######## design 1 ########
**Design 1: cell placement**

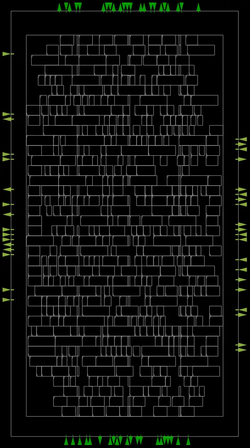
**Design 1: placement density heat map**

Drawn at 4 px/um. 6 x 12 tiles, from dark blue (low) to red (high), 0 to 100% covered.
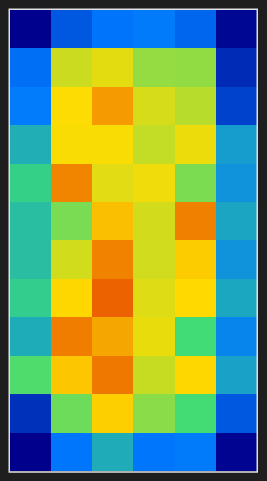
**Design 1: I/O nets highlighted**

Drawn at 3 px/um.
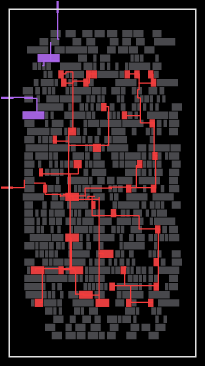
**src/rtl/shift_seq_ctrl_pkg.sv**
```systemverilog
// Shared encodings for the multicycle shift sequencer: shift ops,
// shift-amount sources and the sequencer state type.
package shift_seq_pkg;

  localparam logic [1:0] SH_SLL = 2'b00;
  localparam logic [1:0] SH_SRL = 2'b01;
  localparam logic [1:0] SH_SRA = 2'b10;
  localparam logic [1:0] SH_ROR = 2'b11;

  // Any source code with bit 1 set selects the memory-derived amount.
  localparam logic [1:0] AMT_RT    = 2'b00;
  localparam logic [1:0] AMT_SHAMT = 2'b01;
  localparam logic [1:0] AMT_MEM   = 2'b10;

  typedef enum logic [1:0] {
    IDLE  = 2'b00,
    LOAD  = 2'b01,
    SHIFT = 2'b10,
    DONE  = 2'b11
  } state_t;

endpackage

```
**src/rtl/shift_seq_ctrl_step.sv**
```systemverilog
// Single-bit shift of a WIDTH-bit value; the sequencer applies this once
// per cycle to build up multi-bit shifts.
module shift_step
  import shift_seq_pkg::*;
#(
  parameter int WIDTH = 32
) (
  input  logic [WIDTH-1:0] value,
  input  logic [1:0]       op,
  output logic [WIDTH-1:0] stepped
);

  // Pick the one-position shift for the requested operation.
  always_comb begin
    stepped = value;
    case (op)
      SH_SLL:  stepped = {value[WIDTH-2:0], 1'b0};
      SH_SRL:  stepped = {1'b0, value[WIDTH-1:1]};
      SH_SRA:  stepped = {value[WIDTH-1], value[WIDTH-1:1]};
      SH_ROR:  stepped = {value[0], value[WIDTH-1:1]};
      default: stepped = value;
    endcase
  end

endmodule

```
**src/rtl/shift_seq_ctrl.sv**
```systemverilog
// Multicycle shift sequencer: steers the external amount mux, loads the
// operand and amount, shifts one bit per cycle and pulses done.
// Every output is a register, so no input reaches an output combinationally.
module shift_seq_ctrl
  import shift_seq_pkg::*;
#(
  parameter int WIDTH = 32,
  parameter int AMT_W = 5
) (
  input  logic             clk,
  input  logic             reset,
  input  logic             start,
  input  logic [1:0]       shift_op,
  input  logic [1:0]       amt_src,
  output logic [1:0]       shift_amt_sel,
  input  logic [AMT_W-1:0] n_in,
  input  logic [WIDTH-1:0] data_in,
  output logic [WIDTH-1:0] result,
  output logic             busy,
  output logic             done
);

  state_t           state;
  logic [AMT_W-1:0] count;
  logic [1:0]       op_q;
  logic [WIDTH-1:0] step_out;

  shift_step #(.WIDTH(WIDTH)) u_step (
    .value   (result),
    .op      (op_q),
    .stepped (step_out)
  );

  // Sequencer FSM; the amount-mux selector register doubles as the captured
  // source and is held for the whole busy window, then cleared on return to IDLE.
  always_ff @(posedge clk) begin
    if (!reset) begin
      state         <= IDLE;
      result        <= '0;
      busy          <= 1'b0;
      done          <= 1'b0;
      shift_amt_sel <= AMT_RT;
      count         <= '0;
      op_q          <= SH_SLL;
    end else begin
      done <= 1'b0;
      case (state)
        IDLE: begin
          if (start) begin
            op_q          <= shift_op;
            shift_amt_sel <= amt_src;
            busy          <= 1'b1;
            state         <= LOAD;
          end
        end
        LOAD: begin
          result <= data_in;
          count  <= n_in;
          if (n_in != '0) begin
            state <= SHIFT;
          end else begin
            state <= DONE;
            done  <= 1'b1;
          end
        end
        SHIFT: begin
          result <= step_out;
          count  <= count - AMT_W'(1);
          if (count == AMT_W'(1)) begin
            state <= DONE;
            done  <= 1'b1;
          end
        end
        DONE: begin
          busy          <= 1'b0;
          shift_amt_sel <= AMT_RT;
          state         <= IDLE;
        end
        default: begin
          busy          <= 1'b0;
          shift_amt_sel <= AMT_RT;
          state         <= IDLE;
        end
      endcase
    end
  end

endmodule

```
**config.mk**
```make
export PLATFORM = sky130hd
export DESIGN_NAME = shift_seq_ctrl
export DESIGN_NICKNAME = d
export VERILOG_FILES = /design/src/rtl/shift_seq_ctrl_pkg.sv /design/src/rtl/shift_seq_ctrl_step.sv /design/src/rtl/shift_seq_ctrl.sv
export SDC_FILE = /design/constraint.sdc
export NUM_CORES = 1
export LEC_CHECK = 0
export ABC_AREA = 1
export CORE_ASPECT_RATIO = 2
export CORE_MARGIN = 4
export CORE_UTILIZATION = 48
export CTS_CLUSTER_SIZE = 14
export DETAILED_ROUTE_END_ITERATION = 12
export GPL_TIMING_DRIVEN = 0
export PLACE_DENSITY = 0.78
export SYNTH_ARGS = -nofsm -noshare
export SYNTH_HDL_FRONTEND = slang
export SYNTH_HIERARCHICAL = 1
export SYNTH_SLANG_ARGS = --single-unit
```
**constraint.sdc**
```tcl
create_clock -name clk -period 1.5 [get_ports clk]
set_input_delay 0.225 -clock clk [delete_from_list [all_inputs] [get_ports clk]]
set_output_delay 0.225 -clock clk [all_outputs]
set_load 0.03 [all_outputs]
```
==> results.txt <==
run results: CP Depth=9, Final Wtd Congestion=0.911, H-tree Lvls=2, Comb area share=0.415, PostCTS Resize Cnt=38, Synth Warn #=6, Final Hold Vio Count=0, max reg flops=32, most numerous logic cells after layout=nand2_1 (116), a21oi_1 (45), o21ai_0 (43), dfxtp_1 (43), clkdlybuf4s50_1 (43), top routing layer used=met4, RR Startpoint=state[0], Final nets=532, Slowest Stage Delay on Critical Path=360 ps, # diodes=0, outcome=complete, no violations, vias=2981, CTS tree=built, Power Dens Cells=2350 nW/um2
About 'cell placement' of design 1:
# Taps: 60
Final Non-Filler Cells: 542

About 'placement density heat map' of design 1:
The mean over all tiles is 52%. 5.6% of the tiles are nearly empty. 21% of the tiles are over 75% full.
Core Area: 5520 um2
fin util: 0.679

About 'I/O nets highlighted' of design 1:
Purple stands for shift_amt_sel, bits 2, direction output, end cells 2, buffers 2, wire 41.8 um. Red stands for reset, bits 1, direction input, end cells 40, buffers 5, wire 468 um.
io pins: 80
Port Buffer Count: 79

power breakdown:
group / internal, uW / switching [uW] / leakage [uW]
Combinational: 2220 / 3510 / 0.00142
Clock: 366 / 402 / 0.0000443
Sequential: 1740 / 565 / 0.000373
Total: 4320 / 4470 / 0.00184
cell families (layout without fill, tap and decap cells):
kind of cell / Yosys count / after routing
buffers and inverters: 56 / 142
DFF: 45 / 45
AOI/OAI and AO/OA: 126 / 126
adders and majority gates: 6 / 6
and+or+nand+nor: 163 / 163

######## design 2 ########
$ cat src/rtl/wb_arbiter_pkg.sv
// Shared widths and write-back source indices for the integer register file writer.
// Also holds the pointer-width helper used by the arbiters.
`ifndef WB_ARBITER_DEFS
`define WB_ARBITER_DEFS
`define LEN_WORD 32
`define LEN_REG_ADDR 5
`define NUM_REG 32
`define NUM_WB_SRC 3
`define WB_SRC_ALU 0
`define WB_SRC_MEM 1
`define WB_SRC_FPU 2
`endif

package wb_arbiter_pkg;

    localparam int WB_SRC_ALU = `WB_SRC_ALU;
    localparam int WB_SRC_MEM = `WB_SRC_MEM;
    localparam int WB_SRC_FPU = `WB_SRC_FPU;

    // A lone requester still needs a 1-bit pointer to keep ports legal.
    function automatic int ptr_width(input int n);
        return (n > 1) ? $clog2(n) : 1;
    endfunction

endpackage

$ cat src/rtl/rr_arbiter.sv
// Combinational round-robin arbiter: one-hot grant searching upward from ptr_i.
// Reusable for any small requester set, e.g. the memory-port arbiter.
module rr_arbiter
    import wb_arbiter_pkg::*;
#(
    parameter int N  = 3,
    parameter int PW = ptr_width(N)
) (
    input  logic [N-1:0]  req_i,
    input  logic [PW-1:0] ptr_i,
    output logic [N-1:0]  gnt_o,
    output logic [PW-1:0] ptr_nxt_o
);

    logic found;
    int   idx;

    always_comb begin
        gnt_o     = '0;
        ptr_nxt_o = ptr_i;
        found     = 1'b0;
        idx       = 0;
        for (int i = 0; i < N; i++) begin
            idx = int'(ptr_i) + i;
            if (idx >= N) idx = idx - N;
            if (!found && req_i[idx]) begin
                found      = 1'b1;
                gnt_o[idx] = 1'b1;
                ptr_nxt_o  = (idx == N - 1) ? '0 : PW'(idx + 1);
            end
        end
    end

endmodule

$ cat src/rtl/wb_arbiter.sv
// Register-file write-side master: one result slot per execution unit,
// round-robin drained into a registered single write port.
module wb_arbiter
    import wb_arbiter_pkg::*;
#(
    parameter int LEN_REG  = `LEN_WORD,
    parameter int NUM_SRC  = `NUM_WB_SRC,
    parameter int LEN_ADDR = `LEN_REG_ADDR
) (
    input  logic                         clk,
    input  logic                         rstn,
    input  logic [NUM_SRC-1:0]           src_valid,
    input  logic [NUM_SRC*LEN_ADDR-1:0]  src_rd,
    input  logic [NUM_SRC*LEN_REG-1:0]   src_data,
    output logic [NUM_SRC-1:0]           src_ready,
    output logic                         wr_en,
    output logic [LEN_ADDR-1:0]          wr_addr,
    output logic [LEN_REG-1:0]           wr_data,
    output logic                         idle
);

    localparam int PW = ptr_width(NUM_SRC);

    logic [NUM_SRC-1:0]  slot_valid_q, slot_valid_d;
    logic [LEN_ADDR-1:0] slot_rd_q   [NUM_SRC];
    logic [LEN_ADDR-1:0] slot_rd_d   [NUM_SRC];
    logic [LEN_REG-1:0]  slot_data_q [NUM_SRC];
    logic [LEN_REG-1:0]  slot_data_d [NUM_SRC];

    logic [PW-1:0]       rr_ptr_q, rr_ptr_d, ptr_nxt;
    logic [NUM_SRC-1:0]  grant, load;

    logic                wr_en_q, wr_en_d;
    logic [LEN_ADDR-1:0] wr_addr_q, wr_addr_d;
    logic [LEN_REG-1:0]  wr_data_q, wr_data_d;

    rr_arbiter #(
        .N  (NUM_SRC),
        .PW (PW)
    ) u_rr (
        .req_i     (slot_valid_q),
        .ptr_i     (rr_ptr_q),
        .gnt_o     (grant),
        .ptr_nxt_o (ptr_nxt)
    );

    // A draining slot can accept in the same cycle, keeping one write per cycle.
    assign src_ready = {NUM_SRC{rstn}} & (~slot_valid_q | grant);

    always_comb begin
        slot_valid_d = slot_valid_q;
        slot_rd_d    = slot_rd_q;
        slot_data_d  = slot_data_q;
        load         = '0;
        wr_en_d      = |grant;
        wr_addr_d    = wr_addr_q;
        wr_data_d    = wr_data_q;
        rr_ptr_d     = (|grant) ? ptr_nxt : rr_ptr_q;
        for (int i = 0; i < NUM_SRC; i++) begin
            // Results aimed at x0 are swallowed at the handshake.
            load[i] = src_valid[i] & src_ready[i]
                    & (|src_rd[i*LEN_ADDR +: LEN_ADDR]);
            if (grant[i]) begin
                wr_addr_d       = slot_rd_q[i];
                wr_data_d       = slot_data_q[i];
                slot_valid_d[i] = 1'b0;
            end
            if (load[i]) begin
                slot_valid_d[i] = 1'b1;
                slot_rd_d[i]    = src_rd[i*LEN_ADDR +: LEN_ADDR];
                slot_data_d[i]  = src_data[i*LEN_REG +: LEN_REG];
            end
        end
    end

    always_ff @(posedge clk) begin
        if (!rstn) begin
            slot_valid_q <= '0;
            rr_ptr_q     <= '0;
            wr_en_q      <= 1'b0;
            wr_addr_q    <= '0;
            wr_data_q    <= '0;
            for (int i = 0; i < NUM_SRC; i++) begin
                slot_rd_q[i]   <= '0;
                slot_data_q[i] <= '0;
            end
        end else begin
            slot_valid_q <= slot_valid_d;
            rr_ptr_q     <= rr_ptr_d;
            wr_en_q      <= wr_en_d;
            wr_addr_q    <= wr_addr_d;
            wr_data_q    <= wr_data_d;
            for (int i = 0; i < NUM_SRC; i++) begin
                slot_rd_q[i]   <= slot_rd_d[i];
                slot_data_q[i] <= slot_data_d[i];
            end
        end
    end

    assign wr_en   = wr_en_q;
    assign wr_addr = wr_addr_q;
    assign wr_data = wr_data_q;
    assign idle    = ~|slot_valid_q & ~wr_en_q;

endmodule

$ cat config.mk
export PLATFORM = sky130hd
export DESIGN_NAME = wb_arbiter
export DESIGN_NICKNAME = d
export VERILOG_FILES = /design/src/rtl/wb_arbiter_pkg.sv /design/src/rtl/rr_arbiter.sv /design/src/rtl/wb_arbiter.sv
export SDC_FILE = /design/constraint.sdc
export NUM_CORES = 1
export LEC_CHECK = 0
export ABC_AREA = 1
export CAP_MARGIN = 15
export CORE_MARGIN = 5
export CORE_UTILIZATION = 51
export CTS_CLUSTER_DIAMETER = 120
export CTS_CLUSTER_SIZE = 40
export DETAILED_ROUTE_END_ITERATION = 12
export PLACE_DENSITY = 0.81
export SLEW_MARGIN = 20
export SYNTH_ARGS = -nofsm -noshare
export SYNTH_HDL_FRONTEND = slang
export SYNTH_SLANG_ARGS = --single-unit
$ cat constraint.sdc
create_clock -name clk -period 2.43 [get_ports clk]
set_input_delay 0.243 -clock clk [delete_from_list [all_inputs] [get_ports clk]]
set_output_delay 0.243 -clock clk [all_outputs]
set_load 0.02 [all_outputs]
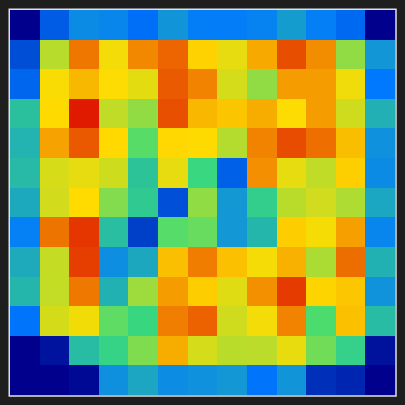
**Above:** design 2 (placement density heat map).
Drawn at 3 px/um. 13 x 13 tiles, from dark blue (low) to red (high), 0 to 100% covered.
The emptiest ninth of the die: bottom left. The fullest tile reaches 97%. 4.1% of the tiles are nearly empty.
fin util: 0.690
Starting Density: 0.517
Core Area: 13800 um2

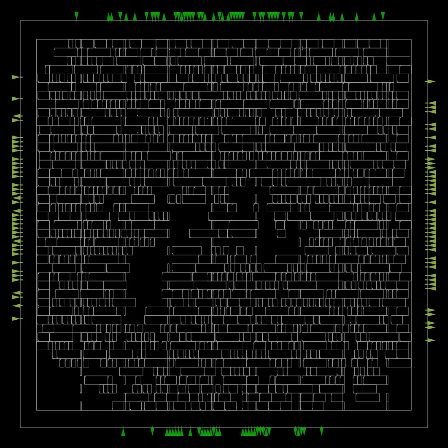
**Above:** design 2 (cell placement).
# Taps: 180
Final Non-Filler Cells: 1439
FILL cells: 1191
num rows: 43

## layout by cell type (no fill, tap or decap), types with 6 or more instances in the layout
master and n:
nor2_1 362, nand2_1 249, clkdlybuf4s50_1 153, dfxtp_1 152
inv_1 119, o21ai_0 69, o21ai_1 40, clkbuf_16 18
buf_4 11, a21oi_1 9, nand3_1 8, nand4_1 7
buf_12 7, inv_2 6, nand3_2 6
## metal layers
metal / up-vias / track usage / part of all wire
li1: 3616 / - / -
met1: 2977 / 0.282 / 0.44
met2: 172 / 0.378 / 0.49
met3: 24 / 0.0382 / 0.051
met4: 0 / 0.0799 / 0.016
met5: - / 0 / 0
==> results.txt <==
run results: max-slew violations=0, Clk pin slew, worst setup/hold paths=60 ps, Clk. pwr=2760 uW, outcome=complete, no violations, Rel. slew slack=0.568, Total Routing Usage GR=0.221, Final nets=1366, global-route wire length before repair=29800 um, clk root buf=clkbuf_16, final setup violation count=0, clock buffer count=20, Max FO, Critical Path=25, CP Depth=14, clk sinks=154, Largest cells by area=dfxtp_1 (43%), nor2_1 (19%), nand2_1 (13%), area grow syn2layout=33.4%, startpoint type of the worst setup path=flip-flop, global route overflow=0

######## design 3 ########
**Design 3: cell classes on the final placement**

Drawn at 4 px/um.
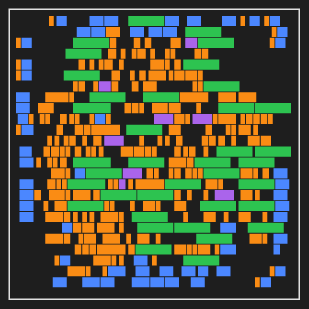
**Design 3: cell placement**

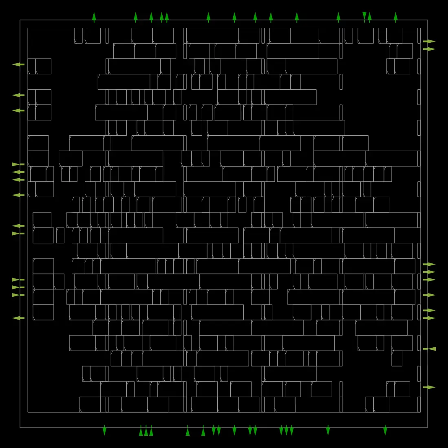
<file path="config.mk">
export PLATFORM = sky130hd
export DESIGN_NAME = tilemap_scanner
export DESIGN_NICKNAME = d
export VERILOG_FILES = /design/src/rtl/tile_pkg.sv /design/src/rtl/tilemap_scanner_map_cursor.sv /design/src/rtl/tilemap_scanner.sv
export SDC_FILE = /design/constraint.sdc
export NUM_CORES = 1
export LEC_CHECK = 0
export ABC_AREA = 1
export CAP_MARGIN = 20
export CORE_UTILIZATION = 45
export CTS_CLUSTER_SIZE = 40
export DETAILED_ROUTE_END_ITERATION = 8
export GPL_TIMING_DRIVEN = 0
export MAX_ROUTING_LAYER = met4
export PLACE_DENSITY = 0.72
export SYNTH_ARGS = -nofsm -noshare
export SYNTH_HDL_FRONTEND = slang
export SYNTH_SLANG_ARGS = --single-unit
</file>
<file path="constraint.sdc">
create_clock -name i_clk -period 2.1 [get_ports i_clk]
set_clock_uncertainty 0.15 [all_clocks]
set_input_delay 0.42 -clock i_clk [delete_from_list [all_inputs] [get_ports i_clk]]
set_output_delay 0.42 -clock i_clk [all_outputs]
set_load 0.01 [all_outputs]
</file>
<file path="src/rtl/tile_pkg.sv">
// Constants shared by the tile renderer blocks: tile geometry, ROM layout, map size and
// the scanner FSM state codes.
package tile_pkg;

    localparam int TILE_PX     = 8;
    localparam int TILE_BYTES  = 192;
    localparam int TILE_ROM_AW = 12;
    localparam int NUM_TILES   = 21;
    localparam int SCREEN_W    = 160;
    localparam int SCREEN_H    = 120;
    localparam int MAP_COLS    = SCREEN_W / TILE_PX;
    localparam int MAP_ROWS    = SCREEN_H / TILE_PX;
    localparam int MAP_AW      = 9;
    localparam int COL_W       = $clog2(MAP_COLS);
    localparam int ROW_W       = $clog2(MAP_ROWS);
    localparam int STATE_W     = 3;

    localparam logic [STATE_W-1:0] S_IDLE      = 3'd0;
    localparam logic [STATE_W-1:0] S_FETCH     = 3'd1;
    localparam logic [STATE_W-1:0] S_WAIT_RD   = 3'd2;
    localparam logic [STATE_W-1:0] S_DECODE    = 3'd3;
    localparam logic [STATE_W-1:0] S_ISSUE     = 3'd4;
    localparam logic [STATE_W-1:0] S_WAIT_DONE = 3'd5;
    localparam logic [STATE_W-1:0] S_ADVANCE   = 3'd6;
    localparam logic [STATE_W-1:0] S_DONE      = 3'd7;

    // idx*192 as two shifts; indices below NUM_TILES never overflow the 12-bit ROM space.
    function automatic logic [TILE_ROM_AW-1:0] tile_base(input logic [7:0] idx);
        logic [TILE_ROM_AW-1:0] w_idx;
        w_idx = TILE_ROM_AW'(idx);
        return (w_idx << 7) + (w_idx << 6);
    endfunction

endpackage

</file>
<file path="src/rtl/tilemap_scanner_map_cursor.sv">
// Row/column cursor over the tile map plus a linear map RAM address kept in step by
// incrementing, so no row*COLS multiply is needed.
module map_cursor
    import tile_pkg::*;
#(
    parameter int COLS  = MAP_COLS,
    parameter int ROWS  = MAP_ROWS,
    parameter int AW    = MAP_AW,
    parameter int CW    = COL_W,
    parameter int RW    = ROW_W
) (
    input  logic          i_clk,
    input  logic          i_resetn,
    input  logic          i_clear,
    input  logic          i_advance,
    output logic [CW-1:0] o_col,
    output logic [RW-1:0] o_row,
    output logic [AW-1:0] o_addr,
    output logic          o_last
);

    localparam logic [CW-1:0] COL_LAST = CW'(COLS - 1);
    localparam logic [RW-1:0] ROW_LAST = RW'(ROWS - 1);

    logic [CW-1:0] r_col;
    logic [RW-1:0] r_row;
    logic [AW-1:0] r_addr;
    logic          w_col_wrap;
    logic          w_last;

    assign w_col_wrap = (r_col == COL_LAST);
    assign w_last     = w_col_wrap && (r_row == ROW_LAST);

    always_ff @(posedge i_clk or negedge i_resetn) begin
        if (!i_resetn) begin
            r_col  <= '0;
            r_row  <= '0;
            r_addr <= '0;
        end else if (i_clear) begin
            r_col  <= '0;
            r_row  <= '0;
            r_addr <= '0;
        end else if (i_advance) begin
            r_addr <= r_addr + AW'(1);
            if (w_col_wrap) begin
                r_col <= '0;
                r_row <= w_last ? '0 : r_row + RW'(1);
            end else begin
                r_col <= r_col + CW'(1);
            end
        end
    end

    assign o_col  = r_col;
    assign o_row  = r_row;
    assign o_addr = r_addr;
    assign o_last = w_last;

endmodule

</file>
<file path="src/rtl/tilemap_scanner.sv">
// Walks the tile map in row-major order and hands tiledrawer one job per valid cell,
// waiting for each job to finish before fetching the next cell.
//
//  state       | meaning
//  S_IDLE      | waiting for start
//  S_FETCH     | map_addr presented to map RAM
//  S_WAIT_RD   | map RAM read latency
//  S_DECODE    | check index, latch job; stall while drawer busy
//  S_ISSUE     | draw high until drawer reports active
//  S_WAIT_DONE | draw low until drawer goes idle
//  S_ADVANCE   | step cursor, finish after last cell
//  S_DONE      | one-cycle done pulse
module tilemap_scanner
    import tile_pkg::*;
(
    input  logic                   i_clk,
    input  logic                   i_resetn,
    input  logic                   i_start,
    output logic [MAP_AW-1:0]      o_map_addr,
    input  logic [7:0]             i_map_data,
    output logic [TILE_ROM_AW-1:0] o_tile_address,
    output logic [7:0]             o_x_pos,
    output logic [7:0]             o_y_pos,
    output logic                   o_draw,
    input  logic                   i_drawer_active,
    output logic                   o_busy,
    output logic                   o_done,
    output logic                   o_bad_tile
);

    localparam logic [7:0] IDX_LIMIT = 8'(NUM_TILES);

    logic [STATE_W-1:0]     r_state;
    logic [TILE_ROM_AW-1:0] r_tile_address;
    logic [7:0]             r_x_pos;
    logic [7:0]             r_y_pos;
    logic                   r_bad_tile;

    logic                   w_clear;
    logic                   w_advance;
    logic                   w_last;
    logic                   w_idx_bad;
    logic [COL_W-1:0]       w_col;
    logic [ROW_W-1:0]       w_row;
    logic [MAP_AW-1:0]      w_map_addr;

    assign w_clear   = (r_state == S_IDLE) && i_start;
    assign w_advance = (r_state == S_ADVANCE);
    assign w_idx_bad = (i_map_data >= IDX_LIMIT);

    map_cursor u_cursor (
        .i_clk     (i_clk),
        .i_resetn  (i_resetn),
        .i_clear   (w_clear),
        .i_advance (w_advance),
        .o_col     (w_col),
        .o_row     (w_row),
        .o_addr    (w_map_addr),
        .o_last    (w_last)
    );

    always_ff @(posedge i_clk or negedge i_resetn) begin
        if (!i_resetn) begin
            r_state        <= S_IDLE;
            r_tile_address <= '0;
            r_x_pos        <= '0;
            r_y_pos        <= '0;
            r_bad_tile     <= 1'b0;
        end else begin
            case (r_state)
                S_IDLE: begin
                    if (i_start) begin
                        r_state    <= S_FETCH;
                        r_bad_tile <= 1'b0;
                    end
                end
                S_FETCH:   r_state <= S_WAIT_RD;
                S_WAIT_RD: r_state <= S_DECODE;
                S_DECODE: begin
                    // Invalid cells are skipped at once; valid ones wait out a foreign drawer job.
                    if (w_idx_bad) begin
                        r_bad_tile <= 1'b1;
                        r_state    <= S_ADVANCE;
                    end else if (!i_drawer_active) begin
                        r_tile_address <= tile_base(i_map_data);
                        r_x_pos        <= 8'({w_col, 3'b000});
                        r_y_pos        <= 8'({w_row, 3'b000});
                        r_state        <= S_ISSUE;
                    end
                end
                S_ISSUE: begin
                    if (i_drawer_active) r_state <= S_WAIT_DONE;
                end
                S_WAIT_DONE: begin
                    if (!i_drawer_active) r_state <= S_ADVANCE;
                end
                S_ADVANCE: r_state <= w_last ? S_DONE : S_FETCH;
                S_DONE:    r_state <= S_IDLE;
                default:   r_state <= S_IDLE;
            endcase
        end
    end

    assign o_map_addr     = w_map_addr;
    assign o_tile_address = r_tile_address;
    assign o_x_pos        = r_x_pos;
    assign o_y_pos        = r_y_pos;
    assign o_draw         = (r_state == S_ISSUE);
    assign o_busy         = (r_state != S_IDLE);
    assign o_done         = (r_state == S_DONE);
    assign o_bad_tile     = r_bad_tile;

endmodule
</file>
==> results.txt <==
run results: Clk Latency, worst-skew pair=290 ps, OpenROAD warning count=30, Max IR drop VDD=0.536 mV, Comb. pwr=1260 uW, Starting Density=0.469, top cells by count=nand2_1 (53), dfrtp_1 (37), inv_1 (31), MUX area fraction=0, Top pwr grp=combinational logic, Leak=0.00142 uW, final setup violation count=0, io pins=53, clk root buf=clkbuf_8, clock buffer count=5, max reg flops=9, ClkCell Share=0.0319, outcome=complete, no violations, Pre-antenna DRT Iters=5, HP Class=input port to async pin, Rel. slew slack=0.457, Port Buffer Count=39, area grow syn2layout=29.2%, share of the synthesized area in the top cell type=0.418, Final Hold Vio Count=0, startpoint type of the worst setup path=flip-flop, CP startpoint=r_state[0]
Notes on 'cell classes on the final placement' of design 3 above:
Green stands for flops, cells 37, share of their area 33%. Purple stands for clock drivers and dummy loads, cells 8, share of their area 3.3%. Blue stands for other buffers and delay cells, cells 57, share of their area 19%. Orange stands for combinational and other logic, cells 209, share of their area 44%.
post-route cell area: 2860 um2
Core Area: 4720 um2
num rows: 25
Seq area share: 0.325
fin util: 0.605

Notes on 'cell placement' of design 3 above:
# Taps: 67
FFs & Latches: 37
Final Non-Filler Cells: 378
FILL cells: 424

[per-layer routing]
| layer | share of wire | routed length, um | up-vias | GRT usage |
|---|---|---|---|---|
| li1 | - | - | 903 | - |
| met1 | 0.46 | 1930 | 828 | 0.231 |
| met2 | 0.51 | 2150 | 43 | 0.298 |
| met3 | 0.031 | 132 | 0 | 0.0403 |
| met4 | 0 | 0 | 0 | 0.0479 |
| met5 | 0 | 0 | - | - |
[worst max-delay path, cell delays in order, from the launching register on]
cell             delay [ps]
dfrtp_2                 430
nand2_1                 100
nor2_1                  120
clkdlybuf4s50_1         550

######## design 4 ########
**Design 4: the metal 1 layer**

Drawn at 4 px/um. Supply wires on this layer in grey. Cells faint in the background.
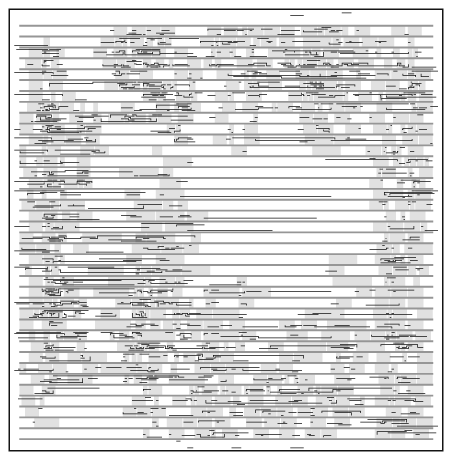
File: src/rtl/mem_arbiter.sv
// Arbiter sharing one memory port between instruction fetch and data access.
// Data has priority; a starvation counter forces a fetch grant after STARVE_LIMIT losses.
module mem_arbiter #(
   parameter int unsigned STARVE_LIMIT = 4,
   parameter int unsigned ADDR_W       = 32
) (
   input  logic              clk_i,
   input  logic              rstn_i,

   input  logic              if_req_valid_i,
   input  logic [ADDR_W-1:0] if_req_addr_i,
   output logic              if_req_ready_o,
   output logic              if_rsp_valid_o,
   output logic [31:0]       if_rsp_data_o,

   input  logic              dm_req_valid_i,
   input  logic [ADDR_W-1:0] dm_req_addr_i,
   input  logic              dm_req_we_i,
   input  logic [31:0]       dm_req_wdata_i,
   output logic              dm_req_ready_o,
   output logic              dm_rsp_valid_o,
   output logic [31:0]       dm_rsp_data_o,

   output logic              mem_req_valid_o,
   output logic [ADDR_W-1:0] mem_req_addr_o,
   output logic              mem_req_we_o,
   output logic [31:0]       mem_req_wdata_o,
   input  logic              mem_rsp_valid_i,
   input  logic [31:0]       mem_rsp_data_i,

   output logic              busy_o,
   output logic              err_o
);

   localparam int unsigned CntW = (STARVE_LIMIT > 0) ? $clog2(STARVE_LIMIT + 1) : 1;
   localparam logic [CntW-1:0] CntMax = CntW'(STARVE_LIMIT);

   typedef enum logic [0:0] {StIdle, StWaitRsp} state_e;
   typedef enum logic [0:0] {OwnFetch, OwnData} owner_e;

   state_e          state_q, state_d;
   owner_e          owner_q, owner_d;
   logic [CntW-1:0] starve_cnt_q, starve_cnt_d;
   logic            err_q, err_d;

   logic fetch_win;
   logic data_win;
   logic grant;

   // Fetch only beats a valid data request once it has lost STARVE_LIMIT times in a row.
   always_comb begin
      fetch_win = if_req_valid_i && (!dm_req_valid_i || (starve_cnt_q == CntMax));
      data_win  = dm_req_valid_i && !fetch_win;
      grant     = (state_q == StIdle) && (fetch_win || data_win);
   end

   always_ff @(posedge clk_i or negedge rstn_i) begin
      if (!rstn_i) begin
         state_q      <= StIdle;
         owner_q      <= OwnFetch;
         starve_cnt_q <= '0;
         err_q        <= 1'b0;
      end else begin
         state_q      <= state_d;
         owner_q      <= owner_d;
         starve_cnt_q <= starve_cnt_d;
         err_q        <= err_d;
      end
   end

   always_comb begin
      state_d      = state_q;
      owner_d      = owner_q;
      starve_cnt_d = starve_cnt_q;
      err_d        = err_q;
      unique case (state_q)
         StIdle: begin
            // A response with nothing outstanding is a protocol violation.
            if (mem_rsp_valid_i) begin
               err_d = 1'b1;
            end
            if (grant) begin
               state_d = StWaitRsp;
               owner_d = data_win ? OwnData : OwnFetch;
               if (fetch_win) begin
                  starve_cnt_d = '0;
               end else if (if_req_valid_i && (starve_cnt_q != CntMax)) begin
                  starve_cnt_d = starve_cnt_q + CntW'(1);
               end
            end
         end
         StWaitRsp: begin
            if (mem_rsp_valid_i) begin
               state_d = StIdle;
            end
         end
         default: state_d = StIdle;
      endcase
   end

   // Outputs are forced low while reset is held, independent of the request inputs.
   always_comb begin
      if_req_ready_o  = 1'b0;
      dm_req_ready_o  = 1'b0;
      if_rsp_valid_o  = 1'b0;
      dm_rsp_valid_o  = 1'b0;
      if_rsp_data_o   = '0;
      dm_rsp_data_o   = '0;
      mem_req_valid_o = 1'b0;
      mem_req_addr_o  = '0;
      mem_req_we_o    = 1'b0;
      mem_req_wdata_o = '0;
      if (rstn_i) begin
         unique case (state_q)
            StIdle: begin
               mem_req_valid_o = grant;
               if (data_win) begin
                  dm_req_ready_o  = 1'b1;
                  mem_req_addr_o  = dm_req_addr_i;
                  mem_req_we_o    = dm_req_we_i;
                  mem_req_wdata_o = dm_req_wdata_i;
               end else if (fetch_win) begin
                  if_req_ready_o = 1'b1;
                  mem_req_addr_o = if_req_addr_i;
               end
            end
            StWaitRsp: begin
               if_rsp_valid_o = mem_rsp_valid_i && (owner_q == OwnFetch);
               dm_rsp_valid_o = mem_rsp_valid_i && (owner_q == OwnData);
               if_rsp_data_o  = mem_rsp_data_i;
               dm_rsp_data_o  = mem_rsp_data_i;
            end
            default: ;
         endcase
      end
   end

   assign busy_o = rstn_i && (state_q == StWaitRsp);
   assign err_o  = err_q;

endmodule

File: config.mk
export PLATFORM = sky130hd
export DESIGN_NAME = mem_arbiter
export DESIGN_NICKNAME = d
export VERILOG_FILES = /design/src/rtl/mem_arbiter.sv
export SDC_FILE = /design/constraint.sdc
export NUM_CORES = 1
export LEC_CHECK = 0
export ABC_AREA = 1
export ABC_CLOCK_PERIOD_IN_PS = 1800
export CAP_MARGIN = 15
export CORE_AREA = 2 2 106 108
export DETAILED_ROUTE_END_ITERATION = 8
export DIE_AREA = 0 0 108 110
export SLEW_MARGIN = 20
export SYNTH_ARGS = -nofsm -noshare
export SYNTH_HDL_FRONTEND = slang
export SYNTH_SLANG_ARGS = --single-unit
File: constraint.sdc
create_clock -name clk_i -period 1.8 [get_ports clk_i]
set_input_delay 0.45 -clock clk_i [delete_from_list [all_inputs] [get_ports clk_i]]
set_output_delay 0.45 -clock clk_i [all_outputs]
set_load 0.01 [all_outputs]
==> results.txt <==
run results: outcome=finished with violations, failing checks=negative setup slack, dpl cell area=4470 um2, Final nets=750, Seq pwr share=0.079, sw frac=0.417, clk root buf=clkbuf_8, top cells by count=inv_1 (74), nor2_1 (59), nand2_1 (42), global-route wire length before repair=15200 um, Setup WS post-layout=-245 ps, clock skew=2.78 ps, cell with the most instances after synthesis=inv_1, share of the synthesized area in the top cell type=0.157, final setup violation count=96, Synth Area per Inst=5.35 um2, Req. time, crit path=1350 ps, ao+oa area frac=0.00989, fin util=0.540, Final Non-Filler Cells=752, simple share=0.504, FILL cells=1008, Synth Instances=331, most numerous logic cells after layout=clkdlybuf4s50_1 (131), buf_6 (97), inv_1 (68), nor2_4 (50), buf_2 (48), Die Y=110 um, Pre-antenna DRT Iters=6, global route overflow=0, CP arrival=1590 ps, Main synth FF type=dfrtp_1, dpl hpwl=7360 um, post-route cell area=5780 um2, Clk. pwr=204 uW, clk sinks=6, Core Area=10700 um2, Top pwr grp=combinational logic, Seq/Total Area, Yosys=0.0848, yosys xor share=0, max_cap viols=0, Clk pin slew, worst setup/hold paths=40 ps, met3 Use GR=0.0382, RR Startpoint=starve_cnt_q[1], f_max=0.489 GHz, final antenna-violating net count=0, MUX area fraction=0, Global Route met2 Usage=0.344
## Picture notes: 'the metal 1 layer' of design 4
598 nets have wire on it. The wires run mostly horizontal.
WL final: 11400 um
vias: 3211

==> cell type report <==
type / count / share of cell area
Timing Repair Buffer: 329 / 0.589
Multi-Input combinational cell: 199 / 0.298
Inverter: 75 / 0.0489
Tap cell: 140 / 0.0303
Sequential cell: 6 / 0.0260
Clock buffer: 3 / 0.00714
==> registers in the layout (all words and copies together), names as in the netlist <==
signal,count
err_o,1
owner_q,1
starve_cnt_q,3
state_q,1
==> worst max-delay path, stage by stage, from the launching register on <==
cell and delay [ps]:
dfrtp_1 350, inv_2 50, ha_4 160, nand2_4 70, nand2_8 60, nand2_8 110
buf_12 180, nand2_8 130, nor2_4 130, buf_6 110

######## design 5 ########
**Design 5: I/O nets highlighted**

Drawn at 3 px/um.
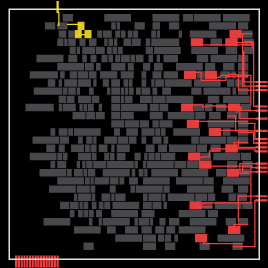
**Design 5: cell classes on the final placement**

Drawn at 4 px/um.
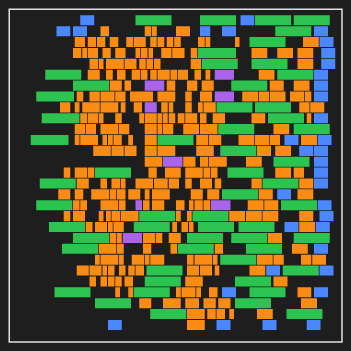
**Design 5: cell placement**

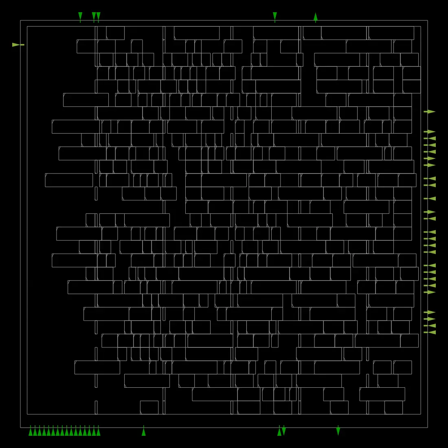
[src/rtl/audio_sample_pacer_if.sv]
// Audio sample pacer bus: control inputs, flash word handshake and paced audio outputs.
interface audio_sample_pacer_if;
  logic        play;
  logic        direction;
  logic        speed_up;
  logic        speed_down;
  logic        speed_reset;
  logic        word_valid;
  logic [31:0] word_data;
  logic        word_ready;
  logic [7:0]  audio_out;
  logic        sample_strobe;
  logic        underrun;

  // Producer/controller side (fetcher and transport controls)
  modport master (
    output play, direction, speed_up, speed_down, speed_reset, word_valid, word_data,
    input  word_ready, audio_out, sample_strobe, underrun
  );

  // Pacer side
  modport slave (
    input  play, direction, speed_up, speed_down, speed_reset, word_valid, word_data,
    output word_ready, audio_out, sample_strobe, underrun
  );
endinterface

[src/rtl/audio_sample_pacer.sv]
// Audio sample pacer: splits 32-bit flash words into two 16-bit PCM samples and
// emits their high bytes one per rate tick, with play/pause, order and speed control.
module audio_sample_pacer #(
  parameter int unsigned DEFAULT_DIV = 2272,
  parameter int unsigned DIV_STEP    = 64,
  parameter int unsigned MIN_DIV     = 256,
  parameter int unsigned MAX_DIV     = 8192,
  parameter int unsigned DIV_W       = 16
) (
  input  logic                 clk,
  input  logic                 rst,
  audio_sample_pacer_if.slave  bus
);

  localparam logic [DIV_W-1:0] L_DEF_DIV = DIV_W'(DEFAULT_DIV);
  localparam logic [DIV_W-1:0] L_STEP    = DIV_W'(DIV_STEP);
  localparam logic [DIV_W-1:0] L_MIN_DIV = DIV_W'(MIN_DIV);
  localparam logic [DIV_W-1:0] L_MAX_DIV = DIV_W'(MAX_DIV);
  localparam logic [DIV_W-1:0] L_ONE     = DIV_W'(1);

  typedef enum logic [1:0] {
    S_IDLE   = 2'd0,
    S_REQ    = 2'd1,
    S_FIRST  = 2'd2,
    S_SECOND = 2'd3
  } state_t;

  state_t           r_state;
  state_t           w_state_nxt;

  logic [DIV_W-1:0] r_div;
  logic [DIV_W-1:0] w_div_nxt;
  logic [DIV_W-1:0] r_cnt;
  logic             w_tick;

  // Only the high byte of each half-word is ever played, so only those are buffered.
  logic [7:0]       r_hi_a;
  logic [7:0]       r_hi_b;
  logic             r_dir;
  logic [7:0]       r_audio;
  logic             r_strobe;
  logic             r_underrun;

  logic             w_ready;
  logic             w_accept;
  logic             w_emit_first;
  logic             w_emit_second;
  logic             w_underrun;
  logic [7:0]       w_first_byte;
  logic [7:0]       w_second_byte;
  logic             w_unused;

  // Low bytes of each sample are dropped by the 8-bit audio path.
  assign w_unused = ^{bus.word_data[23:16], bus.word_data[7:0]};

  // Rate tick: '>=' keeps the counter from running past a divider that just shrank.
  assign w_tick = bus.play && (r_cnt >= (r_div - L_ONE));

  // Sample rate counter, frozen while paused.
  always_ff @(posedge clk or posedge rst) begin
    if (rst) begin
      r_cnt <= '0;
    end else if (bus.play) begin
      if (w_tick) begin
        r_cnt <= '0;
      end else begin
        r_cnt <= r_cnt + L_ONE;
      end
    end
  end

  // Next divider: reset wins, opposing up/down cancel, result saturates to the legal range.
  always_comb begin
    w_div_nxt = r_div;
    if (bus.speed_reset) begin
      w_div_nxt = L_DEF_DIV;
    end else if (bus.speed_up && !bus.speed_down) begin
      if (r_div <= (L_MIN_DIV + L_STEP)) begin
        w_div_nxt = L_MIN_DIV;
      end else begin
        w_div_nxt = r_div - L_STEP;
      end
    end else if (bus.speed_down && !bus.speed_up) begin
      if (r_div >= (L_MAX_DIV - L_STEP)) begin
        w_div_nxt = L_MAX_DIV;
      end else begin
        w_div_nxt = r_div + L_STEP;
      end
    end
  end

  // Divider register; the new value is used by the tick compare from the next cycle.
  always_ff @(posedge clk or posedge rst) begin
    if (rst) begin
      r_div <= L_DEF_DIV;
    end else begin
      r_div <= w_div_nxt;
    end
  end

  // FSM state register.
  always_ff @(posedge clk or posedge rst) begin
    if (rst) begin
      r_state <= S_IDLE;
    end else begin
      r_state <= w_state_nxt;
    end
  end

  // FSM next state and per-cycle actions; a tick in REQ that coincides with an accept is dropped.
  always_comb begin
    w_state_nxt   = r_state;
    w_ready       = 1'b0;
    w_accept      = 1'b0;
    w_emit_first  = 1'b0;
    w_emit_second = 1'b0;
    w_underrun    = 1'b0;
    unique case (r_state)
      S_IDLE: begin
        w_state_nxt = S_REQ;
      end
      S_REQ: begin
        w_ready = bus.play;
        if (bus.word_valid && bus.play) begin
          w_accept    = 1'b1;
          w_state_nxt = S_FIRST;
        end else if (w_tick) begin
          w_underrun = 1'b1;
        end
      end
      S_FIRST: begin
        if (w_tick) begin
          w_emit_first = 1'b1;
          w_state_nxt  = S_SECOND;
        end
      end
      S_SECOND: begin
        if (w_tick) begin
          w_emit_second = 1'b1;
          w_state_nxt   = S_REQ;
        end
      end
      default: begin
        w_state_nxt = S_IDLE;
      end
    endcase
  end

  // Half-word order: forward plays the low half first; the second pick uses the latched order.
  assign w_first_byte  = bus.direction ? r_hi_a : r_hi_b;
  assign w_second_byte = r_dir ? r_hi_b : r_hi_a;

  // Word buffer, captured only on an accepted handshake.
  always_ff @(posedge clk or posedge rst) begin
    if (rst) begin
      r_hi_a <= '0;
      r_hi_b <= '0;
    end else if (w_accept) begin
      r_hi_a <= bus.word_data[15:8];
      r_hi_b <= bus.word_data[31:24];
    end
  end

  // Audio output, strobe and underrun pulses, all registered one cycle after the tick.
  always_ff @(posedge clk or posedge rst) begin
    if (rst) begin
      r_audio    <= '0;
      r_dir      <= 1'b0;
      r_strobe   <= 1'b0;
      r_underrun <= 1'b0;
    end else begin
      r_strobe   <= w_emit_first || w_emit_second;
      r_underrun <= w_underrun;
      if (w_emit_first) begin
        r_audio <= w_first_byte;
        r_dir   <= bus.direction;
      end else if (w_emit_second) begin
        r_audio <= w_second_byte;
      end
    end
  end

  assign bus.word_ready    = w_ready;
  assign bus.audio_out     = r_audio;
  assign bus.sample_strobe = r_strobe;
  assign bus.underrun      = r_underrun;

endmodule

[src/flat_wrapper.sv]
// flat-port wrapper written by rule: the top's interface ports become plain ports
module audio_sample_pacer_flat 
#(
  parameter int unsigned DEFAULT_DIV = 2272,
  parameter int unsigned DIV_STEP    = 64,
  parameter int unsigned MIN_DIV     = 256,
  parameter int unsigned MAX_DIV     = 8192,
  parameter int unsigned DIV_W       = 16
)
  (clk, rst, bus_play, bus_direction, bus_speed_up, bus_speed_down, bus_speed_reset, bus_word_valid, bus_word_data, bus_word_ready, bus_audio_out, bus_sample_strobe, bus_underrun);
  audio_sample_pacer_if bus_i ();
  input  logic clk;
  input  logic rst;
  input wire logic [$bits(bus_i.play)-1:0] bus_play;
  input wire logic [$bits(bus_i.direction)-1:0] bus_direction;
  input wire logic [$bits(bus_i.speed_up)-1:0] bus_speed_up;
  input wire logic [$bits(bus_i.speed_down)-1:0] bus_speed_down;
  input wire logic [$bits(bus_i.speed_reset)-1:0] bus_speed_reset;
  input wire logic [$bits(bus_i.word_valid)-1:0] bus_word_valid;
  input wire logic [$bits(bus_i.word_data)-1:0] bus_word_data;
  output wire logic [$bits(bus_i.word_ready)-1:0] bus_word_ready;
  output wire logic [$bits(bus_i.audio_out)-1:0] bus_audio_out;
  output wire logic [$bits(bus_i.sample_strobe)-1:0] bus_sample_strobe;
  output wire logic [$bits(bus_i.underrun)-1:0] bus_underrun;
  assign bus_i.play = bus_play;
  assign bus_i.direction = bus_direction;
  assign bus_i.speed_up = bus_speed_up;
  assign bus_i.speed_down = bus_speed_down;
  assign bus_i.speed_reset = bus_speed_reset;
  assign bus_i.word_valid = bus_word_valid;
  assign bus_i.word_data = bus_word_data;
  assign bus_word_ready = bus_i.word_ready;
  assign bus_audio_out = bus_i.audio_out;
  assign bus_sample_strobe = bus_i.sample_strobe;
  assign bus_underrun = bus_i.underrun;
  audio_sample_pacer #(.DEFAULT_DIV(DEFAULT_DIV), .DIV_STEP(DIV_STEP), .MIN_DIV(MIN_DIV), .MAX_DIV(MAX_DIV), .DIV_W(DIV_W)) u_core (.clk(clk), .rst(rst), .bus(bus_i));
endmodule
[config.mk]
export PLATFORM = sky130hd
export DESIGN_NAME = audio_sample_pacer_flat
export DESIGN_NICKNAME = d
export VERILOG_FILES = /design/src/rtl/audio_sample_pacer_if.sv /design/src/rtl/audio_sample_pacer.sv /design/src/flat_wrapper.sv
export SDC_FILE = /design/constraint.sdc
export NUM_CORES = 1
export LEC_CHECK = 0
export ABC_AREA = 0
export CAP_MARGIN = 10
export CORE_UTILIZATION = 53
export DETAILED_ROUTE_END_ITERATION = 7
export HOLD_SLACK_MARGIN = 0.03
export PLACE_DENSITY = 0.78
export SETUP_SLACK_MARGIN = 0.05
export SYNTH_ARGS = -nofsm -noshare
export SYNTH_HDL_FRONTEND = slang
export SYNTH_SLANG_ARGS = --single-unit
[constraint.sdc]
create_clock -name clk -period 7.39 [get_ports clk]
set_clock_uncertainty 0.1 [all_clocks]
set_input_delay 1.1085 -clock clk [delete_from_list [all_inputs] [get_ports clk]]
set_output_delay 1.1085 -clock clk [all_outputs]
set_load 0.005 [all_outputs]
==> results.txt <==
run results: outcome=complete, no violations, Synth Warn #=0, CP Capture Type=flip-flop, CTS tree=built, sw frac=0.337, Final nets=426, Floorplan Nets=399, Slowest Stage Delay on Critical Path=640 ps, HP Class=flip-flop to flip-flop, Comb area share=0.493, clock buffer depth=2, most used logic cell in the final layout=dfrtp_1, Seq/Total Area, Yosys=0.406, CP delay by family, top=simple AND/OR/NAND/NOR gates, f_max=0.239 GHz, area grow syn2layout=13.7%, setup_tns=0 ps, chip area=6860 um2, Req. time, crit path=7510 ps, Final Wtd Congestion=0.930, Flop+latch power=457 uW, asr flop ratio synth=1.00, Seq pwr share=0.478, startpoint type of the worst setup path=flip-flop, Max IR drop VDD=0.121 mV
## Picture notes: 'I/O nets highlighted' of design 5
Yellow stands for bus_speed_down, bits 1, direction input, end cells 3, buffers 1, wire 18.1 um. Red stands for bus_word_data, bits 32, direction input, end cells 16, buffers 16, wire 435 um.
io pins: 51
Port Buffer Count: 34

## Picture notes: 'cell classes on the final placement' of design 5
Purple stands for clock drivers and dummy loads, cells 8, share of their area 2.5%. Orange stands for combinational and other logic, cells 265, share of their area 52%. Green stands for flops, cells 56, share of their area 37%. Blue stands for other buffers and delay cells, cells 35, share of their area 9.1%.
Seq area share: 0.357
Core Area: 6310 um2
post-route cell area: 3940 um2
num rows: 29
fin util: 0.623

## Picture notes: 'cell placement' of design 5
FILL cells: 530
Final Non-Filler Cells: 441
FFs & Latches: 56

## metal layers
| layer | GRT usage | wire length [um] |
|---|---|---|
| met1 | 0.297 | 3290 |
| met2 | 0.356 | 3460 |
| met3 | 0.0368 | 344 |
| met4 | 0.0549 | 84 |
| met5 | 0 | 0 |
## cells by family (layout without fill, tap and decap cells)
logic type                 Yosys count  after routing
and+or+nand+nor                     88             88
adders and majority gates           23             23
buffers and inverters               28             56
DFF                                 56             56
AOI/OAI and AO/OA                   75             75
xor gates and xnor gates            22             22
muxes                               44             44

######## design 6 ########
**Design 6: placement density heat map**

Drawn at 3 px/um. 12 x 12 tiles, from dark blue (low) to red (high), 0 to 100% covered.
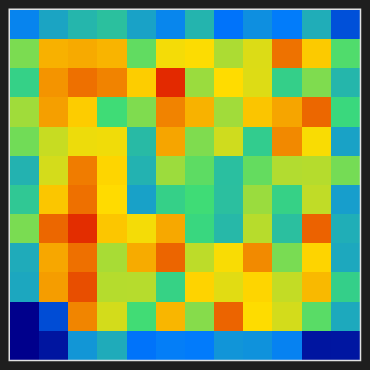
## src/rtl/codes_pkg.sv

```systemverilog
// Shared opcode, size and state codes for the execute and memory stages,
// plus small decode helpers used by the load/store stage.
package codes;

    typedef enum logic [1:0] {
        SZ_BYTE,
        SZ_HALF,
        SZ_WORD
    } size_t;

    typedef enum logic [3:0] {
        OP_NOP,
        OP_ADD,
        OP_SUB,
        OP_AND,
        OP_OR,
        OP_XOR,
        OP_SLT,
        OP_SLL,
        OP_LB,
        OP_LBU,
        OP_LH,
        OP_LHU,
        OP_LW,
        OP_SB,
        OP_SH,
        OP_SW
    } opcode_t;

    typedef enum logic [1:0] {
        IDLE,
        ACCESS,
        DONE
    } mem_state_t;

    function automatic logic is_mem_op(opcode_t op);
        return op inside {OP_LB, OP_LBU, OP_LH, OP_LHU, OP_LW, OP_SB, OP_SH, OP_SW};
    endfunction

    function automatic logic is_load(opcode_t op);
        return op inside {OP_LB, OP_LBU, OP_LH, OP_LHU, OP_LW};
    endfunction

    function automatic logic is_signed_load(opcode_t op);
        return op inside {OP_LB, OP_LH};
    endfunction

    // Access width; non-memory opcodes report word size and are never used.
    function automatic size_t op_size(opcode_t op);
        case (op)
            OP_LB, OP_LBU, OP_SB: return SZ_BYTE;
            OP_LH, OP_LHU, OP_SH: return SZ_HALF;
            default:              return SZ_WORD;
        endcase
    endfunction

    // Halfwords need an even address, words a multiple of four.
    function automatic logic is_misaligned(opcode_t op, logic [1:0] offset);
        case (op_size(op))
            SZ_HALF: return offset[0];
            SZ_WORD: return offset != 2'b00;
            default: return 1'b0;
        endcase
    endfunction

endpackage

```

## src/rtl/mem_lane_align.sv

```systemverilog
// Byte-lane steering shared by loads and stores: byteenable generation,
// store-data replication, and load lane extraction with sign/zero extension.
module mem_lane_align
    import codes::*;
(
    input  opcode_t     op_i,
    input  logic [1:0]  offset_i,
    input  logic [31:0] store_data_i,
    input  logic [31:0] read_data_i,
    output logic [3:0]  byteenable_o,
    output logic [31:0] write_data_o,
    output logic [31:0] load_data_o
);

    logic [7:0]  byte_sel;
    logic [15:0] half_sel;

    // Pick the addressed byte and halfword out of the read word.
    always_comb begin
        case (offset_i)
            2'd0:    byte_sel = read_data_i[7:0];
            2'd1:    byte_sel = read_data_i[15:8];
            2'd2:    byte_sel = read_data_i[23:16];
            default: byte_sel = read_data_i[31:24];
        endcase
        half_sel = offset_i[1] ? read_data_i[31:16] : read_data_i[15:0];
    end

    // Lane masks, replicated store data and extended load data by access size.
    always_comb begin
        // NOTE: every output gets a default first so no path through the case infers a latch.
        byteenable_o = 4'b1111;
        write_data_o = store_data_i;
        load_data_o  = read_data_i;
        case (op_size(op_i))
            SZ_BYTE: begin
                byteenable_o = 4'b0001 << offset_i;
                write_data_o = {4{store_data_i[7:0]}};
                load_data_o  = is_signed_load(op_i) ? {{24{byte_sel[7]}}, byte_sel}
                                                    : {24'b0, byte_sel};
            end
            SZ_HALF: begin
                byteenable_o = offset_i[1] ? 4'b1100 : 4'b0011;
                write_data_o = {2{store_data_i[15:0]}};
                load_data_o  = is_signed_load(op_i) ? {{16{half_sel[15]}}, half_sel}
                                                    : {16'b0, half_sel};
            end
            default: ;
        endcase
    end

endmodule

```

## src/rtl/mem_access.sv

```systemverilog
// Load/store stage: turns one ALU memory request into a single Avalon-MM word
// access with byte lanes, and returns the extended load result.
module mem_access
    import codes::*;
#(
    parameter int ADDR_W = 32
) (
    input  logic              clk,
    input  logic              rst_n,
    input  logic              start_i,
    input  opcode_t           opcode_i,
    input  logic [ADDR_W-1:0] effective_address_i,
    input  logic [31:0]       store_data_i,
    output logic [ADDR_W-1:0] mem_address_o,
    output logic              mem_read_o,
    output logic              mem_write_o,
    output logic [31:0]       mem_writedata_o,
    output logic [3:0]        mem_byteenable_o,
    input  logic              mem_waitrequest_i,
    input  logic [31:0]       mem_readdata_i,
    output logic [31:0]       load_data_o,
    output logic              done_o,
    output logic              busy_o,
    output logic              addr_error_o
);

    mem_state_t        state_q, state_d;
    opcode_t           op_q, op_d;
    logic [1:0]        offset_q, offset_d;
    logic [ADDR_W-1:0] mem_address_q, mem_address_d;
    logic              mem_read_q, mem_read_d;
    logic              mem_write_q, mem_write_d;
    logic [31:0]       mem_writedata_q, mem_writedata_d;
    logic [3:0]        mem_byteenable_q, mem_byteenable_d;
    logic [31:0]       load_data_q, load_data_d;
    logic              done_q, done_d;
    logic              addr_error_q, addr_error_d;

    opcode_t     align_op;
    logic [1:0]  align_offset;
    logic [3:0]  align_be;
    logic [31:0] align_wdata;
    logic [31:0] align_load;
    logic        misaligned;

    // The aligner sees the incoming request while idle and the latched one afterwards.
    always_comb begin
        align_op     = (state_q == IDLE) ? opcode_i : op_q;
        align_offset = (state_q == IDLE) ? effective_address_i[1:0] : offset_q;
        misaligned   = is_misaligned(opcode_i, effective_address_i[1:0]);
    end

    mem_lane_align u_lane_align (
        .op_i         (align_op),
        .offset_i     (align_offset),
        .store_data_i (store_data_i),
        .read_data_i  (mem_readdata_i),
        .byteenable_o (align_be),
        .write_data_o (align_wdata),
        .load_data_o  (align_load)
    );

    // Next-state and next-output logic for the IDLE -> ACCESS -> DONE sequence.
    always_comb begin
        state_d          = state_q;
        op_d             = op_q;
        offset_d         = offset_q;
        mem_address_d    = mem_address_q;
        mem_read_d       = mem_read_q;
        mem_write_d      = mem_write_q;
        mem_writedata_d  = mem_writedata_q;
        mem_byteenable_d = mem_byteenable_q;
        load_data_d      = load_data_q;
        addr_error_d     = addr_error_q;
        done_d           = 1'b0;

        case (state_q)
            IDLE: begin
                if (start_i && is_mem_op(opcode_i)) begin
                    op_d         = opcode_i;
                    offset_d     = effective_address_i[1:0];
                    load_data_d  = '0;
                    addr_error_d = misaligned;
                    if (misaligned) begin
                        // No bus cycle; report the error straight away.
                        state_d = DONE;
                        done_d  = 1'b1;
                    end else begin
                        state_d          = ACCESS;
                        mem_address_d    = {effective_address_i[ADDR_W-1:2], 2'b00};
                        mem_read_d       = is_load(opcode_i);
                        mem_write_d      = !is_load(opcode_i);
                        mem_byteenable_d = align_be;
                        mem_writedata_d  = align_wdata;
                    end
                end
            end
            ACCESS: begin
                // Bus signals are held unchanged until the slave drops waitrequest.
                if (!mem_waitrequest_i) begin
                    state_d     = DONE;
                    mem_read_d  = 1'b0;
                    mem_write_d = 1'b0;
                    done_d      = 1'b1;
                    if (is_load(op_q)) begin
                        load_data_d = align_load;
                    end
                end
            end
            DONE: begin
                state_d = IDLE;
            end
            default: begin
                state_d = IDLE;
            end
        endcase
    end

    // State and registered outputs; reset abandons any access in flight.
    always_ff @(posedge clk or negedge rst_n) begin
        if (!rst_n) begin
            state_q          <= IDLE;
            op_q             <= OP_NOP;
            offset_q         <= 2'b00;
            mem_address_q    <= '0;
            mem_read_q       <= 1'b0;
            mem_write_q      <= 1'b0;
            mem_writedata_q  <= '0;
            mem_byteenable_q <= '0;
            load_data_q      <= '0;
            done_q           <= 1'b0;
            addr_error_q     <= 1'b0;
        end else begin
            // NOTE: non-blocking so every flop samples the pre-edge values of the others.
            state_q          <= state_d;
            op_q             <= op_d;
            offset_q         <= offset_d;
            mem_address_q    <= mem_address_d;
            mem_read_q       <= mem_read_d;
            mem_write_q      <= mem_write_d;
            mem_writedata_q  <= mem_writedata_d;
            mem_byteenable_q <= mem_byteenable_d;
            load_data_q      <= load_data_d;
            done_q           <= done_d;
            addr_error_q     <= addr_error_d;
        end
    end

    assign mem_address_o    = mem_address_q;
    assign mem_read_o       = mem_read_q;
    assign mem_write_o      = mem_write_q;
    assign mem_writedata_o  = mem_writedata_q;
    assign mem_byteenable_o = mem_byteenable_q;
    assign load_data_o      = load_data_q;
    assign done_o           = done_q;
    assign addr_error_o     = addr_error_q;
    assign busy_o           = (state_q != IDLE);

endmodule

```

## config.mk

```make
export PLATFORM = sky130hd
export DESIGN_NAME = mem_access
export DESIGN_NICKNAME = d
export VERILOG_FILES = /design/src/rtl/codes_pkg.sv /design/src/rtl/mem_lane_align.sv /design/src/rtl/mem_access.sv
export SDC_FILE = /design/constraint.sdc
export NUM_CORES = 1
export LEC_CHECK = 0
export ABC_AREA = 0
export ABC_CLOCK_PERIOD_IN_PS = 2800
export CAP_MARGIN = 10
export CORE_MARGIN = 3
export CORE_UTILIZATION = 45
export CTS_CLUSTER_DIAMETER = 50
export CTS_CLUSTER_SIZE = 20
export DETAILED_ROUTE_END_ITERATION = 16
export PLACE_DENSITY_LB_ADDON = 0.15
export SLEW_MARGIN = 10
export SYNTH_ARGS = -nofsm -noshare
export SYNTH_HDL_FRONTEND = slang
export SYNTH_SLANG_ARGS = --single-unit
```

## constraint.sdc

```tcl
create_clock -name clk -period 2.8 [get_ports clk]
set_input_delay 0.7 -clock clk [delete_from_list [all_inputs] [get_ports clk]]
set_output_delay 0.7 -clock clk [all_outputs]
set_load 0.01 [all_outputs]
```

==> results.txt <==
run results: outcome=complete, no violations, dpl hpwl=12500 um, H-tree Lvls=3, Synth Area per Inst=10.4 um2, top routing layer used=met4, flops out of synthesis=110, Seq/Total Area, Yosys=0.500, ao+oa area frac=0.209, max_cap viols=0, max-slew violations=0, CP delay by family, top=simple AND/OR/NAND/NOR gates, fraction of layout cells with a size suffix above 1=0.142, Comb area share=0.314, clock skew=5.92 ps, Total Routing Usage GR=0.246, Clk pin slew, worst setup/hold paths=70 ps, vias in the first global route=5101, met3 wire len=1480 um, largest net degree at the start of global routing=111, post-route cell area=8140 um2, FILL cells=923, Post-synth EDFFs=0, number of instances in the placed design=872, wl on met1=6720 um, area grow syn2layout=48.0%
About 'placement density heat map' of design 6:
The mean over all tiles is 59%. The fullest tile reaches 95%. 1.4% of the tiles are nearly empty. The densest ninth of the die: left middle. 31% of the tiles are over 75% full.
fin util: 0.698
Starting Density: 0.472
Core Area: 11700 um2

worst max-delay path by stage:
stage,startpoint,end,cells after the start
5_1_grt,opcode_i[2],load_data_o[24],7
6_report,opcode_i[3],load_data_o[25],6
3_5_place_dp,opcode_i[3],load_data_o[25],6
3_3_place_gp,opcode_i[3],load_data_o[17],6
2_1_floorplan,opcode_i[3],load_data_o[21],7
4_1_cts,opcode_i[3],load_data_o[25],6
power by group:
part | switching, uW | internal [uW] | total (uW)
clock network | 584 | 703 | 1290
registers | 267 | 2040 | 2310
logic | 1160 | 1400 | 2560

######## design 7 ########
**Design 7: I/O nets highlighted**

Drawn at 4 px/um.
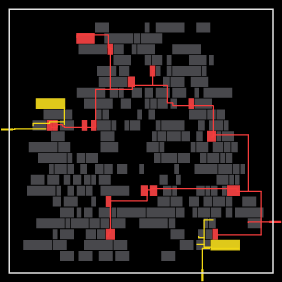
**Design 7: cell classes on the final placement**

Drawn at 6 px/um.
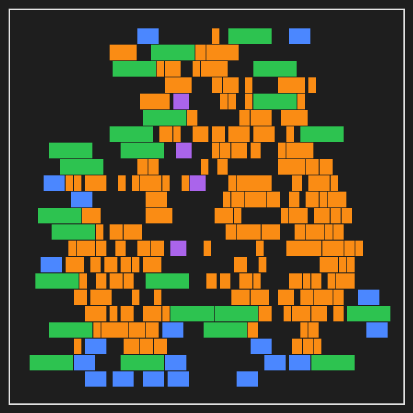
**Design 7: placement density heat map**

Drawn at 6 px/um. 7 x 7 tiles, from dark blue (low) to red (high), 0 to 100% covered.
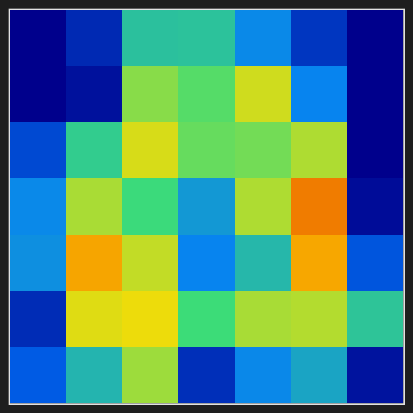
**src/rtl/ring_code_monitor.sv**
```systemverilog
// ring_code_monitor
// Watches a sampled ring-counter code and tracks whether it is stepping
// correctly (one-hot, rotating left by one position per qualified sample).
// The monitor hunts for a valid one-hot code, confirms LOCK_CNT consecutive
// correct steps, then stays locked. While locked, every wrong sample raises
// an error pulse; UNLOCK_CNT consecutive wrong samples drop the lock.
//
// Ports
//   clk        in   rising-edge clock
//   reset      in   synchronous, active-high reset
//   ring_in    in   sampled ring-counter code (WIDTH bits)
//   sample_en  in   qualifies ring_in in the current cycle
//   clr_err    in   synchronous clear of err_count
//   idx        out  binary position of the set bit in the last one-hot sample
//   idx_valid  out  one-cycle pulse, idx was updated
//   locked     out  monitor is in LOCKED
//   err        out  one-cycle pulse, sequence error while locked
//   err_count  out  saturating error count (ERRW bits)
module ring_code_monitor #(
  parameter int WIDTH      = 3,
  parameter int LOCK_CNT   = 4,
  parameter int UNLOCK_CNT = 2,
  parameter int ERRW       = 8,
  localparam int IW        = ($clog2(WIDTH) > 1) ? $clog2(WIDTH) : 1
) (
  input  logic             clk,
  input  logic             reset,
  input  logic [WIDTH-1:0] ring_in,
  input  logic             sample_en,
  input  logic             clr_err,
  output logic [IW-1:0]    idx,
  output logic             idx_valid,
  output logic             locked,
  output logic             err,
  output logic [ERRW-1:0]  err_count
);

  localparam int GW = $clog2(LOCK_CNT + 1);
  localparam int BW = $clog2(UNLOCK_CNT + 1);
  localparam logic [GW-1:0] LOCK_V   = GW'(LOCK_CNT);
  localparam logic [BW-1:0] UNLOCK_V = BW'(UNLOCK_CNT);

  typedef enum logic [1:0] {
    HUNT    = 2'd0,
    CONFIRM = 2'd1,
    LOCKED  = 2'd2
  } state_t;

  state_t           state_q;
  logic [WIDTH-1:0] last_q;
  logic [GW-1:0]    good_cnt_q;
  logic [BW-1:0]    bad_cnt_q;
  logic [IW-1:0]    idx_q;
  logic             idx_valid_q;
  logic             locked_q;
  logic             err_q;
  logic [ERRW-1:0]  err_count_q;

  logic             is_onehot;
  logic [WIDTH-1:0] expected;
  logic             match;
  logic [GW-1:0]    good_cnt_d;
  logic [BW-1:0]    bad_cnt_d;
  logic [ERRW-1:0]  err_count_d;

  // Position of the set bit; only meaningful for a one-hot input.
  function automatic logic [IW-1:0] onehot_to_idx(input logic [WIDTH-1:0] v);
    logic [IW-1:0] r;
    r = '0;
    for (int i = 0; i < WIDTH; i++) begin
      if (v[i]) r = r | IW'(i);
    end
    return r;
  endfunction

  function automatic logic [ERRW-1:0] sat_inc(input logic [ERRW-1:0] v);
    return (&v) ? v : v + ERRW'(1);
  endfunction

  // A nonzero value with no bit left after clearing its lowest set bit.
  assign is_onehot  = (ring_in != '0) && ((ring_in & (ring_in - WIDTH'(1))) == '0);
  assign expected   = {last_q[WIDTH-2:0], last_q[WIDTH-1]};
  assign match      = (ring_in == expected);
  assign good_cnt_d = good_cnt_q + GW'(1);
  assign bad_cnt_d  = bad_cnt_q + BW'(1);
  // An error in the same cycle as a clear counts as the first new error.
  assign err_count_d = clr_err ? ERRW'(1) : sat_inc(err_count_q);

  always_ff @(posedge clk) begin
    if (reset) begin
      state_q     <= HUNT;
      last_q      <= '0;
      good_cnt_q  <= '0;
      bad_cnt_q   <= '0;
      idx_q       <= '0;
      idx_valid_q <= 1'b0;
      locked_q    <= 1'b0;
      err_q       <= 1'b0;
      err_count_q <= '0;
    end else begin
      idx_valid_q <= 1'b0;
      err_q       <= 1'b0;
      if (clr_err) err_count_q <= '0;

      if (sample_en) begin
        if (is_onehot) begin
          idx_q       <= onehot_to_idx(ring_in);
          idx_valid_q <= 1'b1;
        end

        case (state_q)
          HUNT: begin
            if (is_onehot) begin
              last_q     <= ring_in;
              good_cnt_q <= GW'(1);
              state_q    <= CONFIRM;
            end
          end

          CONFIRM: begin
            if (match) begin
              last_q     <= ring_in;
              good_cnt_q <= good_cnt_d;
              if (good_cnt_d == LOCK_V) begin
                state_q   <= LOCKED;
                locked_q  <= 1'b1;
                bad_cnt_q <= '0;
              end
            end else if (is_onehot) begin
              // Valid but out of sequence: restart confirmation from here.
              last_q     <= ring_in;
              good_cnt_q <= GW'(1);
            end else begin
              state_q <= HUNT;
            end
          end

          LOCKED: begin
            if (match) begin
              last_q    <= ring_in;
              bad_cnt_q <= '0;
            end else begin
              err_q       <= 1'b1;
              bad_cnt_q   <= bad_cnt_d;
              err_count_q <= err_count_d;
              // Resync to a valid code, otherwise flywheel on the prediction.
              last_q      <= is_onehot ? ring_in : expected;
              if (bad_cnt_d == UNLOCK_V) begin
                state_q  <= HUNT;
                locked_q <= 1'b0;
              end
            end
          end

          default: begin
            state_q  <= HUNT;
            locked_q <= 1'b0;
          end
        endcase
      end
    end
  end

  assign idx       = idx_q;
  assign idx_valid = idx_valid_q;
  assign locked    = locked_q;
  assign err       = err_q;
  assign err_count = err_count_q;

endmodule

```
**config.mk**
```make
export PLATFORM = sky130hd
export DESIGN_NAME = ring_code_monitor
export DESIGN_NICKNAME = d
export VERILOG_FILES = /design/src/rtl/ring_code_monitor.sv
export SDC_FILE = /design/constraint.sdc
export NUM_CORES = 1
export LEC_CHECK = 0
export ABC_CLOCK_PERIOD_IN_PS = 4700
export CORE_MARGIN = 2
export CORE_UTILIZATION = 40
export CTS_BUF_LIST = sky130_fd_sc_hd__clkbuf_4
export CTS_CLUSTER_DIAMETER = 100
export DETAILED_ROUTE_END_ITERATION = 10
export SLEW_MARGIN = 10
export SYNTH_ARGS = -nofsm -noshare
export SYNTH_HDL_FRONTEND = slang
export SYNTH_SLANG_ARGS = --single-unit
```
**constraint.sdc**
```tcl
create_clock -name clk -period 4.7 [get_ports clk]
set_input_delay 0.94 -clock clk [delete_from_list [all_inputs] [get_ports clk]]
set_output_delay 0.94 -clock clk [all_outputs]
set_load 0.02 [all_outputs]
```
==> results.txt <==
run results: Top non-seq family=simple AND/OR/NAND/NOR gates, Setup WS post-layout=1630 ps, outcome=complete, no violations, startpoint type of the worst setup path=input port, H-tree Lvls=1, max_cap viols=0, Hold-fix buffers, CTS=0, MUX area fraction=0.0396, Rel. slew slack=0.438, final antenna-violating net count=0, most numerous logic cells after layout=nor2_1 (24), dfxtp_1 (23), clkdlybuf4s50_1 (19), nand2_1 (14), inv_1 (10), antenna violations before repair=0, Post-synth EDFFs=0, Seq pwr share=0.529, Crit-path slowest cell=clkdlybuf4s50_1, wl on met1=1600 um, met3 wire len=143 um, CP arrival=3280 ps, Floorplan Nets=203, most used logic cell in the final layout=nor2_1, drt drc=0, worst hold path startpoint=state_q[0]
## Picture notes: 'I/O nets highlighted' of design 7
Red stands for reset, bits 1, direction input, end cells 16, buffers 1, wire 196 um. Yellow stands for idx, bits 2, direction output, end cells 2, buffers 2, wire 51.1 um.
Port Buffer Count: 19
io pins: 20

## Picture notes: 'cell classes on the final placement' of design 7
Purple stands for clock drivers and dummy loads, cells 4, share of their area 1.8%. Orange stands for combinational and other logic, cells 154, share of their area 59%. Blue stands for other buffers and delay cells, cells 19, share of their area 11%. Green stands for flops, cells 23, share of their area 28%.
num rows: 22
fin util: 0.474
post-route cell area: 1730 um2
Seq area share: 0.266

## Picture notes: 'placement density heat map' of design 7
6.1% of the tiles are over 75% full. The mean over all tiles is 39%. The emptiest ninth of the die: top left.
Core Area: 3660 um2
Starting Density: 0.414

[registers in the layout, summed over array words and instances, names as in the netlist]
register	cells
err_count	8
good_cnt_q	3
last_q	3
bad_cnt_q	2
idx	2
state_q	2
err	1
idx_valid	1
locked	1
[final cells by class]
| type | count | area, um2 |
|---|---|---|
| clock buffers | 4 | 30.0 |
| fillers | 363 | 1930 |
| inverters | 11 | 41.3 |
| multi-input cells | 143 | 952 |
| flip-flops and latches | 23 | 460 |
| well taps | 48 | 60.1 |
| repair buffers | 19 | 190 |

######## design 8 ########
[config.mk]
export PLATFORM = sky130hd
export DESIGN_NAME = act_stream_adapter
export DESIGN_NICKNAME = d
export VERILOG_FILES = /design/src/rtl/act_stream_adapter.sv
export SDC_FILE = /design/constraint.sdc
export NUM_CORES = 1
export LEC_CHECK = 0
export CAP_MARGIN = 25
export CORE_MARGIN = 3
export CORE_UTILIZATION = 30
export DETAILED_ROUTE_END_ITERATION = 6
export SYNTH_ARGS = -nofsm -noshare
export SYNTH_HDL_FRONTEND = slang
export SYNTH_SLANG_ARGS = --single-unit
[constraint.sdc]
create_clock -name clk -period 2.9 [get_ports clk]
set_input_delay 0.725 -clock clk [delete_from_list [all_inputs] [get_ports clk]]
set_output_delay 0.725 -clock clk [all_outputs]
set_load 0.01 [all_outputs]
[src/rtl/act_stream_adapter.sv]
// Valid/ready wrapper around a fixed-latency, non-stallable activation core; output FIFO holds results.
// Latency: accept edge to m_valid is CORE_LAT cycles; results leave in acceptance order, bit-exact.
// Backpressure: s_ready drops when in-flight + buffered reaches FIFO_DEPTH; optional stat_count via ACT_STREAM_STATS_EN.
module act_stream_adapter #(
   parameter int M          = 2,
   parameter int N          = 10,
   parameter int WIDTH      = M + N,
   parameter int CORE_LAT   = 2,
   parameter int FIFO_DEPTH = 4
) (
   input  logic             clk,
   input  logic             rst,
   input  logic             s_valid,
   output logic             s_ready,
   input  logic [WIDTH-1:0] s_data,
   output logic [WIDTH-1:0] core_x,
   input  logic [WIDTH-1:0] core_f,
   output logic             m_valid,
   input  logic             m_ready,
   output logic [WIDTH-1:0] m_data
`ifdef ACT_STREAM_STATS_EN
   ,
   output logic [15:0]      stat_count
`endif
);

   localparam int PW = $clog2(FIFO_DEPTH);
   localparam int CW = $clog2(FIFO_DEPTH + 1);
   localparam logic [CW-1:0] DEPTH_C = CW'(FIFO_DEPTH);

   logic [CORE_LAT-1:0] vld;
   logic [CW-1:0]       occ;
   logic [CW-1:0]       cnt;
   logic [PW-1:0]       wr_ptr;
   logic [PW-1:0]       rd_ptr;
   logic [WIDTH-1:0]    mem [FIFO_DEPTH];

   logic accept;
   logic pop;
   logic capture;

   // Credit check uses registered occupancy only, so m_ready never reaches s_ready combinationally.
   assign s_ready = (occ < DEPTH_C) & ~rst;
   assign accept  = s_valid & s_ready;
   assign m_valid = (cnt != '0);
   assign pop     = m_valid & m_ready;
   assign capture = vld[CORE_LAT-1];
   assign m_data  = m_valid ? mem[rd_ptr] : '0;

   // Launch accepted samples into the core and track them through its fixed latency.
   always_ff @(posedge clk or posedge rst) begin
      if (rst) begin
         core_x <= '0;
         vld    <= '0;
      end else begin
         if (accept) begin
            core_x <= s_data;
         end
         vld <= (vld << 1) | CORE_LAT'(accept);
      end
   end

   // Single credit counter covers in-flight and buffered results, so every capture finds a slot.
   always_ff @(posedge clk or posedge rst) begin
      if (rst) begin
         occ <= '0;
      end else begin
         case ({accept, pop})
            2'b10:   occ <= occ + CW'(1);
            2'b01:   occ <= occ - CW'(1);
            default: occ <= occ;
         endcase
      end
   end

   // FIFO pointers and fill level; pointers wrap naturally since depth is a power of two.
   always_ff @(posedge clk or posedge rst) begin
      if (rst) begin
         wr_ptr <= '0;
         rd_ptr <= '0;
         cnt    <= '0;
      end else begin
         if (capture) begin
            wr_ptr <= wr_ptr + PW'(1);
         end
         if (pop) begin
            rd_ptr <= rd_ptr + PW'(1);
         end
         case ({capture, pop})
            2'b10:   cnt <= cnt + CW'(1);
            2'b01:   cnt <= cnt - CW'(1);
            default: cnt <= cnt;
         endcase
      end
   end

   // Storage needs no reset: m_data is gated to zero while the FIFO is empty.
   always_ff @(posedge clk) begin
      if (capture) begin
         mem[wr_ptr] <= core_f;
      end
   end

`ifdef ACT_STREAM_STATS_EN
   // Completed-transfer counter, wraps at 16 bits.
   always_ff @(posedge clk or posedge rst) begin
      if (rst) begin
         stat_count <= '0;
      end else if (pop) begin
         stat_count <= stat_count + 16'd1;
      end
   end
`endif

endmodule

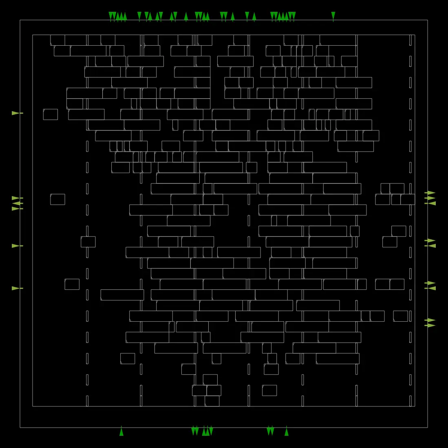
**Above:** design 8 (cell placement).
FFs & Latches: 72
Seq area share: 0.536
Core Area: 9330 um2
# Taps: 129

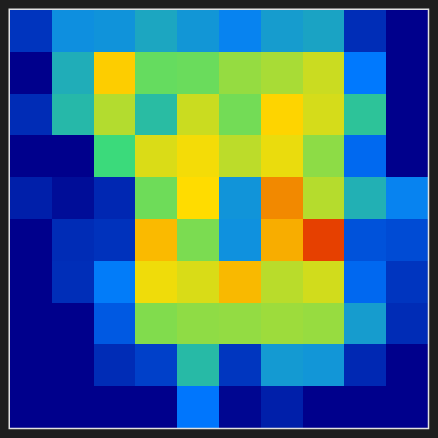
**Above:** design 8 (placement density heat map).
Drawn at 4 px/um. 10 x 10 tiles, from dark blue (low) to red (high), 0 to 100% covered.
The emptiest ninth of the die: bottom left. The fullest tile reaches 93%. 7.0% of the tiles are over 75% full. The mean over all tiles is 34%.
Starting Density: 0.312
fin util: 0.409

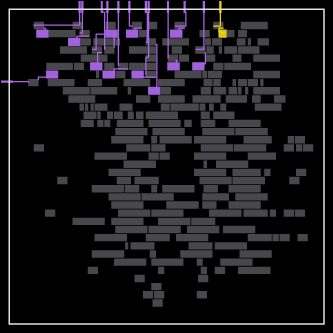
**Above:** design 8 (I/O nets highlighted).
Drawn at 3 px/um.
Yellow stands for rst, bits 1, direction input, end cells 2, buffers 1, wire 12.0 um. Purple stands for s_data, bits 12, direction input, end cells 12, buffers 12, wire 233 um.
io pins: 54
Port Buffer Count: 53

==> results.txt <==
run results: outcome=complete, no violations, OpenROAD warning count=29, setup_tns=0 ps, RSZ-0062 raised after global routing=no, critical path class=flip-flop to output port, Max IR drop VDD=0.283 mV, yosys xor share=0.0271, CP Capture Type=output port, HP Class=flip-flop to flip-flop, drt drc=0, Power Total=3570 uW, Clk pwr share=0.207, clk root buf=clkbuf_8, Slowest Stage Delay on Critical Path=520 ps, Seq pwr share=0.402, most numerous logic cells after layout=clkdlybuf4s50_1 (53), edfxtp_1 (48), dfrtp_1 (23), and2_1 (18), mux2_2 (12), f_max=0.356 GHz, Max FO, Critical Path=6, MI comb cells=68, Synth Instances=154, Main synth FF type=edfxtp_1, CP arrival=2080 ps, RR Startpoint=cnt[0], Final Hold Vio Count=0, met3 wire len=190 um, WL final=5060 um, CP Depth=4, met3 Use GR=0.0317, global-route wire length before repair=8020 um, Top pwr grp=registers, dpl hpwl=3460 um
[per-stage QoR]
stage / instance area [um2] / worst slack, ps / util / hold WS, ps
after floorplan: 2910 / 469 / - / 331
after global placement: 3590 / 360 / 0.384 / 336
after detailed placement: 3590 / 348 / 0.384 / 339
after CTS: 3770 / 8.43 / 0.404 / 357
after global routing: 3810 / 6.23 / 0.409 / 374
final: 3810 / 94.5 / 0.409 / 354
[repair_timing]
action	CTS	global route
setup endpoints to repair	0	9
setup buffers	0	1
hold endpoints to repair	0	0
hold buffers	0	0
gates resized	0	2

######## design 9 ########
--- src/rtl/h_u_serial_sub12.sv ---
// h_u_serial_sub12
// Serial unsigned ripple-borrow subtractor: computes a - b for two N-bit
// unsigned operands, D bits per clock, through a chain of D full-subtractor
// cells and a registered borrow between digits.
//
// Parameters:
//   N  operand width (must be a multiple of D)
//   D  digit width, bits processed per cycle (1..N)
//
// Ports:
//   clk        rising-edge clock
//   rst        asynchronous active-high reset
//   in_valid   a/b valid
//   in_ready   accepting operands (IDLE only)
//   a, b       minuend, subtrahend (unsigned, N bits)
//   out_valid  out holds a completed result (DONE only)
//   out_ready  consumer accepts out
//   out        {final borrow, difference} = (a - b) mod 2^(N+1)
//
// Handshake: a transfer happens on a rising edge where valid and ready are
// both high. in_ready and out_valid are decoded from the state register
// only, so neither depends combinationally on in_valid or out_ready.
// The FSM state is held in state_q for checker binding.
module h_u_serial_sub12 #(
  parameter int N = 12,
  parameter int D = 1
) (
  input  logic         clk,
  input  logic         rst,
  input  logic         in_valid,
  output logic         in_ready,
  input  logic [N-1:0] a,
  input  logic [N-1:0] b,
  output logic         out_valid,
  input  logic         out_ready,
  output logic [N:0]   out
);

  localparam int DIGITS = N / D;
  localparam int CW     = $clog2(DIGITS + 1);

  typedef enum logic [1:0] {
    IDLE = 2'd0,
    RUN  = 2'd1,
    DONE = 2'd2
  } state_t;

  state_t         state_q;
  state_t         state_d;

  logic [N-1:0]   a_sh;
  logic [N-1:0]   b_sh;
  logic [N-1:0]   diff_sh;
  logic           borrow_q;
  logic [CW-1:0]  cnt_q;
  logic [N:0]     out_q;

  logic [D-1:0]   dig;
  logic           bout;
  logic [N-1:0]   dig_ext;
  logic [N-1:0]   diff_next;
  logic           last_digit;

  // Chain of D full-subtractor cells over the low D operand bits.
  always_comb begin
    logic bc;
    bc  = borrow_q;
    dig = '0;
    for (int i = 0; i < D; i++) begin
      dig[i] = a_sh[i] ^ b_sh[i] ^ bc;
      bc     = (~a_sh[i] & b_sh[i]) | (~(a_sh[i] ^ b_sh[i]) & bc);
    end
    bout = bc;
  end

  // New digit enters the result register from the MSB side; after N/D
  // digits the first digit has reached bit 0. Written as shifts so the
  // D == N case needs no empty slice.
  always_comb begin
    dig_ext          = '0;
    dig_ext[D-1:0]   = dig;
    diff_next        = (diff_sh >> D) | (dig_ext << (N - D));
  end

  assign last_digit = (cnt_q == CW'(DIGITS - 1));

  // State register
  always_ff @(posedge clk or posedge rst) begin
    if (rst) begin
      state_q <= IDLE;
    end else begin
      state_q <= state_d;
    end
  end

  // Next-state logic
  always_comb begin
    state_d = state_q;
    case (state_q)
      IDLE: if (in_valid)   state_d = RUN;
      RUN:  if (last_digit) state_d = DONE;
      DONE: if (out_ready)  state_d = IDLE;
      default:              state_d = IDLE;
    endcase
  end

  assign in_ready  = (state_q == IDLE);
  assign out_valid = (state_q == DONE);
  assign out       = out_q;

  // Datapath registers
  always_ff @(posedge clk or posedge rst) begin
    if (rst) begin
      a_sh     <= '0;
      b_sh     <= '0;
      diff_sh  <= '0;
      borrow_q <= 1'b0;
      cnt_q    <= '0;
      out_q    <= '0;
    end else begin
      case (state_q)
        IDLE: begin
          if (in_valid) begin
            a_sh     <= a;
            b_sh     <= b;
            diff_sh  <= '0;
            borrow_q <= 1'b0;
            cnt_q    <= '0;
          end
        end
        RUN: begin
          a_sh     <= a_sh >> D;
          b_sh     <= b_sh >> D;
          diff_sh  <= diff_next;
          borrow_q <= bout;
          cnt_q    <= cnt_q + 1'b1;
          // out only changes here, so it stays put through DONE and after
          // the handshake until the next completion.
          if (last_digit) begin
            out_q <= {bout, diff_next};
          end
        end
        default: ;
      endcase
    end
  end

endmodule
--- config.mk ---
export PLATFORM = sky130hd
export DESIGN_NAME = h_u_serial_sub12
export DESIGN_NICKNAME = d
export VERILOG_FILES = /design/src/rtl/h_u_serial_sub12.sv
export SDC_FILE = /design/constraint.sdc
export NUM_CORES = 1
export LEC_CHECK = 0
export ABC_AREA = 1
export ABC_CLOCK_PERIOD_IN_PS = 3400
export CORE_MARGIN = 2
export CORE_UTILIZATION = 49
export CTS_BUF_LIST = sky130_fd_sc_hd__clkbuf_2 sky130_fd_sc_hd__clkbuf_4 sky130_fd_sc_hd__clkbuf_8
export CTS_CLUSTER_SIZE = 14
export DETAILED_ROUTE_END_ITERATION = 8
export DONT_BUFFER_PORTS = 1
export HOLD_SLACK_MARGIN = 0.1
export PLACE_DENSITY_LB_ADDON = 0.25
export SLEW_MARGIN = 20
export SYNTH_ARGS = -nofsm -noshare
export SYNTH_HDL_FRONTEND = slang
export SYNTH_SLANG_ARGS = --single-unit
--- constraint.sdc ---
create_clock -name clk -period 3.4 [get_ports clk]
set_clock_uncertainty 0.15 [all_clocks]
set_input_delay 0.51 -clock clk [delete_from_list [all_inputs] [get_ports clk]]
set_output_delay 0.51 -clock clk [all_outputs]
set_load 0.1 [all_outputs]
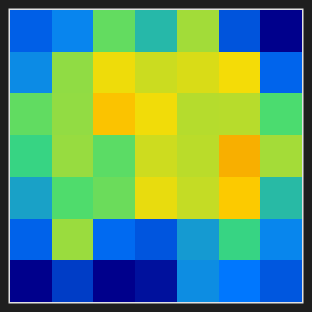
**Above:** design 9 (placement density heat map).
Drawn at 4 px/um. 7 x 7 tiles, from dark blue (low) to red (high), 0 to 100% covered.
The fullest tile reaches 80%. 6.1% of the tiles are nearly empty. 6.1% of the tiles are over 75% full. The mean over all tiles is 46%.
fin util: 0.537
Core Area: 4660 um2
Starting Density: 0.501

==> results.txt <==
run results: Power Total=2630 uW, OpenROAD warning count=26, largest net degree at the start of global routing=42, worst hold path startpoint=out_ready, most numerous logic cells after layout=nand2_1 (99), dfrtp_1 (55), nand3_1 (54), inv_1 (14), o22ai_1 (9), outcome=complete, no violations, Final Cycle Share=0.665, Clk Latency, worst-skew pair=300 ps, ao+oa area frac=0.0391, cell with the most instances after synthesis=nand2_1, Crit-path slowest cell=nor2_2, HP Class=input port to flip-flop, Synth cell types=21, min cycle time layout=2260 ps, f_max=0.443 GHz
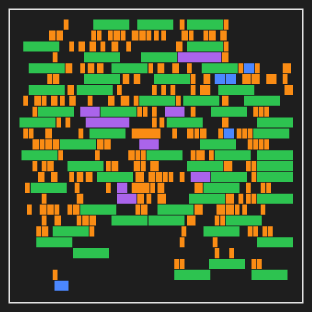
**Above:** design 9 (cell classes on the final placement).
Drawn at 4 px/um.
Green stands for flops, cells 55, share of their area 57%. Purple stands for clock drivers and dummy loads, cells 8, share of their area 5.6%. Orange stands for combinational and other logic, cells 196, share of their area 36%. Blue stands for other buffers and delay cells, cells 5, share of their area 1.6%.
post-route cell area: 2500 um2
Seq area share: 0.550
num rows: 25

-- final cells by class --
class	count	area, um2	share of cell area
Clock inverter	3	67.6	0.0270
Multi-Input combinational cell	179	817	0.327
Timing Repair Buffer	5	40.0	0.0160
Sequential cell	55	1380	0.550
Tap cell	54	67.6	0.0270
Clock buffer	5	68.8	0.0275
Inverter	17	63.8	0.0255
-- through the flow --
step	hold slack, ps	setup WS, ps	std cells	cell area (um2)	utilization
floorplan	292	1050	266	2330	-
global placement	301	1480	309	2350	0.505
detailed placement	303	1460	309	2350	0.505
CTS	146	1120	318	2500	0.537
global route	138	1090	318	2500	0.537
finish	151	1140	318	2500	0.537

######## design 10 ########
===== config.mk =====
export PLATFORM = sky130hd
export DESIGN_NAME = mul_acc_seq
export DESIGN_NICKNAME = d
export VERILOG_FILES = /design/src/rtl/mul_acc_seq.sv
export SDC_FILE = /design/constraint.sdc
export NUM_CORES = 1
export LEC_CHECK = 0
export ABC_AREA = 1
export CORE_MARGIN = 4
export CORE_UTILIZATION = 57
export CTS_CLUSTER_DIAMETER = 100
export DETAILED_ROUTE_END_ITERATION = 10
export HOLD_SLACK_MARGIN = 0.03
export MAX_ROUTING_LAYER = met4
export PLACE_DENSITY_LB_ADDON = 0.12
export SETUP_SLACK_MARGIN = 0.5
export SLEW_MARGIN = 20
export SYNTH_ARGS = -nofsm -noshare
export SYNTH_HDL_FRONTEND = slang
export SYNTH_SLANG_ARGS = --single-unit

===== constraint.sdc =====
create_clock -name CLK -period 4.5 [get_ports CLK]
set_input_delay 0.9 -clock CLK [delete_from_list [all_inputs] [get_ports CLK]]
set_output_delay 0.9 -clock CLK [all_outputs]
set_load 0.01 [all_outputs]

===== src/rtl/mul_acc_seq.sv =====
// mul_acc_seq: multiply sequencing and accumulate stage.
// Sits after the multiply unit. It strobes the unit, selects which product half
// the unit drives on B, and adds the C-bus operand to that half. The result is
// 32 or 64 bits, with N/Z flags for writeback.
//
// Ports:
//   CLK       in   system clock, rising edge
//   RST_N     in   asynchronous active-low reset
//   START     in   request a sequence (sampled in IDLE and DONE only)
//   LONG      in   1 = 64-bit result, latched at accepted START
//   ACC       in   1 = add C_In operand, latched at accepted START
//   B_In      in   product half from the multiply unit
//   C_In      in   accumulate operand half (low word in LO, high word in HI)
//   LD_MUL    out  multiply unit load strobe (MULT state)
//   MUL_HiLo  out  product half select, 1 = high (HI state)
//   BUSY      out  sequence in progress (MULT, LO, HI)
//   DONE      out  one-cycle result-valid pulse
//   RES_LO    out  result [31:0]
//   RES_HI    out  result [63:32], 0 for short results
//   N         out  result sign over the active width
//   Z         out  result is zero over the active width
module mul_acc_seq (
    input  logic        CLK,
    input  logic        RST_N,
    input  logic        START,
    input  logic        LONG,
    input  logic        ACC,
    input  logic [31:0] B_In,
    input  logic [31:0] C_In,
    output logic        LD_MUL,
    output logic        MUL_HiLo,
    output logic        BUSY,
    output logic        DONE,
    output logic [31:0] RES_LO,
    output logic [31:0] RES_HI,
    output logic        N,
    output logic        Z
);
    localparam logic [2:0] S_IDLE = 3'd0;
    localparam logic [2:0] S_MULT = 3'd1;
    localparam logic [2:0] S_LO   = 3'd2;
    localparam logic [2:0] S_HI   = 3'd3;
    localparam logic [2:0] S_DONE = 3'd4;

    logic [2:0]  state_q, state_d;
    logic        long_q, long_d;
    logic        acc_q, acc_d;
    logic        carry_q, carry_d;
    logic [31:0] res_lo_q, res_lo_d;
    logic [31:0] res_hi_q, res_hi_d;
    logic        n_q, n_d;
    logic        z_q, z_d;

    logic        accept;
    logic [31:0] opnd;
    logic [32:0] sum_lo;
    logic [31:0] sum_hi;

    // START only counts when the sequencer is between results.
    assign accept = START && (state_q == S_IDLE || state_q == S_DONE);
    assign opnd   = acc_q ? C_In : 32'd0;
    assign sum_lo = {1'b0, B_In} + {1'b0, opnd};
    assign sum_hi = B_In + opnd + {31'd0, carry_q};

    always_comb begin
        state_d  = state_q;
        long_d   = accept ? LONG : long_q;
        acc_d    = accept ? ACC : acc_q;
        carry_d  = carry_q;
        res_lo_d = res_lo_q;
        res_hi_d = res_hi_q;
        n_d      = n_q;
        z_d      = z_q;
        case (state_q)
            S_IDLE:  state_d = accept ? S_MULT : S_IDLE;
            S_MULT:  state_d = S_LO;
            S_LO: begin
                state_d  = long_q ? S_HI : S_DONE;
                res_lo_d = sum_lo[31:0];
                carry_d  = sum_lo[32];
                // A short result finalises its flags here; a long one waits for HI.
                if (!long_q) begin
                    res_hi_d = 32'd0;
                    n_d      = sum_lo[31];
                    z_d      = (sum_lo[31:0] == 32'd0);
                end
            end
            S_HI: begin
                state_d  = S_DONE;
                res_hi_d = sum_hi;
                n_d      = sum_hi[31];
                z_d      = (res_lo_q == 32'd0) && (sum_hi == 32'd0);
            end
            S_DONE:  state_d = accept ? S_MULT : S_IDLE;
            default: state_d = S_IDLE;
        endcase
    end

    always_ff @(posedge CLK or negedge RST_N) begin
        if (!RST_N) begin
            state_q  <= S_IDLE;
            long_q   <= 1'b0;
            acc_q    <= 1'b0;
            carry_q  <= 1'b0;
            res_lo_q <= 32'd0;
            res_hi_q <= 32'd0;
            n_q      <= 1'b0;
            z_q      <= 1'b0;
        end else begin
            state_q  <= state_d;
            long_q   <= long_d;
            acc_q    <= acc_d;
            carry_q  <= carry_d;
            res_lo_q <= res_lo_d;
            res_hi_q <= res_hi_d;
            n_q      <= n_d;
            z_q      <= z_d;
        end
    end

    assign LD_MUL   = (state_q == S_MULT);
    assign MUL_HiLo = (state_q == S_HI);
    assign BUSY     = (state_q == S_MULT) || (state_q == S_LO) || (state_q == S_HI);
    assign DONE     = (state_q == S_DONE);
    assign RES_LO   = res_lo_q;
    assign RES_HI   = res_hi_q;
    assign N        = n_q;
    assign Z        = z_q;
endmodule


==> results.txt <==
run results: outcome=complete, no violations, Main synth FF type=dfrtp_1, TritonCTS Buffers=9, Clk pin slew, worst setup/hold paths=60 ps, Final Non-Filler Cells=1411, yosys stat chip area=6650 um2, Total Routing Usage GR=0.351, GR peak layer=met2, fa+ha+maj area frac=0.0663, Flop+latch power=1170 uW, Die Y=116 um, # Post-CTS Setup Buffers=0, max-slew violations=0, sw frac=0.487, Top class by area=logic gates, asr flop ratio synth=1.00, Port Buffer Count=138, H-tree Lvls=3, FFs & Latches=72, vias per cell=5.42, Comb area share=0.472, # diodes=0, global route overflow=0, Comb power frac=0.634, top cells by count=nand2_1 (493), inv_1 (194), nor2_1 (83)
[metal layers]
metal | wire, um | vias up
met5 | 0 | -
li1 | - | 3725
met3 | 1840 | 71
met4 | 994 | 0
met2 | 10700 | 391
met1 | 9050 | 3463
[stage by stage]
| step | util | cell area [um2] | power [uW] |
|---|---|---|---|
| after global placement | 0.713 | 8150 | 4310 |
| final | 0.741 | 8460 | 5270 |
| after global routing | 0.741 | 8460 | 5670 |
| after CTS | 0.741 | 8460 | 5210 |
| after floorplan | - | 6650 | 3110 |
| after detailed placement | 0.713 | 8150 | 4410 |
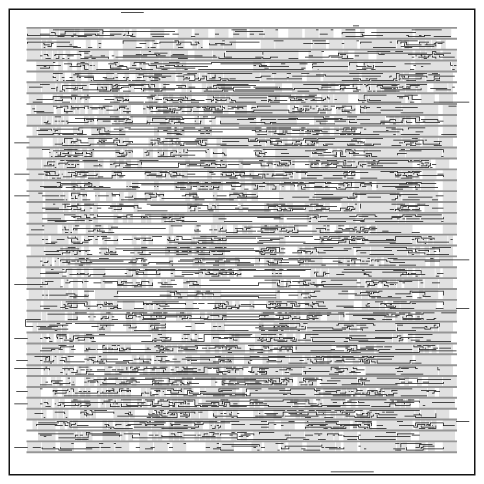
**Above:** design 10 (the metal 1 layer).
Drawn at 4 px/um. Supply wires on this layer in grey. Cells faint in the background.
The longest straight run is 53.8 um. 1245 nets have wire on it.
GR met1 Demand/Resource: 0.422
WL final: 22600 um
vias: 7650

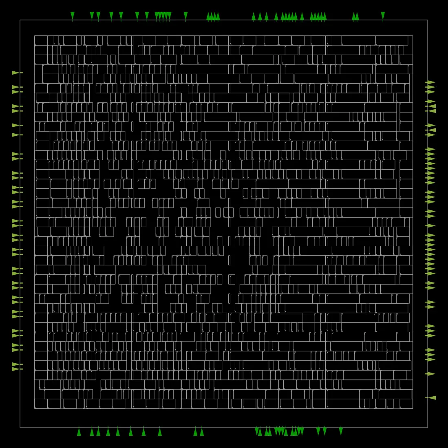
**Above:** design 10 (cell placement).
num rows: 39
FILL cells: 923
Seq area share: 0.213


######## design 11 ########
===== config.mk =====
export PLATFORM = sky130hd
export DESIGN_NAME = adc_serial_multi
export DESIGN_NICKNAME = d
export VERILOG_FILES = /design/src/rtl/adc_serial_multi.sv
export SDC_FILE = /design/constraint.sdc
export NUM_CORES = 1
export LEC_CHECK = 0
export CAP_MARGIN = 20
export CORE_ASPECT_RATIO = 1.1
export CORE_MARGIN = 3
export CORE_UTILIZATION = 45
export CTS_BUF_LIST = sky130_fd_sc_hd__clkbuf_8
export CTS_CLUSTER_DIAMETER = 100
export DETAILED_ROUTE_END_ITERATION = 10
export PLACE_DENSITY = 0.72
export SLEW_MARGIN = 20
export SYNTH_ARGS = -nofsm -noshare
export SYNTH_HDL_FRONTEND = slang
export SYNTH_SLANG_ARGS = --single-unit

===== constraint.sdc =====
create_clock -name clk -period 4.46 [get_ports clk]
set_input_delay 1.115 -clock clk [delete_from_list [all_inputs] [get_ports clk]]
set_output_delay 1.115 -clock clk [all_outputs]
set_load 0.03 [all_outputs]

===== src/rtl/adc_serial_multi.sv =====
// Round-robin reader for serial ADC chips that share sclk/miso and have one active-low select each.
// Results are published per channel, each with a one-clk valid strobe.
module adc_serial_multi #(
  parameter int DATA_WIDTH = 8,
  parameter int CHANNELS   = 1,
  parameter int CLK_DIV    = 24,
  parameter int CS_SETUP   = 2,
  parameter int CONV_TICKS = 26,
  parameter int MSB_FIRST  = 1,
  localparam int CHW = (CHANNELS > 1) ? $clog2(CHANNELS) : 1
) (
  input  logic                           clk,
  input  logic                           rst,
  input  logic                           enable,
  input  logic                           miso,
  output logic                           sclk,
  output logic [CHANNELS-1:0]            sel,
  output logic [CHANNELS*DATA_WIDTH-1:0] value,
  output logic                           valid,
  output logic [CHW-1:0]                 valid_ch
);

  typedef enum logic [2:0] {
    S_IDLE,
    S_CONVERT,
    S_SETUP,
    S_SHIFT,
    S_HOLD
  } state_t;

  localparam logic [15:0] DIV_MAX   = 16'(CLK_DIV - 1);
  localparam logic [12:0] LIM_CONV  = 13'(CONV_TICKS - 1);
  localparam logic [12:0] LIM_SETUP = 13'(CS_SETUP - 1);
  localparam logic [12:0] LIM_SHIFT = 13'(2 * DATA_WIDTH - 1);

  state_t                          r_state, w_next;
  logic [15:0]                     r_div;
  logic [12:0]                     r_cnt, w_lim;
  logic                            w_tick, w_last;
  logic [CHW-1:0]                  r_ch, w_ch_inc, r_valid_ch;
  logic [DATA_WIDTH-1:0]           r_shift, w_shift_in;
  logic                            r_sclk, r_valid;
  logic [CHANNELS-1:0]             r_sel;
  logic [CHANNELS*DATA_WIDTH-1:0]  r_value;

  assign w_tick     = (r_div == '0);
  assign w_last     = w_tick && (r_cnt == w_lim);
  assign w_ch_inc   = (r_ch == CHW'(CHANNELS - 1)) ? '0 : r_ch + 1'b1;
  assign w_shift_in = (MSB_FIRST != 0) ? {r_shift[DATA_WIDTH-2:0], miso}
                                       : {miso, r_shift[DATA_WIDTH-1:1]};

  assign sclk     = r_sclk;
  assign sel      = r_sel;
  assign value    = r_value;
  assign valid    = r_valid;
  assign valid_ch = r_valid_ch;

  // Last-tick index of the current state; HOLD lasts a single tick.
  always_comb begin
    w_lim = '0;
    unique case (r_state)
      S_CONVERT: w_lim = LIM_CONV;
      S_SETUP:   w_lim = LIM_SETUP;
      S_SHIFT:   w_lim = LIM_SHIFT;
      default:   w_lim = '0;
    endcase
  end

  always_comb begin
    w_next = r_state;
    unique case (r_state)
      S_IDLE:    if (enable) w_next = S_CONVERT;
      S_CONVERT: if (w_last) w_next = S_SETUP;
      S_SETUP:   if (w_last) w_next = S_SHIFT;
      S_SHIFT:   if (w_last) w_next = S_HOLD;
      S_HOLD:    if (w_last) w_next = enable ? S_CONVERT : S_IDLE;
      default:   w_next = S_IDLE;
    endcase
  end

  always_ff @(posedge clk or posedge rst) begin
    if (rst) r_state <= S_IDLE;
    else     r_state <= w_next;
  end

  always_ff @(posedge clk or posedge rst) begin
    if (rst) begin
      r_div      <= DIV_MAX;
      r_cnt      <= '0;
      r_ch       <= '0;
      r_shift    <= '0;
      r_sclk     <= 1'b0;
      r_sel      <= '1;
      r_value    <= '0;
      r_valid    <= 1'b0;
      r_valid_ch <= '0;
    end else begin
      r_valid <= 1'b0;

      if (r_state == S_IDLE || w_tick) r_div <= DIV_MAX;
      else                             r_div <= r_div - 1'b1;

      if (w_next != r_state)                  r_cnt <= '0;
      else if (w_tick && r_state != S_IDLE)   r_cnt <= r_cnt + 1'b1;

      case (r_state)
        S_IDLE: begin
          r_sel  <= '1;
          r_sclk <= 1'b0;
        end
        S_CONVERT: if (w_last) r_sel <= ~(CHANNELS'(1) << r_ch);
        // Sample on the tick that raises sclk; the final toggle leaves sclk low.
        S_SHIFT: if (w_tick) begin
          r_sclk <= ~r_sclk;
          if (!r_sclk) r_shift <= w_shift_in;
        end
        S_HOLD: if (w_last) begin
          r_sel <= '1;
          for (int unsigned n = 0; n < CHANNELS; n++)
            if (CHW'(n) == r_ch) r_value[n*DATA_WIDTH +: DATA_WIDTH] <= r_shift;
          r_valid    <= 1'b1;
          r_valid_ch <= r_ch;
          r_ch       <= w_ch_inc;
        end
        default: ;
      endcase
    end
  end

endmodule


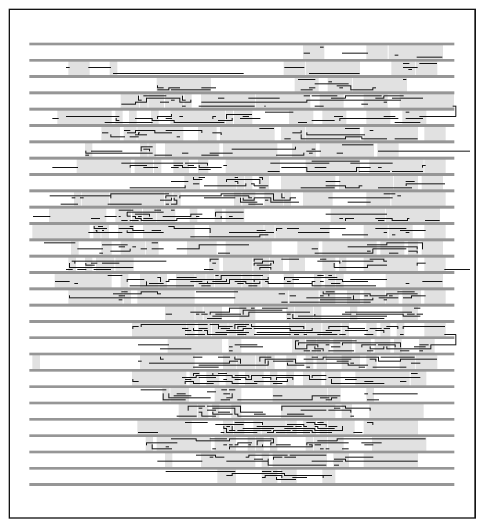
**Above:** design 11 (the metal 1 layer).
Drawn at 6 px/um. Supply wires on this layer in grey. Cells faint in the background.
The layer carries 2160 um of wire. The wires run mostly horizontal. 229 nets have wire on it. The longest straight run is 27.6 um.
GR met1 Demand/Resource: 0.203
WL final: 4380 um
vias: 1747

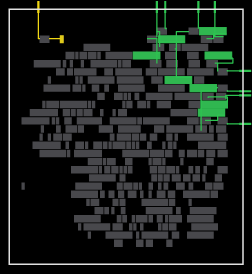
**Above:** design 11 (I/O nets highlighted).
Drawn at 3 px/um.
Yellow stands for rst, bits 1, direction input, end cells 1, buffers 1, wire 13.5 um. Green stands for value, bits 8, direction output, end cells 8, buffers 8, wire 158 um.
io pins: 16
Port Buffer Count: 14

==> results.txt <==
run results: top routing layer used=met4, Final Non-Filler Cells=327, Final Wtd Congestion=0.823, CP delay by family, top=simple AND/OR/NAND/NOR gates, largest net degree at the start of global routing=31, Clk. pwr=270 uW, dpl hpwl=3150 um, CP Cell Sequence=nor2b_1 > xor2_1 > nor3_1 > nand2_1 > nor3_2 > mux2_2, Floorplan Nets=247, FF+latch area=1280 um2, Reg-to-Reg End=value[0], # Post-CTS Setup Buffers=0, Final Cycle Share=0.619, clock buffer count=5, FFs & Latches=51, Req. time, crit path=4650 ps, clock buffer depth=2, Seq area share=0.455, vias per cell=5.34, FILL cells=496, Main synth FF type=dfrtp_1, Top class by area=flip-flops and latches, outcome=complete, no violations, synthesized area=2520 um2, share of the synthesized area in the top cell type=0.456, Global Route met2 Usage=0.237, max_cap viols=0, Yosys top cell by area=dfrtp_1, Synth cell types=43, r2r setup slk=1700 ps, Worst-Margin Slew=650 ps, CP endpoint=value[0], num rows=27, final antenna-violating net count=0, area grow syn2layout=11.7%, Inverters, non-clock=3, Non-CTS buffers=16, min cycle time layout=2760 ps
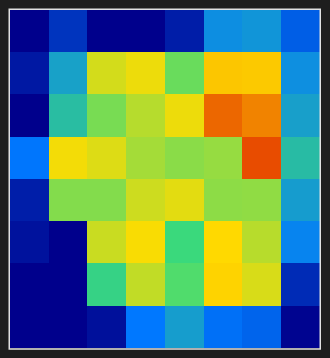
**Above:** design 11 (placement density heat map).
Drawn at 4 px/um. 8 x 8 tiles, from dark blue (low) to red (high), 0 to 100% covered.
11% of the tiles are over 75% full. The emptiest ninth of the die: bottom left. The mean over all tiles is 42%. 16% of the tiles are nearly empty. The fullest tile reaches 91%.
Core Area: 5200 um2
fin util: 0.542
Starting Density: 0.485

cell families (layout without fill, tap and decap cells):
family,after synthesis,in the layout,share of synthesized area
xor+xnor,21,21,0.0729
simple gates,107,107,0.233
flops,51,51,0.508
buf+inv,13,27,0.0223
compound gates,29,29,0.0768
other cells,1,1,0.00149
fa+ha+maj,2,2,0.00991
mux,17,17,0.0754
sequential cells by signal, indices dropped and copies added (netlist names):
name     cells
valid        1
sclk         1
sel          1
r_state      3
value        8
r_cnt       13
r_div       16
r_shift      8

######## design 12 ########
**Design 12: cell classes on the final placement**

Drawn at 4 px/um.
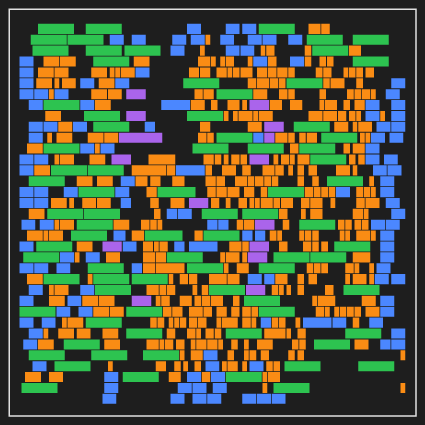
===== src/rtl/wbm_dma.sv =====
// wbm_dma: Wishbone initiator that block-copies or pattern-fills 16-bit words, one word per bus cycle.
// Optional ack timeout with sticky error flag when WBM_DMA_TIMEOUT_EN is defined.
module wbm_dma #(
  parameter int unsigned TMO = 255
) (
  input  logic        wb_clk_i,
  input  logic        wb_rst_n,
  output logic [15:0] wb_adr_o,
  output logic [15:0] wb_dat_o,
  input  logic [15:0] wb_dat_i,
  output logic        wb_cyc_o,
  output logic        wb_stb_o,
  output logic        wb_we_o,
  output logic [1:0]  wb_sel_o,
  input  logic        wb_ack_i,
  input  logic        start_i,
  input  logic [15:0] src_i,
  input  logic [15:0] dst_i,
  input  logic [12:0] len_i,
  input  logic        fill_i,
  input  logic [15:0] pattern_i,
  output logic        busy_o,
  output logic        done_o,
  output logic        err_o
);
  typedef enum logic [2:0] {IDLE, RD, RGAP, WR, WGAP, DONE} state_t;
  state_t      state;
  logic [15:0] src, dst, pat, hold;
  logic [12:0] cnt;
  logic        fill;
  // Every bus output is a pure decode of the state register, so ack never reaches an output combinationally.
  assign wb_cyc_o = state == RD || state == WR;
  assign wb_stb_o = wb_cyc_o;
  assign wb_we_o  = state == WR;
  assign wb_sel_o = wb_cyc_o ? 2'b11 : 2'b00;
  assign wb_adr_o = state == RD ? src : state == WR ? dst : 16'h0000;
  assign wb_dat_o = state == WR ? (fill ? pat : hold) : 16'h0000;
  assign busy_o   = state == RD || state == RGAP || state == WR || state == WGAP;
  assign done_o   = state == DONE;
`ifdef WBM_DMA_TIMEOUT_EN
  localparam logic [15:0] TMO_M1 = 16'(TMO - 1);
  logic [15:0] tmo;
  logic        err;
  assign err_o = err;
  always_ff @(posedge wb_clk_i or negedge wb_rst_n)
    if (!wb_rst_n) tmo <= '0;
    else tmo <= (state == RD || state == WR) && !wb_ack_i ? tmo + 16'd1 : 16'd0;
`else
  assign err_o = 1'b0;
`endif
  always_ff @(posedge wb_clk_i or negedge wb_rst_n)
    if (!wb_rst_n) begin
      state <= IDLE;
      src   <= '0;
      dst   <= '0;
      pat   <= '0;
      hold  <= '0;
      cnt   <= '0;
      fill  <= 1'b0;
`ifdef WBM_DMA_TIMEOUT_EN
      err   <= 1'b0;
`endif
    end else
      case (state)
        IDLE: if (start_i) begin
          src   <= src_i & 16'hFFFE;
          dst   <= dst_i & 16'hFFFE;
          cnt   <= len_i;
          fill  <= fill_i;
          pat   <= pattern_i;
          state <= len_i == 13'd0 ? DONE : fill_i ? WR : RD;
`ifdef WBM_DMA_TIMEOUT_EN
          err   <= 1'b0;
`endif
        end
        RD: if (wb_ack_i) begin
          hold  <= wb_dat_i;
          state <= RGAP;
        end
`ifdef WBM_DMA_TIMEOUT_EN
        else if (tmo == TMO_M1) begin
          err   <= 1'b1;
          state <= DONE;
        end
`endif
        RGAP: state <= WR;
        WR: if (wb_ack_i) begin
          cnt   <= cnt - 13'd1;
          src   <= src + 16'd2;
          dst   <= dst + 16'd2;
          state <= WGAP;
        end
`ifdef WBM_DMA_TIMEOUT_EN
        else if (tmo == TMO_M1) begin
          err   <= 1'b1;
          state <= DONE;
        end
`endif
        WGAP: state <= cnt == 13'd0 ? DONE : fill ? WR : RD;
        default: state <= IDLE;
      endcase
endmodule

===== config.mk =====
export PLATFORM = sky130hd
export DESIGN_NAME = wbm_dma
export DESIGN_NICKNAME = d
export VERILOG_FILES = /design/src/rtl/wbm_dma.sv
export SDC_FILE = /design/constraint.sdc
export NUM_CORES = 1
export LEC_CHECK = 0
export CORE_MARGIN = 2
export CORE_UTILIZATION = 50
export DETAILED_ROUTE_END_ITERATION = 10
export PLACE_DENSITY = 0.82
export SYNTH_ARGS = -nofsm -noshare
export SYNTH_HDL_FRONTEND = slang
export SYNTH_SLANG_ARGS = --single-unit

===== constraint.sdc =====
create_clock -name wb_clk_i -period 2.45 [get_ports wb_clk_i]
set_input_delay 0.3675 -clock wb_clk_i [delete_from_list [all_inputs] [get_ports wb_clk_i]]
set_output_delay 0.3675 -clock wb_clk_i [all_outputs]
set_load 0.02 [all_outputs]

==> results.txt <==
run results: chip area=10300 um2, Top pwr grp=combinational logic, Main synth FF type=dfrtp_1, synthesized area=4730 um2, P_int=4870 uW, met3 Use GR=0.0725, global route overflow=0, Global Route met2 Usage=0.406, Chip Width=101 um, Comb power frac=0.568, clk sinks=79, vias in the first global route=4225, MUX area fraction=0.148, drt drc=0, asr flop ratio synth=1.00, PostCTS Resize Cnt=1, outcome=complete, no violations
Notes on 'cell classes on the final placement' of design 12 above:
Blue stands for other buffers and delay cells, cells 134, share of their area 22%. Purple stands for clock drivers and dummy loads, cells 15, share of their area 3.6%. Orange stands for combinational and other logic, cells 376, share of their area 42%. Green stands for flops, cells 79, share of their area 33%.
Seq area share: 0.319
post-route cell area: 6200 um2

[synthesized netlist by cell type, types with 9 or more instances]
cell type | instances | area share
o22ai_1 | 12 | 0.016
mux2_2 | 33 | 0.079
o21ai_0 | 24 | 0.025
nor2_1 | 54 | 0.043
buf_2 | 25 | 0.026
mux2i_1 | 33 | 0.070
nand4_1 | 10 | 0.013
dfrtp_1 | 79 | 0.42
nand2_1 | 25 | 0.020
a2bb2oi_1 | 13 | 0.024
a21oi_1 | 36 | 0.038
inv_1 | 9 | 0.0071
nand3_1 | 19 | 0.020

######## design 13 ########
**Design 13: placement density heat map**

Drawn at 6 px/um. 6 x 6 tiles, from dark blue (low) to red (high), 0 to 100% covered.
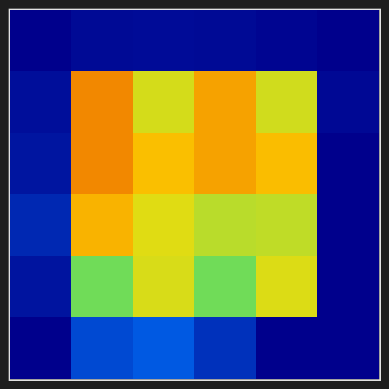
**Design 13: cell placement**

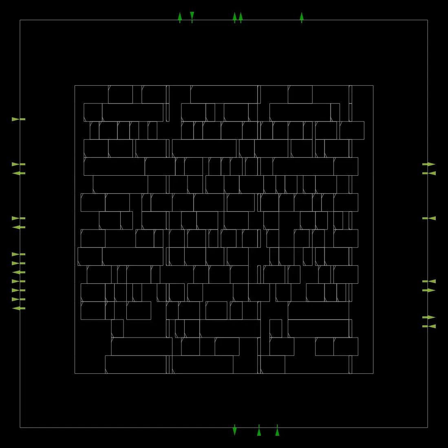
$ cat src/rtl/reg_multimode.sv
// Multi-mode data register: load, step up/down (wrap or saturate) and serial shift,
// with a combinational terminal-count flag and a registered one-cycle overflow pulse.
module reg_multimode #(
    parameter int WIDTH    = 8,
    parameter int STEP     = 1,
    parameter bit SATURATE = 1'b0
) (
    input  logic             clk,
    input  logic             rst,
    input  logic [WIDTH-1:0] in,
    input  logic             en,
    input  logic             clr,
    input  logic [1:0]       mode_sel,
    input  logic             mode_wr,
    output logic [WIDTH-1:0] out,
    output logic [1:0]       mode,
    output logic             tc,
    output logic             ovf
);

    typedef enum logic [1:0] {
        MODE_LOAD  = 2'b00,
        MODE_INC   = 2'b01,
        MODE_DEC   = 2'b10,
        MODE_SHIFT = 2'b11
    } mode_e;

    localparam logic [WIDTH-1:0] STEP_W   = WIDTH'(STEP);
    localparam logic [WIDTH-1:0] ALL_ONES = '1;

    mode_e            mode_q, mode_d;
    logic [WIDTH-1:0] out_q, out_d;
    logic             ovf_q, ovf_d;
    logic [WIDTH:0]   sum, diff;

    always_comb begin
        // NOTE: every output of this block gets a default first, so no path can infer a latch.
        sum    = {1'b0, out_q} + {1'b0, STEP_W};
        diff   = {1'b0, out_q} - {1'b0, STEP_W};
        mode_d = mode_q;
        out_d  = out_q;
        ovf_d  = 1'b0;

        if (mode_wr) begin
            mode_d = mode_e'(mode_sel);
        end

        // The operation always follows the registered mode, never mode_sel.
        if (clr) begin
            out_d = '0;
        end else if (en) begin
            unique case (mode_q)
                MODE_LOAD: begin
                    out_d = in;
                end
                MODE_INC: begin
                    ovf_d = sum[WIDTH];
                    out_d = (sum[WIDTH] && SATURATE) ? ALL_ONES : sum[WIDTH-1:0];
                end
                MODE_DEC: begin
                    // diff[WIDTH] is the borrow out of the unsigned subtraction.
                    ovf_d = diff[WIDTH];
                    out_d = (diff[WIDTH] && SATURATE) ? '0 : diff[WIDTH-1:0];
                end
                MODE_SHIFT: begin
                    ovf_d = out_q[WIDTH-1];
                    out_d = {out_q[WIDTH-2:0], in[0]};
                end
            endcase
        end
    end

    // NOTE: state flops use non-blocking assignments so every flop samples pre-edge values.
    always_ff @(posedge clk or negedge rst) begin
        if (!rst) begin
            mode_q <= MODE_LOAD;
            out_q  <= '0;
            ovf_q  <= 1'b0;
        end else begin
            mode_q <= mode_d;
            out_q  <= out_d;
            ovf_q  <= ovf_d;
        end
    end

    assign out  = out_q;
    assign mode = mode_q;
    assign ovf  = ovf_q;
    assign tc   = ((mode_q == MODE_INC) && (out_q == ALL_ONES)) ||
                  ((mode_q == MODE_DEC) && (out_q == '0));

endmodule

$ cat config.mk
export PLATFORM = sky130hd
export DESIGN_NAME = reg_multimode
export DESIGN_NICKNAME = d
export VERILOG_FILES = /design/src/rtl/reg_multimode.sv
export SDC_FILE = /design/constraint.sdc
export NUM_CORES = 1
export LEC_CHECK = 0
export CAP_MARGIN = 15
export CORE_MARGIN = 8
export CORE_UTILIZATION = 52
export CTS_CLUSTER_SIZE = 25
export DETAILED_ROUTE_END_ITERATION = 12
export PLACE_DENSITY = 0.82
export SYNTH_ARGS = -nofsm -noshare
export SYNTH_HDL_FRONTEND = slang
export SYNTH_SLANG_ARGS = --single-unit
$ cat constraint.sdc
create_clock -name clk -period 4.3 [get_ports clk]
set_input_delay 0.86 -clock clk [delete_from_list [all_inputs] [get_ports clk]]
set_output_delay 0.86 -clock clk [all_outputs]
set_load 0.02 [all_outputs]
==> results.txt <==
run results: outcome=complete, no violations, fraction of layout cells with a size suffix above 1=0.100, share of the synthesized area in the top cell type=0.255, CP arrival=2400 ps, Global Route met2 Usage=0.269, number of instances in the placed design=173, CP Cell Sequence=ha_1 > nand4_1 > nor4_1 > a31o_1 > clkdlybuf4s50_1, clock buffer count=3, WL final=3020 um, r2r setup slk=2250 ps, CTS tree=built, Non-CTS buffers=26, DR WL met2=1410 um, CP endpoint=tc, Reg-to-Reg End=out[6], Crit-path slowest cell=clkdlybuf4s50_1
Notes on 'placement density heat map' of design 13 above:
19% of the tiles are over 75% full. The densest ninth of the die: middle. The mean over all tiles is 34%.
fin util: 0.682
Core Area: 1960 um2

Notes on 'cell placement' of design 13 above:
FFs & Latches: 11
Final Non-Filler Cells: 177
FILL cells: 191

[kinds of logic after synthesis]
kind of cell,synth area share
buf+inv,0.0834
simple gates,0.270
compound gates,0.292
flops,0.255
fa+ha+maj,0.0348
mux,0.0487
xor+xnor,0.0162
[report_power, final]
group	switching, uW	internal (uW)
Sequential	29.9	111
Clock	39.8	34.5
Combinational	73.4	74.9
Total	143	221
[flip-flops by register name, indices dropped and copies added (netlist names)]
register and count:
out 8, mode 2, ovf 1

######## design 14 ########
**Design 14: the metal 1 layer**

Drawn at 6 px/um. Supply wires on this layer in grey. Cells faint in the background.
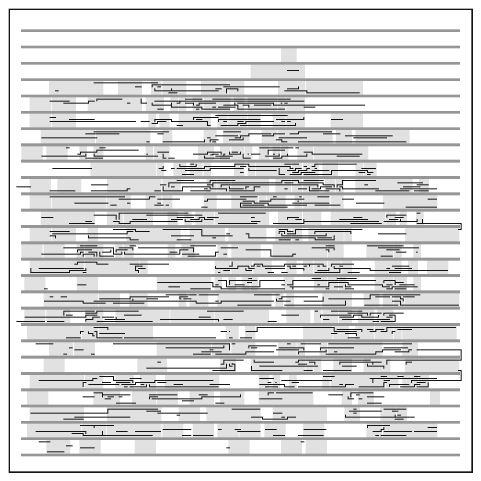
**Design 14: cell placement**

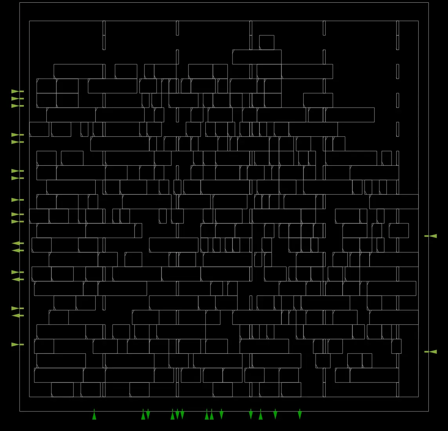
==> src/rtl/cfg_frame_tx.sv <==
// cfg_frame_tx
//
// Readback transmitter for the camera-edge configuration channel. A request
// snapshots the live configuration values and streams them out as
// address/data byte pairs in the same framing the configuration decoder
// accepts: 0x01 status, 0x02 gray threshold, 0x03 radius.
//
// Optional feature macro: CFG_TX_CHECKSUM_EN
//   defined   : a seventh byte (8-bit sum of the six preceding bytes) closes
//               the frame
//   undefined : the frame is exactly six bytes
//
// Parameters
//   BYTE_GAP    idle cycles (dout_vld low) after each accepted byte, 0..255
//
// Ports
//   clk         system clock
//   rst_n       asynchronous active-low reset
//   send_req    one-cycle frame request, honoured only while idle
//   cfg_flag    configuration-enable sequence completed (level)
//   gray_value  current gray threshold
//   radius      current radius
//   tx_rdy      downstream transmitter can take a byte this cycle
//   dout        byte to transmit
//   dout_vld    dout valid; a byte moves on an edge with dout_vld && tx_rdy
//   busy        frame in progress
//   done        one-cycle pulse after the last byte of a frame is accepted
//
// state  | meaning
// -------+-----------------------------------------------------------------
// IDLE   | no frame; waiting for send_req
// ADDR   | address byte (reg_idx+1) presented, or pending behind a gap
// DATA   | data byte for reg_idx presented, or pending behind a gap
// SUM    | checksum byte presented, or pending behind a gap (macro only)
//
// The gap counter overlays ADDR/DATA/SUM: while it is non-zero dout_vld is
// low and the state names the byte that will be presented when it expires.

module cfg_frame_tx #(
    parameter int unsigned BYTE_GAP = 0
) (
    input  logic       clk,
    input  logic       rst_n,
    input  logic       send_req,
    input  logic       cfg_flag,
    input  logic [7:0] gray_value,
    input  logic [7:0] radius,
    input  logic       tx_rdy,
    output logic [7:0] dout,
    output logic       dout_vld,
    output logic       busy,
    output logic       done
);

    localparam logic [7:0] GAP_LOAD = 8'(BYTE_GAP);

    typedef enum logic [1:0] {
        S_IDLE = 2'd0,
        S_ADDR = 2'd1,
        S_DATA = 2'd2
`ifdef CFG_TX_CHECKSUM_EN
        ,
        S_SUM  = 2'd3
`endif
    } state_t;

    state_t     state, state_nxt;
    logic [1:0] reg_idx, reg_idx_nxt;
    logic [7:0] gap_cnt, gap_cnt_nxt;
    logic       snap_flag, snap_flag_nxt;
    logic [7:0] snap_gray, snap_gray_nxt;
    logic [7:0] snap_radius, snap_radius_nxt;
    logic [7:0] dout_nxt;
    logic       dout_vld_nxt;
    logic       busy_nxt;
    logic       done_nxt;

`ifdef CFG_TX_CHECKSUM_EN
    logic [7:0] sum_acc, sum_acc_nxt;
    logic [7:0] sum_add;
`endif

    // Where the frame goes after the byte currently presented is accepted.
    state_t     st_after;
    logic [1:0] idx_after;
    logic       last_byte;

    // Byte contents for a given position in the frame, from the snapshot.
    logic [7:0] byte_after;
    logic [7:0] byte_cur;

    logic       xfer;

    function automatic logic [7:0] byte_sel(input state_t st, input logic [1:0] idx,
                                            input logic fl, input logic [7:0] gr,
                                            input logic [7:0] ra);
        logic [7:0] b;
        b = 8'h00;
        case (st)
            S_ADDR: b = {6'b0, idx} + 8'd1;
            S_DATA: begin
                case (idx)
                    2'd0:    b = {7'b0, fl};
                    2'd1:    b = gr;
                    default: b = ra;
                endcase
            end
            default: b = 8'h00;
        endcase
        return b;
    endfunction

    assign xfer = dout_vld & tx_rdy;

    always_ff @(posedge clk or negedge rst_n) begin
        if (!rst_n) begin
            state       <= S_IDLE;
            reg_idx     <= 2'd0;
            gap_cnt     <= 8'd0;
            snap_flag   <= 1'b0;
            snap_gray   <= 8'h00;
            snap_radius <= 8'h00;
            dout        <= 8'h00;
            dout_vld    <= 1'b0;
            busy        <= 1'b0;
            done        <= 1'b0;
`ifdef CFG_TX_CHECKSUM_EN
            sum_acc     <= 8'h00;
`endif
        end else begin
            state       <= state_nxt;
            reg_idx     <= reg_idx_nxt;
            gap_cnt     <= gap_cnt_nxt;
            snap_flag   <= snap_flag_nxt;
            snap_gray   <= snap_gray_nxt;
            snap_radius <= snap_radius_nxt;
            dout        <= dout_nxt;
            dout_vld    <= dout_vld_nxt;
            busy        <= busy_nxt;
            done        <= done_nxt;
`ifdef CFG_TX_CHECKSUM_EN
            sum_acc     <= sum_acc_nxt;
`endif
        end
    end

    always_comb begin
        state_nxt       = state;
        reg_idx_nxt     = reg_idx;
        gap_cnt_nxt     = gap_cnt;
        snap_flag_nxt   = snap_flag;
        snap_gray_nxt   = snap_gray;
        snap_radius_nxt = snap_radius;
        dout_nxt        = dout;
        dout_vld_nxt    = dout_vld;
        busy_nxt        = busy;
        done_nxt        = 1'b0;
        st_after        = state;
        idx_after       = reg_idx;
        last_byte       = 1'b0;
`ifdef CFG_TX_CHECKSUM_EN
        sum_acc_nxt     = sum_acc;
        sum_add         = sum_acc + dout;
`endif

        case (state)
            S_ADDR: st_after = S_DATA;
            S_DATA: begin
                if (reg_idx != 2'd2) begin
                    st_after  = S_ADDR;
                    idx_after = reg_idx + 2'd1;
                end else begin
`ifdef CFG_TX_CHECKSUM_EN
                    st_after  = S_SUM;
`else
                    last_byte = 1'b1;
`endif
                end
            end
`ifdef CFG_TX_CHECKSUM_EN
            S_SUM:  last_byte = 1'b1;
`endif
            default: st_after = state;
        endcase

        byte_after = byte_sel(st_after, idx_after, snap_flag, snap_gray, snap_radius);
        byte_cur   = byte_sel(state, reg_idx, snap_flag, snap_gray, snap_radius);
`ifdef CFG_TX_CHECKSUM_EN
        // With no gap the checksum is presented on the same edge that adds
        // the last data byte, so it has to come from the adder, not the reg.
        if (st_after == S_SUM) byte_after = sum_add;
        if (state == S_SUM)    byte_cur   = sum_acc;
`endif

        if (state == S_IDLE) begin
            if (send_req) begin
                snap_flag_nxt   = cfg_flag;
                snap_gray_nxt   = gray_value;
                snap_radius_nxt = radius;
                state_nxt       = S_ADDR;
                reg_idx_nxt     = 2'd0;
                gap_cnt_nxt     = 8'd0;
                dout_nxt        = 8'h01;
                dout_vld_nxt    = 1'b1;
                busy_nxt        = 1'b1;
`ifdef CFG_TX_CHECKSUM_EN
                sum_acc_nxt     = 8'h00;
`endif
            end
        end else if (xfer) begin
`ifdef CFG_TX_CHECKSUM_EN
            sum_acc_nxt = sum_add;
`endif
            if (last_byte) begin
                state_nxt    = S_IDLE;
                reg_idx_nxt  = 2'd0;
                gap_cnt_nxt  = 8'd0;
                dout_nxt     = 8'h00;
                dout_vld_nxt = 1'b0;
                busy_nxt     = 1'b0;
                done_nxt     = 1'b1;
            end else begin
                state_nxt   = st_after;
                reg_idx_nxt = idx_after;
                if (BYTE_GAP == 0) begin
                    dout_vld_nxt = 1'b1;
                    dout_nxt     = byte_after;
                end else begin
                    dout_vld_nxt = 1'b0;
                    gap_cnt_nxt  = GAP_LOAD;
                end
            end
        end else if (gap_cnt != 8'd0) begin
            // Down-counting gap; the pending byte goes valid as it expires.
            gap_cnt_nxt = gap_cnt - 8'd1;
            if (gap_cnt == 8'd1) begin
                dout_vld_nxt = 1'b1;
                dout_nxt     = byte_cur;
            end
        end
    end

endmodule

==> config.mk <==
export PLATFORM = sky130hd
export DESIGN_NAME = cfg_frame_tx
export DESIGN_NICKNAME = d
export VERILOG_FILES = /design/src/rtl/cfg_frame_tx.sv
export SDC_FILE = /design/constraint.sdc
export NUM_CORES = 1
export LEC_CHECK = 0
export CORE_MARGIN = 1.5
export CORE_UTILIZATION = 41
export DETAILED_ROUTE_END_ITERATION = 10
export GPL_TIMING_DRIVEN = 0
export PLACE_DENSITY = 0.65
export SYNTH_ARGS = -nofsm -noshare
export SYNTH_HDL_FRONTEND = slang
export SYNTH_SLANG_ARGS = --single-unit
==> constraint.sdc <==
create_clock -name clk -period 2.4 [get_ports clk]
set_input_delay 0.6 -clock clk [delete_from_list [all_inputs] [get_ports clk]]
set_output_delay 0.6 -clock clk [all_outputs]
set_load 0.03 [all_outputs]
==> results.txt <==
run results: Max FO, Critical Path=6, vias in the first global route=1726, clock buffer count=5, CP most frequent cell=ha_4, antenna violations before repair=0, TritonCTS Buffers=5, Synth Area per Inst=10.0 um2, OpenROAD warning count=36, most used logic cell in the final layout=dfrtp_1, MUX area fraction=0.0704, Synth Warn #=0, max-slew violations=0, Worst-Margin Slew=905 ps, ao+oa area frac=0.205, Max IR drop VDD=0.613 mV, largest net degree at the start of global routing=41, outcome=complete, no violations, DR WL met2=2290 um, Setup WS post-layout=119 ps, CP startpoint=state[1], flops out of synthesis=40, setup_tns=0 ps
## Picture notes: 'the metal 1 layer' of design 14
259 nets have wire on it. The layer holds 48% of the routed length. The wires run mostly horizontal. The layer carries 2340 um of wire.
GR met1 Demand/Resource: 0.245
WL final: 4910 um
vias: 1780

## Picture notes: 'cell placement' of design 14
FILL cells: 452
# Taps: 70

-- where the power goes --
group / total [uW] / switching, uW / internal, uW
Clock: 571 / 257 / 313
Sequential: 1130 / 195 / 933
Combinational: 1900 / 1010 / 891
Total: 3600 / 1460 / 2140
-- state kept, by name, summed over array words and instances, names as in the netlist --
signal       cells
dout             8
gap_cnt          8
reg_idx          2
dout_vld         1
state            2
snap_flag        1
busy             1
done             1
snap_gray        8
snap_radius      8

######## design 15 ########
**Design 15: placement density heat map**

Drawn at 8 px/um. 9 x 9 tiles, from dark blue (low) to red (high), 0 to 100% covered.
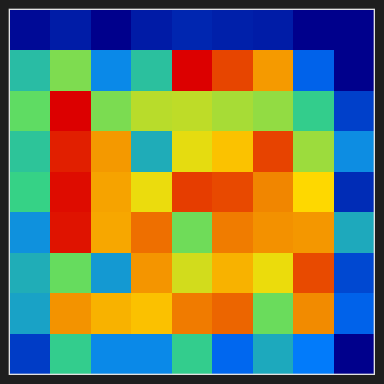
**Design 15: the metal 1 layer**

Drawn at 10 px/um. Supply wires on this layer in grey. Cells faint in the background.
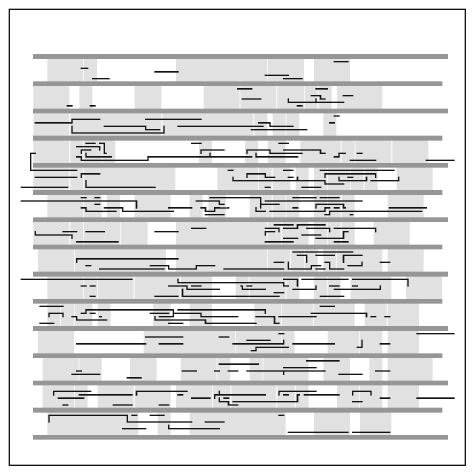
[config.mk]
export PLATFORM = sky130hd
export DESIGN_NAME = acc_cpu_sequencer
export DESIGN_NICKNAME = d
export VERILOG_FILES = /design/src/rtl/acc_cpu_sequencer.sv
export SDC_FILE = /design/constraint.sdc
export NUM_CORES = 1
export LEC_CHECK = 0
export ABC_AREA = 1
export CORE_MARGIN = 2
export CORE_UTILIZATION = 41
export CTS_CLUSTER_SIZE = 30
export DETAILED_ROUTE_END_ITERATION = 7
export PLACE_DENSITY_LB_ADDON = 0.25
export SYNTH_ARGS = -nofsm -noshare
export SYNTH_HDL_FRONTEND = slang
export SYNTH_SLANG_ARGS = --single-unit
[constraint.sdc]
create_clock -name clk -period 2.33 [get_ports clk]
set_input_delay 0.3495 -clock clk [delete_from_list [all_inputs] [get_ports clk]]
set_output_delay 0.3495 -clock clk [all_outputs]
set_load 0.01 [all_outputs]
[src/rtl/acc_cpu_sequencer.sv]
// Multi-cycle IDLE/FETCH/EXEC/WB control sequencer for the 8-bit accumulator CPU.
// Optional retired-instruction counter enabled by defining RETIRE_COUNT_EN.
module acc_cpu_sequencer #(
    parameter logic [3:0] RESET_PC = 4'h0,
    parameter int         OPW      = 4
) (
    input  logic        clk,
    input  logic        reset,
    input  logic        run,
    input  logic        step,
    input  logic [7:0]  instr,
    input  logic        z_flag,
    output logic [7:0]  ir_out,
    output logic        pc_en,
    output logic        pc_jump,
    output logic [3:0]  jump_addr,
    output logic        mem_we,
    output logic [1:0]  acc_sel,
    output logic        acc_en,
    output logic        reg_en,
    output logic [3:0]  alu_sel,
    output logic        z_en,
`ifdef RETIRE_COUNT_EN
    output logic [15:0] retired,
`endif
    output logic        halted
);

    typedef enum logic [1:0] {IDLE, FETCH, EXEC, WB} state_e;

    typedef enum logic [OPW-1:0] {
        OP_NOP, OP_LDAC, OP_STAC, OP_MVAC, OP_MOVR, OP_JUMP, OP_JMPZ, OP_JPNZ,
        OP_ADD, OP_SUB, OP_INAC, OP_CLAC, OP_AND, OP_OR, OP_XOR, OP_NOT
    } opcode_e;

    state_e  state, state_next;
    logic [7:0] ir;
    opcode_e opcode;

    assign opcode    = opcode_e'(ir[7:8-OPW]);
    assign ir_out    = ir;
    // Before any instruction has been fetched the PC should see the reset vector.
    assign jump_addr = (state == IDLE) ? RESET_PC : ir[3:0];

    // NOTE: sequential state uses non-blocking assignments so every register
    // samples pre-edge values, independent of statement order.
    always_ff @(posedge clk or posedge reset) begin
        if (reset) begin
            state <= IDLE;
            ir    <= 8'h00;
        end else begin
            state <= state_next;
            if (state == FETCH)
                ir <= instr;
        end
    end

    // NOTE: every output gets a default before the case so no latch is inferred.
    always_comb begin
        state_next = state;
        pc_en      = 1'b0;
        pc_jump    = 1'b0;
        mem_we     = 1'b0;
        acc_sel    = 2'b00;
        acc_en     = 1'b0;
        reg_en     = 1'b0;
        alu_sel    = 4'h0;
        z_en       = 1'b0;
        halted     = 1'b0;

        case (state)
            IDLE: begin
                halted = 1'b1;
                if (run || step)
                    state_next = FETCH;
            end
            FETCH: state_next = EXEC;
            EXEC: begin
                state_next = run ? FETCH : IDLE;
                case (opcode)
                    OP_NOP:  pc_en = 1'b1;
                    OP_LDAC: state_next = WB;
                    OP_STAC: begin
                        mem_we = 1'b1;
                        pc_en  = 1'b1;
                    end
                    OP_MVAC: begin
                        reg_en = 1'b1;
                        pc_en  = 1'b1;
                    end
                    OP_MOVR: begin
                        acc_sel = 2'b10;
                        acc_en  = 1'b1;
                        pc_en   = 1'b1;
                    end
                    OP_JUMP: begin
                        pc_en   = 1'b1;
                        pc_jump = 1'b1;
                    end
                    OP_JMPZ: begin
                        pc_en   = 1'b1;
                        pc_jump = z_flag;
                    end
                    OP_JPNZ: begin
                        pc_en   = 1'b1;
                        pc_jump = ~z_flag;
                    end
                    default: begin
                        // ALU group 8..F maps onto ALU op codes 1..8.
                        alu_sel = 4'(opcode - opcode_e'(7));
                        acc_en  = 1'b1;
                        z_en    = 1'b1;
                        pc_en   = 1'b1;
                    end
                endcase
            end
            WB: begin
                acc_sel    = 2'b01;
                acc_en     = 1'b1;
                pc_en      = 1'b1;
                state_next = run ? FETCH : IDLE;
            end
            default: state_next = IDLE;
        endcase
    end

`ifdef RETIRE_COUNT_EN
    always_ff @(posedge clk or posedge reset) begin
        if (reset)
            retired <= 16'h0000;
        else if (pc_en)
            retired <= retired + 16'h0001;
    end
`endif

endmodule

==> results.txt <==
run results: HP Class=input port to async pin, met3 wire len=103 um, Final Hold Vio Count=0, P_int=846 uW, global-route wire length before repair=2600 um, # diodes=0, TritonCTS Buffers=3, MI comb cells=63, MUX area fraction=0, num rows=14, outcome=complete, no violations, critical path class=flip-flop to output port, clock buffer count=3, Max IR drop VDD=0.869 mV, CP arrival=1820 ps, # Cells Yosys=93, WP buf/inv=2, Hold-fix buffers, CTS=0, cell with the most instances after synthesis=nand2_1
About 'placement density heat map' of design 15:
6.2% of the tiles are nearly empty. The fullest tile reaches 100%. The emptiest ninth of the die: top right.
fin util: 0.720
Starting Density: 0.452
Core Area: 1560 um2

About 'the metal 1 layer' of design 15:
The layer carries 667 um of wire. 122 nets have wire on it.
WL final: 1540 um
vias: 693
GR met1 Demand/Resource: 0.203

[per-stage QoR]
step	total power [uW]	worst slack [ps]	area [um2]
after floorplan	984	731	704
after global placement	1430	265	1080
after detailed placement	1450	214	1080
after CTS	1560	1.03	1100
after global routing	1710	9.01	1120
final	1560	161	1120
[worst register-to-register path, stage by stage, from the launching register on]
cell,delay [ps]
dfrtp_1,420
inv_2,70
ha_1,230
a31oi_1,260
nor2_1,70
[power groups by stage]
stage	registers (uW)	clock network (uW)	logic (uW)
after floorplan	393	0	591
after global placement	373	0	1060
after detailed placement	378	0	1070
after CTS	377	118	1060
after global routing	390	129	1190
final	377	113	1070

######## design 16 ########
[config.mk]
export PLATFORM = sky130hd
export DESIGN_NAME = boreal_vns_pulse_ctrl
export DESIGN_NICKNAME = d
export VERILOG_FILES = /design/src/rtl/boreal_vns_pkg.sv /design/src/rtl/boreal_brake_holdoff.sv /design/src/rtl/boreal_vns_pulse_ctrl.sv
export SDC_FILE = /design/constraint.sdc
export NUM_CORES = 1
export LEC_CHECK = 0
export ABC_AREA = 1
export CAP_MARGIN = 10
export CORE_AREA = 2 2 122 124
export DETAILED_ROUTE_END_ITERATION = 12
export DIE_AREA = 0 0 124 126
export PLACE_DENSITY_LB_ADDON = 0.05
export SLEW_MARGIN = 20
export SYNTH_ARGS = -nofsm -noshare
export SYNTH_HDL_FRONTEND = slang
export SYNTH_SLANG_ARGS = --single-unit
[constraint.sdc]
create_clock -name clk -period 3.9 [get_ports clk]
set_clock_uncertainty 0.2 [all_clocks]
set_input_delay 0.585 -clock clk [delete_from_list [all_inputs] [get_ports clk]]
set_output_delay 0.585 -clock clk [all_outputs]
set_load 0.005 [all_outputs]
[src/rtl/boreal_vns_pkg.sv]
// Shared types and defaults for the VNS pulse-train sequencer.
// The soft-start feature is enabled by defining VNS_RAMP_EN.
package boreal_vns_pkg;

    localparam int unsigned AMP_W_DEF = 12;
    localparam logic [11:0] BRAKE_AMP_CAP_DEF = 12'h100;

    typedef enum logic [2:0] {
        ST_IDLE,
        ST_CATH,
        ST_IPG,
        ST_ANOD,
        ST_REST
    } vns_state_e;

    // Clocks left in a pulse period once both phases and the gap are done
    function automatic int unsigned rest_cycles(input int unsigned period,
                                                input int unsigned pw,
                                                input int unsigned ipg);
        return period - 2 * pw - ipg;
    endfunction

endpackage

[src/rtl/boreal_brake_holdoff.sv]
// Vagus Brake flag: sets one clock after the guard is seen high, clears after
// HOLDOFF_CYCLES consecutive guard-low clocks.
module boreal_brake_holdoff #(
    parameter int unsigned HOLDOFF_CYCLES = 1024
) (
    input  logic clk,
    input  logic rst,
    input  logic guard_i,
    output logic brake_active_o
);

    localparam int unsigned HO_W = $clog2(HOLDOFF_CYCLES + 1);
    localparam logic [HO_W-1:0] HO_LAST = HO_W'(HOLDOFF_CYCLES - 1);

    logic [HO_W-1:0] cnt_q, cnt_d;
    logic            brake_q, brake_d;

    always_comb begin
        cnt_d   = cnt_q;
        brake_d = brake_q;
        if (guard_i) begin
            brake_d = 1'b1;
            cnt_d   = '0;
        end else if (brake_q) begin
            if (cnt_q == HO_LAST) begin
                brake_d = 1'b0;
                cnt_d   = '0;
            end else begin
                cnt_d = cnt_q + HO_W'(1);
            end
        end
    end

    always_ff @(posedge clk or posedge rst) begin
        if (rst) begin
            cnt_q   <= '0;
            brake_q <= 1'b0;
        end else begin
            cnt_q   <= cnt_d;
            brake_q <= brake_d;
        end
    end

    assign brake_active_o = brake_q;

endmodule

[src/rtl/boreal_vns_pulse_ctrl.sv]
// Biphasic VNS pulse-train sequencer with Vagus Brake abort/amplitude cap.
// Optional soft start (per-pulse amplitude ramp) under `define VNS_RAMP_EN.
module boreal_vns_pulse_ctrl
    import boreal_vns_pkg::*;
#(
    parameter int unsigned PW_CYCLES      = 200,
    parameter int unsigned IPG_CYCLES     = 20,
    parameter int unsigned PERIOD_CYCLES  = 5000,
    parameter int unsigned AMP_W          = AMP_W_DEF,
    parameter logic [AMP_W-1:0] BRAKE_AMP_CAP = AMP_W'(BRAKE_AMP_CAP_DEF),
    parameter int unsigned HOLDOFF_CYCLES = 1024,
    parameter int unsigned RAMP_STEP      = 64
) (
    input  logic             clk,
    input  logic             rst,
    input  logic             stim_req,
    input  logic [AMP_W-1:0] stim_amp,
    input  logic [7:0]       stim_count,
    input  logic             ad_guard_active,
    output logic             cath_en,
    output logic             anod_en,
    output logic [AMP_W-1:0] dac_code,
    output logic             busy,
    output logic             stim_ack,
    output logic             train_done,
    output logic             train_aborted,
    output logic             brake_active
);

    localparam int unsigned PH_W = $clog2(PERIOD_CYCLES + 1);
    localparam logic [PH_W-1:0] PW_LAST   = PH_W'(PW_CYCLES - 1);
    localparam logic [PH_W-1:0] IPG_LAST  = PH_W'(IPG_CYCLES - 1);
    localparam logic [PH_W-1:0] REST_LAST =
        PH_W'(rest_cycles(PERIOD_CYCLES, PW_CYCLES, IPG_CYCLES) - 1);

    if (PW_CYCLES < 1 || IPG_CYCLES < 1 || RAMP_STEP < 1 ||
        PERIOD_CYCLES < 2 * PW_CYCLES + IPG_CYCLES + 1) begin : g_bad_cfg
        $error("boreal_vns_pulse_ctrl: illegal timing parameters");
    end

    vns_state_e       state_q, state_d;
    logic [PH_W-1:0]  ph_q, ph_d;
    logic [7:0]       pulse_q, pulse_d;
    logic [7:0]       count_q, count_d;
    logic [AMP_W-1:0] amp_q, amp_d;
    logic [AMP_W-1:0] phase_amp_d;
    logic             abort_q, abort_d;
    logic             brake_dly_q;
    logic             brake_rise_c;
    logic             start_c;
    logic             ack_d, done_d, aborted_d;

    boreal_brake_holdoff #(
        .HOLDOFF_CYCLES(HOLDOFF_CYCLES)
    ) u_holdoff (
        .clk           (clk),
        .rst           (rst),
        .guard_i       (ad_guard_active),
        .brake_active_o(brake_active)
    );

    assign brake_rise_c = brake_active & ~brake_dly_q;

    always_comb begin
        state_d   = state_q;
        ph_d      = ph_q + PH_W'(1);
        pulse_d   = pulse_q;
        count_d   = count_q;
        amp_d     = amp_q;
        abort_d   = abort_q | (brake_rise_c && state_q != ST_IDLE);
        start_c   = 1'b0;
        ack_d     = 1'b0;
        done_d    = 1'b0;
        aborted_d = 1'b0;
        unique case (state_q)
            ST_IDLE: begin
                ph_d    = '0;
                abort_d = 1'b0;
                if (stim_req) begin
                    ack_d = 1'b1;
                    if (stim_count == 8'd0) begin
                        done_d = 1'b1;
                    end else begin
                        count_d = stim_count;
                        amp_d   = (brake_active && stim_amp > BRAKE_AMP_CAP) ?
                                  BRAKE_AMP_CAP : stim_amp;
                        pulse_d = '0;
                        start_c = 1'b1;
                        state_d = ST_CATH;
                    end
                end
            end
            ST_CATH: begin
                if (ph_q == PW_LAST) begin
                    ph_d    = '0;
                    state_d = ST_IPG;
                end
            end
            ST_IPG: begin
                if (ph_q == IPG_LAST) begin
                    ph_d    = '0;
                    state_d = ST_ANOD;
                end
            end
            ST_ANOD: begin
                // Anodic phase always runs to completion for charge balance
                if (ph_q == PW_LAST) begin
                    ph_d = '0;
                    if (abort_d) begin
                        abort_d   = 1'b0;
                        aborted_d = 1'b1;
                        state_d   = ST_IDLE;
                    end else begin
                        state_d = ST_REST;
                    end
                end
            end
            ST_REST: begin
                if (abort_d) begin
                    ph_d      = '0;
                    abort_d   = 1'b0;
                    aborted_d = 1'b1;
                    state_d   = ST_IDLE;
                end else if (ph_q == REST_LAST) begin
                    ph_d = '0;
                    if (pulse_q + 8'd1 == count_q) begin
                        done_d  = 1'b1;
                        state_d = ST_IDLE;
                    end else begin
                        pulse_d = pulse_q + 8'd1;
                        start_c = 1'b1;
                        state_d = ST_CATH;
                    end
                end
            end
            default: begin
                ph_d    = '0;
                abort_d = 1'b0;
                state_d = ST_IDLE;
            end
        endcase
    end

`ifdef VNS_RAMP_EN
    logic [AMP_W-1:0] pulse_amp_q;

    // min(base, (k+1)*RAMP_STEP) with the product saturated to the DAC range
    function automatic logic [AMP_W-1:0] ramp_amp(input logic [AMP_W-1:0] base,
                                                  input logic [7:0] k);
        logic [63:0]      prod;
        logic [AMP_W-1:0] lim;
        prod = 64'({1'b0, k} + 9'd1) * 64'(RAMP_STEP);
        lim  = (prod > 64'({AMP_W{1'b1}})) ? {AMP_W{1'b1}} : AMP_W'(prod);
        return (base < lim) ? base : lim;
    endfunction

    assign phase_amp_d = start_c ? ramp_amp(amp_d, pulse_d) : pulse_amp_q;

    always_ff @(posedge clk or posedge rst) begin
        if (rst) pulse_amp_q <= '0;
        else     pulse_amp_q <= phase_amp_d;
    end
`else
    assign phase_amp_d = amp_d;
`endif

    always_ff @(posedge clk or posedge rst) begin
        if (rst) begin
            state_q       <= ST_IDLE;
            ph_q          <= '0;
            pulse_q       <= '0;
            count_q       <= '0;
            amp_q         <= '0;
            abort_q       <= 1'b0;
            brake_dly_q   <= 1'b0;
            cath_en       <= 1'b0;
            anod_en       <= 1'b0;
            dac_code      <= '0;
            busy          <= 1'b0;
            stim_ack      <= 1'b0;
            train_done    <= 1'b0;
            train_aborted <= 1'b0;
        end else begin
            state_q       <= state_d;
            ph_q          <= ph_d;
            pulse_q       <= pulse_d;
            count_q       <= count_d;
            amp_q         <= amp_d;
            abort_q       <= abort_d;
            brake_dly_q   <= brake_active;
            cath_en       <= (state_d == ST_CATH);
            anod_en       <= (state_d == ST_ANOD);
            dac_code      <= (state_d == ST_CATH || state_d == ST_ANOD) ?
                             phase_amp_d : '0;
            busy          <= (state_d != ST_IDLE);
            stim_ack      <= ack_d;
            train_done    <= done_d;
            train_aborted <= aborted_d;
        end
    end

endmodule

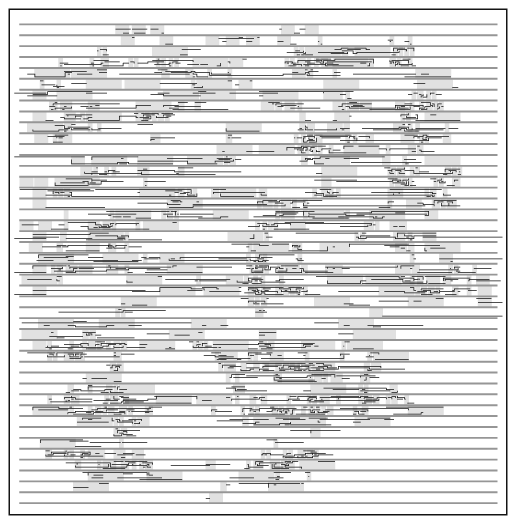
**Above:** design 16 (the metal 1 layer).
Drawn at 4 px/um. Supply wires on this layer in grey. Cells faint in the background.
The wires run mostly horizontal. The layer carries 4750 um of wire. The longest straight run is 42.3 um.
GR met1 Demand/Resource: 0.187
vias: 3153

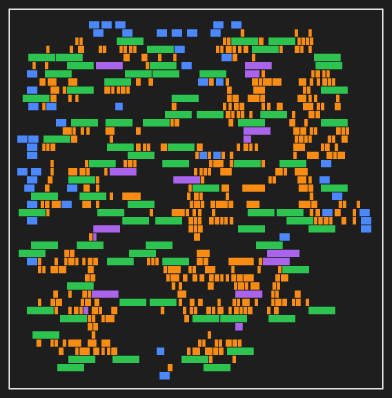
**Above:** design 16 (cell classes on the final placement).
Drawn at 3 px/um.
Blue stands for other buffers and delay cells, cells 47, share of their area 9.9%. Purple stands for clock drivers and dummy loads, cells 15, share of their area 6.3%. Green stands for flops, cells 76, share of their area 41%. Orange stands for combinational and other logic, cells 391, share of their area 43%.
fin util: 0.341
post-route cell area: 4880 um2
num rows: 44
Core Area: 14300 um2

==> results.txt <==
run results: outcome=complete, no violations, Hold-fix buffers, CTS=0, Power Total=1780 uW, critical path class=flip-flop to flip-flop, f_max=0.422 GHz, Synth cell types=42, global-route wire length before repair=16200 um, Clk pwr share=0.475, worst hold path startpoint=ph_q[0], # diodes=0, Synth Warn #=0, Max IR drop VDD=0.176 mV, chip area=15600 um2, H-tree Lvls=3, CP Depth=10, MUX area fraction=0, TritonCTS Buffers=9, number of instances in the placed design=698, CP delay by family, top=simple AND/OR/NAND/NOR gates, largest registers=ph_q: 13 flops, amp_q: 12 flops, dac_code: 12 flops, share of the synthesized area in the top cell type=0.482, max-slew violations=0, RSZ-0062 raised after global routing=no, Reg-to-Reg End=dac_code[1], Chip Width=124 um, max_cap viols=0, clk sinks=76, Comb. pwr=114 uW, R2R cell count=10, Clk pin slew, worst setup/hold paths=60 ps, WHS Endpoint=ph_q[0], HP Class=flip-flop to flip-flop, simple share=0.292, PostCTS Resize Cnt=0, Crit-path slowest cell=dfrtp_1
## cell type report
type	instances	area, um2	share of cell area
Tap cell	184	230	0.0472
Multi-Input combinational cell	305	1670	0.342
Timing Repair Buffer	47	458	0.0939
Sequential cell	76	1900	0.390
Inverter	86	324	0.0665
Clock buffer	11	243	0.0498
Clock inverter	4	50.0	0.0103
## per-layer routing
metal / global-route usage / part of all wire
met1: 0.187 / 0.51
met2: 0.199 / 0.43
met3: 0.0267 / 0.036
met4: 0.0661 / 0.028
met5: 0 / 0

######## design 17 ########
**Design 17: I/O nets highlighted**

Drawn at 4 px/um.
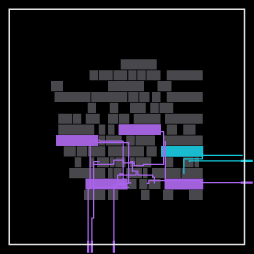
[config.mk]
export PLATFORM = sky130hd
export DESIGN_NAME = par2ser_stream
export DESIGN_NICKNAME = d
export VERILOG_FILES = /design/src/rtl/par2ser_pkg.sv /design/src/rtl/par2ser_bitcnt.sv /design/src/rtl/par2ser_stream.sv
export SDC_FILE = /design/constraint.sdc
export NUM_CORES = 1
export LEC_CHECK = 0
export ABC_CLOCK_PERIOD_IN_PS = 2200
export CORE_MARGIN = 10
export CORE_UTILIZATION = 46
export CTS_CLUSTER_SIZE = 24
export DETAILED_ROUTE_END_ITERATION = 8
export DONT_BUFFER_PORTS = 1
export GPL_TIMING_DRIVEN = 0
export PLACE_DENSITY_LB_ADDON = 0.05
export SETUP_SLACK_MARGIN = 0.4
export SLEW_MARGIN = 15
export SYNTH_ARGS = -nofsm -noshare
export SYNTH_HDL_FRONTEND = slang
export SYNTH_SLANG_ARGS = --single-unit
[constraint.sdc]
create_clock -name clk -period 2.2 [get_ports clk]
set_input_delay 0.33 -clock clk [delete_from_list [all_inputs] [get_ports clk]]
set_output_delay 0.33 -clock clk [all_outputs]
set_load 0.1 [all_outputs]
[src/rtl/par2ser_pkg.sv]
// Shared constants for the parallel-to-serial / serial-to-parallel stream blocks.
package par2ser_pkg;

  localparam logic ST_IDLE  = 1'b0;
  localparam logic ST_SHIFT = 1'b1;

  localparam bit DIR_LSB = 1'b1;
  localparam bit DIR_MSB = 1'b0;

  function automatic int clog2(input int v);
    for (int r = 0; r < 32; r++)
      if ((1 << r) >= v) return r;
    return 32;
  endfunction

endpackage

[src/rtl/par2ser_bitcnt.sv]
// Remaining-bit counter: loads WIDTH, counts down on dec, flags the final bit.
module par2ser_bitcnt
  import par2ser_pkg::*;
#(
  parameter  int WIDTH = 8,
  localparam int CW    = clog2(WIDTH + 1)
) (
  input  logic          clk,
  input  logic          rst,
  input  logic          load,
  input  logic          dec,
  output logic [CW-1:0] cnt,
  output logic          is_last
);

  always_ff @(posedge clk or posedge rst) begin
    if (rst)                  cnt <= '0;
    else if (load)            cnt <= CW'(WIDTH);
    else if (dec && cnt != 0) cnt <= cnt - 1'b1;
  end

  assign is_last = (cnt == CW'(1));

endmodule

[src/rtl/par2ser_stream.sv]
// Parallel-to-serial converter with a Mealy load handshake so words stream
// back-to-back; direction, fill bit and width are parameters.
module par2ser_stream
  import par2ser_pkg::*;
#(
  parameter  int   WIDTH     = 8,
  parameter  bit   LSB_FIRST = DIR_LSB,
  parameter  logic FILL      = 1'b0,
  localparam int   CW        = clog2(WIDTH + 1)
) (
  input  logic             clk,
  input  logic             rst,
  input  logic [WIDTH-1:0] din,
  input  logic             load_valid,
  output logic             load_ready,
  input  logic             shift_en,
  output logic             ser_out,
  output logic             ser_valid,
  output logic             ser_last,
  output logic [WIDTH-1:0] shreg,
  output logic [CW-1:0]    bit_cnt,
  output logic             busy
);

  if (WIDTH < 1) begin : g_bad_width
    $error("par2ser_stream: WIDTH must be >= 1");
  end

  logic             state, state_nxt;
  logic             is_last, step, accept;
  logic [WIDTH-1:0] shifted;

  assign step       = (state == ST_SHIFT) & shift_en;
  assign load_ready = (state == ST_IDLE) | (step & is_last);
  assign accept     = load_valid & load_ready;

  always_ff @(posedge clk or posedge rst) begin
    if (rst) state <= ST_IDLE;
    else     state <= state_nxt;
  end

  always_comb begin
    state_nxt = state;
    case (state)
      ST_IDLE:  if (accept) state_nxt = ST_SHIFT;
      ST_SHIFT: if (step && is_last && !accept) state_nxt = ST_IDLE;
      default:  state_nxt = ST_IDLE;
    endcase
  end

  always_comb begin
    busy      = (state == ST_SHIFT);
    ser_valid = busy;
    ser_out   = busy & (LSB_FIRST ? shreg[0] : shreg[WIDTH-1]);
    ser_last  = busy & is_last;
  end

  // A single-bit register has no neighbour to shift in, only the fill bit.
  if (WIDTH == 1) begin : g_sh1
    assign shifted = FILL;
  end else if (LSB_FIRST) begin : g_shr
    assign shifted = {FILL, shreg[WIDTH-1:1]};
  end else begin : g_shl
    assign shifted = {shreg[WIDTH-2:0], FILL};
  end

  always_ff @(posedge clk or posedge rst) begin
    if (rst)         shreg <= '0;
    else if (accept) shreg <= din;
    else if (step)   shreg <= shifted;
  end

  par2ser_bitcnt #(.WIDTH(WIDTH)) u_bitcnt (
    .clk     (clk),
    .rst     (rst),
    .load    (accept),
    .dec     (step & ~accept),
    .cnt     (bit_cnt),
    .is_last (is_last)
  );

endmodule

==> results.txt <==
run results: HP Class=input port to flip-flop, post-place setup slack=298 ps, Inverters, non-clock=3, # Cells Yosys=62, TritonCTS Buffers=3, largest net degree at the start of global routing=14, drt drc=0, simple share=0.208, Largest cells by area=dfrtp_1 (48%), a221o_1 (10%), and2_1 (8.3%), Worst-Margin Slew=937 ps, Comb area share=0.452, Floorplan Nets=77, clock buffer depth=2, global route overflow=0, Clk Latency, worst-skew pair=280 ps, Total Routing Usage GR=0.106, WHS Endpoint=busy, dpl hpwl=1220 um, outcome=complete, no violations, Synth Instances=62, Synth Area per Inst=11.0 um2, top routing layer used=met4
Notes on 'I/O nets highlighted' of design 17 above:
Purple stands for bit_cnt, bits 4, direction output, end cells 4, buffers 0, wire 199 um. Cyan stands for ser_valid, bits 1, direction output, end cells 1, buffers 1, wire 33.1 um.
Port Buffer Count: 0
io pins: 29

[how the worst max path moves through the flow]
stage	start	to	cells past startpoint
after floorplan	u_bitcnt.cnt[0]	load_ready	3
after global placement	u_bitcnt.cnt[0]	load_ready	3
after detailed placement	u_bitcnt.cnt[0]	load_ready	3
after CTS	u_bitcnt.cnt[1]	ser_last	3
after global routing	u_bitcnt.cnt[1]	ser_last	3
final	u_bitcnt.cnt[1]	ser_last	3

######## design 18 ########
`config.mk`:
```
export PLATFORM = sky130hd
export DESIGN_NAME = apb_xfer_sched
export DESIGN_NICKNAME = d
export VERILOG_FILES = /design/src/rtl/apb_xfer_sched.sv
export SDC_FILE = /design/constraint.sdc
export NUM_CORES = 1
export LEC_CHECK = 0
export CAP_MARGIN = 40
export CORE_AREA = 2 2 83 165
export CTS_CLUSTER_SIZE = 24
export DETAILED_ROUTE_END_ITERATION = 6
export DIE_AREA = 0 0 85 167
export GPL_ROUTABILITY_DRIVEN = 0
export HOLD_SLACK_MARGIN = 0.15
export PLACE_DENSITY = 0.8
export SLEW_MARGIN = 20
export SYNTH_ARGS = -nofsm -noshare
export SYNTH_HDL_FRONTEND = slang
export SYNTH_SLANG_ARGS = --single-unit
```
`constraint.sdc`:
```
create_clock -name ACLK -period 6.1 [get_ports ACLK]
set_input_delay 1.83 -clock ACLK [delete_from_list [all_inputs] [get_ports ACLK]]
set_output_delay 1.83 -clock ACLK [all_outputs]
set_load 0.02 [all_outputs]
```
`src/rtl/apb_xfer_sched.sv`:
```
// Single-outstanding scheduler: round-robin read/write requests onto one APB master, two slave windows.
// Optional ACCESS-phase abort counter enabled with `define APB_TIMEOUT_EN.
module apb_xfer_sched #(
  parameter int                   WIDTH_PAD     = 32,
  parameter int                   WIDTH_PDA     = 32,
  parameter logic [WIDTH_PAD-1:0] ADDR_PBASE0   = 32'hC0000000,
  parameter int                   ADDR_PLENGTH0 = 16,
  parameter logic [WIDTH_PAD-1:0] ADDR_PBASE1   = 32'hC0001000,
  parameter int                   ADDR_PLENGTH1 = 16,
  parameter int                   TIMEOUT_CYC   = 256
) (
  input  logic                   ACLK,
  input  logic                   ARESET,
  input  logic                   WREQ_VALID,
  output logic                   WREQ_READY,
  input  logic [WIDTH_PAD-1:0]   WREQ_ADDR,
  input  logic [WIDTH_PDA-1:0]   WREQ_DATA,
  input  logic [WIDTH_PDA/8-1:0] WREQ_STRB,
  output logic                   WRSP_VALID,
  input  logic                   WRSP_READY,
  output logic                   WRSP_ERR,
  input  logic                   RREQ_VALID,
  output logic                   RREQ_READY,
  input  logic [WIDTH_PAD-1:0]   RREQ_ADDR,
  output logic                   RRSP_VALID,
  input  logic                   RRSP_READY,
  output logic [WIDTH_PDA-1:0]   RRSP_DATA,
  output logic                   RRSP_ERR,
  output logic [WIDTH_PAD-1:0]   M_PADDR,
  output logic                   M_PWRITE,
  output logic [WIDTH_PDA-1:0]   M_PWDATA,
  output logic [WIDTH_PDA/8-1:0] M_PSTRB,
  output logic                   M_PENABLE,
  output logic                   M0_PSEL,
  input  logic [WIDTH_PDA-1:0]   M0_PRDATA,
  input  logic                   M0_PREADY,
  input  logic                   M0_PSLVERR,
  output logic                   M1_PSEL,
  input  logic [WIDTH_PDA-1:0]   M1_PRDATA,
  input  logic                   M1_PREADY,
  input  logic                   M1_PSLVERR
);

  localparam logic [WIDTH_PAD-1:0] MASK0 =
    ~((WIDTH_PAD'(1) << ADDR_PLENGTH0) - WIDTH_PAD'(1));
  localparam logic [WIDTH_PAD-1:0] MASK1 =
    ~((WIDTH_PAD'(1) << ADDR_PLENGTH1) - WIDTH_PAD'(1));

  typedef enum logic [1:0] {S_IDLE, S_SETUP, S_ACCESS, S_RESP} state_t;

  state_t                 state_q;
  logic                   prio_rd_q;
  logic                   dir_wr_q;
  logic                   sel1_q;
  logic [WIDTH_PAD-1:0]   paddr_q;
  logic                   pwrite_q;
  logic [WIDTH_PDA-1:0]   pwdata_q;
  logic [WIDTH_PDA/8-1:0] pstrb_q;
  logic                   penable_q;
  logic                   psel0_q;
  logic                   psel1_q;
  logic                   wrsp_valid_q;
  logic                   wrsp_err_q;
  logic                   rrsp_valid_q;
  logic                   rrsp_err_q;
  logic [WIDTH_PDA-1:0]   rrsp_data_q;

  logic                   wr_sel;
  logic                   rd_sel;
  logic [WIDTH_PAD-1:0]   req_addr;
  logic                   hit0;
  logic                   hit1;
  logic                   pready_sel;
  logic                   pslverr_sel;
  logic [WIDTH_PDA-1:0]   prdata_sel;
  logic                   tmo_hit;
  logic                   acc_done;
  logic                   acc_err;
  logic [WIDTH_PDA-1:0]   acc_data;
  logic                   rsp_taken;

  // Priority pointer only matters when both sides are valid at once.
  assign wr_sel = WREQ_VALID & (~RREQ_VALID | ~prio_rd_q);
  assign rd_sel = RREQ_VALID & (~WREQ_VALID |  prio_rd_q);

  assign WREQ_READY = (state_q == S_IDLE) & wr_sel;
  assign RREQ_READY = (state_q == S_IDLE) & rd_sel;

  assign req_addr = wr_sel ? WREQ_ADDR : RREQ_ADDR;
  assign hit0     = (req_addr & MASK0) == ADDR_PBASE0;
  assign hit1     = (req_addr & MASK1) == ADDR_PBASE1;

  assign pready_sel  = sel1_q ? M1_PREADY  : M0_PREADY;
  assign pslverr_sel = sel1_q ? M1_PSLVERR : M0_PSLVERR;
  assign prdata_sel  = sel1_q ? M1_PRDATA  : M0_PRDATA;

`ifdef APB_TIMEOUT_EN
  localparam int TW_RAW = $clog2(TIMEOUT_CYC + 1);
  localparam int TW     = (TW_RAW < 8) ? 8 : ((TW_RAW > 16) ? 16 : TW_RAW);

  logic [TW-1:0] tmo_cnt_q;

  always_ff @(posedge ACLK or posedge ARESET) begin
    if (ARESET) begin
      tmo_cnt_q <= '0;
    end else if (state_q == S_SETUP) begin
      tmo_cnt_q <= '0;
    end else if (state_q == S_ACCESS) begin
      tmo_cnt_q <= tmo_cnt_q + TW'(1);
    end
  end

  // Fires on the last allowed ACCESS cycle; a PREADY in that cycle still wins.
  assign tmo_hit = (state_q == S_ACCESS) & ~pready_sel &
                   (tmo_cnt_q == TW'(TIMEOUT_CYC - 1));
`else
  logic unused_tmo;
  assign unused_tmo = ^TIMEOUT_CYC;
  assign tmo_hit    = 1'b0;
`endif

  assign acc_done  = pready_sel | tmo_hit;
  assign acc_err   = pready_sel ? pslverr_sel : 1'b1;
  assign acc_data  = pready_sel ? prdata_sel : '0;
  assign rsp_taken = dir_wr_q ? WRSP_READY : RRSP_READY;

  always_ff @(posedge ACLK or posedge ARESET) begin
    if (ARESET) begin
      state_q      <= S_IDLE;
      prio_rd_q    <= 1'b0;
      dir_wr_q     <= 1'b0;
      sel1_q       <= 1'b0;
      paddr_q      <= '0;
      pwrite_q     <= 1'b0;
      pwdata_q     <= '0;
      pstrb_q      <= '0;
      penable_q    <= 1'b0;
      psel0_q      <= 1'b0;
      psel1_q      <= 1'b0;
      wrsp_valid_q <= 1'b0;
      wrsp_err_q   <= 1'b0;
      rrsp_valid_q <= 1'b0;
      rrsp_err_q   <= 1'b0;
      rrsp_data_q  <= '0;
    end else begin
      case (state_q)
        S_IDLE: begin
          if (wr_sel | rd_sel) begin
            prio_rd_q <= wr_sel;
            dir_wr_q  <= wr_sel;
            if (hit0 | hit1) begin
              sel1_q   <= ~hit0;
              psel0_q  <= hit0;
              psel1_q  <= ~hit0;
              paddr_q  <= req_addr;
              pwrite_q <= wr_sel;
              pwdata_q <= wr_sel ? WREQ_DATA : '0;
              pstrb_q  <= wr_sel ? WREQ_STRB : '0;
              state_q  <= S_SETUP;
            end else begin
              // Decode miss: answer directly, the APB bus never moves.
              wrsp_valid_q <= wr_sel;
              wrsp_err_q   <= wr_sel;
              rrsp_valid_q <= rd_sel;
              rrsp_err_q   <= rd_sel;
              if (rd_sel) rrsp_data_q <= '0;
              state_q <= S_RESP;
            end
          end
        end
        S_SETUP: begin
          penable_q <= 1'b1;
          state_q   <= S_ACCESS;
        end
        S_ACCESS: begin
          if (acc_done) begin
            psel0_q   <= 1'b0;
            psel1_q   <= 1'b0;
            penable_q <= 1'b0;
            if (dir_wr_q) begin
              wrsp_valid_q <= 1'b1;
              wrsp_err_q   <= acc_err;
            end else begin
              rrsp_valid_q <= 1'b1;
              rrsp_err_q   <= acc_err;
              rrsp_data_q  <= acc_data;
            end
            state_q <= S_RESP;
          end
        end
        S_RESP: begin
          if (rsp_taken) begin
            wrsp_valid_q <= 1'b0;
            rrsp_valid_q <= 1'b0;
            state_q      <= S_IDLE;
          end
        end
        default: state_q <= S_IDLE;
      endcase
    end
  end

  assign M_PADDR    = paddr_q;
  assign M_PWRITE   = pwrite_q;
  assign M_PWDATA   = pwdata_q;
  assign M_PSTRB    = pstrb_q;
  assign M_PENABLE  = penable_q;
  assign M0_PSEL    = psel0_q;
  assign M1_PSEL    = psel1_q;
  assign WRSP_VALID = wrsp_valid_q;
  assign WRSP_ERR   = wrsp_err_q;
  assign RRSP_VALID = rrsp_valid_q;
  assign RRSP_ERR   = rrsp_err_q;
  assign RRSP_DATA  = rrsp_data_q;

endmodule

```
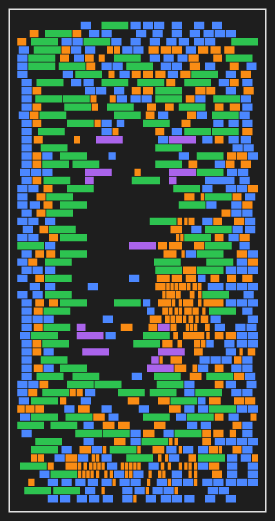
**Above:** design 18 (cell classes on the final placement).
Drawn at 3 px/um.
Purple stands for clock drivers and dummy loads, cells 14, share of their area 3.4%. Orange stands for combinational and other logic, cells 264, share of their area 25%. Green stands for flops, cells 112, share of their area 35%. Blue stands for other buffers and delay cells, cells 292, share of their area 37%.
fin util: 0.630
post-route cell area: 8140 um2
Core Area: 12900 um2
num rows: 59

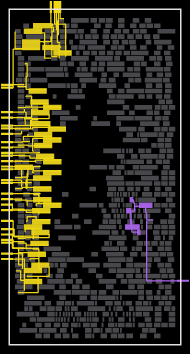
**Above:** design 18 (I/O nets highlighted).
Drawn at 2 px/um.
Yellow stands for M_PWDATA, bits 32, direction output, end cells 32, buffers 32, wire 1020 um. Purple stands for RREQ_VALID, bits 1, direction input, end cells 6, buffers 1, wire 86.6 um.
io pins: 284
Port Buffer Count: 283

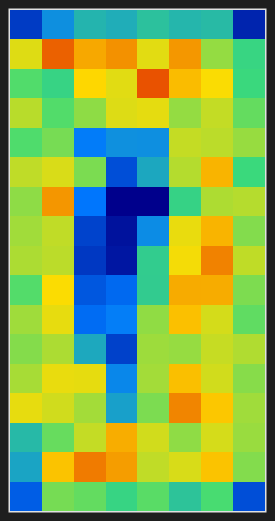
**Above:** design 18 (placement density heat map).
Drawn at 3 px/um. 8 x 17 tiles, from dark blue (low) to red (high), 0 to 100% covered.
The densest ninth of the die: right middle. 16% of the tiles are over 75% full. 1.5% of the tiles are nearly empty. The emptiest ninth of the die: middle.
Starting Density: 0.375

==> results.txt <==
run results: outcome=complete, no violations, Worst-Margin Slew=638 ps, fraction of layout cells with a size suffix above 1=0.0499, Final Hold Vio Count=0, RR Startpoint=state_q[1], CP Depth=4, global route overflow=0, Clk pin slew, worst setup/hold paths=70 ps, largest net degree at the start of global routing=50, Synth cell types=35, Clk Latency, worst-skew pair=340 ps, Hold-fix buffers, CTS=0, Reg-to-Reg End=M_PADDR[4], clk root buf=clkbuf_16, P_int=1610 uW, Slowest Stage Delay on Critical Path=670 ps, most used logic cell in the final layout=clkdlybuf4s50_1, CP startpoint=RREQ_VALID, critical path class=input port to output port, number of instances in the placed design=820, Req. time, crit path=4270 ps, final antenna-violating net count=0, flops out of synthesis=112, Yosys top cell by area=dfrtp_1, Pre-antenna DRT Iters=4, antenna violations before repair=0, startpoint type of the worst setup path=input port, WP buf/inv=2, max-slew violations=0, yosys stat chip area=4840 um2, setup_tns=0 ps, Power Total=2420 uW, vias=4284, Clk. pwr=541 uW, OpenROAD warning count=29, R2R cell count=8, Chip Width=85 um, Largest cells by area=dfrtp_1 (58%), mux2i_1 (7.9%), a22o_1 (6.7%), CP delay by family, top=buffers and inverters, clk sinks=112, worst hold margin=470 ps, Final Cycle Share=0.894, Seq pwr share=0.388, DR WL/cell=18.1 um, chip area=14200 um2
[layout make-up]
class                      count  area, um2
fill                        1048       4770
timing repair buffer         292       2930
sequential                   112       2800
multi-input combinational    254       1910
clock buffer                   9        225
tap                          152        190
clock inverter                 5       43.8
inverter                      10       40.0
[worst register-to-register path: stages (launching register included)]
cell and delay, ps:
dfrtp_1 450, inv_1 120, ha_1 340, nand2_1 220, nor2_4 140, buf_4 400
o22ai_4 200, buf_4 320, mux2_1 390
[layer usage]
layer / global-route usage / wire length [um]
met3: 0.0545 / 1150
met2: 0.379 / 8120
met5: 0 / 0
met1: 0.219 / 5310
met4: 0.0911 / 530

######## design 19 ########
$ cat src/rtl/seq_barrel_unshifter_pkg.sv
// Shared definitions for the sequential barrel unshifter: FSM state type and default width.
package barrel_pkg;

    localparam int unsigned DEFAULT_N = 3;

    typedef enum logic [1:0] {
        IDLE  = 2'd0,
        SHIFT = 2'd1,
        DONE  = 2'd2
    } state_t;

endpackage

$ cat src/rtl/seq_barrel_unshifter_rotate_stage.sv
// One conditional barrel stage: rotates data by 2**stage when enabled.
// dir=1 rotates left, dir=0 rotates right.
module rotate_stage #(
    parameter int unsigned N = 3
) (
    input  logic [2**N-1:0] data,
    input  logic            enable,
    input  logic [N-1:0]    stage,
    input  logic            dir,
    output logic [2**N-1:0] result
);

    localparam int unsigned W = 2**N;

    logic [N:0]     sh;
    logic [2*W-1:0] dbl;
    logic [2*W-1:0] tmp;

    assign sh  = (N+1)'(1) << stage;
    assign dbl = {data, data};

    // Shifting the doubled word makes the wrapped bits fall into the kept half.
    always_comb begin
        result = data;
        tmp    = '0;
        if (enable) begin
            if (dir) begin
                tmp    = dbl << sh;
                result = tmp[2*W-1:W];
            end else begin
                tmp    = dbl >> sh;
                result = tmp[W-1:0];
            end
        end
    end

endmodule

$ cat src/rtl/seq_barrel_unshifter.sv
// Sequential barrel unshifter: undoes a rotation one binary stage per cycle.
// Optional macro UNSHIFT_ZERO_BYPASS_EN skips the SHIFT phase when amt is zero.
module seq_barrel_unshifter
    import barrel_pkg::*;
#(
    parameter int unsigned N = DEFAULT_N
) (
    input  logic            clk,
    input  logic            reset,
    input  logic            start,
    input  logic [2**N-1:0] a,
    input  logic [N-1:0]    amt,
    input  logic            lr,
    output logic            busy,
    output logic            done,
    output logic [2**N-1:0] y
);

    localparam int unsigned    W      = 2**N;
    localparam logic [N-1:0]   K_LAST = N'(N - 1);

    state_t         state;
    logic [N-1:0]   k;
    logic [N-1:0]   amt_q;
    logic           lr_q;
    logic [W-1:0]   work;
    logic [W-1:0]   stage_out;

    // Undo direction is the opposite of the original: lr=1 (right applied) -> rotate left.
    rotate_stage #(.N(N)) u_stage (
        .data   (work),
        .enable (amt_q[k]),
        .stage  (k),
        .dir    (lr_q),
        .result (stage_out)
    );

    always_ff @(posedge clk) begin
        if (reset) begin
            state <= IDLE;
            k     <= '0;
            amt_q <= '0;
            lr_q  <= 1'b0;
            work  <= '0;
            y     <= '0;
        end else begin
            case (state)
                IDLE: begin
                    if (start) begin
                        work  <= a;
                        amt_q <= amt;
                        lr_q  <= lr;
                        k     <= '0;
`ifdef UNSHIFT_ZERO_BYPASS_EN
                        if (amt == '0) begin
                            y     <= a;
                            state <= DONE;
                        end else begin
                            state <= SHIFT;
                        end
`else
                        state <= SHIFT;
`endif
                    end
                end
                SHIFT: begin
                    work <= stage_out;
                    k    <= k + N'(1);
                    // y is captured on entry to DONE so it is already valid while done is high.
                    if (k == K_LAST) begin
                        y     <= stage_out;
                        state <= DONE;
                    end
                end
                DONE: begin
                    state <= IDLE;
                end
                default: begin
                    state <= IDLE;
                end
            endcase
        end
    end

    assign busy = (state != IDLE);
    assign done = (state == DONE);

endmodule

$ cat config.mk
export PLATFORM = sky130hd
export DESIGN_NAME = seq_barrel_unshifter
export DESIGN_NICKNAME = d
export VERILOG_FILES = /design/src/rtl/seq_barrel_unshifter_pkg.sv /design/src/rtl/seq_barrel_unshifter_rotate_stage.sv /design/src/rtl/seq_barrel_unshifter.sv
export SDC_FILE = /design/constraint.sdc
export NUM_CORES = 1
export LEC_CHECK = 0
export ABC_AREA = 1
export CAP_MARGIN = 20
export CORE_MARGIN = 2
export CORE_UTILIZATION = 60
export CTS_BUF_LIST = sky130_fd_sc_hd__clkbuf_4 sky130_fd_sc_hd__clkbuf_8 sky130_fd_sc_hd__clkbuf_16
export CTS_CLUSTER_DIAMETER = 40
export CTS_CLUSTER_SIZE = 10
export DETAILED_ROUTE_END_ITERATION = 10
export PLACE_DENSITY_LB_ADDON = 0.12
export SYNTH_ARGS = -nofsm -noshare
export SYNTH_HDL_FRONTEND = slang
export SYNTH_SLANG_ARGS = --single-unit
$ cat constraint.sdc
create_clock -name clk -period 3.6 [get_ports clk]
set_input_delay 0.72 -clock clk [delete_from_list [all_inputs] [get_ports clk]]
set_output_delay 0.72 -clock clk [all_outputs]
set_load 0.1 [all_outputs]
==> results.txt <==
run results: outcome=complete, no violations, Setup WS post-layout=924 ps, HP Class=flip-flop to flip-flop, Power Total=739 uW, r2r setup slk=1370 ps, # Cells Yosys=330, MI comb cells=260, Synth cell types=26, max_cap viols=0, antenna violations before repair=0, Crit-path slowest cell=clkdlybuf4s50_1, Hold Path Stages=2, WP buf/inv=2, area grow syn2layout=11.9%, dpl hpwl=4220 um, worst hold path startpoint=amt_q[2], vias in the first global route=1969, RSZ-0062 raised after global routing=no, worst hold margin=502 ps, Total Routing Usage GR=0.324, chip area=3810 um2, RR Startpoint=k[0], Clk pin slew, worst setup/hold paths=130 ps, top routing layer used=met4, fraction of layout cells with a size suffix above 1=0.0809, OpenROAD warning count=29, CP endpoint=done, Floorplan Nets=350, DRT iter0 DRCs=401, CP startpoint=state[1], Final Non-Filler Cells=390, met3 wire len=512 um, # diodes=0, CP Cell Sequence=inv_1 > nor2_1 > clkdlybuf4s50_1, Comb area share=0.575, CP Depth=3, Max FO, Critical Path=2, Gate Area=1280 um2, flops out of synthesis=25, Synth Area per Inst=6.06 um2, Seq/Total Area, Yosys=0.250, FILL cells=304, f_max=0.374 GHz, post-place setup slack=1300 ps, clk root buf=clkbuf_4
-- cells by family after synthesis --
group	synth area share
AOI/OAI and AO/OA	0.137
adders and majority gates	0.0313
buffers and inverters	0.106
DFF	0.250
and+or+nand+nor	0.475
-- synth_stat cells, drive strengths merged --
library cell and number:
a21oi 20, a22o 3, a31oi 4, a32o 2, buf 11, clkbuf 2, clkinv 2, dfxtp 25
ha 5, inv 30, nand2 101, nand3 75, nand3b 2, nor2 28, o21ai 19, or2 1
-- where the power goes --
part	internal, uW	switching, uW
combinational	98.4	200
clock	41.8	86.4
sequential	293	20.0
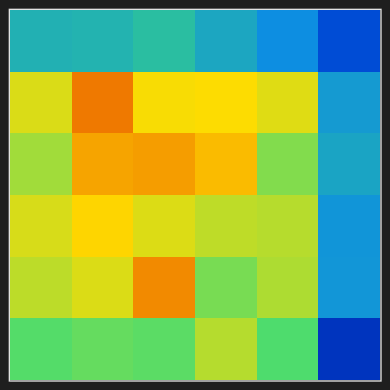
**Above:** design 19 (placement density heat map).
Drawn at 6 px/um. 6 x 6 tiles, from dark blue (low) to red (high), 0 to 100% covered.
The fullest tile reaches 86%. The mean over all tiles is 57%. 17% of the tiles are over 75% full.
Core Area: 3100 um2
fin util: 0.721
Starting Density: 0.644

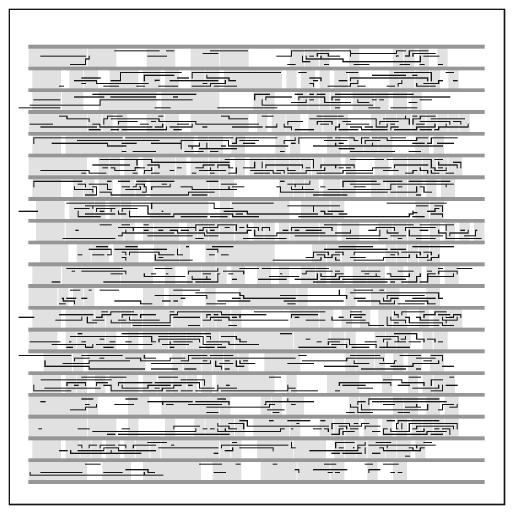
**Above:** design 19 (the metal 1 layer).
Drawn at 8 px/um. Supply wires on this layer in grey. Cells faint in the background.
The layer holds 42% of the routed length. 343 nets have wire on it. The longest straight run is 18.4 um. The wires run mostly horizontal. The layer carries 2350 um of wire.
GR met1 Demand/Resource: 0.406
vias: 2308
WL final: 5650 um


######## design 20 ########
<file path="src/rtl/contador_gray_param.sv">
// contador_gray_param: up/down binary counter with a registered Gray-coded copy.
// Supports a synchronous load, wrap or saturate behaviour at the limits, a
// one-cycle terminal-count pulse and a sticky "held at limit" flag.
module contador_gray_param #(
  parameter int WIDTH     = 4,
  parameter int RESET_VAL = 0
) (
  input  logic             clk,
  input  logic             reset_L,
  input  logic             enable,
  input  logic             up_down,
  input  logic             sat_mode,
  input  logic             load,
  input  logic [WIDTH-1:0] load_value,
  output logic [WIDTH-1:0] salida_gray,
  output logic [WIDTH-1:0] salida_bin,
  output logic             valid_out,
  output logic             tc,
  output logic             saturado
);

  typedef enum logic [1:0] {
    IDLE     = 2'd0,
    CONTANDO = 2'd1,
    SATURADO = 2'd2
  } estado_t;

  localparam logic [WIDTH-1:0] MAX_BIN   = {WIDTH{1'b1}};
  localparam logic [WIDTH-1:0] MIN_BIN   = {WIDTH{1'b0}};
  localparam logic [WIDTH-1:0] ONE_BIN   = {{(WIDTH-1){1'b0}}, 1'b1};
  localparam logic [WIDTH-1:0] RESET_BIN = WIDTH'(RESET_VAL);

  estado_t          estado_q;
  estado_t          estado_d;
  logic [WIDTH-1:0] bin_q;
  logic [WIDTH-1:0] bin_d;
  logic [WIDTH-1:0] gray_q;
  logic             valid_q;
  logic             valid_d;
  logic             tc_q;
  logic             tc_d;
  logic             at_limit;
  logic [WIDTH-1:0] bin_step;

  function automatic logic [WIDTH-1:0] to_gray(input logic [WIDTH-1:0] b);
    return b ^ (b >> 1);
  endfunction

  // Detect whether the next step in the selected direction hits a limit, and
  // precompute that step (natural modular arithmetic gives the wrap value).
  always_comb begin
    at_limit = up_down ? (bin_q == MAX_BIN) : (bin_q == MIN_BIN);
    bin_step = up_down ? (bin_q + ONE_BIN) : (bin_q - ONE_BIN);
  end

  // Next-state and next-output decision: load beats enable; a saturate-mode
  // hit at the limit holds the count and pulses tc only on entry to SATURADO.
  always_comb begin
    bin_d    = bin_q;
    valid_d  = 1'b0;
    tc_d     = 1'b0;
    estado_d = (estado_q == SATURADO) ? SATURADO : IDLE;
    if (load) begin
      bin_d    = load_value;
      valid_d  = 1'b1;
      estado_d = enable ? CONTANDO : IDLE;
    end else if (enable) begin
      if (at_limit && sat_mode) begin
        tc_d     = (estado_q != SATURADO);
        estado_d = SATURADO;
      end else begin
        bin_d    = bin_step;
        valid_d  = 1'b1;
        tc_d     = at_limit;
        estado_d = CONTANDO;
      end
    end
  end

  // State and output registers; binary and Gray copies update together so
  // they never skew against each other.
  always_ff @(posedge clk or negedge reset_L) begin
    if (!reset_L) begin
      bin_q    <= RESET_BIN;
      gray_q   <= to_gray(RESET_BIN);
      valid_q  <= 1'b0;
      tc_q     <= 1'b0;
      estado_q <= IDLE;
    end else begin
      bin_q    <= bin_d;
      gray_q   <= to_gray(bin_d);
      valid_q  <= valid_d;
      tc_q     <= tc_d;
      estado_q <= estado_d;
    end
  end

  assign salida_bin  = bin_q;
  assign salida_gray = gray_q;
  assign valid_out   = valid_q;
  assign tc          = tc_q;
  assign saturado    = (estado_q == SATURADO);

endmodule

</file>
<file path="config.mk">
export PLATFORM = sky130hd
export DESIGN_NAME = contador_gray_param
export DESIGN_NICKNAME = d
export VERILOG_FILES = /design/src/rtl/contador_gray_param.sv
export SDC_FILE = /design/constraint.sdc
export NUM_CORES = 1
export LEC_CHECK = 0
export ABC_AREA = 1
export CAP_MARGIN = 15
export CORE_MARGIN = 5
export CORE_UTILIZATION = 30
export CTS_CLUSTER_SIZE = 20
export DETAILED_ROUTE_END_ITERATION = 7
export PLACE_DENSITY = 0.52
export SLEW_MARGIN = 10
export SYNTH_ARGS = -nofsm -noshare
export SYNTH_HDL_FRONTEND = slang
export SYNTH_SLANG_ARGS = --single-unit
</file>
<file path="constraint.sdc">
create_clock -name clk -period 2 [get_ports clk]
set_input_delay 0.4 -clock clk [delete_from_list [all_inputs] [get_ports clk]]
set_output_delay 0.4 -clock clk [all_outputs]
set_load 0.1 [all_outputs]
</file>
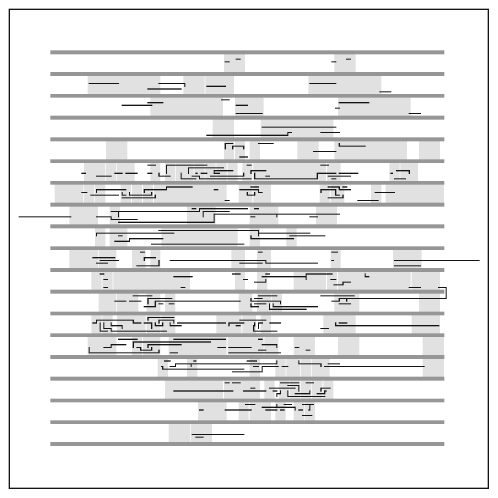
**Above:** design 20 (the metal 1 layer).
Drawn at 8 px/um. Supply wires on this layer in grey. Cells faint in the background.
The longest straight run is 15.6 um. The layer carries 665 um of wire. The wires run mostly horizontal.
GR met1 Demand/Resource: 0.118
WL final: 1600 um
vias: 687

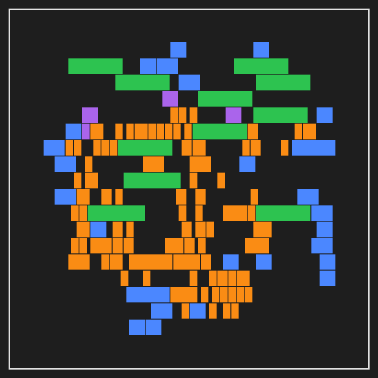
**Above:** design 20 (cell classes on the final placement).
Drawn at 6 px/um.
Orange stands for combinational and other logic, cells 84, share of their area 45%. Green stands for flops, cells 11, share of their area 28%. Purple stands for clock drivers and dummy loads, cells 4, share of their area 2.7%. Blue stands for other buffers and delay cells, cells 26, share of their area 25%.
num rows: 18
Core Area: 2410 um2

==> results.txt <==
run results: outcome=complete, no violations, area grow syn2layout=38.2%, NonClk Buf Share=0.237, FF+latch area=278 um2, Final Hold Vio Count=0, max-slew violations=0, r2r setup slk=350 ps, Clk Latency, worst-skew pair=260 ps, sw frac=0.482, Die Y=59.7 um, CP startpoint=up_down, f_max=0.548 GHz, Clk. pwr=150 uW, global route overflow=0, vias in the first global route=665, CP Cell Sequence=clkdlybuf4s50_1 > inv_1 > ha_1 > a21oi_1 > nand3_1 > nand2_1 > nand3_1 > nand3_2 > nand2_2 > nand2_1 > nand2_1, final antenna-violating net count=0, dpl hpwl=1320 um, MUX area fraction=0, Total Routing Usage GR=0.104, OpenROAD warning count=27, CP most frequent cell=nand2_1, clock buffer depth=2, MI comb cells=68, most numerous logic cells after layout=nand2_1 (28), inv_1 (16), buf_4 (15), nand3_1 (11), simple share=0.404, fraction of layout cells with a size suffix above 1=0.296, WP buf/inv=2, Port Buffer Count=20, CP Depth=11, RSZ-0062 raised after global routing=no, final setup violation count=0, FFs & Latches=11, P_int=456 uW, Synth Area per Inst=7.56 um2, Crit-path slowest cell=clkdlybuf4s50_1, RR Startpoint=salida_bin[0], Chip Width=59.7 um, # Taps=30, Clk pin slew, worst setup/hold paths=70 ps, Top pwr grp=combinational logic, met3 wire len=105 um, PostCTS Resize Cnt=0
==> Yosys cell counts <==
cell,instances
nand2_1,28
inv_1,16
dfrtp_1,11
nand3_1,11
nor2_1,7
nand2_2,6
nand3_2,4
a21oi_1,2
buf_4,2
ha_1,2
nand2_4,2
or2_2,2
clkbuf_8,1
fa_1,1
o2111ai_1,1
o21ai_0,1
xor2_1,1
==> per-stage QoR <==
stage	hold slack (ps)	util	area (um2)	power [uW]
floorplan	104	-	746	618
global placement	553	0.414	997	737
detailed placement	577	0.414	997	737
CTS	485	0.425	1020	891
global route	507	0.425	1020	934
finish	461	0.425	1020	880

######## design 21 ########
--- src/rtl/dram_word_port.sv ---
// Purpose     : word-granular (32-bit) load/store front end for the DDR3 wrapper user port;
//               packs stores into masked 128-bit line writes and cuts read lines back to one word.
// Latency     : command issues the cycle after acceptance; load data 1 cycle after i_dram_valid.
// Backpressure: o_ready drops while the held request cannot issue (i_dram_busy, or 8 reads outstanding).
// Ports       : clk/i_rst (async, active high); i_valid/o_ready request handshake with
//               i_wen/i_addr/i_wdata/i_wstrb; o_rvalid/o_rdata load response; o_idle, o_err (sticky);
//               o_dram_* command side to the wrapper; i_dram_busy/i_dram_data/i_dram_valid from it.
module dram_word_port #(
  parameter int APP_ADDR_WIDTH = 28,
  parameter int APP_DATA_WIDTH = 128,
  parameter int APP_MASK_WIDTH = 16,
  parameter int RD_ADDR_WIDTH  = 3
) (
  input  logic                      clk,
  input  logic                      i_rst,
  input  logic                      i_valid,
  input  logic                      i_wen,
  input  logic [31:0]               i_addr,
  input  logic [31:0]               i_wdata,
  input  logic [3:0]                i_wstrb,
  output logic                      o_ready,
  output logic [31:0]               o_rdata,
  output logic                      o_rvalid,
  output logic                      o_idle,
  output logic                      o_err,
  output logic                      o_dram_ren,
  output logic                      o_dram_wen,
  output logic [APP_ADDR_WIDTH-2:0] o_dram_addr,
  output logic [APP_DATA_WIDTH-1:0] o_dram_data,
  output logic [APP_MASK_WIDTH-1:0] o_dram_mask,
  output logic                      o_dram_busy,
  input  logic                      i_dram_busy,
  input  logic [APP_DATA_WIDTH-1:0] i_dram_data,
  input  logic                      i_dram_valid
);

  localparam int DEPTH = 1 << RD_ADDR_WIDTH;
  localparam int PW    = RD_ADDR_WIDTH + 1;

  // Request holding register
  logic                      req_full_q, req_full_d;
  logic                      req_wen_q,  req_wen_d;
  logic [APP_ADDR_WIDTH-2:0] req_addr_q, req_addr_d;
  logic [1:0]                req_off_q,  req_off_d;
  logic [31:0]               req_data_q, req_data_d;
  logic [3:0]                req_strb_q, req_strb_d;

  // Outstanding-read word offsets, oldest at rd_ptr
  logic [1:0]    ofifo_mem_q [DEPTH];
  logic [1:0]    ofifo_mem_d [DEPTH];
  logic [PW-1:0] wr_ptr_q, wr_ptr_d;
  logic [PW-1:0] rd_ptr_q, rd_ptr_d;

  // Response / status registers
  logic          rvalid_q, rvalid_d;
  logic [31:0]   rdata_q,  rdata_d;
  logic          err_q,    err_d;

  logic [PW-1:0] ofifo_count;
  logic          ofifo_full;
  logic          ofifo_empty;
  logic          fire;
  logic          accept;
  logic          push;
  logic          pop;
  logic [1:0]    rd_off;
  logic [31:0]   rd_word;
  logic [APP_MASK_WIDTH-1:0] dram_mask;
  logic          unused_bits;

  // Pointers carry one extra bit so full (difference == DEPTH) and empty (== 0) are distinct.
  assign ofifo_count = wr_ptr_q - rd_ptr_q;
  assign ofifo_full  = (ofifo_count == PW'(DEPTH));
  assign ofifo_empty = (ofifo_count == '0);

  // Stores need no offset slot; loads only issue when their offset can be recorded.
  assign fire   = req_full_q && !i_dram_busy && (req_wen_q || !ofifo_full);
  assign accept = i_valid && o_ready;
  assign push   = fire && !req_wen_q;
  assign pop    = i_dram_valid && !ofifo_empty;

  assign rd_off  = ofifo_mem_q[rd_ptr_q[RD_ADDR_WIDTH-1:0]];
  assign rd_word = i_dram_data[{rd_off, 5'b00000} +: 32];

  // Only the addressed word's bytes may be written; every other byte stays masked (1).
  always_comb begin
    dram_mask = '1;
    dram_mask[{req_off_q, 2'b00} +: 4] = ~req_strb_q;
  end

  always_comb begin
    req_full_d = req_full_q;
    req_wen_d  = req_wen_q;
    req_addr_d = req_addr_q;
    req_off_d  = req_off_q;
    req_data_d = req_data_q;
    req_strb_d = req_strb_q;
    if (accept) begin
      req_full_d = 1'b1;
      req_wen_d  = i_wen;
      // Line address in 16-bit column units: 8 columns per 128-bit line.
      req_addr_d = {i_addr[APP_ADDR_WIDTH-1:4], 3'b000};
      req_off_d  = i_addr[3:2];
      req_data_d = i_wdata;
      req_strb_d = i_wstrb;
    end else if (fire) begin
      req_full_d = 1'b0;
    end

    ofifo_mem_d = ofifo_mem_q;
    if (push) begin
      ofifo_mem_d[wr_ptr_q[RD_ADDR_WIDTH-1:0]] = req_off_q;
    end
    wr_ptr_d = wr_ptr_q + {{RD_ADDR_WIDTH{1'b0}}, push};
    rd_ptr_d = rd_ptr_q + {{RD_ADDR_WIDTH{1'b0}}, pop};

    rvalid_d = pop;
    rdata_d  = pop ? rd_word : rdata_q;
    // Data with nothing outstanding is dropped and flagged until reset.
    err_d    = err_q | (i_dram_valid & ofifo_empty);
  end

  always_ff @(posedge clk or posedge i_rst) begin
    if (i_rst) begin
      req_full_q  <= 1'b0;
      req_wen_q   <= 1'b0;
      req_addr_q  <= '0;
      req_off_q   <= '0;
      req_data_q  <= '0;
      req_strb_q  <= '0;
      ofifo_mem_q <= '{default: 2'b00};
      wr_ptr_q    <= '0;
      rd_ptr_q    <= '0;
      rvalid_q    <= 1'b0;
      rdata_q     <= '0;
      err_q       <= 1'b0;
    end else begin
      req_full_q  <= req_full_d;
      req_wen_q   <= req_wen_d;
      req_addr_q  <= req_addr_d;
      req_off_q   <= req_off_d;
      req_data_q  <= req_data_d;
      req_strb_q  <= req_strb_d;
      ofifo_mem_q <= ofifo_mem_d;
      wr_ptr_q    <= wr_ptr_d;
      rd_ptr_q    <= rd_ptr_d;
      rvalid_q    <= rvalid_d;
      rdata_q     <= rdata_d;
      err_q       <= err_d;
    end
  end

  assign o_ready     = !req_full_q || fire;
  assign o_rdata     = rdata_q;
  assign o_rvalid    = rvalid_q;
  assign o_idle      = !req_full_q && ofifo_empty;
  assign o_err       = err_q;
  assign o_dram_ren  = fire && !req_wen_q;
  assign o_dram_wen  = fire && req_wen_q;
  assign o_dram_addr = req_addr_q;
  assign o_dram_data = {(APP_DATA_WIDTH/32){req_data_q}};
  assign o_dram_mask = dram_mask;
  // Responses are always sunk, so the wrapper is never stalled.
  assign o_dram_busy = 1'b0;

  // Byte-lane bits and address bits above the DRAM range carry no meaning here.
  assign unused_bits = ^{i_addr[31:APP_ADDR_WIDTH], i_addr[1:0]};

endmodule

--- config.mk ---
export PLATFORM = sky130hd
export DESIGN_NAME = dram_word_port
export DESIGN_NICKNAME = d
export VERILOG_FILES = /design/src/rtl/dram_word_port.sv
export SDC_FILE = /design/constraint.sdc
export NUM_CORES = 1
export LEC_CHECK = 0
export ABC_AREA = 1
export CAP_MARGIN = 25
export CORE_AREA = 2 2 158 160
export DETAILED_ROUTE_END_ITERATION = 12
export DIE_AREA = 0 0 160 162
export PLACE_DENSITY = 0.73
export REMOVE_ABC_BUFFERS = 1
export SYNTH_ARGS = -nofsm -noshare
export SYNTH_HDL_FRONTEND = slang
export SYNTH_SLANG_ARGS = --single-unit
--- constraint.sdc ---
create_clock -name clk -period 8.8 [get_ports clk]
set_clock_uncertainty 0.2 [all_clocks]
set_input_delay 1.76 -clock clk [delete_from_list [all_inputs] [get_ports clk]]
set_output_delay 1.76 -clock clk [all_outputs]
set_load 0.01 [all_outputs]
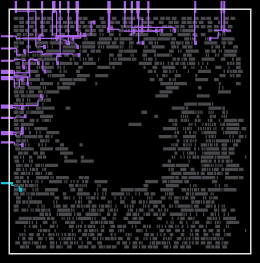
**Above:** design 21 (I/O nets highlighted).
Drawn at 1.5 px/um.
Purple stands for i_wdata, bits 32, direction input, end cells 32, buffers 32, wire 782 um. Cyan stands for i_rst, bits 1, direction input, end cells 1, buffers 1, wire 6.10 um.
io pins: 412
Port Buffer Count: 401

==> results.txt <==
run results: outcome=complete, no violations, dpl hpwl=18900 um, Max FO, Critical Path=18, most numerous logic cells after layout=clkdlybuf4s50_1 (400), nand2_1 (386), nand3_1 (139), dfrtp_1 (122), inv_1 (89), cell with the most instances after synthesis=nand2_1, Clk pwr share=0.142, synthesized area=7830 um2, number of instances in the placed design=1629, CP endpoint=o_dram_ren, # diodes=0, sw power=2160 uW, CP Cell Sequence=clkdlybuf4s50_1 > nor2_4 > a21boi_2 > nand2_1 > inv_1 > clkdlybuf4s50_1, Main synth FF type=dfrtp_1, Setup WS post-layout=2950 ps, vias=7679, share of the synthesized area in the top cell type=0.390, Yosys top cell by area=dfrtp_1, area grow syn2layout=49.9%, P_int=2560 uW, Chip Width=160 um, Synth Warn #=0, Flop+latch power=1110 uW, fin util=0.487, Comb power frac=0.623
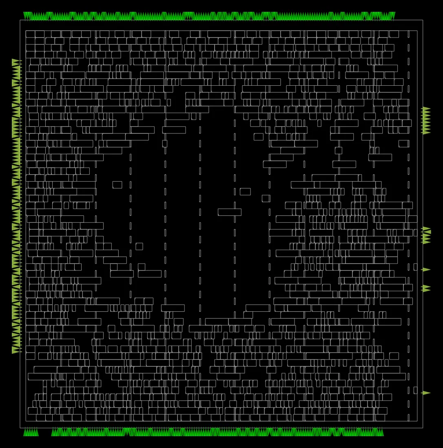
**Above:** design 21 (cell placement).
# Taps: 324
Core Area: 24100 um2

## worst min-delay path: stages, from the launching register on
cell	delay, ps
dfrtp_1	340
nand2_1	50
nand2_1	50
## layout make-up
cell class	instances	area [um2]
Clock inverter	14	123
Clock buffer	18	439
Tap cell	324	405
Timing Repair Buffer	407	4070
Sequential cell	122	3050
Multi-Input combinational cell	682	3300
Fill cell	2398	12400
Inverter	94	355
## routing by layer
metal	GRT usage	up-vias	routed length [um]
li1	-	3770	-
met1	0.248	3617	11200
met2	0.337	251	13400
met3	0.0398	39	1310
met4	0.0708	2	674
met5	0	-	13

######## design 22 ########
**Design 22: cell placement**

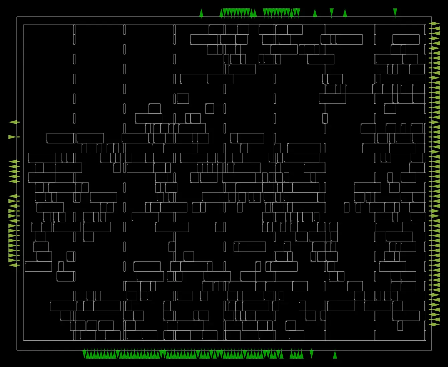
## config.mk

```make
export PLATFORM = sky130hd
export DESIGN_NAME = uart_tx_scheduler
export DESIGN_NICKNAME = d
export VERILOG_FILES = /design/src/rtl/uart_tx_scheduler.sv
export SDC_FILE = /design/constraint.sdc
export NUM_CORES = 1
export LEC_CHECK = 0
export CORE_ASPECT_RATIO = 0.8
export CORE_MARGIN = 1.5
export CORE_UTILIZATION = 30
export DETAILED_ROUTE_END_ITERATION = 16
export DONT_BUFFER_PORTS = 1
export GPL_TIMING_DRIVEN = 0
export PLACE_DENSITY_LB_ADDON = 0.2
export SYNTH_ARGS = -nofsm -noshare
export SYNTH_HDL_FRONTEND = slang
export SYNTH_SLANG_ARGS = --single-unit
```

## constraint.sdc

```tcl
create_clock -name clk_baud -period 2.7 [get_ports clk_baud]
set_input_delay 0.54 -clock clk_baud [delete_from_list [all_inputs] [get_ports clk_baud]]
set_output_delay 0.54 -clock clk_baud [all_outputs]
set_load 0.02 [all_outputs]
```

## src/rtl/uart_tx_scheduler.sv

```systemverilog
// Round-robin arbiter sharing one uart_encode transmitter among NUM_REQ packet sources.
// Optional SEND watchdog with sticky timeout_err: define UART_SCHED_TIMEOUT_EN.
module uart_tx_scheduler #(
    parameter int NUM_REQ        = 4,
    parameter int PACKET_WIDTH   = 4,
    parameter int GAP_BAUDS      = 2,
    parameter int TIMEOUT_CYCLES = 4096
) (
    input  logic                              clk_baud,
    input  logic                              reset,
    input  logic [NUM_REQ-1:0]                req,
    input  logic [NUM_REQ*PACKET_WIDTH*8-1:0] packets,
    output logic [NUM_REQ-1:0]                grant,
    output logic [NUM_REQ-1:0]                ack,
    output logic [PACKET_WIDTH*8-1:0]         enc_packet,
    output logic                              enc_ready,
    input  logic                              enc_done,
    output logic                              busy
`ifdef UART_SCHED_TIMEOUT_EN
    ,
    output logic                              timeout_err
`endif
);

    localparam int          PW    = PACKET_WIDTH * 8;
    localparam int          PTR_W = $clog2(NUM_REQ);
    localparam int unsigned NREQ  = NUM_REQ;

    typedef enum logic [1:0] {IDLE, SEND, GAP} state_t;

    state_t             state_q, state_d;
    logic [PTR_W-1:0]   ptr_q, ptr_d;
    logic [NUM_REQ-1:0] grant_q, grant_d;
    logic [NUM_REQ-1:0] ack_q, ack_d;
    logic [PW-1:0]      enc_packet_q, enc_packet_d;
    logic               enc_ready_q, enc_ready_d;
    logic               busy_q, busy_d;
    logic               armed_q, armed_d;
    logic [7:0]         gap_cnt_q, gap_cnt_d;

`ifdef UART_SCHED_TIMEOUT_EN
    localparam int TO_W = $clog2(TIMEOUT_CYCLES + 1);
    logic [TO_W-1:0] to_cnt_q, to_cnt_d;
    logic            timeout_err_q, timeout_err_d;
`endif

    logic             found;
    logic [PTR_W-1:0] win;

    // Search starts just past the last owner so a persistent requester yields to all others.
    always_comb begin
        int unsigned      idx;
        logic [PTR_W-1:0] cand;
        found = 1'b0;
        win   = '0;
        for (int unsigned i = 0; i < NREQ; i++) begin
            idx = 32'(ptr_q) + 1 + i;
            if (idx >= NREQ) idx = idx - NREQ;
            cand = PTR_W'(idx);
            if (!found && req[cand]) begin
                found = 1'b1;
                win   = cand;
            end
        end
    end

    always_comb begin
        logic finish;
        state_d      = state_q;
        ptr_d        = ptr_q;
        grant_d      = grant_q;
        ack_d        = '0;
        enc_packet_d = enc_packet_q;
        enc_ready_d  = enc_ready_q;
        armed_d      = armed_q;
        gap_cnt_d    = gap_cnt_q;
        finish       = 1'b0;
`ifdef UART_SCHED_TIMEOUT_EN
        to_cnt_d      = to_cnt_q;
        timeout_err_d = timeout_err_q;
`endif
        case (state_q)
            IDLE: begin
                if (found) begin
                    grant_d      = {{(NUM_REQ-1){1'b0}}, 1'b1} << win;
                    enc_packet_d = packets[int'(win)*PW +: PW];
                    enc_ready_d  = 1'b1;
                    ptr_d        = win;
                    armed_d      = 1'b0;
                    state_d      = SEND;
`ifdef UART_SCHED_TIMEOUT_EN
                    to_cnt_d     = '0;
`endif
                end
            end
            SEND: begin
                // enc_done is still high from the previous packet; only a high after a sampled low counts.
                if (!enc_done) armed_d = 1'b1;
                if (armed_q && enc_done) begin
                    finish = 1'b1;
                end
`ifdef UART_SCHED_TIMEOUT_EN
                else if (to_cnt_q == TO_W'(TIMEOUT_CYCLES - 1)) begin
                    finish        = 1'b1;
                    timeout_err_d = 1'b1;
                end else begin
                    to_cnt_d = to_cnt_q + 1'b1;
                end
`endif
                if (finish) begin
                    enc_ready_d = 1'b0;
                    grant_d     = '0;
                    ack_d       = grant_q;
                    gap_cnt_d   = 8'(GAP_BAUDS - 1);
                    state_d     = (GAP_BAUDS == 0) ? IDLE : GAP;
                end
            end
            GAP: begin
                if (gap_cnt_q == 8'd0) state_d = IDLE;
                else                   gap_cnt_d = gap_cnt_q - 8'd1;
            end
            default: state_d = IDLE;
        endcase
        busy_d = (state_d != IDLE);
    end

    always_ff @(posedge clk_baud) begin
        if (reset) begin
            state_q      <= IDLE;
            ptr_q        <= PTR_W'(NUM_REQ - 1);
            grant_q      <= '0;
            ack_q        <= '0;
            enc_packet_q <= '0;
            enc_ready_q  <= 1'b0;
            busy_q       <= 1'b0;
            armed_q      <= 1'b0;
            gap_cnt_q    <= '0;
`ifdef UART_SCHED_TIMEOUT_EN
            to_cnt_q      <= '0;
            timeout_err_q <= 1'b0;
`endif
        end else begin
            state_q      <= state_d;
            ptr_q        <= ptr_d;
            grant_q      <= grant_d;
            ack_q        <= ack_d;
            enc_packet_q <= enc_packet_d;
            enc_ready_q  <= enc_ready_d;
            busy_q       <= busy_d;
            armed_q      <= armed_d;
            gap_cnt_q    <= gap_cnt_d;
`ifdef UART_SCHED_TIMEOUT_EN
            to_cnt_q      <= to_cnt_d;
            timeout_err_q <= timeout_err_d;
`endif
        end
    end

    assign grant      = grant_q;
    assign ack        = ack_q;
    assign enc_packet = enc_packet_q;
    assign enc_ready  = enc_ready_q;
    assign busy       = busy_q;
`ifdef UART_SCHED_TIMEOUT_EN
    assign timeout_err = timeout_err_q;
`endif

endmodule

```

==> results.txt <==
run results: Comb area share=0.521, Final Hold Vio Count=0, fin util=0.339, ClkCell Share=0.0394, Die Y=92.0 um, critical path class=flip-flop to flip-flop, Final Wtd Congestion=0.752, f_max=0.449 GHz, Synth Warn #=0, most numerous logic cells after layout=dfxtp_1 (55), nor2_1 (54), a211oi_1 (33), a21oi_1 (28), mux2_2 (27), Clk pwr share=0.287, Total Routing Usage GR=0.174, Chip Width=114 um, r2r setup slk=470 ps, CTS tree=built, cell with the most instances after synthesis=dfxtp_1, # Cells Yosys=341, clock skew=10.8 ps, WP buf/inv=2, antenna violations before repair=0, Top class by area=logic gates, # Taps=136, MI comb cells=253, max-slew violations=0, fraction of layout cells with a size suffix above 1=0.144, chip area=10500 um2, CP endpoint=enc_packet[22], Final Cycle Share=0.826, outcome=complete, no violations, DRT iter0 DRCs=124, ao+oa area frac=0.271, simple share=0.161, WL final=9280 um, clk sinks=55, Top non-seq family=AND-OR/OR-AND gates, Synth cell types=36, asr flop ratio synth=0
Notes on 'cell placement' of design 22 above:
Final Non-Filler Cells: 483
num rows: 32
FFs & Latches: 55
Seq area share: 0.337

## power by group through the flow
stage / combinational, uW / sequential, uW / clock [uW]
2_1_floorplan: 416 / 1040 / 0
3_3_place_gp: 525 / 1060 / 0
3_5_place_dp: 532 / 1060 / 0
4_1_cts: 535 / 1040 / 644
5_1_grt: 594 / 1050 / 679
6_report: 528 / 1040 / 632
## per-layer routing
metal  routed length, um  vias up  part of all wire  global-route usage
met2                4420      128              0.48               0.295
met1                4030     1276              0.43               0.216
met4                  85        0            0.0092              0.0531
met3                 747       10             0.080              0.0443
met5                   0        -                 0                   0
li1                    -     1269                 -                   -

######## design 23 ########
**config.mk**
```make
export PLATFORM = sky130hd
export DESIGN_NAME = branch_target_predictor
export DESIGN_NICKNAME = d
export VERILOG_FILES = /design/src/rtl/branch_target_predictor.sv
export SDC_FILE = /design/constraint.sdc
export NUM_CORES = 2
export LEC_CHECK = 0
export CELL_PAD_IN_SITES_DETAIL_PLACEMENT = 1
export CELL_PAD_IN_SITES_GLOBAL_PLACEMENT = 1
export CORE_MARGIN = 2
export CORE_UTILIZATION = 50
export DETAILED_ROUTE_END_ITERATION = 8
export PLACE_DENSITY = 0.8
export SLEW_MARGIN = 5
export SYNTH_ARGS = -nofsm -noshare
export SYNTH_HDL_FRONTEND = slang
export SYNTH_SLANG_ARGS = --single-unit
```
**constraint.sdc**
```tcl
create_clock -name clk -period 5.1 [get_ports clk]
set_clock_uncertainty 0.15 [all_clocks]
set_input_delay 0.51 -clock clk [delete_from_list [all_inputs] [get_ports clk]]
set_output_delay 0.51 -clock clk [all_outputs]
set_load 0.02 [all_outputs]
```
**src/rtl/branch_target_predictor.sv**
```systemverilog
// ============================================================================
// Module   : branch_target_predictor
// Purpose  : Direct-mapped BTB with 2-bit counters. It predicts the next fetch
//            PC and raises a registered redirect when ID resolves a mispredict.
// Revision : 1.0
// ============================================================================
`default_nettype none

module branch_target_predictor #(
  parameter int ENTRIES = 16,
  parameter int IDX_W   = 4,
  parameter int TAG_W   = 26,
  parameter int CNT_W   = 32
) (
  input  logic             clk,
  input  logic             reset,
  input  logic [31:0]      if_pc,
  output logic             pred_taken,
  output logic [31:0]      pred_next_pc,
  input  logic             if_stall,
  input  logic             if_flush,
  input  logic             upd_valid,
  input  logic             upd_is_branch,
  input  logic [31:0]      upd_pc,
  input  logic             upd_taken,
  input  logic [31:0]      upd_target,
  output logic             mispredict,
  output logic [31:0]      redirect_pc,
  output logic [CNT_W-1:0] branch_cnt,
  output logic [CNT_W-1:0] mispred_cnt
);

  localparam logic [1:0] c_CTR_SNT = 2'b00;
  localparam logic [1:0] c_CTR_WNT = 2'b01;
  localparam logic [1:0] c_CTR_WT  = 2'b10;
  localparam logic [1:0] c_CTR_ST  = 2'b11;

  logic             valid_q  [ENTRIES];
  logic [TAG_W-1:0] tag_q    [ENTRIES];
  logic [31:0]      target_q [ENTRIES];
  logic [1:0]       ctr_q    [ENTRIES];

  logic             id_pred_taken_q;
  logic [31:0]      id_pred_target_q;
  logic             mispredict_q;
  logic [31:0]      redirect_pc_q;
  logic [CNT_W-1:0] branch_cnt_q;
  logic [CNT_W-1:0] mispred_cnt_q;

  logic [IDX_W-1:0] w_idx;
  logic [TAG_W-1:0] w_tag;
  logic             w_hit;
  logic [IDX_W-1:0] w_u_idx;
  logic [TAG_W-1:0] w_u_tag;
  logic             w_u_hit;
  logic             w_br_taken;
  logic             w_mis;
  logic             w_btb_we;
  logic [31:0]      w_actual_next;
  logic [1:0]       ctr_d;
  logic [31:0]      target_d;
  logic             w_unused_pc_bits;

  // Fetch-side lookup reads pre-update contents, so a same-cycle write is
  // only visible from the following cycle.
  assign w_idx        = if_pc[IDX_W+1:2];
  assign w_tag        = if_pc[31:IDX_W+2];
  assign w_hit        = valid_q[w_idx] && (tag_q[w_idx] == w_tag);
  assign pred_taken   = w_hit & ctr_q[w_idx][1];
  assign pred_next_pc = pred_taken ? target_q[w_idx] : (if_pc + 32'd4);

  assign w_u_idx       = upd_pc[IDX_W+1:2];
  assign w_u_tag       = upd_pc[31:IDX_W+2];
  assign w_u_hit       = valid_q[w_u_idx] && (tag_q[w_u_idx] == w_u_tag);
  assign w_br_taken    = upd_is_branch & upd_taken;
  assign w_actual_next = w_br_taken ? upd_target : (upd_pc + 32'd4);
  assign w_mis         = (id_pred_taken_q != w_br_taken) |
                         (id_pred_taken_q & w_br_taken & (id_pred_target_q != upd_target));
  assign w_btb_we      = upd_valid & upd_is_branch;

  assign w_unused_pc_bits = ^{if_pc[1:0], upd_pc[1:0]};

  always_comb begin
    ctr_d    = ctr_q[w_u_idx];
    target_d = target_q[w_u_idx];
    if (!w_u_hit) begin
      ctr_d    = upd_taken ? c_CTR_WT : c_CTR_WNT;
      target_d = upd_target;
    end else if (upd_taken) begin
      ctr_d    = (ctr_q[w_u_idx] == c_CTR_ST) ? c_CTR_ST : ctr_q[w_u_idx] + 2'd1;
      target_d = upd_target;
    end else begin
      ctr_d    = (ctr_q[w_u_idx] == c_CTR_SNT) ? c_CTR_SNT : ctr_q[w_u_idx] - 2'd1;
    end
  end

  always_ff @(posedge clk) begin
    if (reset) begin
      for (int i = 0; i < ENTRIES; i++) begin
        valid_q[i]  <= 1'b0;
        tag_q[i]    <= '0;
        target_q[i] <= '0;
        ctr_q[i]    <= c_CTR_WNT;
      end
    end else if (w_btb_we) begin
      valid_q[w_u_idx]  <= 1'b1;
      tag_q[w_u_idx]    <= w_u_tag;
      target_q[w_u_idx] <= target_d;
      ctr_q[w_u_idx]    <= ctr_d;
    end
  end

  // A flush only drops the taken bit; the stale target is harmless then.
  always_ff @(posedge clk) begin
    if (reset) begin
      id_pred_taken_q  <= 1'b0;
      id_pred_target_q <= '0;
    end else if (if_flush) begin
      id_pred_taken_q  <= 1'b0;
    end else if (!if_stall) begin
      id_pred_taken_q  <= pred_taken;
      id_pred_target_q <= target_q[w_idx];
    end
  end

  always_ff @(posedge clk) begin
    if (reset) begin
      mispredict_q  <= 1'b0;
      redirect_pc_q <= '0;
      branch_cnt_q  <= '0;
      mispred_cnt_q <= '0;
    end else begin
      mispredict_q <= upd_valid & w_mis;
      if (upd_valid) begin
        redirect_pc_q <= w_actual_next;
      end
      if (w_btb_we) begin
        branch_cnt_q <= branch_cnt_q + 1'b1;
      end
      if (upd_valid && w_mis) begin
        mispred_cnt_q <= mispred_cnt_q + 1'b1;
      end
    end
  end

  assign mispredict  = mispredict_q;
  assign redirect_pc = redirect_pc_q;
  assign branch_cnt  = branch_cnt_q;
  assign mispred_cnt = mispred_cnt_q;

endmodule

`default_nettype wire
```
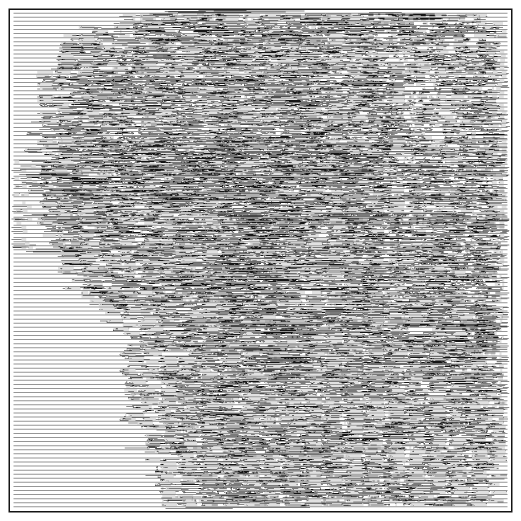
**Above:** design 23 (the metal 1 layer).
Drawn at 1.5 px/um. Supply wires on this layer in grey. Cells faint in the background.
The layer holds 34% of the routed length. The longest straight run is 82.8 um. The layer carries 72.6 mm of wire. The wires run mostly horizontal. 4275 nets have wire on it.
vias: 41000
GR met1 Demand/Resource: 0.468
WL final: 216000 um

==> results.txt <==
run results: outcome=finished with violations, failing checks=negative setup slack, Main synth FF type=edfxtp_1, Power Dens Cells=351 nW/um2, Slowest Stage Delay on Critical Path=510 ps, final setup violation count=32, Setup WS post-layout=-182 ps, area grow syn2layout=17.3%, Flop+latch power=10500 uW, cell with the most instances after synthesis=edfxtp_1, FFs & Latches=1106, H-tree Lvls=3, Hold-fix buffers, CTS=0, Clk pin slew, worst setup/hold paths=60 ps, HP Class=input port to flip-flop, max reg flops=512, DR WL/cell=37.0 um
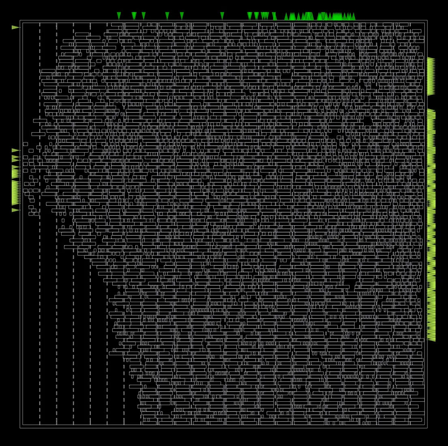
**Above:** design 23 (cell placement).
fin util: 0.589
FILL cells: 10300
Core Area: 108000 um2
# Taps: 1414

==> worst min-delay path, delay by kind of cell <==
| family | cells | cell delay, ps |
|---|---|---|
| buf+inv | 1 | 150 |
| compound gates | 1 | 50 |
| simple gates | 2 | 160 |
==> layer usage <==
| layer | GRT usage | vias to the layer above | part of all wire |
|---|---|---|---|
| met2 | 0.582 | 3620 | 0.45 |
| li1 | - | 15800 | - |
| met5 | 0.00174 | - | 0.00092 |
| met3 | 0.145 | 899 | 0.15 |
| met1 | 0.468 | 20700 | 0.34 |
| met4 | 0.227 | 18 | 0.068 |

######## design 24 ########
**Design 24: the metal 1 layer**

Drawn at 4 px/um. Supply wires on this layer in grey. Cells faint in the background.
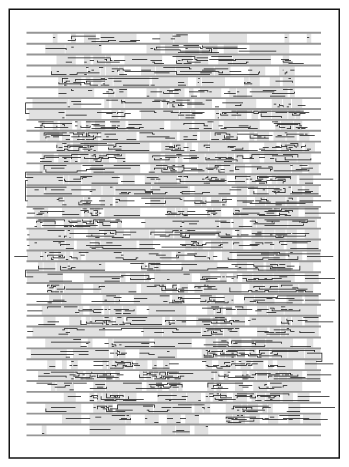
**Design 24: I/O nets highlighted**

Drawn at 2 px/um.
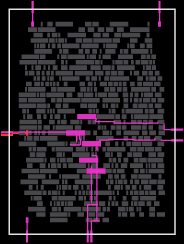
$ cat config.mk
export PLATFORM = sky130hd
export DESIGN_NAME = wm_ui_core
export DESIGN_NICKNAME = d
export VERILOG_FILES = /design/src/rtl/wm_ui_pkg.sv /design/src/rtl/wm_tick_gen.sv /design/src/rtl/wm_ui_core.sv
export SDC_FILE = /design/constraint.sdc
export NUM_CORES = 1
export LEC_CHECK = 0
export CORE_ASPECT_RATIO = 1.4
export CORE_MARGIN = 4
export CORE_UTILIZATION = 51
export CTS_CLUSTER_DIAMETER = 50
export CTS_CLUSTER_SIZE = 40
export DETAILED_ROUTE_END_ITERATION = 10
export PLACE_DENSITY = 0.72
export RECOVER_POWER = 50
export SYNTH_ARGS = -nofsm -noshare
export SYNTH_HDL_FRONTEND = slang
export SYNTH_SLANG_ARGS = --single-unit
$ cat constraint.sdc
create_clock -name clk -period 4.6 [get_ports clk]
set_input_delay 0.92 -clock clk [delete_from_list [all_inputs] [get_ports clk]]
set_output_delay 0.92 -clock clk [all_outputs]
set_load 0.01 [all_outputs]
$ cat src/rtl/wm_ui_pkg.sv
// Shared constants for the washing-machine UI core: segment codes,
// wash-mode masks, run-state encodings and small helper functions.
package wm_ui_pkg;

   // Seven-segment codes {dp,g,f,e,d,c,b,a}, active low, for digits 0..9
   localparam logic [7:0] SEG_LUT [0:9] = '{
      8'hC0, 8'hF9, 8'hA4, 8'hB0, 8'h99,
      8'h92, 8'h82, 8'hF8, 8'h80, 8'h90
   };
   localparam logic [7:0] SEG_BLANK = 8'hFF;
   localparam logic [7:0] AN_OFF    = 8'hFF;

   // Wash-mode masks {wash,rinse,dry}
   localparam logic [2:0] MODE_FULL       = 3'b111;
   localparam logic [2:0] MODE_WASH       = 3'b100;
   localparam logic [2:0] MODE_WASH_RINSE = 3'b110;
   localparam logic [2:0] MODE_RINSE      = 3'b010;
   localparam logic [2:0] MODE_RINSE_DRY  = 3'b011;
   localparam logic [2:0] MODE_DRY        = 3'b001;

   // Programme run-state encodings
   localparam logic [1:0] RUN_IDLE    = 2'b00;
   localparam logic [1:0] RUN_RUNNING = 2'b01;
   localparam logic [1:0] RUN_PAUSED  = 2'b10;
   localparam logic [1:0] RUN_DONE    = 2'b11;

   // Next mode in the button cycle; unreachable codes recover to full cycle
   function automatic logic [2:0] mode_step(input logic [2:0] mode);
      logic [2:0] nxt;
      case (mode)
         MODE_FULL:       nxt = MODE_WASH;
         MODE_WASH:       nxt = MODE_WASH_RINSE;
         MODE_WASH_RINSE: nxt = MODE_RINSE;
         MODE_RINSE:      nxt = MODE_RINSE_DRY;
         MODE_RINSE_DRY:  nxt = MODE_DRY;
         MODE_DRY:        nxt = MODE_FULL;
         default:         nxt = MODE_FULL;
      endcase
      return nxt;
   endfunction

   // Decimal digit to segment code; anything outside 0..9 is blanked
   function automatic logic [7:0] seg_encode(input logic [3:0] digit);
      logic [7:0] seg;
      if (digit < 4'd10) begin
         seg = SEG_LUT[digit];
      end else begin
         seg = SEG_BLANK;
      end
      return seg;
   endfunction

endpackage

$ cat src/rtl/wm_tick_gen.sv
// Free-running clock-enable generator: one-cycle pulse every CLK_HZ/OUT_HZ
// cycles, first pulse on cycle CLK_HZ/OUT_HZ after reset release.
module wm_tick_gen #(
   parameter int CLK_HZ = 100_000_000,
   parameter int OUT_HZ = 1
) (
   input  logic clk,
   input  logic reset,
   output logic tick
);

   localparam int DIV = CLK_HZ / OUT_HZ;
   localparam int CW  = (DIV > 2) ? $clog2(DIV) : 1;
   localparam logic [CW-1:0] LAST = CW'(DIV - 1);

   logic [CW-1:0] count_r;

   // Count up to DIV-1, then wrap and emit a single-cycle registered pulse
   always_ff @(posedge clk or posedge reset) begin
      if (reset) begin
         count_r <= '0;
         tick    <= 1'b0;
      end else if (count_r == LAST) begin
         count_r <= '0;
         tick    <= 1'b1;
      end else begin
         count_r <= count_r + CW'(1);
         tick    <= 1'b0;
      end
   end

endmodule

$ cat src/rtl/wm_ui_core.sv
// Washing-machine UI/timing core: 1 Hz and display-scan clock enables,
// wash-mode selector and multiplexed 8-digit 7-segment display driver.
module wm_ui_core
   import wm_ui_pkg::*;
#(
   parameter int CLK_HZ  = 100_000_000,
   parameter int TICK_HZ = 1,
   parameter int SCAN_HZ = 10_000
) (
   input  logic       clk,
   input  logic       reset,
   input  logic       power_on,
   input  logic [1:0] run_state,
   input  logic       finish,
   input  logic       model_choose,
   input  logic [6:0] current_time,
   input  logic [6:0] total_time,
   input  logic [2:0] current_water,
   output logic       tick_1hz,
   output logic       scan_tick,
   output logic [2:0] current_model,
   output logic [7:0] digit_show,
   output logic [7:0] AN
);

   // ---------------------------------------------------------------
   // Clock enables
   // ---------------------------------------------------------------
   wm_tick_gen #(.CLK_HZ(CLK_HZ), .OUT_HZ(TICK_HZ)) u_tick_1hz (
      .clk   (clk),
      .reset (reset),
      .tick  (tick_1hz)
   );

   wm_tick_gen #(.CLK_HZ(CLK_HZ), .OUT_HZ(SCAN_HZ)) u_tick_scan (
      .clk   (clk),
      .reset (reset),
      .tick  (scan_tick)
   );

   // ---------------------------------------------------------------
   // Mode selector
   // ---------------------------------------------------------------
   logic       choose_prev_r;
   logic       advance_s;
   logic [2:0] mode_r;
   logic [2:0] mode_next_s;

   // Remember the button level so only its rising edge is acted on
   always_ff @(posedge clk or posedge reset) begin
      if (reset) begin
         choose_prev_r <= 1'b0;
      end else begin
         choose_prev_r <= model_choose;
      end
   end

   // Mode state register
   always_ff @(posedge clk or posedge reset) begin
      if (reset) begin
         mode_r <= MODE_FULL;
      end else begin
         mode_r <= mode_next_s;
      end
   end

   // Next mode: power-off forces full cycle; edges honoured only when idle-ish
   always_comb begin
      advance_s   = model_choose & ~choose_prev_r & ~finish &
                    (run_state != RUN_RUNNING);
      mode_next_s = mode_r;
      if (!power_on) begin
         mode_next_s = MODE_FULL;
      end else if (advance_s) begin
         mode_next_s = mode_step(mode_r);
      end else begin
         mode_next_s = mode_r;
      end
   end

   // Mode output straight from the state register
   always_comb begin
      current_model = mode_r;
   end

   // ---------------------------------------------------------------
   // Display scan
   // ---------------------------------------------------------------
   logic [2:0] scan_idx_r;
   logic [2:0] scan_idx_next_s;
   logic [6:0] ct_sat_s;
   logic [6:0] tt_sat_s;
   logic [6:0] ct_ones_s;
   logic [6:0] ct_tens_s;
   logic [6:0] tt_ones_s;
   logic [6:0] tt_tens_s;
   logic [3:0] digit_s;
   logic [7:0] an_next_s;
   logic [7:0] seg_next_s;

   // Saturate times to two digits and split into tens/ones
   always_comb begin
      ct_sat_s  = (current_time > 7'd99) ? 7'd99 : current_time;
      tt_sat_s  = (total_time   > 7'd99) ? 7'd99 : total_time;
      ct_ones_s = ct_sat_s % 7'd10;
      ct_tens_s = ct_sat_s / 7'd10;
      tt_ones_s = tt_sat_s % 7'd10;
      tt_tens_s = tt_sat_s / 7'd10;
   end

   // Select the digit for the current scan position and the following position
   always_comb begin
      digit_s         = 4'd0;
      an_next_s       = AN_OFF;
      scan_idx_next_s = 3'd0;
      case (scan_idx_r)
         3'd0: begin
            digit_s         = ct_ones_s[3:0];
            an_next_s       = 8'hFE;
            scan_idx_next_s = 3'd1;
         end
         3'd1: begin
            digit_s         = ct_tens_s[3:0];
            an_next_s       = 8'hFD;
            scan_idx_next_s = 3'd2;
         end
         3'd2: begin
            digit_s         = tt_ones_s[3:0];
            an_next_s       = 8'hFB;
            scan_idx_next_s = 3'd3;
         end
         3'd3: begin
            digit_s         = tt_tens_s[3:0];
            an_next_s       = 8'hF7;
            scan_idx_next_s = 3'd4;
         end
         3'd4: begin
            digit_s         = {1'b0, current_water};
            an_next_s       = 8'hEF;
            scan_idx_next_s = 3'd0;
         end
         default: begin
            digit_s         = 4'd0;
            an_next_s       = AN_OFF;
            scan_idx_next_s = 3'd0;
         end
      endcase
      seg_next_s = seg_encode(digit_s);
   end

   // Load one digit per scan tick; blank everything while powered down
   always_ff @(posedge clk or posedge reset) begin
      if (reset) begin
         scan_idx_r <= 3'd0;
         AN         <= AN_OFF;
         digit_show <= SEG_BLANK;
      end else if (!power_on) begin
         AN         <= AN_OFF;
         digit_show <= SEG_BLANK;
      end else if (scan_tick) begin
         scan_idx_r <= scan_idx_next_s;
         AN         <= an_next_s;
         digit_show <= seg_next_s;
      end
   end

endmodule

==> results.txt <==
run results: Synth Warn #=0, Max FO, Critical Path=5, Final Hold Vio Count=0, Worst-Margin Slew=1750 ps, Comb. pwr=358 uW, min cycle time layout=4460 ps, failing checks=max-capacitance violations, max-slew violations, P_int=992 uW, H-tree Lvls=3, max-slew violations=49, Setup WS post-layout=138 ps, Final Non-Filler Cells=624, final antenna-violating net count=0, R2R cell count=20, fraction of layout cells with a size suffix above 1=0.294, outcome=finished with violations, drt drc=0, Final Wtd Congestion=0.881, number of instances in the placed design=601, final setup violation count=0, r2r setup slk=200 ps, post-place setup slack=-692 ps, vias per cell=5.53, Max IR drop VDD=0.255 mV, Flop+latch power=549 uW, asr flop ratio synth=1.00, sw frac=0.269, worst hold path startpoint=u_tick_1hz.count_r[4], max_cap viols=1, CP Cell Sequence=dlygate4sd2_1 > buf_6 > a21boi_4 > mux2_4 > a211oi_4 > a21oi_2 > ha_4 > nand2b_4 > o41ai_4 > or2_4 > o211ai_1 > and3_4 > xnor2_4 > ha_4 > a21oi_2 > or3_4 > o31ai_4 > a21oi_4 > inv_2 > ha_1 > inv_1 > mux2i_2 > o221a_1, # diodes=0, MUX area fraction=0.0577, Comb power frac=0.264, HP Class=flip-flop to flip-flop, top routing layer used=met4, CP Depth=23, critical path class=input port to flip-flop, Crit-path slowest cell=or3_4, CP startpoint=total_time[5]
About 'the metal 1 layer' of design 24:
The layer holds 38% of the routed length. The wires run mostly horizontal. The longest straight run is 20.2 um. 509 nets have wire on it. The layer carries 3770 um of wire.
GR met1 Demand/Resource: 0.248
vias: 3449
WL final: 9810 um

About 'I/O nets highlighted' of design 24:
Red stands for reset, bits 1, direction input, end cells 1, buffers 1, wire 5.40 um. Magenta stands for AN, bits 8, direction output, end cells 8, buffers 5, wire 249 um.
Port Buffer Count: 40
io pins: 45

[stage by stage]
step	util	hold WS, ps	total power [uW]	cell area, um2
after floorplan	-	438	742	4100
after global placement	0.666	459	857	4930
after detailed placement	0.666	466	863	4930
after CTS	0.711	478	1350	5270
after global routing	0.720	493	1430	5330
final	0.720	480	1360	5330
[layout make-up]
type / instances / area (um2)
Multi-Input combinational cell: 330 / 2480
Fill cell: 589 / 2080
Sequential cell: 62 / 1570
Timing Repair Buffer: 109 / 928
Clock buffer: 16 / 190
Tap cell: 97 / 121
Inverter: 10 / 37.5

######## design 25 ########
**Design 25: I/O nets highlighted**

Drawn at 2 px/um.
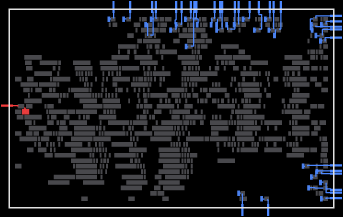
**Design 25: the metal 1 layer**

Drawn at 4 px/um. Supply wires on this layer in grey. Cells faint in the background.
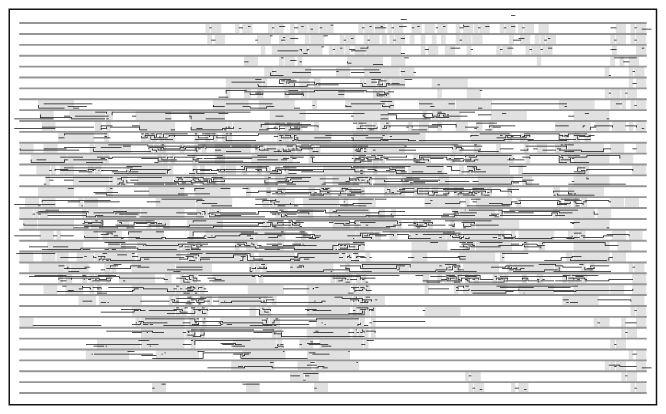
`config.mk`:
```
export PLATFORM = sky130hd
export DESIGN_NAME = fifo_drain_packer_flat
export DESIGN_NICKNAME = d
export VERILOG_FILES = /design/src/rtl/fifo_drain_packer_pkg.sv /design/src/rtl/fifo_drain_packer_if.sv /design/src/rtl/fifo_drain_skid.sv /design/src/rtl/fifo_drain_packer.sv /design/src/flat_wrapper.sv
export SDC_FILE = /design/constraint.sdc
export NUM_CORES = 1
export LEC_CHECK = 0
export ABC_AREA = 1
export CORE_ASPECT_RATIO = 0.6
export CORE_MARGIN = 2
export CORE_UTILIZATION = 35
export DETAILED_ROUTE_END_ITERATION = 7
export GPL_TIMING_DRIVEN = 0
export SLEW_MARGIN = 15
export SYNTH_ARGS = -nofsm -noshare
export SYNTH_HDL_FRONTEND = slang
export SYNTH_SLANG_ARGS = --single-unit
```
`constraint.sdc`:
```
create_clock -name clk -period 3.6 [get_ports clk]
set_input_delay 0.72 -clock clk [delete_from_list [all_inputs] [get_ports clk]]
set_output_delay 0.72 -clock clk [all_outputs]
set_load 0.02 [all_outputs]
```
`src/rtl/fifo_drain_packer_pkg.sv`:
```
// Shared constants and helpers for the fifo drain packer.
// Latency: none (compile-time only).
// Backpressure: not applicable.
package fifo_drain_packer_pkg;

  // Legal range of words per output beat.
  localparam int PACK_MIN = 2;
  localparam int PACK_MAX = 16;

  // The skid buffer never shrinks below two entries.
  localparam int SKID_LOG_MIN = 1;

  // Width of a field able to hold 0..pack inclusive.
  function automatic int cnt_width(input int pack);
    return $clog2(pack + 1);
  endfunction

  // Skid depth exponent, clamped to the two-entry minimum.
  function automatic int skid_log(input int log2_skid);
    return (log2_skid < SKID_LOG_MIN) ? SKID_LOG_MIN : log2_skid;
  endfunction

endpackage

```
`src/rtl/fifo_drain_packer_if.sv`:
```
// Upstream fifo read port, flush handshake and packed output beat bundle.
// Latency: wires only.
// Backpressure: out_ready on the beat; skid reservation on the fifo side.
interface fifo_drain_packer_if #(
  parameter int WIDTH = 8,
  parameter int PACK  = 4
);
  import fifo_drain_packer_pkg::*;

  localparam int CW = cnt_width(PACK);

  logic                  fifo_empty;
  logic                  fifo_re;
  logic                  fifo_rvalid;
  logic [WIDTH-1:0]      fifo_rdata;
  logic                  flush;
  logic                  flush_done;
  logic                  out_valid;
  logic                  out_ready;
  logic [WIDTH*PACK-1:0] out_data;
  logic [CW-1:0]         out_count;
  logic [31:0]           perf_stall;
  logic [31:0]           perf_words;

  // Packer side.
  modport master (
    input  fifo_empty, fifo_rvalid, fifo_rdata, flush, out_ready,
    output fifo_re, flush_done, out_valid, out_data, out_count,
           perf_stall, perf_words
  );

  // Environment side: upstream fifo, flush source and beat consumer.
  modport slave (
    output fifo_empty, fifo_rvalid, fifo_rdata, flush, out_ready,
    input  fifo_re, flush_done, out_valid, out_data, out_count,
           perf_stall, perf_words
  );

endinterface

```
`src/rtl/fifo_drain_skid.sv`:
```
// First-word-fall-through skid buffer of 2**LOG2_SKID entries.
// Latency: a pushed word is visible at pop_data the following cycle.
// Backpressure: none internally; the caller reserves space before pushing.
module fifo_drain_skid #(
  parameter int WIDTH     = 8,
  parameter int LOG2_SKID = 2
) (
  input  logic               clk,
  input  logic               reset,
  input  logic               push,
  input  logic [WIDTH-1:0]   push_data,
  input  logic               pop,
  output logic [WIDTH-1:0]   pop_data,
  output logic [LOG2_SKID:0] count,
  output logic               empty
);

  localparam int DEPTH = 1 << LOG2_SKID;

  logic [WIDTH-1:0]     mem [DEPTH];
  logic [LOG2_SKID-1:0] wr_ptr;
  logic [LOG2_SKID-1:0] rd_ptr;

  assign pop_data = mem[rd_ptr];
  assign empty    = (count == '0);

  // Storage array; contents are don't-care until written.
  always_ff @(posedge clk) begin
    if (push) mem[wr_ptr] <= push_data;
  end

  // Pointers wrap naturally at DEPTH; push and pop together keep count.
  always_ff @(posedge clk or posedge reset) begin
    if (reset) begin
      wr_ptr <= '0;
      rd_ptr <= '0;
      count  <= '0;
    end else begin
      if (push) wr_ptr <= wr_ptr + 1'b1;
      if (pop)  rd_ptr <= rd_ptr + 1'b1;
      case ({push, pop})
        2'b10:   count <= count + 1'b1;
        2'b01:   count <= count - 1'b1;
        default: count <= count;
      endcase
    end
  end

endmodule

```
`src/rtl/fifo_drain_packer.sv`:
```
// Drains an upstream fifo and packs PACK words per beat; flush emits a partial beat.
// Latency: fifo_re to beat is rvalid + skid + one output register stage.
// Backpressure: out_ready low stalls the last word, fills the skid, then stops fifo_re.
// Optional: define FIFO_DRAIN_PERF_EN to build the stall/word performance counters.
module fifo_drain_packer
  import fifo_drain_packer_pkg::*;
#(
  parameter int WIDTH     = 8,
  parameter int PACK      = 4,
  parameter int LOG2_SKID = 2
) (
  input logic                 clk,
  input logic                 reset,
  fifo_drain_packer_if.master bus
);

  localparam int SL    = skid_log(LOG2_SKID);
  localparam int DEPTH = 1 << SL;
  localparam int CW    = cnt_width(PACK);
  localparam int AW    = $clog2(PACK);

  if (PACK < PACK_MIN || PACK > PACK_MAX) begin : g_pack_range
    $error("fifo_drain_packer: PACK out of range");
  end

  logic                       re_q;
  logic                       flush_pend;
  logic [AW-1:0]              acc_cnt;
  logic [PACK-1:0][WIDTH-1:0] acc;
  logic [PACK-1:0][WIDTH-1:0] full_beat;
  logic [WIDTH-1:0]           skid_data;
  logic [SL:0]                skid_count;
  logic                       skid_empty;
  logic                       push;
  logic                       pop;
  logic                       out_free;
  logic                       last_slot;
  logic                       beat_full;
  logic                       flush_exec;
  logic                       flush_beat;

  // Data is only accepted for reads this block actually issued.
  assign push       = bus.fifo_rvalid && re_q;
  assign out_free   = !bus.out_valid || bus.out_ready;
  assign last_slot  = (acc_cnt == AW'(PACK - 1));
  // The final word of a beat waits in the skid until the output register frees.
  assign pop        = !skid_empty && (!last_slot || out_free);
  assign beat_full  = pop && last_slot;
  assign flush_exec = flush_pend && skid_empty && !re_q && out_free;
  assign flush_beat = flush_exec && (acc_cnt != '0);

  // An in-flight read holds a skid slot until its data does or does not arrive.
  assign bus.fifo_re = !bus.fifo_empty && !reset && !flush_pend &&
                       ((int'(skid_count) + int'(re_q)) < DEPTH);

  fifo_drain_skid #(.WIDTH(WIDTH), .LOG2_SKID(SL)) u_skid (
    .clk       (clk),
    .reset     (reset),
    .push      (push),
    .push_data (bus.fifo_rdata),
    .pop       (pop),
    .pop_data  (skid_data),
    .count     (skid_count),
    .empty     (skid_empty)
  );

  // Complete beat: the accumulator with the word being popped in the top slot.
  always_comb begin
    full_beat           = acc;
    full_beat[PACK-1]   = skid_data;
  end

  // Read-in-flight tracker.
  always_ff @(posedge clk or posedge reset) begin
    if (reset) re_q <= 1'b0;
    else       re_q <= bus.fifo_re;
  end

  // Accumulator; cleared on every emission so a partial beat is zero-padded.
  always_ff @(posedge clk or posedge reset) begin
    if (reset) begin
      acc     <= '0;
      acc_cnt <= '0;
    end else if (beat_full || flush_exec) begin
      acc     <= '0;
      acc_cnt <= '0;
    end else if (pop) begin
      acc[acc_cnt] <= skid_data;
      acc_cnt      <= acc_cnt + AW'(1);
    end
  end

  // Output register; held stable while the consumer stalls.
  always_ff @(posedge clk or posedge reset) begin
    if (reset) begin
      bus.out_valid <= 1'b0;
      bus.out_data  <= '0;
      bus.out_count <= '0;
    end else if (beat_full) begin
      bus.out_valid <= 1'b1;
      bus.out_data  <= full_beat;
      bus.out_count <= CW'(PACK);
    end else if (flush_beat) begin
      bus.out_valid <= 1'b1;
      bus.out_data  <= acc;
      bus.out_count <= CW'(acc_cnt);
    end else if (bus.out_ready) begin
      bus.out_valid <= 1'b0;
    end
  end

  // Flush request latch; repeated requests merge into the pending one.
  always_ff @(posedge clk or posedge reset) begin
    if (reset) begin
      flush_pend     <= 1'b0;
      bus.flush_done <= 1'b0;
    end else begin
      bus.flush_done <= flush_exec;
      if (flush_exec)     flush_pend <= 1'b0;
      else if (bus.flush) flush_pend <= 1'b1;
    end
  end

`ifdef FIFO_DRAIN_PERF_EN
  logic [31:0] stall_q;
  logic [31:0] words_q;

  // Free-running performance counters, wrapping at 2**32.
  always_ff @(posedge clk or posedge reset) begin
    if (reset) begin
      stall_q <= '0;
      words_q <= '0;
    end else begin
      stall_q <= stall_q + 32'(bus.out_valid && !bus.out_ready);
      words_q <= words_q + 32'(push);
    end
  end

  assign bus.perf_stall = stall_q;
  assign bus.perf_words = words_q;
`else
  assign bus.perf_stall = '0;
  assign bus.perf_words = '0;
`endif

endmodule

```
`src/flat_wrapper.sv`:
```
// flat-port wrapper written by rule: the top's interface ports become plain ports
module fifo_drain_packer_flat import fifo_drain_packer_pkg::*;
#(
  parameter int WIDTH     = 8,
  parameter int PACK      = 4,
  parameter int LOG2_SKID = 2
)
  (clk, reset, bus_fifo_empty, bus_fifo_rvalid, bus_fifo_rdata, bus_flush, bus_out_ready, bus_fifo_re, bus_flush_done, bus_out_valid, bus_out_data, bus_out_count, bus_perf_stall, bus_perf_words);
  fifo_drain_packer_if #(.WIDTH(WIDTH), .PACK(PACK)) bus_i ();
  input logic clk;
  input logic reset;
  input wire logic [$bits(bus_i.fifo_empty)-1:0] bus_fifo_empty;
  input wire logic [$bits(bus_i.fifo_rvalid)-1:0] bus_fifo_rvalid;
  input wire logic [$bits(bus_i.fifo_rdata)-1:0] bus_fifo_rdata;
  input wire logic [$bits(bus_i.flush)-1:0] bus_flush;
  input wire logic [$bits(bus_i.out_ready)-1:0] bus_out_ready;
  output wire logic [$bits(bus_i.fifo_re)-1:0] bus_fifo_re;
  output wire logic [$bits(bus_i.flush_done)-1:0] bus_flush_done;
  output wire logic [$bits(bus_i.out_valid)-1:0] bus_out_valid;
  output wire logic [$bits(bus_i.out_data)-1:0] bus_out_data;
  output wire logic [$bits(bus_i.out_count)-1:0] bus_out_count;
  output wire logic [$bits(bus_i.perf_stall)-1:0] bus_perf_stall;
  output wire logic [$bits(bus_i.perf_words)-1:0] bus_perf_words;
  assign bus_i.fifo_empty = bus_fifo_empty;
  assign bus_i.fifo_rvalid = bus_fifo_rvalid;
  assign bus_i.fifo_rdata = bus_fifo_rdata;
  assign bus_i.flush = bus_flush;
  assign bus_i.out_ready = bus_out_ready;
  assign bus_fifo_re = bus_i.fifo_re;
  assign bus_flush_done = bus_i.flush_done;
  assign bus_out_valid = bus_i.out_valid;
  assign bus_out_data = bus_i.out_data;
  assign bus_out_count = bus_i.out_count;
  assign bus_perf_stall = bus_i.perf_stall;
  assign bus_perf_words = bus_i.perf_words;
  fifo_drain_packer #(.WIDTH(WIDTH), .PACK(PACK), .LOG2_SKID(LOG2_SKID)) u_core (.clk(clk), .reset(reset), .bus(bus_i));
endmodule
```
==> results.txt <==
run results: top cells by count=nand2_1 (204), dfrtp_1 (80), buf_4 (74), max_cap viols=0, yosys stat chip area=5210 um2, Global Route met2 Usage=0.205, P_int=3030 uW, outcome=complete, no violations, CP Cell Sequence=clkdlybuf4s50_1 > nor2_1 > nand2_1 > a311oi_1 > clkdlybuf4s50_1, # Post-CTS Setup Buffers=0, Synth cell types=25, final antenna-violating net count=0, flops out of synthesis=112, top routing layer used=met4, largest registers=u_core.acc: 32 flops, u_core.bus.out_data: 32 flops, u_core.u_skid.mem: 32 flops, Final nets=710, CP most frequent cell=clkdlybuf4s50_1, fraction of layout cells with a size suffix above 1=0.166, Slowest Stage Delay on Critical Path=670 ps, global-route wire length before repair=17800 um, setup_tns=0 ps, sw power=2040 uW, MUX area fraction=0.00216, max-slew violations=0
About 'I/O nets highlighted' of design 25:
Blue stands for bus_perf_stall, bits 32, direction output, end cells 32, buffers 32, wire 291 um. Red stands for reset, bits 1, direction input, end cells 2, buffers 1, wire 6.60 um.
io pins: 116
Port Buffer Count: 51

About 'the metal 1 layer' of design 25:
The longest straight run is 40.2 um. 606 nets have wire on it.
vias: 3796
WL final: 11500 um
GR met1 Demand/Resource: 0.216

## area by class of cell
cell class / instances / area [um2] / share of cell area
buffer: 81 / 597 / 0.0910
clock buffer: 9 / 225 / 0.0343
clock inverter: 7 / 101 / 0.0155
inverter: 37 / 141 / 0.0216
multi-input combinational: 393 / 1740 / 0.266
sequential: 112 / 2960 / 0.452
tap: 198 / 248 / 0.0378
timing repair buffer: 52 / 538 / 0.0820

######## design 26 ########
**Design 26: the metal 1 layer**

Drawn at 4 px/um. Supply wires on this layer in grey. Cells faint in the background.
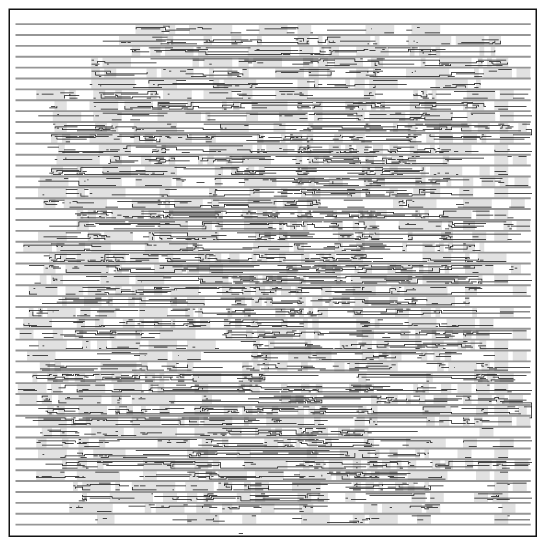
**Design 26: placement density heat map**

Drawn at 3 px/um. 13 x 13 tiles, from dark blue (low) to red (high), 0 to 100% covered.
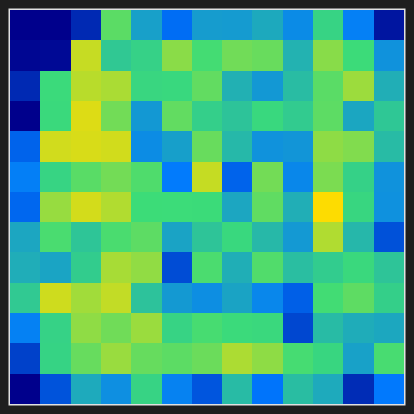
## src/rtl/wx_mem_responder.sv

```systemverilog
// Banked 1-bit weight/activation store with host preload, compute-port access and bulk clear.
// Reads are combinational in SERVE; writes, host preload and clear steps land on the next posedge.
// Host writes are flow-controlled by a registered host_ready; compute strobes are never stalled.
module wx_mem_responder #(
  parameter int W_ADDR_LEN = 20,
  parameter int W_SEL_LEN  = 2,
  parameter int X_ADDR_LEN = 10,
  parameter int X_SEL_LEN  = 2,
  parameter int W_DEPTH    = 16,
  parameter int X_DEPTH    = 8
) (
  input  logic                  clk,
  input  logic                  rst,
  input  logic                  host_mode,
  input  logic                  host_valid,
  output logic                  host_ready,
  input  logic                  host_target,
  input  logic [1:0]            host_sel,
  input  logic [W_ADDR_LEN-1:0] host_addr,
  input  logic                  host_data,
  input  logic                  clear_req,
  output logic                  clear_done,
  output logic                  err_oob,
  input  logic                  wx_write,
  input  logic [W_ADDR_LEN-1:0] w_addr,
  input  logic [W_SEL_LEN-1:0]  w_sel,
  input  logic                  w_wq,
  output logic                  w_data,
  input  logic [X_ADDR_LEN-1:0] x_addr,
  input  logic [X_SEL_LEN-1:0]  x_sel,
  input  logic                  x_wq,
  output logic                  x_data
);

  localparam int W_BANKS = 2 ** W_SEL_LEN;
  localparam int X_BANKS = 2 ** X_SEL_LEN;
  localparam int W_IW    = $clog2(W_DEPTH);
  localparam int X_IW    = $clog2(X_DEPTH);
  localparam int MAX_D   = (W_DEPTH > X_DEPTH) ? W_DEPTH : X_DEPTH;
  localparam int CNT_W   = $clog2(MAX_D + 1);

  localparam logic [W_ADDR_LEN-1:0] W_LIM      = W_ADDR_LEN'(W_DEPTH);
  localparam logic [W_ADDR_LEN-1:0] HX_LIM     = W_ADDR_LEN'(X_DEPTH);
  localparam logic [X_ADDR_LEN-1:0] X_LIM      = X_ADDR_LEN'(X_DEPTH);
  localparam logic [CNT_W-1:0]      CNT_LAST   = CNT_W'(MAX_D - 1);
  localparam logic [CNT_W-1:0]      W_CNT_LIM  = CNT_W'(W_DEPTH);
  localparam logic [CNT_W-1:0]      X_CNT_LIM  = CNT_W'(X_DEPTH);

  typedef enum logic [1:0] {IDLE, PRELOAD, SERVE, CLEAR} state_t;

  state_t           state, state_nxt;
  logic             clear_pend;
  logic [CNT_W-1:0] cnt;

  // Each bank is a bit vector indexed by entry address.
  logic [W_DEPTH-1:0] w_mem [W_BANKS];
  logic [X_DEPTH-1:0] x_mem [X_BANKS];

  logic serve;
  logic w_in_rng, x_in_rng, host_in_rng;
  logic host_acc, clear_go, cnt_last, oob_hit;
  logic [W_IW-1:0] w_idx;
  logic [X_IW-1:0] x_idx;

  assign serve       = (state == SERVE);
  assign w_in_rng    = (w_addr < W_LIM);
  assign x_in_rng    = (x_addr < X_LIM);
  assign w_idx       = w_addr[W_IW-1:0];
  assign x_idx       = x_addr[X_IW-1:0];
  // host_ready is only ever high while in PRELOAD, so it doubles as the state qualifier.
  assign host_acc    = host_valid & host_ready & host_mode;
  assign host_in_rng = host_target ? (host_addr < HX_LIM) : (host_addr < W_LIM);
  // A clear request seen in SERVE/PRELOAD is remembered so a one-cycle pulse still reaches CLEAR.
  assign clear_go    = clear_req | clear_pend;
  assign cnt_last    = (cnt == CNT_LAST);
  assign oob_hit     = (serve & ((w_wq & ~w_in_rng) | (x_wq & ~x_in_rng)))
                     | (host_acc & ~host_in_rng);

  // Combinational read port; out-of-range or non-SERVE reads return 0.
  assign w_data = (serve && w_in_rng) ? w_mem[w_sel][w_idx] : 1'b0;
  assign x_data = (serve && x_in_rng) ? x_mem[x_sel][x_idx] : 1'b0;

  // Next-state selection for the ownership/clear FSM.
  always_comb begin
    state_nxt = state;
    case (state)
      IDLE: begin
        if (clear_go)       state_nxt = CLEAR;
        else if (host_mode) state_nxt = PRELOAD;
        else                state_nxt = SERVE;
      end
      PRELOAD: if (!host_mode || clear_req) state_nxt = IDLE;
      SERVE:   if (host_mode || clear_req)  state_nxt = IDLE;
      CLEAR:   if (cnt_last)                state_nxt = IDLE;
      default: state_nxt = IDLE;
    endcase
  end

  // State register plus the registered control outputs and the sweep counter.
  always_ff @(posedge clk) begin
    if (rst) begin
      state      <= IDLE;
      host_ready <= 1'b0;
      clear_done <= 1'b0;
      err_oob    <= 1'b0;
      cnt        <= '0;
      clear_pend <= 1'b0;
    end else begin
      state      <= state_nxt;
      host_ready <= (state == PRELOAD) && (state_nxt == PRELOAD);
      clear_done <= (state == CLEAR) && cnt_last;
      cnt        <= ((state == CLEAR) && !cnt_last) ? cnt + 1'b1 : '0;
      if ((state == CLEAR) || (state_nxt == CLEAR)) clear_pend <= 1'b0;
      else if (clear_req)                           clear_pend <= 1'b1;
      if (oob_hit) err_oob <= 1'b1;
    end
  end

  // Array updates: compute writes in SERVE, host writes in PRELOAD, one entry per bank per CLEAR cycle.
  always_ff @(posedge clk) begin
    if (!rst) begin
      case (state)
        SERVE: begin
          if (w_wq && w_in_rng) w_mem[w_sel][w_idx] <= wx_write;
          if (x_wq && x_in_rng) x_mem[x_sel][x_idx] <= wx_write;
        end
        PRELOAD: begin
          if (host_acc && host_in_rng) begin
            if (host_target) x_mem[host_sel][host_addr[X_IW-1:0]] <= host_data;
            else             w_mem[host_sel][host_addr[W_IW-1:0]] <= host_data;
          end
        end
        CLEAR: begin
          for (int b = 0; b < W_BANKS; b++)
            if (cnt < W_CNT_LIM) w_mem[b][cnt[W_IW-1:0]] <= 1'b0;
          for (int b = 0; b < X_BANKS; b++)
            if (cnt < X_CNT_LIM) x_mem[b][cnt[X_IW-1:0]] <= 1'b0;
        end
        default: ;
      endcase
    end
  end

endmodule

```

## config.mk

```make
export PLATFORM = sky130hd
export DESIGN_NAME = wx_mem_responder
export DESIGN_NICKNAME = d
export VERILOG_FILES = /design/src/rtl/wx_mem_responder.sv
export SDC_FILE = /design/constraint.sdc
export NUM_CORES = 1
export LEC_CHECK = 0
export CAP_MARGIN = 10
export CELL_PAD_IN_SITES_DETAIL_PLACEMENT = 1
export CELL_PAD_IN_SITES_GLOBAL_PLACEMENT = 2
export CORE_UTILIZATION = 38
export CTS_CLUSTER_DIAMETER = 50
export DETAILED_ROUTE_END_ITERATION = 10
export PLACE_DENSITY_LB_ADDON = 0.1
export SLEW_MARGIN = 20
export SYNTH_ARGS = -nofsm -noshare
export SYNTH_HDL_FRONTEND = slang
export SYNTH_SLANG_ARGS = --single-unit
export TNS_END_PERCENT = 50
```

## constraint.sdc

```tcl
create_clock -name clk -period 6.3 [get_ports clk]
set_clock_uncertainty 0.2 [all_clocks]
set_input_delay 1.89 -clock clk [delete_from_list [all_inputs] [get_ports clk]]
set_output_delay 1.89 -clock clk [all_outputs]
set_load 0.05 [all_outputs]
```

==> results.txt <==
run results: DR WL met2=10800 um, FFs & Latches=107, # diodes=0, Max IR drop VDD=0.182 mV, Chip Width=131 um, Clk pin slew, worst setup/hold paths=70 ps, Crit-path slowest cell=clkdlybuf4s50_1, most used logic cell in the final layout=dfxtp_1, DRT iter0 DRCs=451, CP arrival=4090 ps, largest net degree at the start of global routing=19, outcome=complete, no violations, Max FO, Critical Path=5, Reg-to-Reg End=x_mem[3][1], dpl cell area=7380 um2, Largest cells by area=dfxtp_1 (26%), edfxtp_1 (11%), mux4_2 (8.5%), FILL cells=1812, setup_tns=0 ps, Power Total=1530 uW, vias in the first global route=6328, Setup WS post-layout=121 ps, chip area=17300 um2
About 'the metal 1 layer' of design 26:
The layer carries 10800 um of wire. 763 nets have wire on it. The wires run mostly horizontal.
vias: 6057
WL final: 23500 um
GR met1 Demand/Resource: 0.380

About 'placement density heat map' of design 26:
The fullest tile reaches 75%. 3.6% of the tiles are nearly empty. The densest ninth of the die: left middle. The mean over all tiles is 43%.
fin util: 0.477
Core Area: 16100 um2
Starting Density: 0.395

[routing by layer]
metal | vias to the layer above | GRT usage
met5 | - | 0
met4 | 0 | 0.0827
met3 | 26 | 0.0548
met2 | 189 | 0.440
met1 | 3059 | 0.380
li1 | 2783 | -
[cells by family after synthesis]
| family | count (synthesis) | synth area share |
|---|---|---|
| AOI/OAI and AO/OA | 214 | 0.248 |
| muxes | 30 | 0.0946 |
| and+or+nand+nor | 265 | 0.227 |
| adders and majority gates | 5 | 0.00984 |
| buffers and inverters | 56 | 0.0415 |
| DFF | 107 | 0.375 |
| xor gates and xnor gates | 3 | 0.00413 |

######## design 27 ########
**Design 27: placement density heat map**

Drawn at 1.5 px/um. 22 x 22 tiles, from dark blue (low) to red (high), 0 to 100% covered.
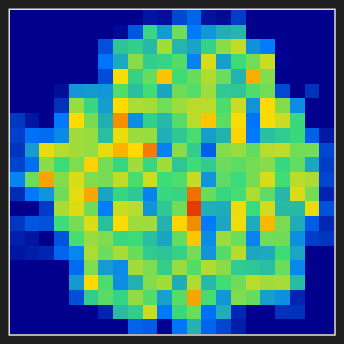
**Design 27: the metal 1 layer**

Drawn at 2 px/um. Supply wires on this layer in grey. Cells faint in the background.
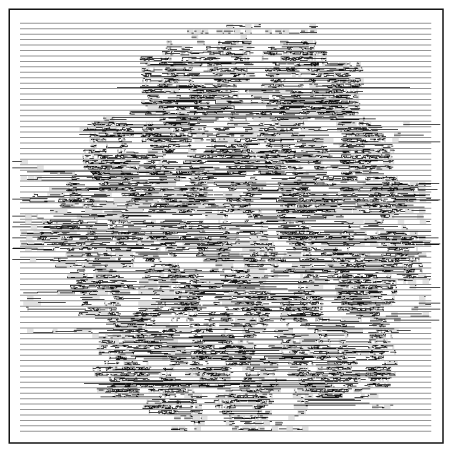
**Design 27: cell placement**

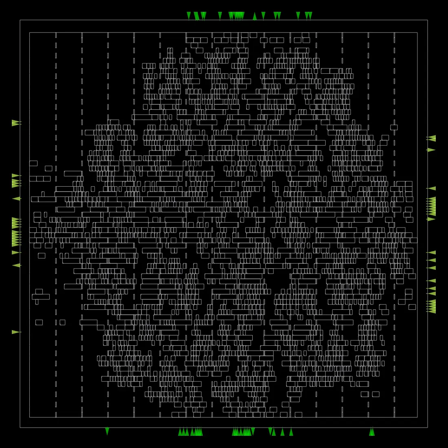
### src/rtl/lif_neuron_array.sv
`default_nettype none
// ============================================================================
// Module   : lif_neuron_array
// Purpose  : Array of N_NEURONS leaky integrate-and-fire neurons that share one
//            runtime configuration (threshold, leak shift, refractory period,
//            reset mode). One timestep is evaluated per in_valid pulse.
// Ports    : clk            - clock, rising edge
//            reset          - asynchronous, active-low reset
//            in_valid       - timestep strobe, post_synaptic valid this cycle
//            post_synaptic  - per-neuron unsigned input, neuron i at
//                             [i*DATA_W +: DATA_W]
//            cfg_we         - configuration write strobe
//            cfg_addr       - 0=threshold 1=leak_shift 2=refrac_period+mode
//                             3=clear spike_count (when enabled)
//            cfg_wdata      - configuration data
//            spike          - registered spike vector
//            spike_valid    - one-cycle pulse, one cycle after in_valid
//            spike_count    - 16-bit saturating spike counter (optional)
// Options  : define LIF_SPIKE_COUNT_EN to add the spike_count output.
// Revision : 1.0 - initial release
// ============================================================================
module lif_neuron_array #(
    parameter int N_NEURONS  = 8,
    parameter int DATA_W     = 8,
    parameter int REFRAC_W   = 4,
    parameter int THRESH_RST = 32,
    parameter int LEAK_RST   = 4
) (
    input  logic                          clk,
    input  logic                          reset,
    input  logic                          in_valid,
    input  logic [N_NEURONS*DATA_W-1:0]   post_synaptic,
    input  logic                          cfg_we,
    input  logic [1:0]                    cfg_addr,
    input  logic [DATA_W-1:0]             cfg_wdata,
    output logic [N_NEURONS-1:0]          spike,
    output logic                          spike_valid
`ifdef LIF_SPIKE_COUNT_EN
    ,
    output logic [15:0]                   spike_count
`endif
);

    // Leak shifts at or beyond the membrane width retain nothing.
    localparam logic [DATA_W:0] c_SHIFT_LIMIT = (DATA_W+1)'(DATA_W);

    logic [DATA_W-1:0]    r_threshold;
    logic [DATA_W-1:0]    r_leak_shift;
    logic [REFRAC_W-1:0]  r_refrac_period;
    logic                 r_mode;
    logic [N_NEURONS-1:0] r_spike;
    logic                 r_spike_valid;
    logic [N_NEURONS-1:0] w_fire;
    logic                 w_shift_kill;

    assign w_shift_kill = ({1'b0, r_leak_shift} >= c_SHIFT_LIMIT);

    // Shared configuration and registered outputs. The neuron datapath reads
    // the register values, so a write coinciding with in_valid only affects
    // later timesteps.
    always_ff @(posedge clk or negedge reset) begin
        if (!reset) begin
            r_threshold     <= DATA_W'(THRESH_RST);
            r_leak_shift    <= DATA_W'(LEAK_RST);
            r_refrac_period <= '0;
            r_mode          <= 1'b0;
            r_spike         <= '0;
            r_spike_valid   <= 1'b0;
        end else begin
            if (cfg_we) begin
                case (cfg_addr)
                    2'd0: r_threshold  <= cfg_wdata;
                    2'd1: r_leak_shift <= cfg_wdata;
                    2'd2: begin
                        r_refrac_period <= cfg_wdata[REFRAC_W-1:0];
                        r_mode          <= cfg_wdata[DATA_W-1];
                    end
                    default: ;
                endcase
            end
            r_spike       <= in_valid ? w_fire : '0;
            r_spike_valid <= in_valid;
        end
    end

    assign spike       = r_spike;
    assign spike_valid = r_spike_valid;

    for (genvar gi = 0; gi < N_NEURONS; gi++) begin : g_neuron
        logic [DATA_W-1:0]   w_post;
        logic [DATA_W-1:0]   w_retained;
        logic [DATA_W:0]     w_sum_wide;
        logic [DATA_W-1:0]   w_sum;
        logic                w_refractory;
        logic                w_cross;
        logic [DATA_W-1:0]   r_membrane;
        logic [REFRAC_W-1:0] r_refrac_cnt;

        assign w_post       = post_synaptic[gi*DATA_W +: DATA_W];
        assign w_refractory = (r_refrac_cnt != '0);
        assign w_retained   = w_shift_kill ? '0 : (r_membrane >> r_leak_shift);
        assign w_sum_wide   = {1'b0, w_post} + {1'b0, w_retained};
        // Saturate the integration instead of wrapping.
        assign w_sum        = w_sum_wide[DATA_W] ? '1 : w_sum_wide[DATA_W-1:0];
        assign w_cross      = (w_sum >= r_threshold);
        assign w_fire[gi]   = !w_refractory && w_cross;

        always_ff @(posedge clk or negedge reset) begin
            if (!reset) begin
                r_membrane   <= '0;
                r_refrac_cnt <= '0;
            end else if (in_valid) begin
                if (w_refractory) begin
                    // Membrane frozen, input discarded while refractory.
                    r_refrac_cnt <= r_refrac_cnt - REFRAC_W'(1);
                end else if (w_cross) begin
                    r_membrane   <= r_mode ? (w_sum - r_threshold) : '0;
                    r_refrac_cnt <= r_refrac_period;
                end else begin
                    r_membrane <= w_sum;
                end
            end
        end
    end

`ifdef LIF_SPIKE_COUNT_EN
    logic [15:0] r_spike_count;
    logic [16:0] w_count_sum;

    always_comb begin
        w_count_sum = {1'b0, r_spike_count};
        for (int k = 0; k < N_NEURONS; k++) begin
            w_count_sum = w_count_sum + 17'(w_fire[k]);
        end
    end

    // A clear via address 3 takes priority over a coincident timestep.
    always_ff @(posedge clk or negedge reset) begin
        if (!reset) begin
            r_spike_count <= '0;
        end else if (cfg_we && (cfg_addr == 2'd3)) begin
            r_spike_count <= '0;
        end else if (in_valid) begin
            r_spike_count <= w_count_sum[16] ? 16'hFFFF : w_count_sum[15:0];
        end
    end

    assign spike_count = r_spike_count;
`endif

endmodule
`default_nettype wire

### config.mk
export PLATFORM = sky130hd
export DESIGN_NAME = lif_neuron_array
export DESIGN_NICKNAME = d
export VERILOG_FILES = /design/src/rtl/lif_neuron_array.sv
export SDC_FILE = /design/constraint.sdc
export NUM_CORES = 1
export LEC_CHECK = 0
export ABC_AREA = 1
export CORE_MARGIN = 5
export CORE_UTILIZATION = 35
export CTS_CLUSTER_DIAMETER = 150
export DETAILED_ROUTE_END_ITERATION = 8
export GPL_ROUTABILITY_DRIVEN = 0
export SYNTH_ARGS = -nofsm -noshare
export SYNTH_HDL_FRONTEND = slang
export SYNTH_SLANG_ARGS = --single-unit
### constraint.sdc
create_clock -name clk -period 11.84 [get_ports clk]
set_input_delay 1.776 -clock clk [delete_from_list [all_inputs] [get_ports clk]]
set_output_delay 1.776 -clock clk [all_outputs]
set_load 0.01 [all_outputs]
==> results.txt <==
run results: Yosys top cell by area=nand2_1, simple share=0.394, Total Routing Usage GR=0.197, Top reg by flops=g_neuron.r_membrane, Gate Area=9960 um2, vias per cell=5.00, clock skew=9.25 ps, H-tree Lvls=4, Worst-Margin Slew=990 ps, startpoint type of the worst setup path=flip-flop, PostCTS Resize Cnt=0, most numerous logic cells after layout=nand2_1 (1000), inv_1 (397), o21ai_0 (224), nand3_1 (173), nor2_1 (159), WHS Endpoint=g_neuron[3].r_refrac_cnt[2], outcome=complete, no violations, fraction of layout cells with a size suffix above 1=0.0364, Clk Latency, worst-skew pair=430 ps, RSZ-0062 raised after global routing=no, asr flop ratio synth=1.00
Notes on 'placement density heat map' of design 27 above:
The fullest tile reaches 93%. 25% of the tiles are nearly empty. The emptiest ninth of the die: top left. The densest ninth of the die: middle.
Core Area: 41900 um2
Starting Density: 0.354
fin util: 0.402

Notes on 'the metal 1 layer' of design 27 above:
The layer holds 47% of the routed length. The longest straight run is 113 um. The wires run mostly horizontal.
GR met1 Demand/Resource: 0.274
WL final: 46700 um
vias: 15700

Notes on 'cell placement' of design 27 above:
num rows: 75
Final Non-Filler Cells: 3150

==> metal layers <==
metal	routed length [um]	track usage	vias to the layer above
met5	0	0	-
met4	1120	0.0509	0
met3	2630	0.0300	68
met2	20900	0.320	431
met1	22000	0.274	7141
li1	-	-	8095
==> worst max-delay path, delay by kind of cell (launching register included) <==
| kind | cells | cell delay, ps |
|---|---|---|
| AND-OR/OR-AND | 3 | 750 |
| buffers and inverters | 5 | 1320 |
| flip-flops | 1 | 360 |
| AND/OR/NAND/NOR | 13 | 2490 |
| adder cells (fa/ha/maj) | 3 | 920 |

######## design 28 ########
**Design 28: I/O nets highlighted**

Drawn at 1 px/um.
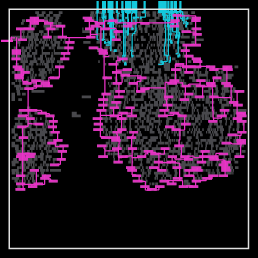
**Design 28: placement density heat map**

Drawn at 1.5 px/um. 24 x 24 tiles, from dark blue (low) to red (high), 0 to 100% covered.
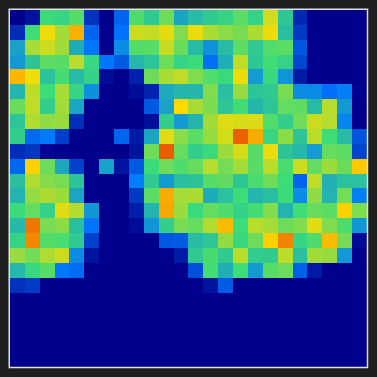
**src/rtl/branch_history_table.sv**
```systemverilog
// Bimodal branch direction predictor with execute-stage resolution:
// 2-bit saturating counters indexed by PC, a registered mispredict/redirect
// output, and saturating performance counters.
module branch_history_table #(
    parameter int unsigned INDEX_BITS = 6,
    parameter logic [1:0]  INIT_STATE = 2'b01
) (
    input  logic        clk,
    input  logic        rst_n,
    input  logic [31:0] pred_pc,
    output logic        pred_taken,
    input  logic        res_valid,
    input  logic [31:0] res_pc,
    input  logic        res_taken,
    input  logic        res_pred_taken,
    input  logic [31:0] res_target,
    output logic        mispredict,
    output logic [31:0] redirect_pc,
    output logic [31:0] branch_count,
    output logic [31:0] mispredict_count
);

    localparam int unsigned ENTRIES = 1 << INDEX_BITS;
    localparam logic [31:0] CNT_MAX = 32'hFFFF_FFFF;

    logic [1:0]            bht_q [ENTRIES];
    logic [INDEX_BITS-1:0] pred_idx;
    logic [INDEX_BITS-1:0] res_idx;
    logic [1:0]            cur_cnt;
    logic [1:0]            next_cnt;
    logic                  miss;
    logic [31:0]           fix_pc;
    logic                  unused_pc_bits;

    assign pred_idx = pred_pc[INDEX_BITS+1:2];
    assign res_idx  = res_pc[INDEX_BITS+1:2];

    // Byte offset and bits above the index never affect the prediction.
    assign unused_pc_bits = ^{pred_pc[31:INDEX_BITS+2], pred_pc[1:0]};

    // Prediction reads the stored counter directly; no bypass from the update.
    assign pred_taken = bht_q[pred_idx][1];

    // Saturating counter step, misprediction detect and corrected next PC.
    always_comb begin
        cur_cnt  = bht_q[res_idx];
        next_cnt = cur_cnt;
        if (res_taken) begin
            if (cur_cnt != 2'b11) next_cnt = cur_cnt + 2'd1;
        end else begin
            if (cur_cnt != 2'b00) next_cnt = cur_cnt - 2'd1;
        end
        miss   = res_valid & (res_taken != res_pred_taken);
        fix_pc = res_taken ? res_target : res_pc + 32'd4;
    end

    // Counter table training on resolved branches.
    always_ff @(posedge clk or negedge rst_n) begin
        if (!rst_n) begin
            for (int i = 0; i < int'(ENTRIES); i++) begin
                bht_q[i] <= INIT_STATE;
            end
        end else if (res_valid) begin
            bht_q[res_idx] <= next_cnt;
        end
    end

    // Registered mispredict pulse and redirect target.
    always_ff @(posedge clk or negedge rst_n) begin
        if (!rst_n) begin
            mispredict  <= 1'b0;
            redirect_pc <= 32'd0;
        end else begin
            mispredict <= miss;
            if (miss) redirect_pc <= fix_pc;
        end
    end

    // Saturating performance counters.
    always_ff @(posedge clk or negedge rst_n) begin
        if (!rst_n) begin
            branch_count     <= 32'd0;
            mispredict_count <= 32'd0;
        end else begin
            if (res_valid && branch_count != CNT_MAX)
                branch_count <= branch_count + 32'd1;
            if (miss && mispredict_count != CNT_MAX)
                mispredict_count <= mispredict_count + 32'd1;
        end
    end

endmodule
```
**config.mk**
```make
export PLATFORM = sky130hd
export DESIGN_NAME = branch_history_table
export DESIGN_NICKNAME = d
export VERILOG_FILES = /design/src/rtl/branch_history_table.sv
export SDC_FILE = /design/constraint.sdc
export NUM_CORES = 1
export LEC_CHECK = 0
export ABC_AREA = 1
export CAP_MARGIN = 5
export CORE_UTILIZATION = 24
export CTS_CLUSTER_SIZE = 24
export DETAILED_ROUTE_END_ITERATION = 7
export GPL_TIMING_DRIVEN = 0
export HOLD_SLACK_MARGIN = 0.03
export SLEW_MARGIN = 20
export SYNTH_ARGS = -nofsm -noshare
export SYNTH_HDL_FRONTEND = slang
export SYNTH_SLANG_ARGS = --single-unit
```
**constraint.sdc**
```tcl
create_clock -name clk -period 2.1 [get_ports clk]
set_input_delay 0.21 -clock clk [delete_from_list [all_inputs] [get_ports clk]]
set_output_delay 0.21 -clock clk [all_outputs]
set_load 0.02 [all_outputs]
```
==> results.txt <==
run results: outcome=finished with violations, failing checks=negative setup slack, Setup WS post-layout=-134 ps, final setup violation count=1, Synth Area per Inst=6.79 um2, flops out of synthesis=225, Floorplan Nets=2070, ao+oa area frac=0.0616, final antenna-violating net count=0, yosys stat chip area=13300 um2, RSZ-0062 raised after global routing=yes, WL final=46900 um, CP Cell Sequence=clkdlybuf4s15_1 > clkbuf_2 > o21ai_0 > o211ai_1 > o211ai_1 > nand3_1 > nand3b_1 > nand2_2 > buf_6, Final Wtd Congestion=0.977, CP Capture Type=output port, Req. time, crit path=1890 ps
Notes on 'I/O nets highlighted' of design 28 above:
Cyan stands for res_target, bits 32, direction input, end cells 32, buffers 32, wire 1010 um. Magenta stands for rst_n, bits 1, direction input, end cells 225, buffers 5, wire 1990 um.
Port Buffer Count: 168
io pins: 199

Notes on 'placement density heat map' of design 28 above:
The emptiest ninth of the die: bottom middle. The fullest tile reaches 90%. The densest ninth of the die: right middle.
fin util: 0.318
Starting Density: 0.243
Core Area: 55000 um2

## what timing repair did
item,CTS,global route
hold buffers,1,0
pin swaps,8,15
cloned,1,0
endpoints found under the setup margin,173,166
setup buffers,7,7
gates resized,93,55
endpoints found under the hold margin,93,0
## flip-flops by register name, summed over array words and instances, names as in the netlist
signal / flops
mispredict: 1
redirect_pc: 32
mispredict_count: 32
bht_q: 128
branch_count: 32
## report_power, final
part           switching (uW)  internal (uW)  leakage, uW
registers                 439           4980      0.00277
logic                    1770           1240      0.00486
clock network            1980           2700     0.000432
total                    4190           8920      0.00806


## Gallery

The metal 1 layer.
image #1
Drawn at 6 px/um. Supply wires on this layer in grey. Cells faint in the background.
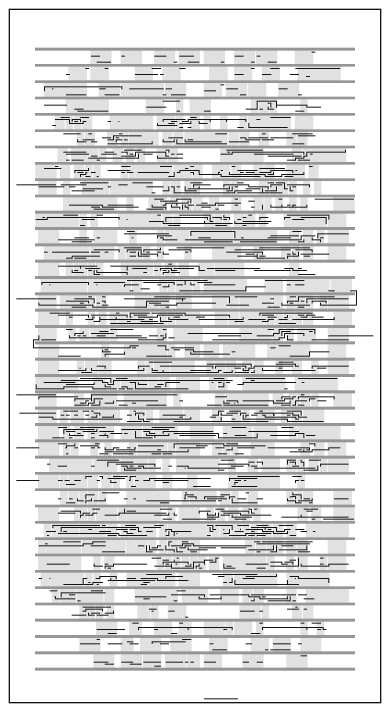
image #2
Drawn at 6 px/um. Supply wires on this layer in grey. Cells faint in the background.
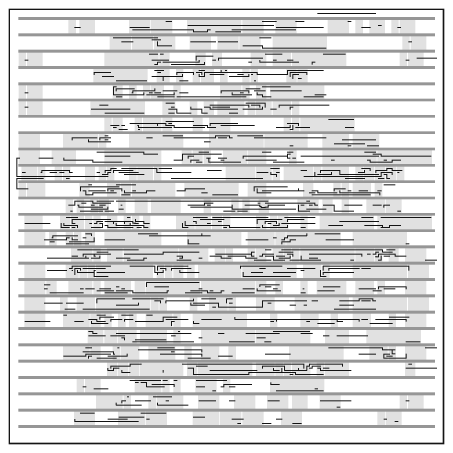
image #3
Drawn at 6 px/um. Supply wires on this layer in grey. Cells faint in the background.
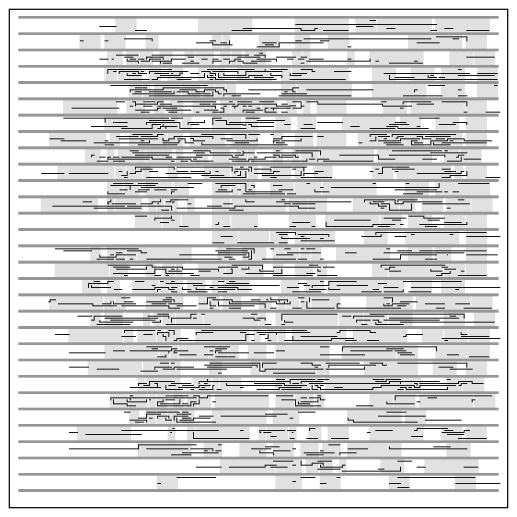
image #4
Drawn at 4 px/um. Supply wires on this layer in grey. Cells faint in the background.
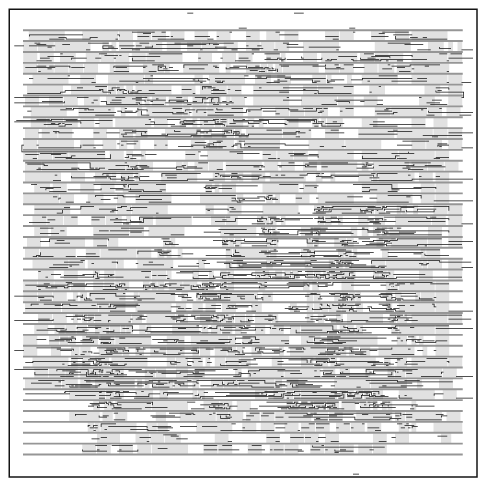
image #5
Drawn at 4 px/um. Supply wires on this layer in grey. Cells faint in the background.
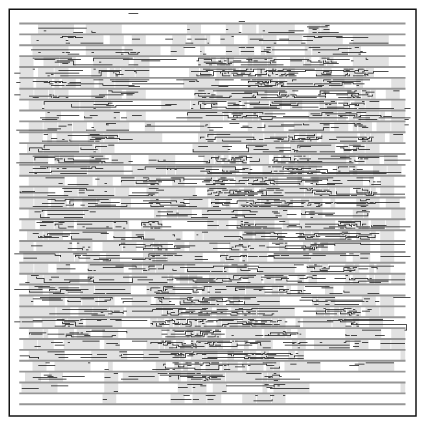
image #6
Drawn at 2 px/um. Supply wires on this layer in grey. Cells faint in the background.
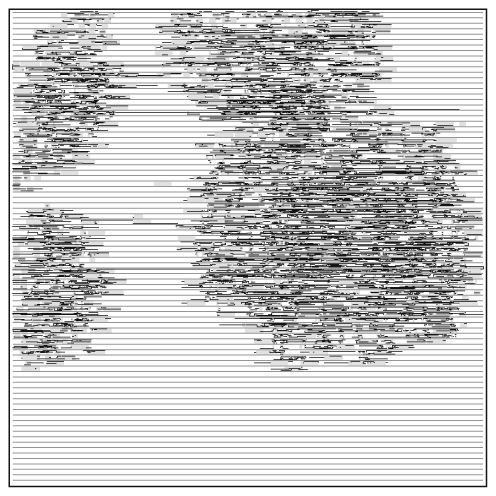
image #1: design 1
image #5: design 12
image #4: design 6
image #3: design 5
image #6: design 28
image #2: design 3

Key to image #1:
467 nets have wire on it. The layer holds 35% of the routed length. The layer carries 2860 um of wire.


## Gallery

The metal 1 layer.
shot_01.png
Drawn at 8 px/um. Supply wires on this layer in grey. Cells faint in the background.
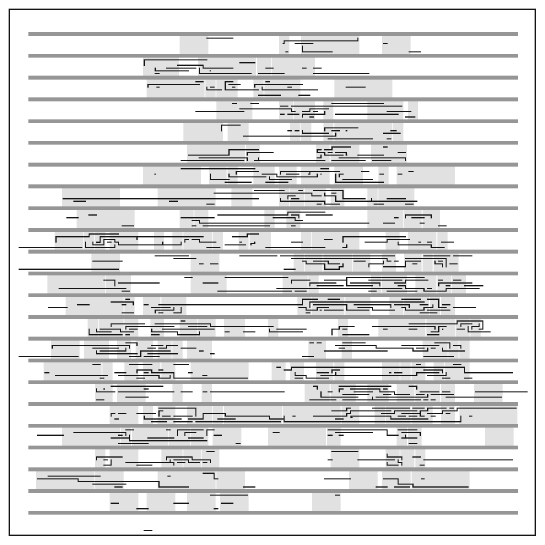
shot_02.png
Drawn at 8 px/um. Supply wires on this layer in grey. Cells faint in the background.
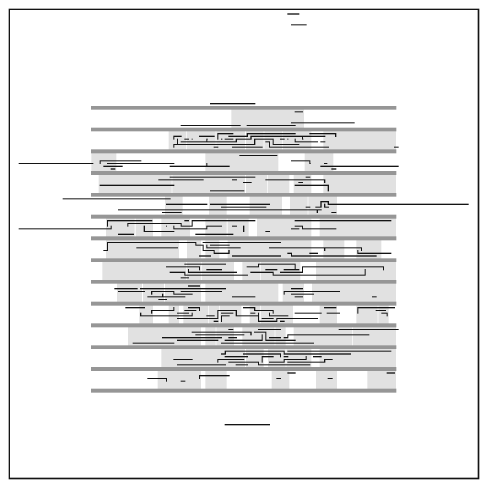
shot_03.png
Drawn at 8 px/um. Supply wires on this layer in grey. Cells faint in the background.
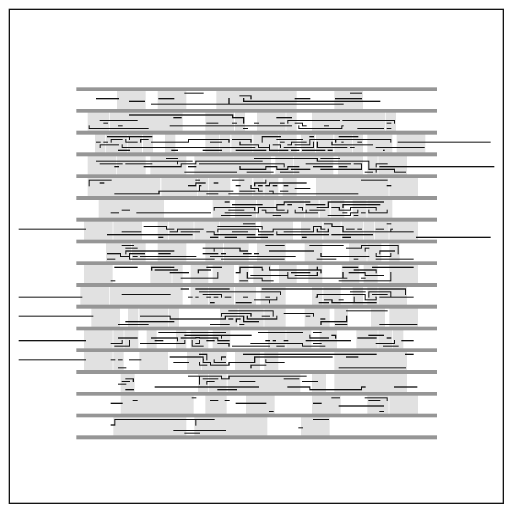
shot_04.png
Drawn at 4 px/um. Supply wires on this layer in grey. Cells faint in the background.
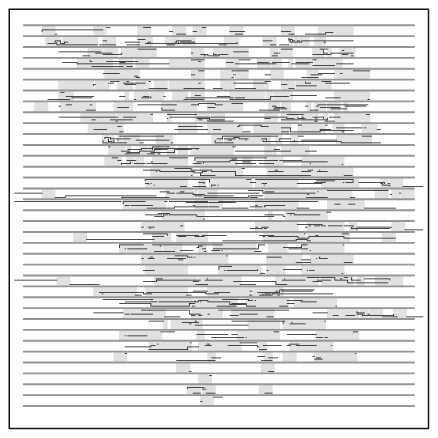
shot_05.png
Drawn at 4 px/um. Supply wires on this layer in grey. Cells faint in the background.
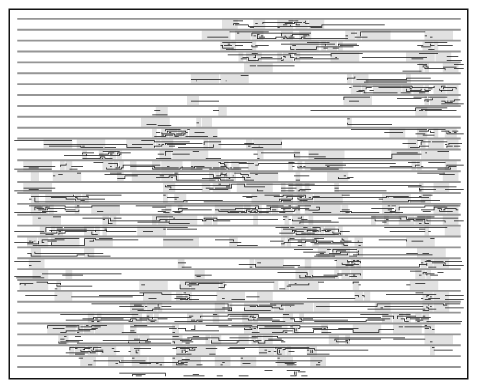
shot_06.png
Drawn at 3 px/um. Supply wires on this layer in grey. Cells faint in the background.
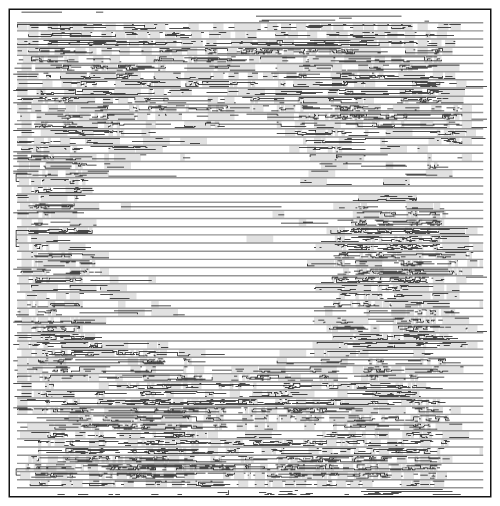
| from | picture |
|---|---|
| design 22 | shot_05.png |
| design 7 | shot_01.png |
| design 8 | shot_04.png |
| design 21 | shot_06.png |
| design 17 | shot_02.png |
| design 13 | shot_03.png |

Key to shot_01.png:
The layer carries 1600 um of wire. The wires run mostly horizontal.

Power and IR drop assume default switching activity.
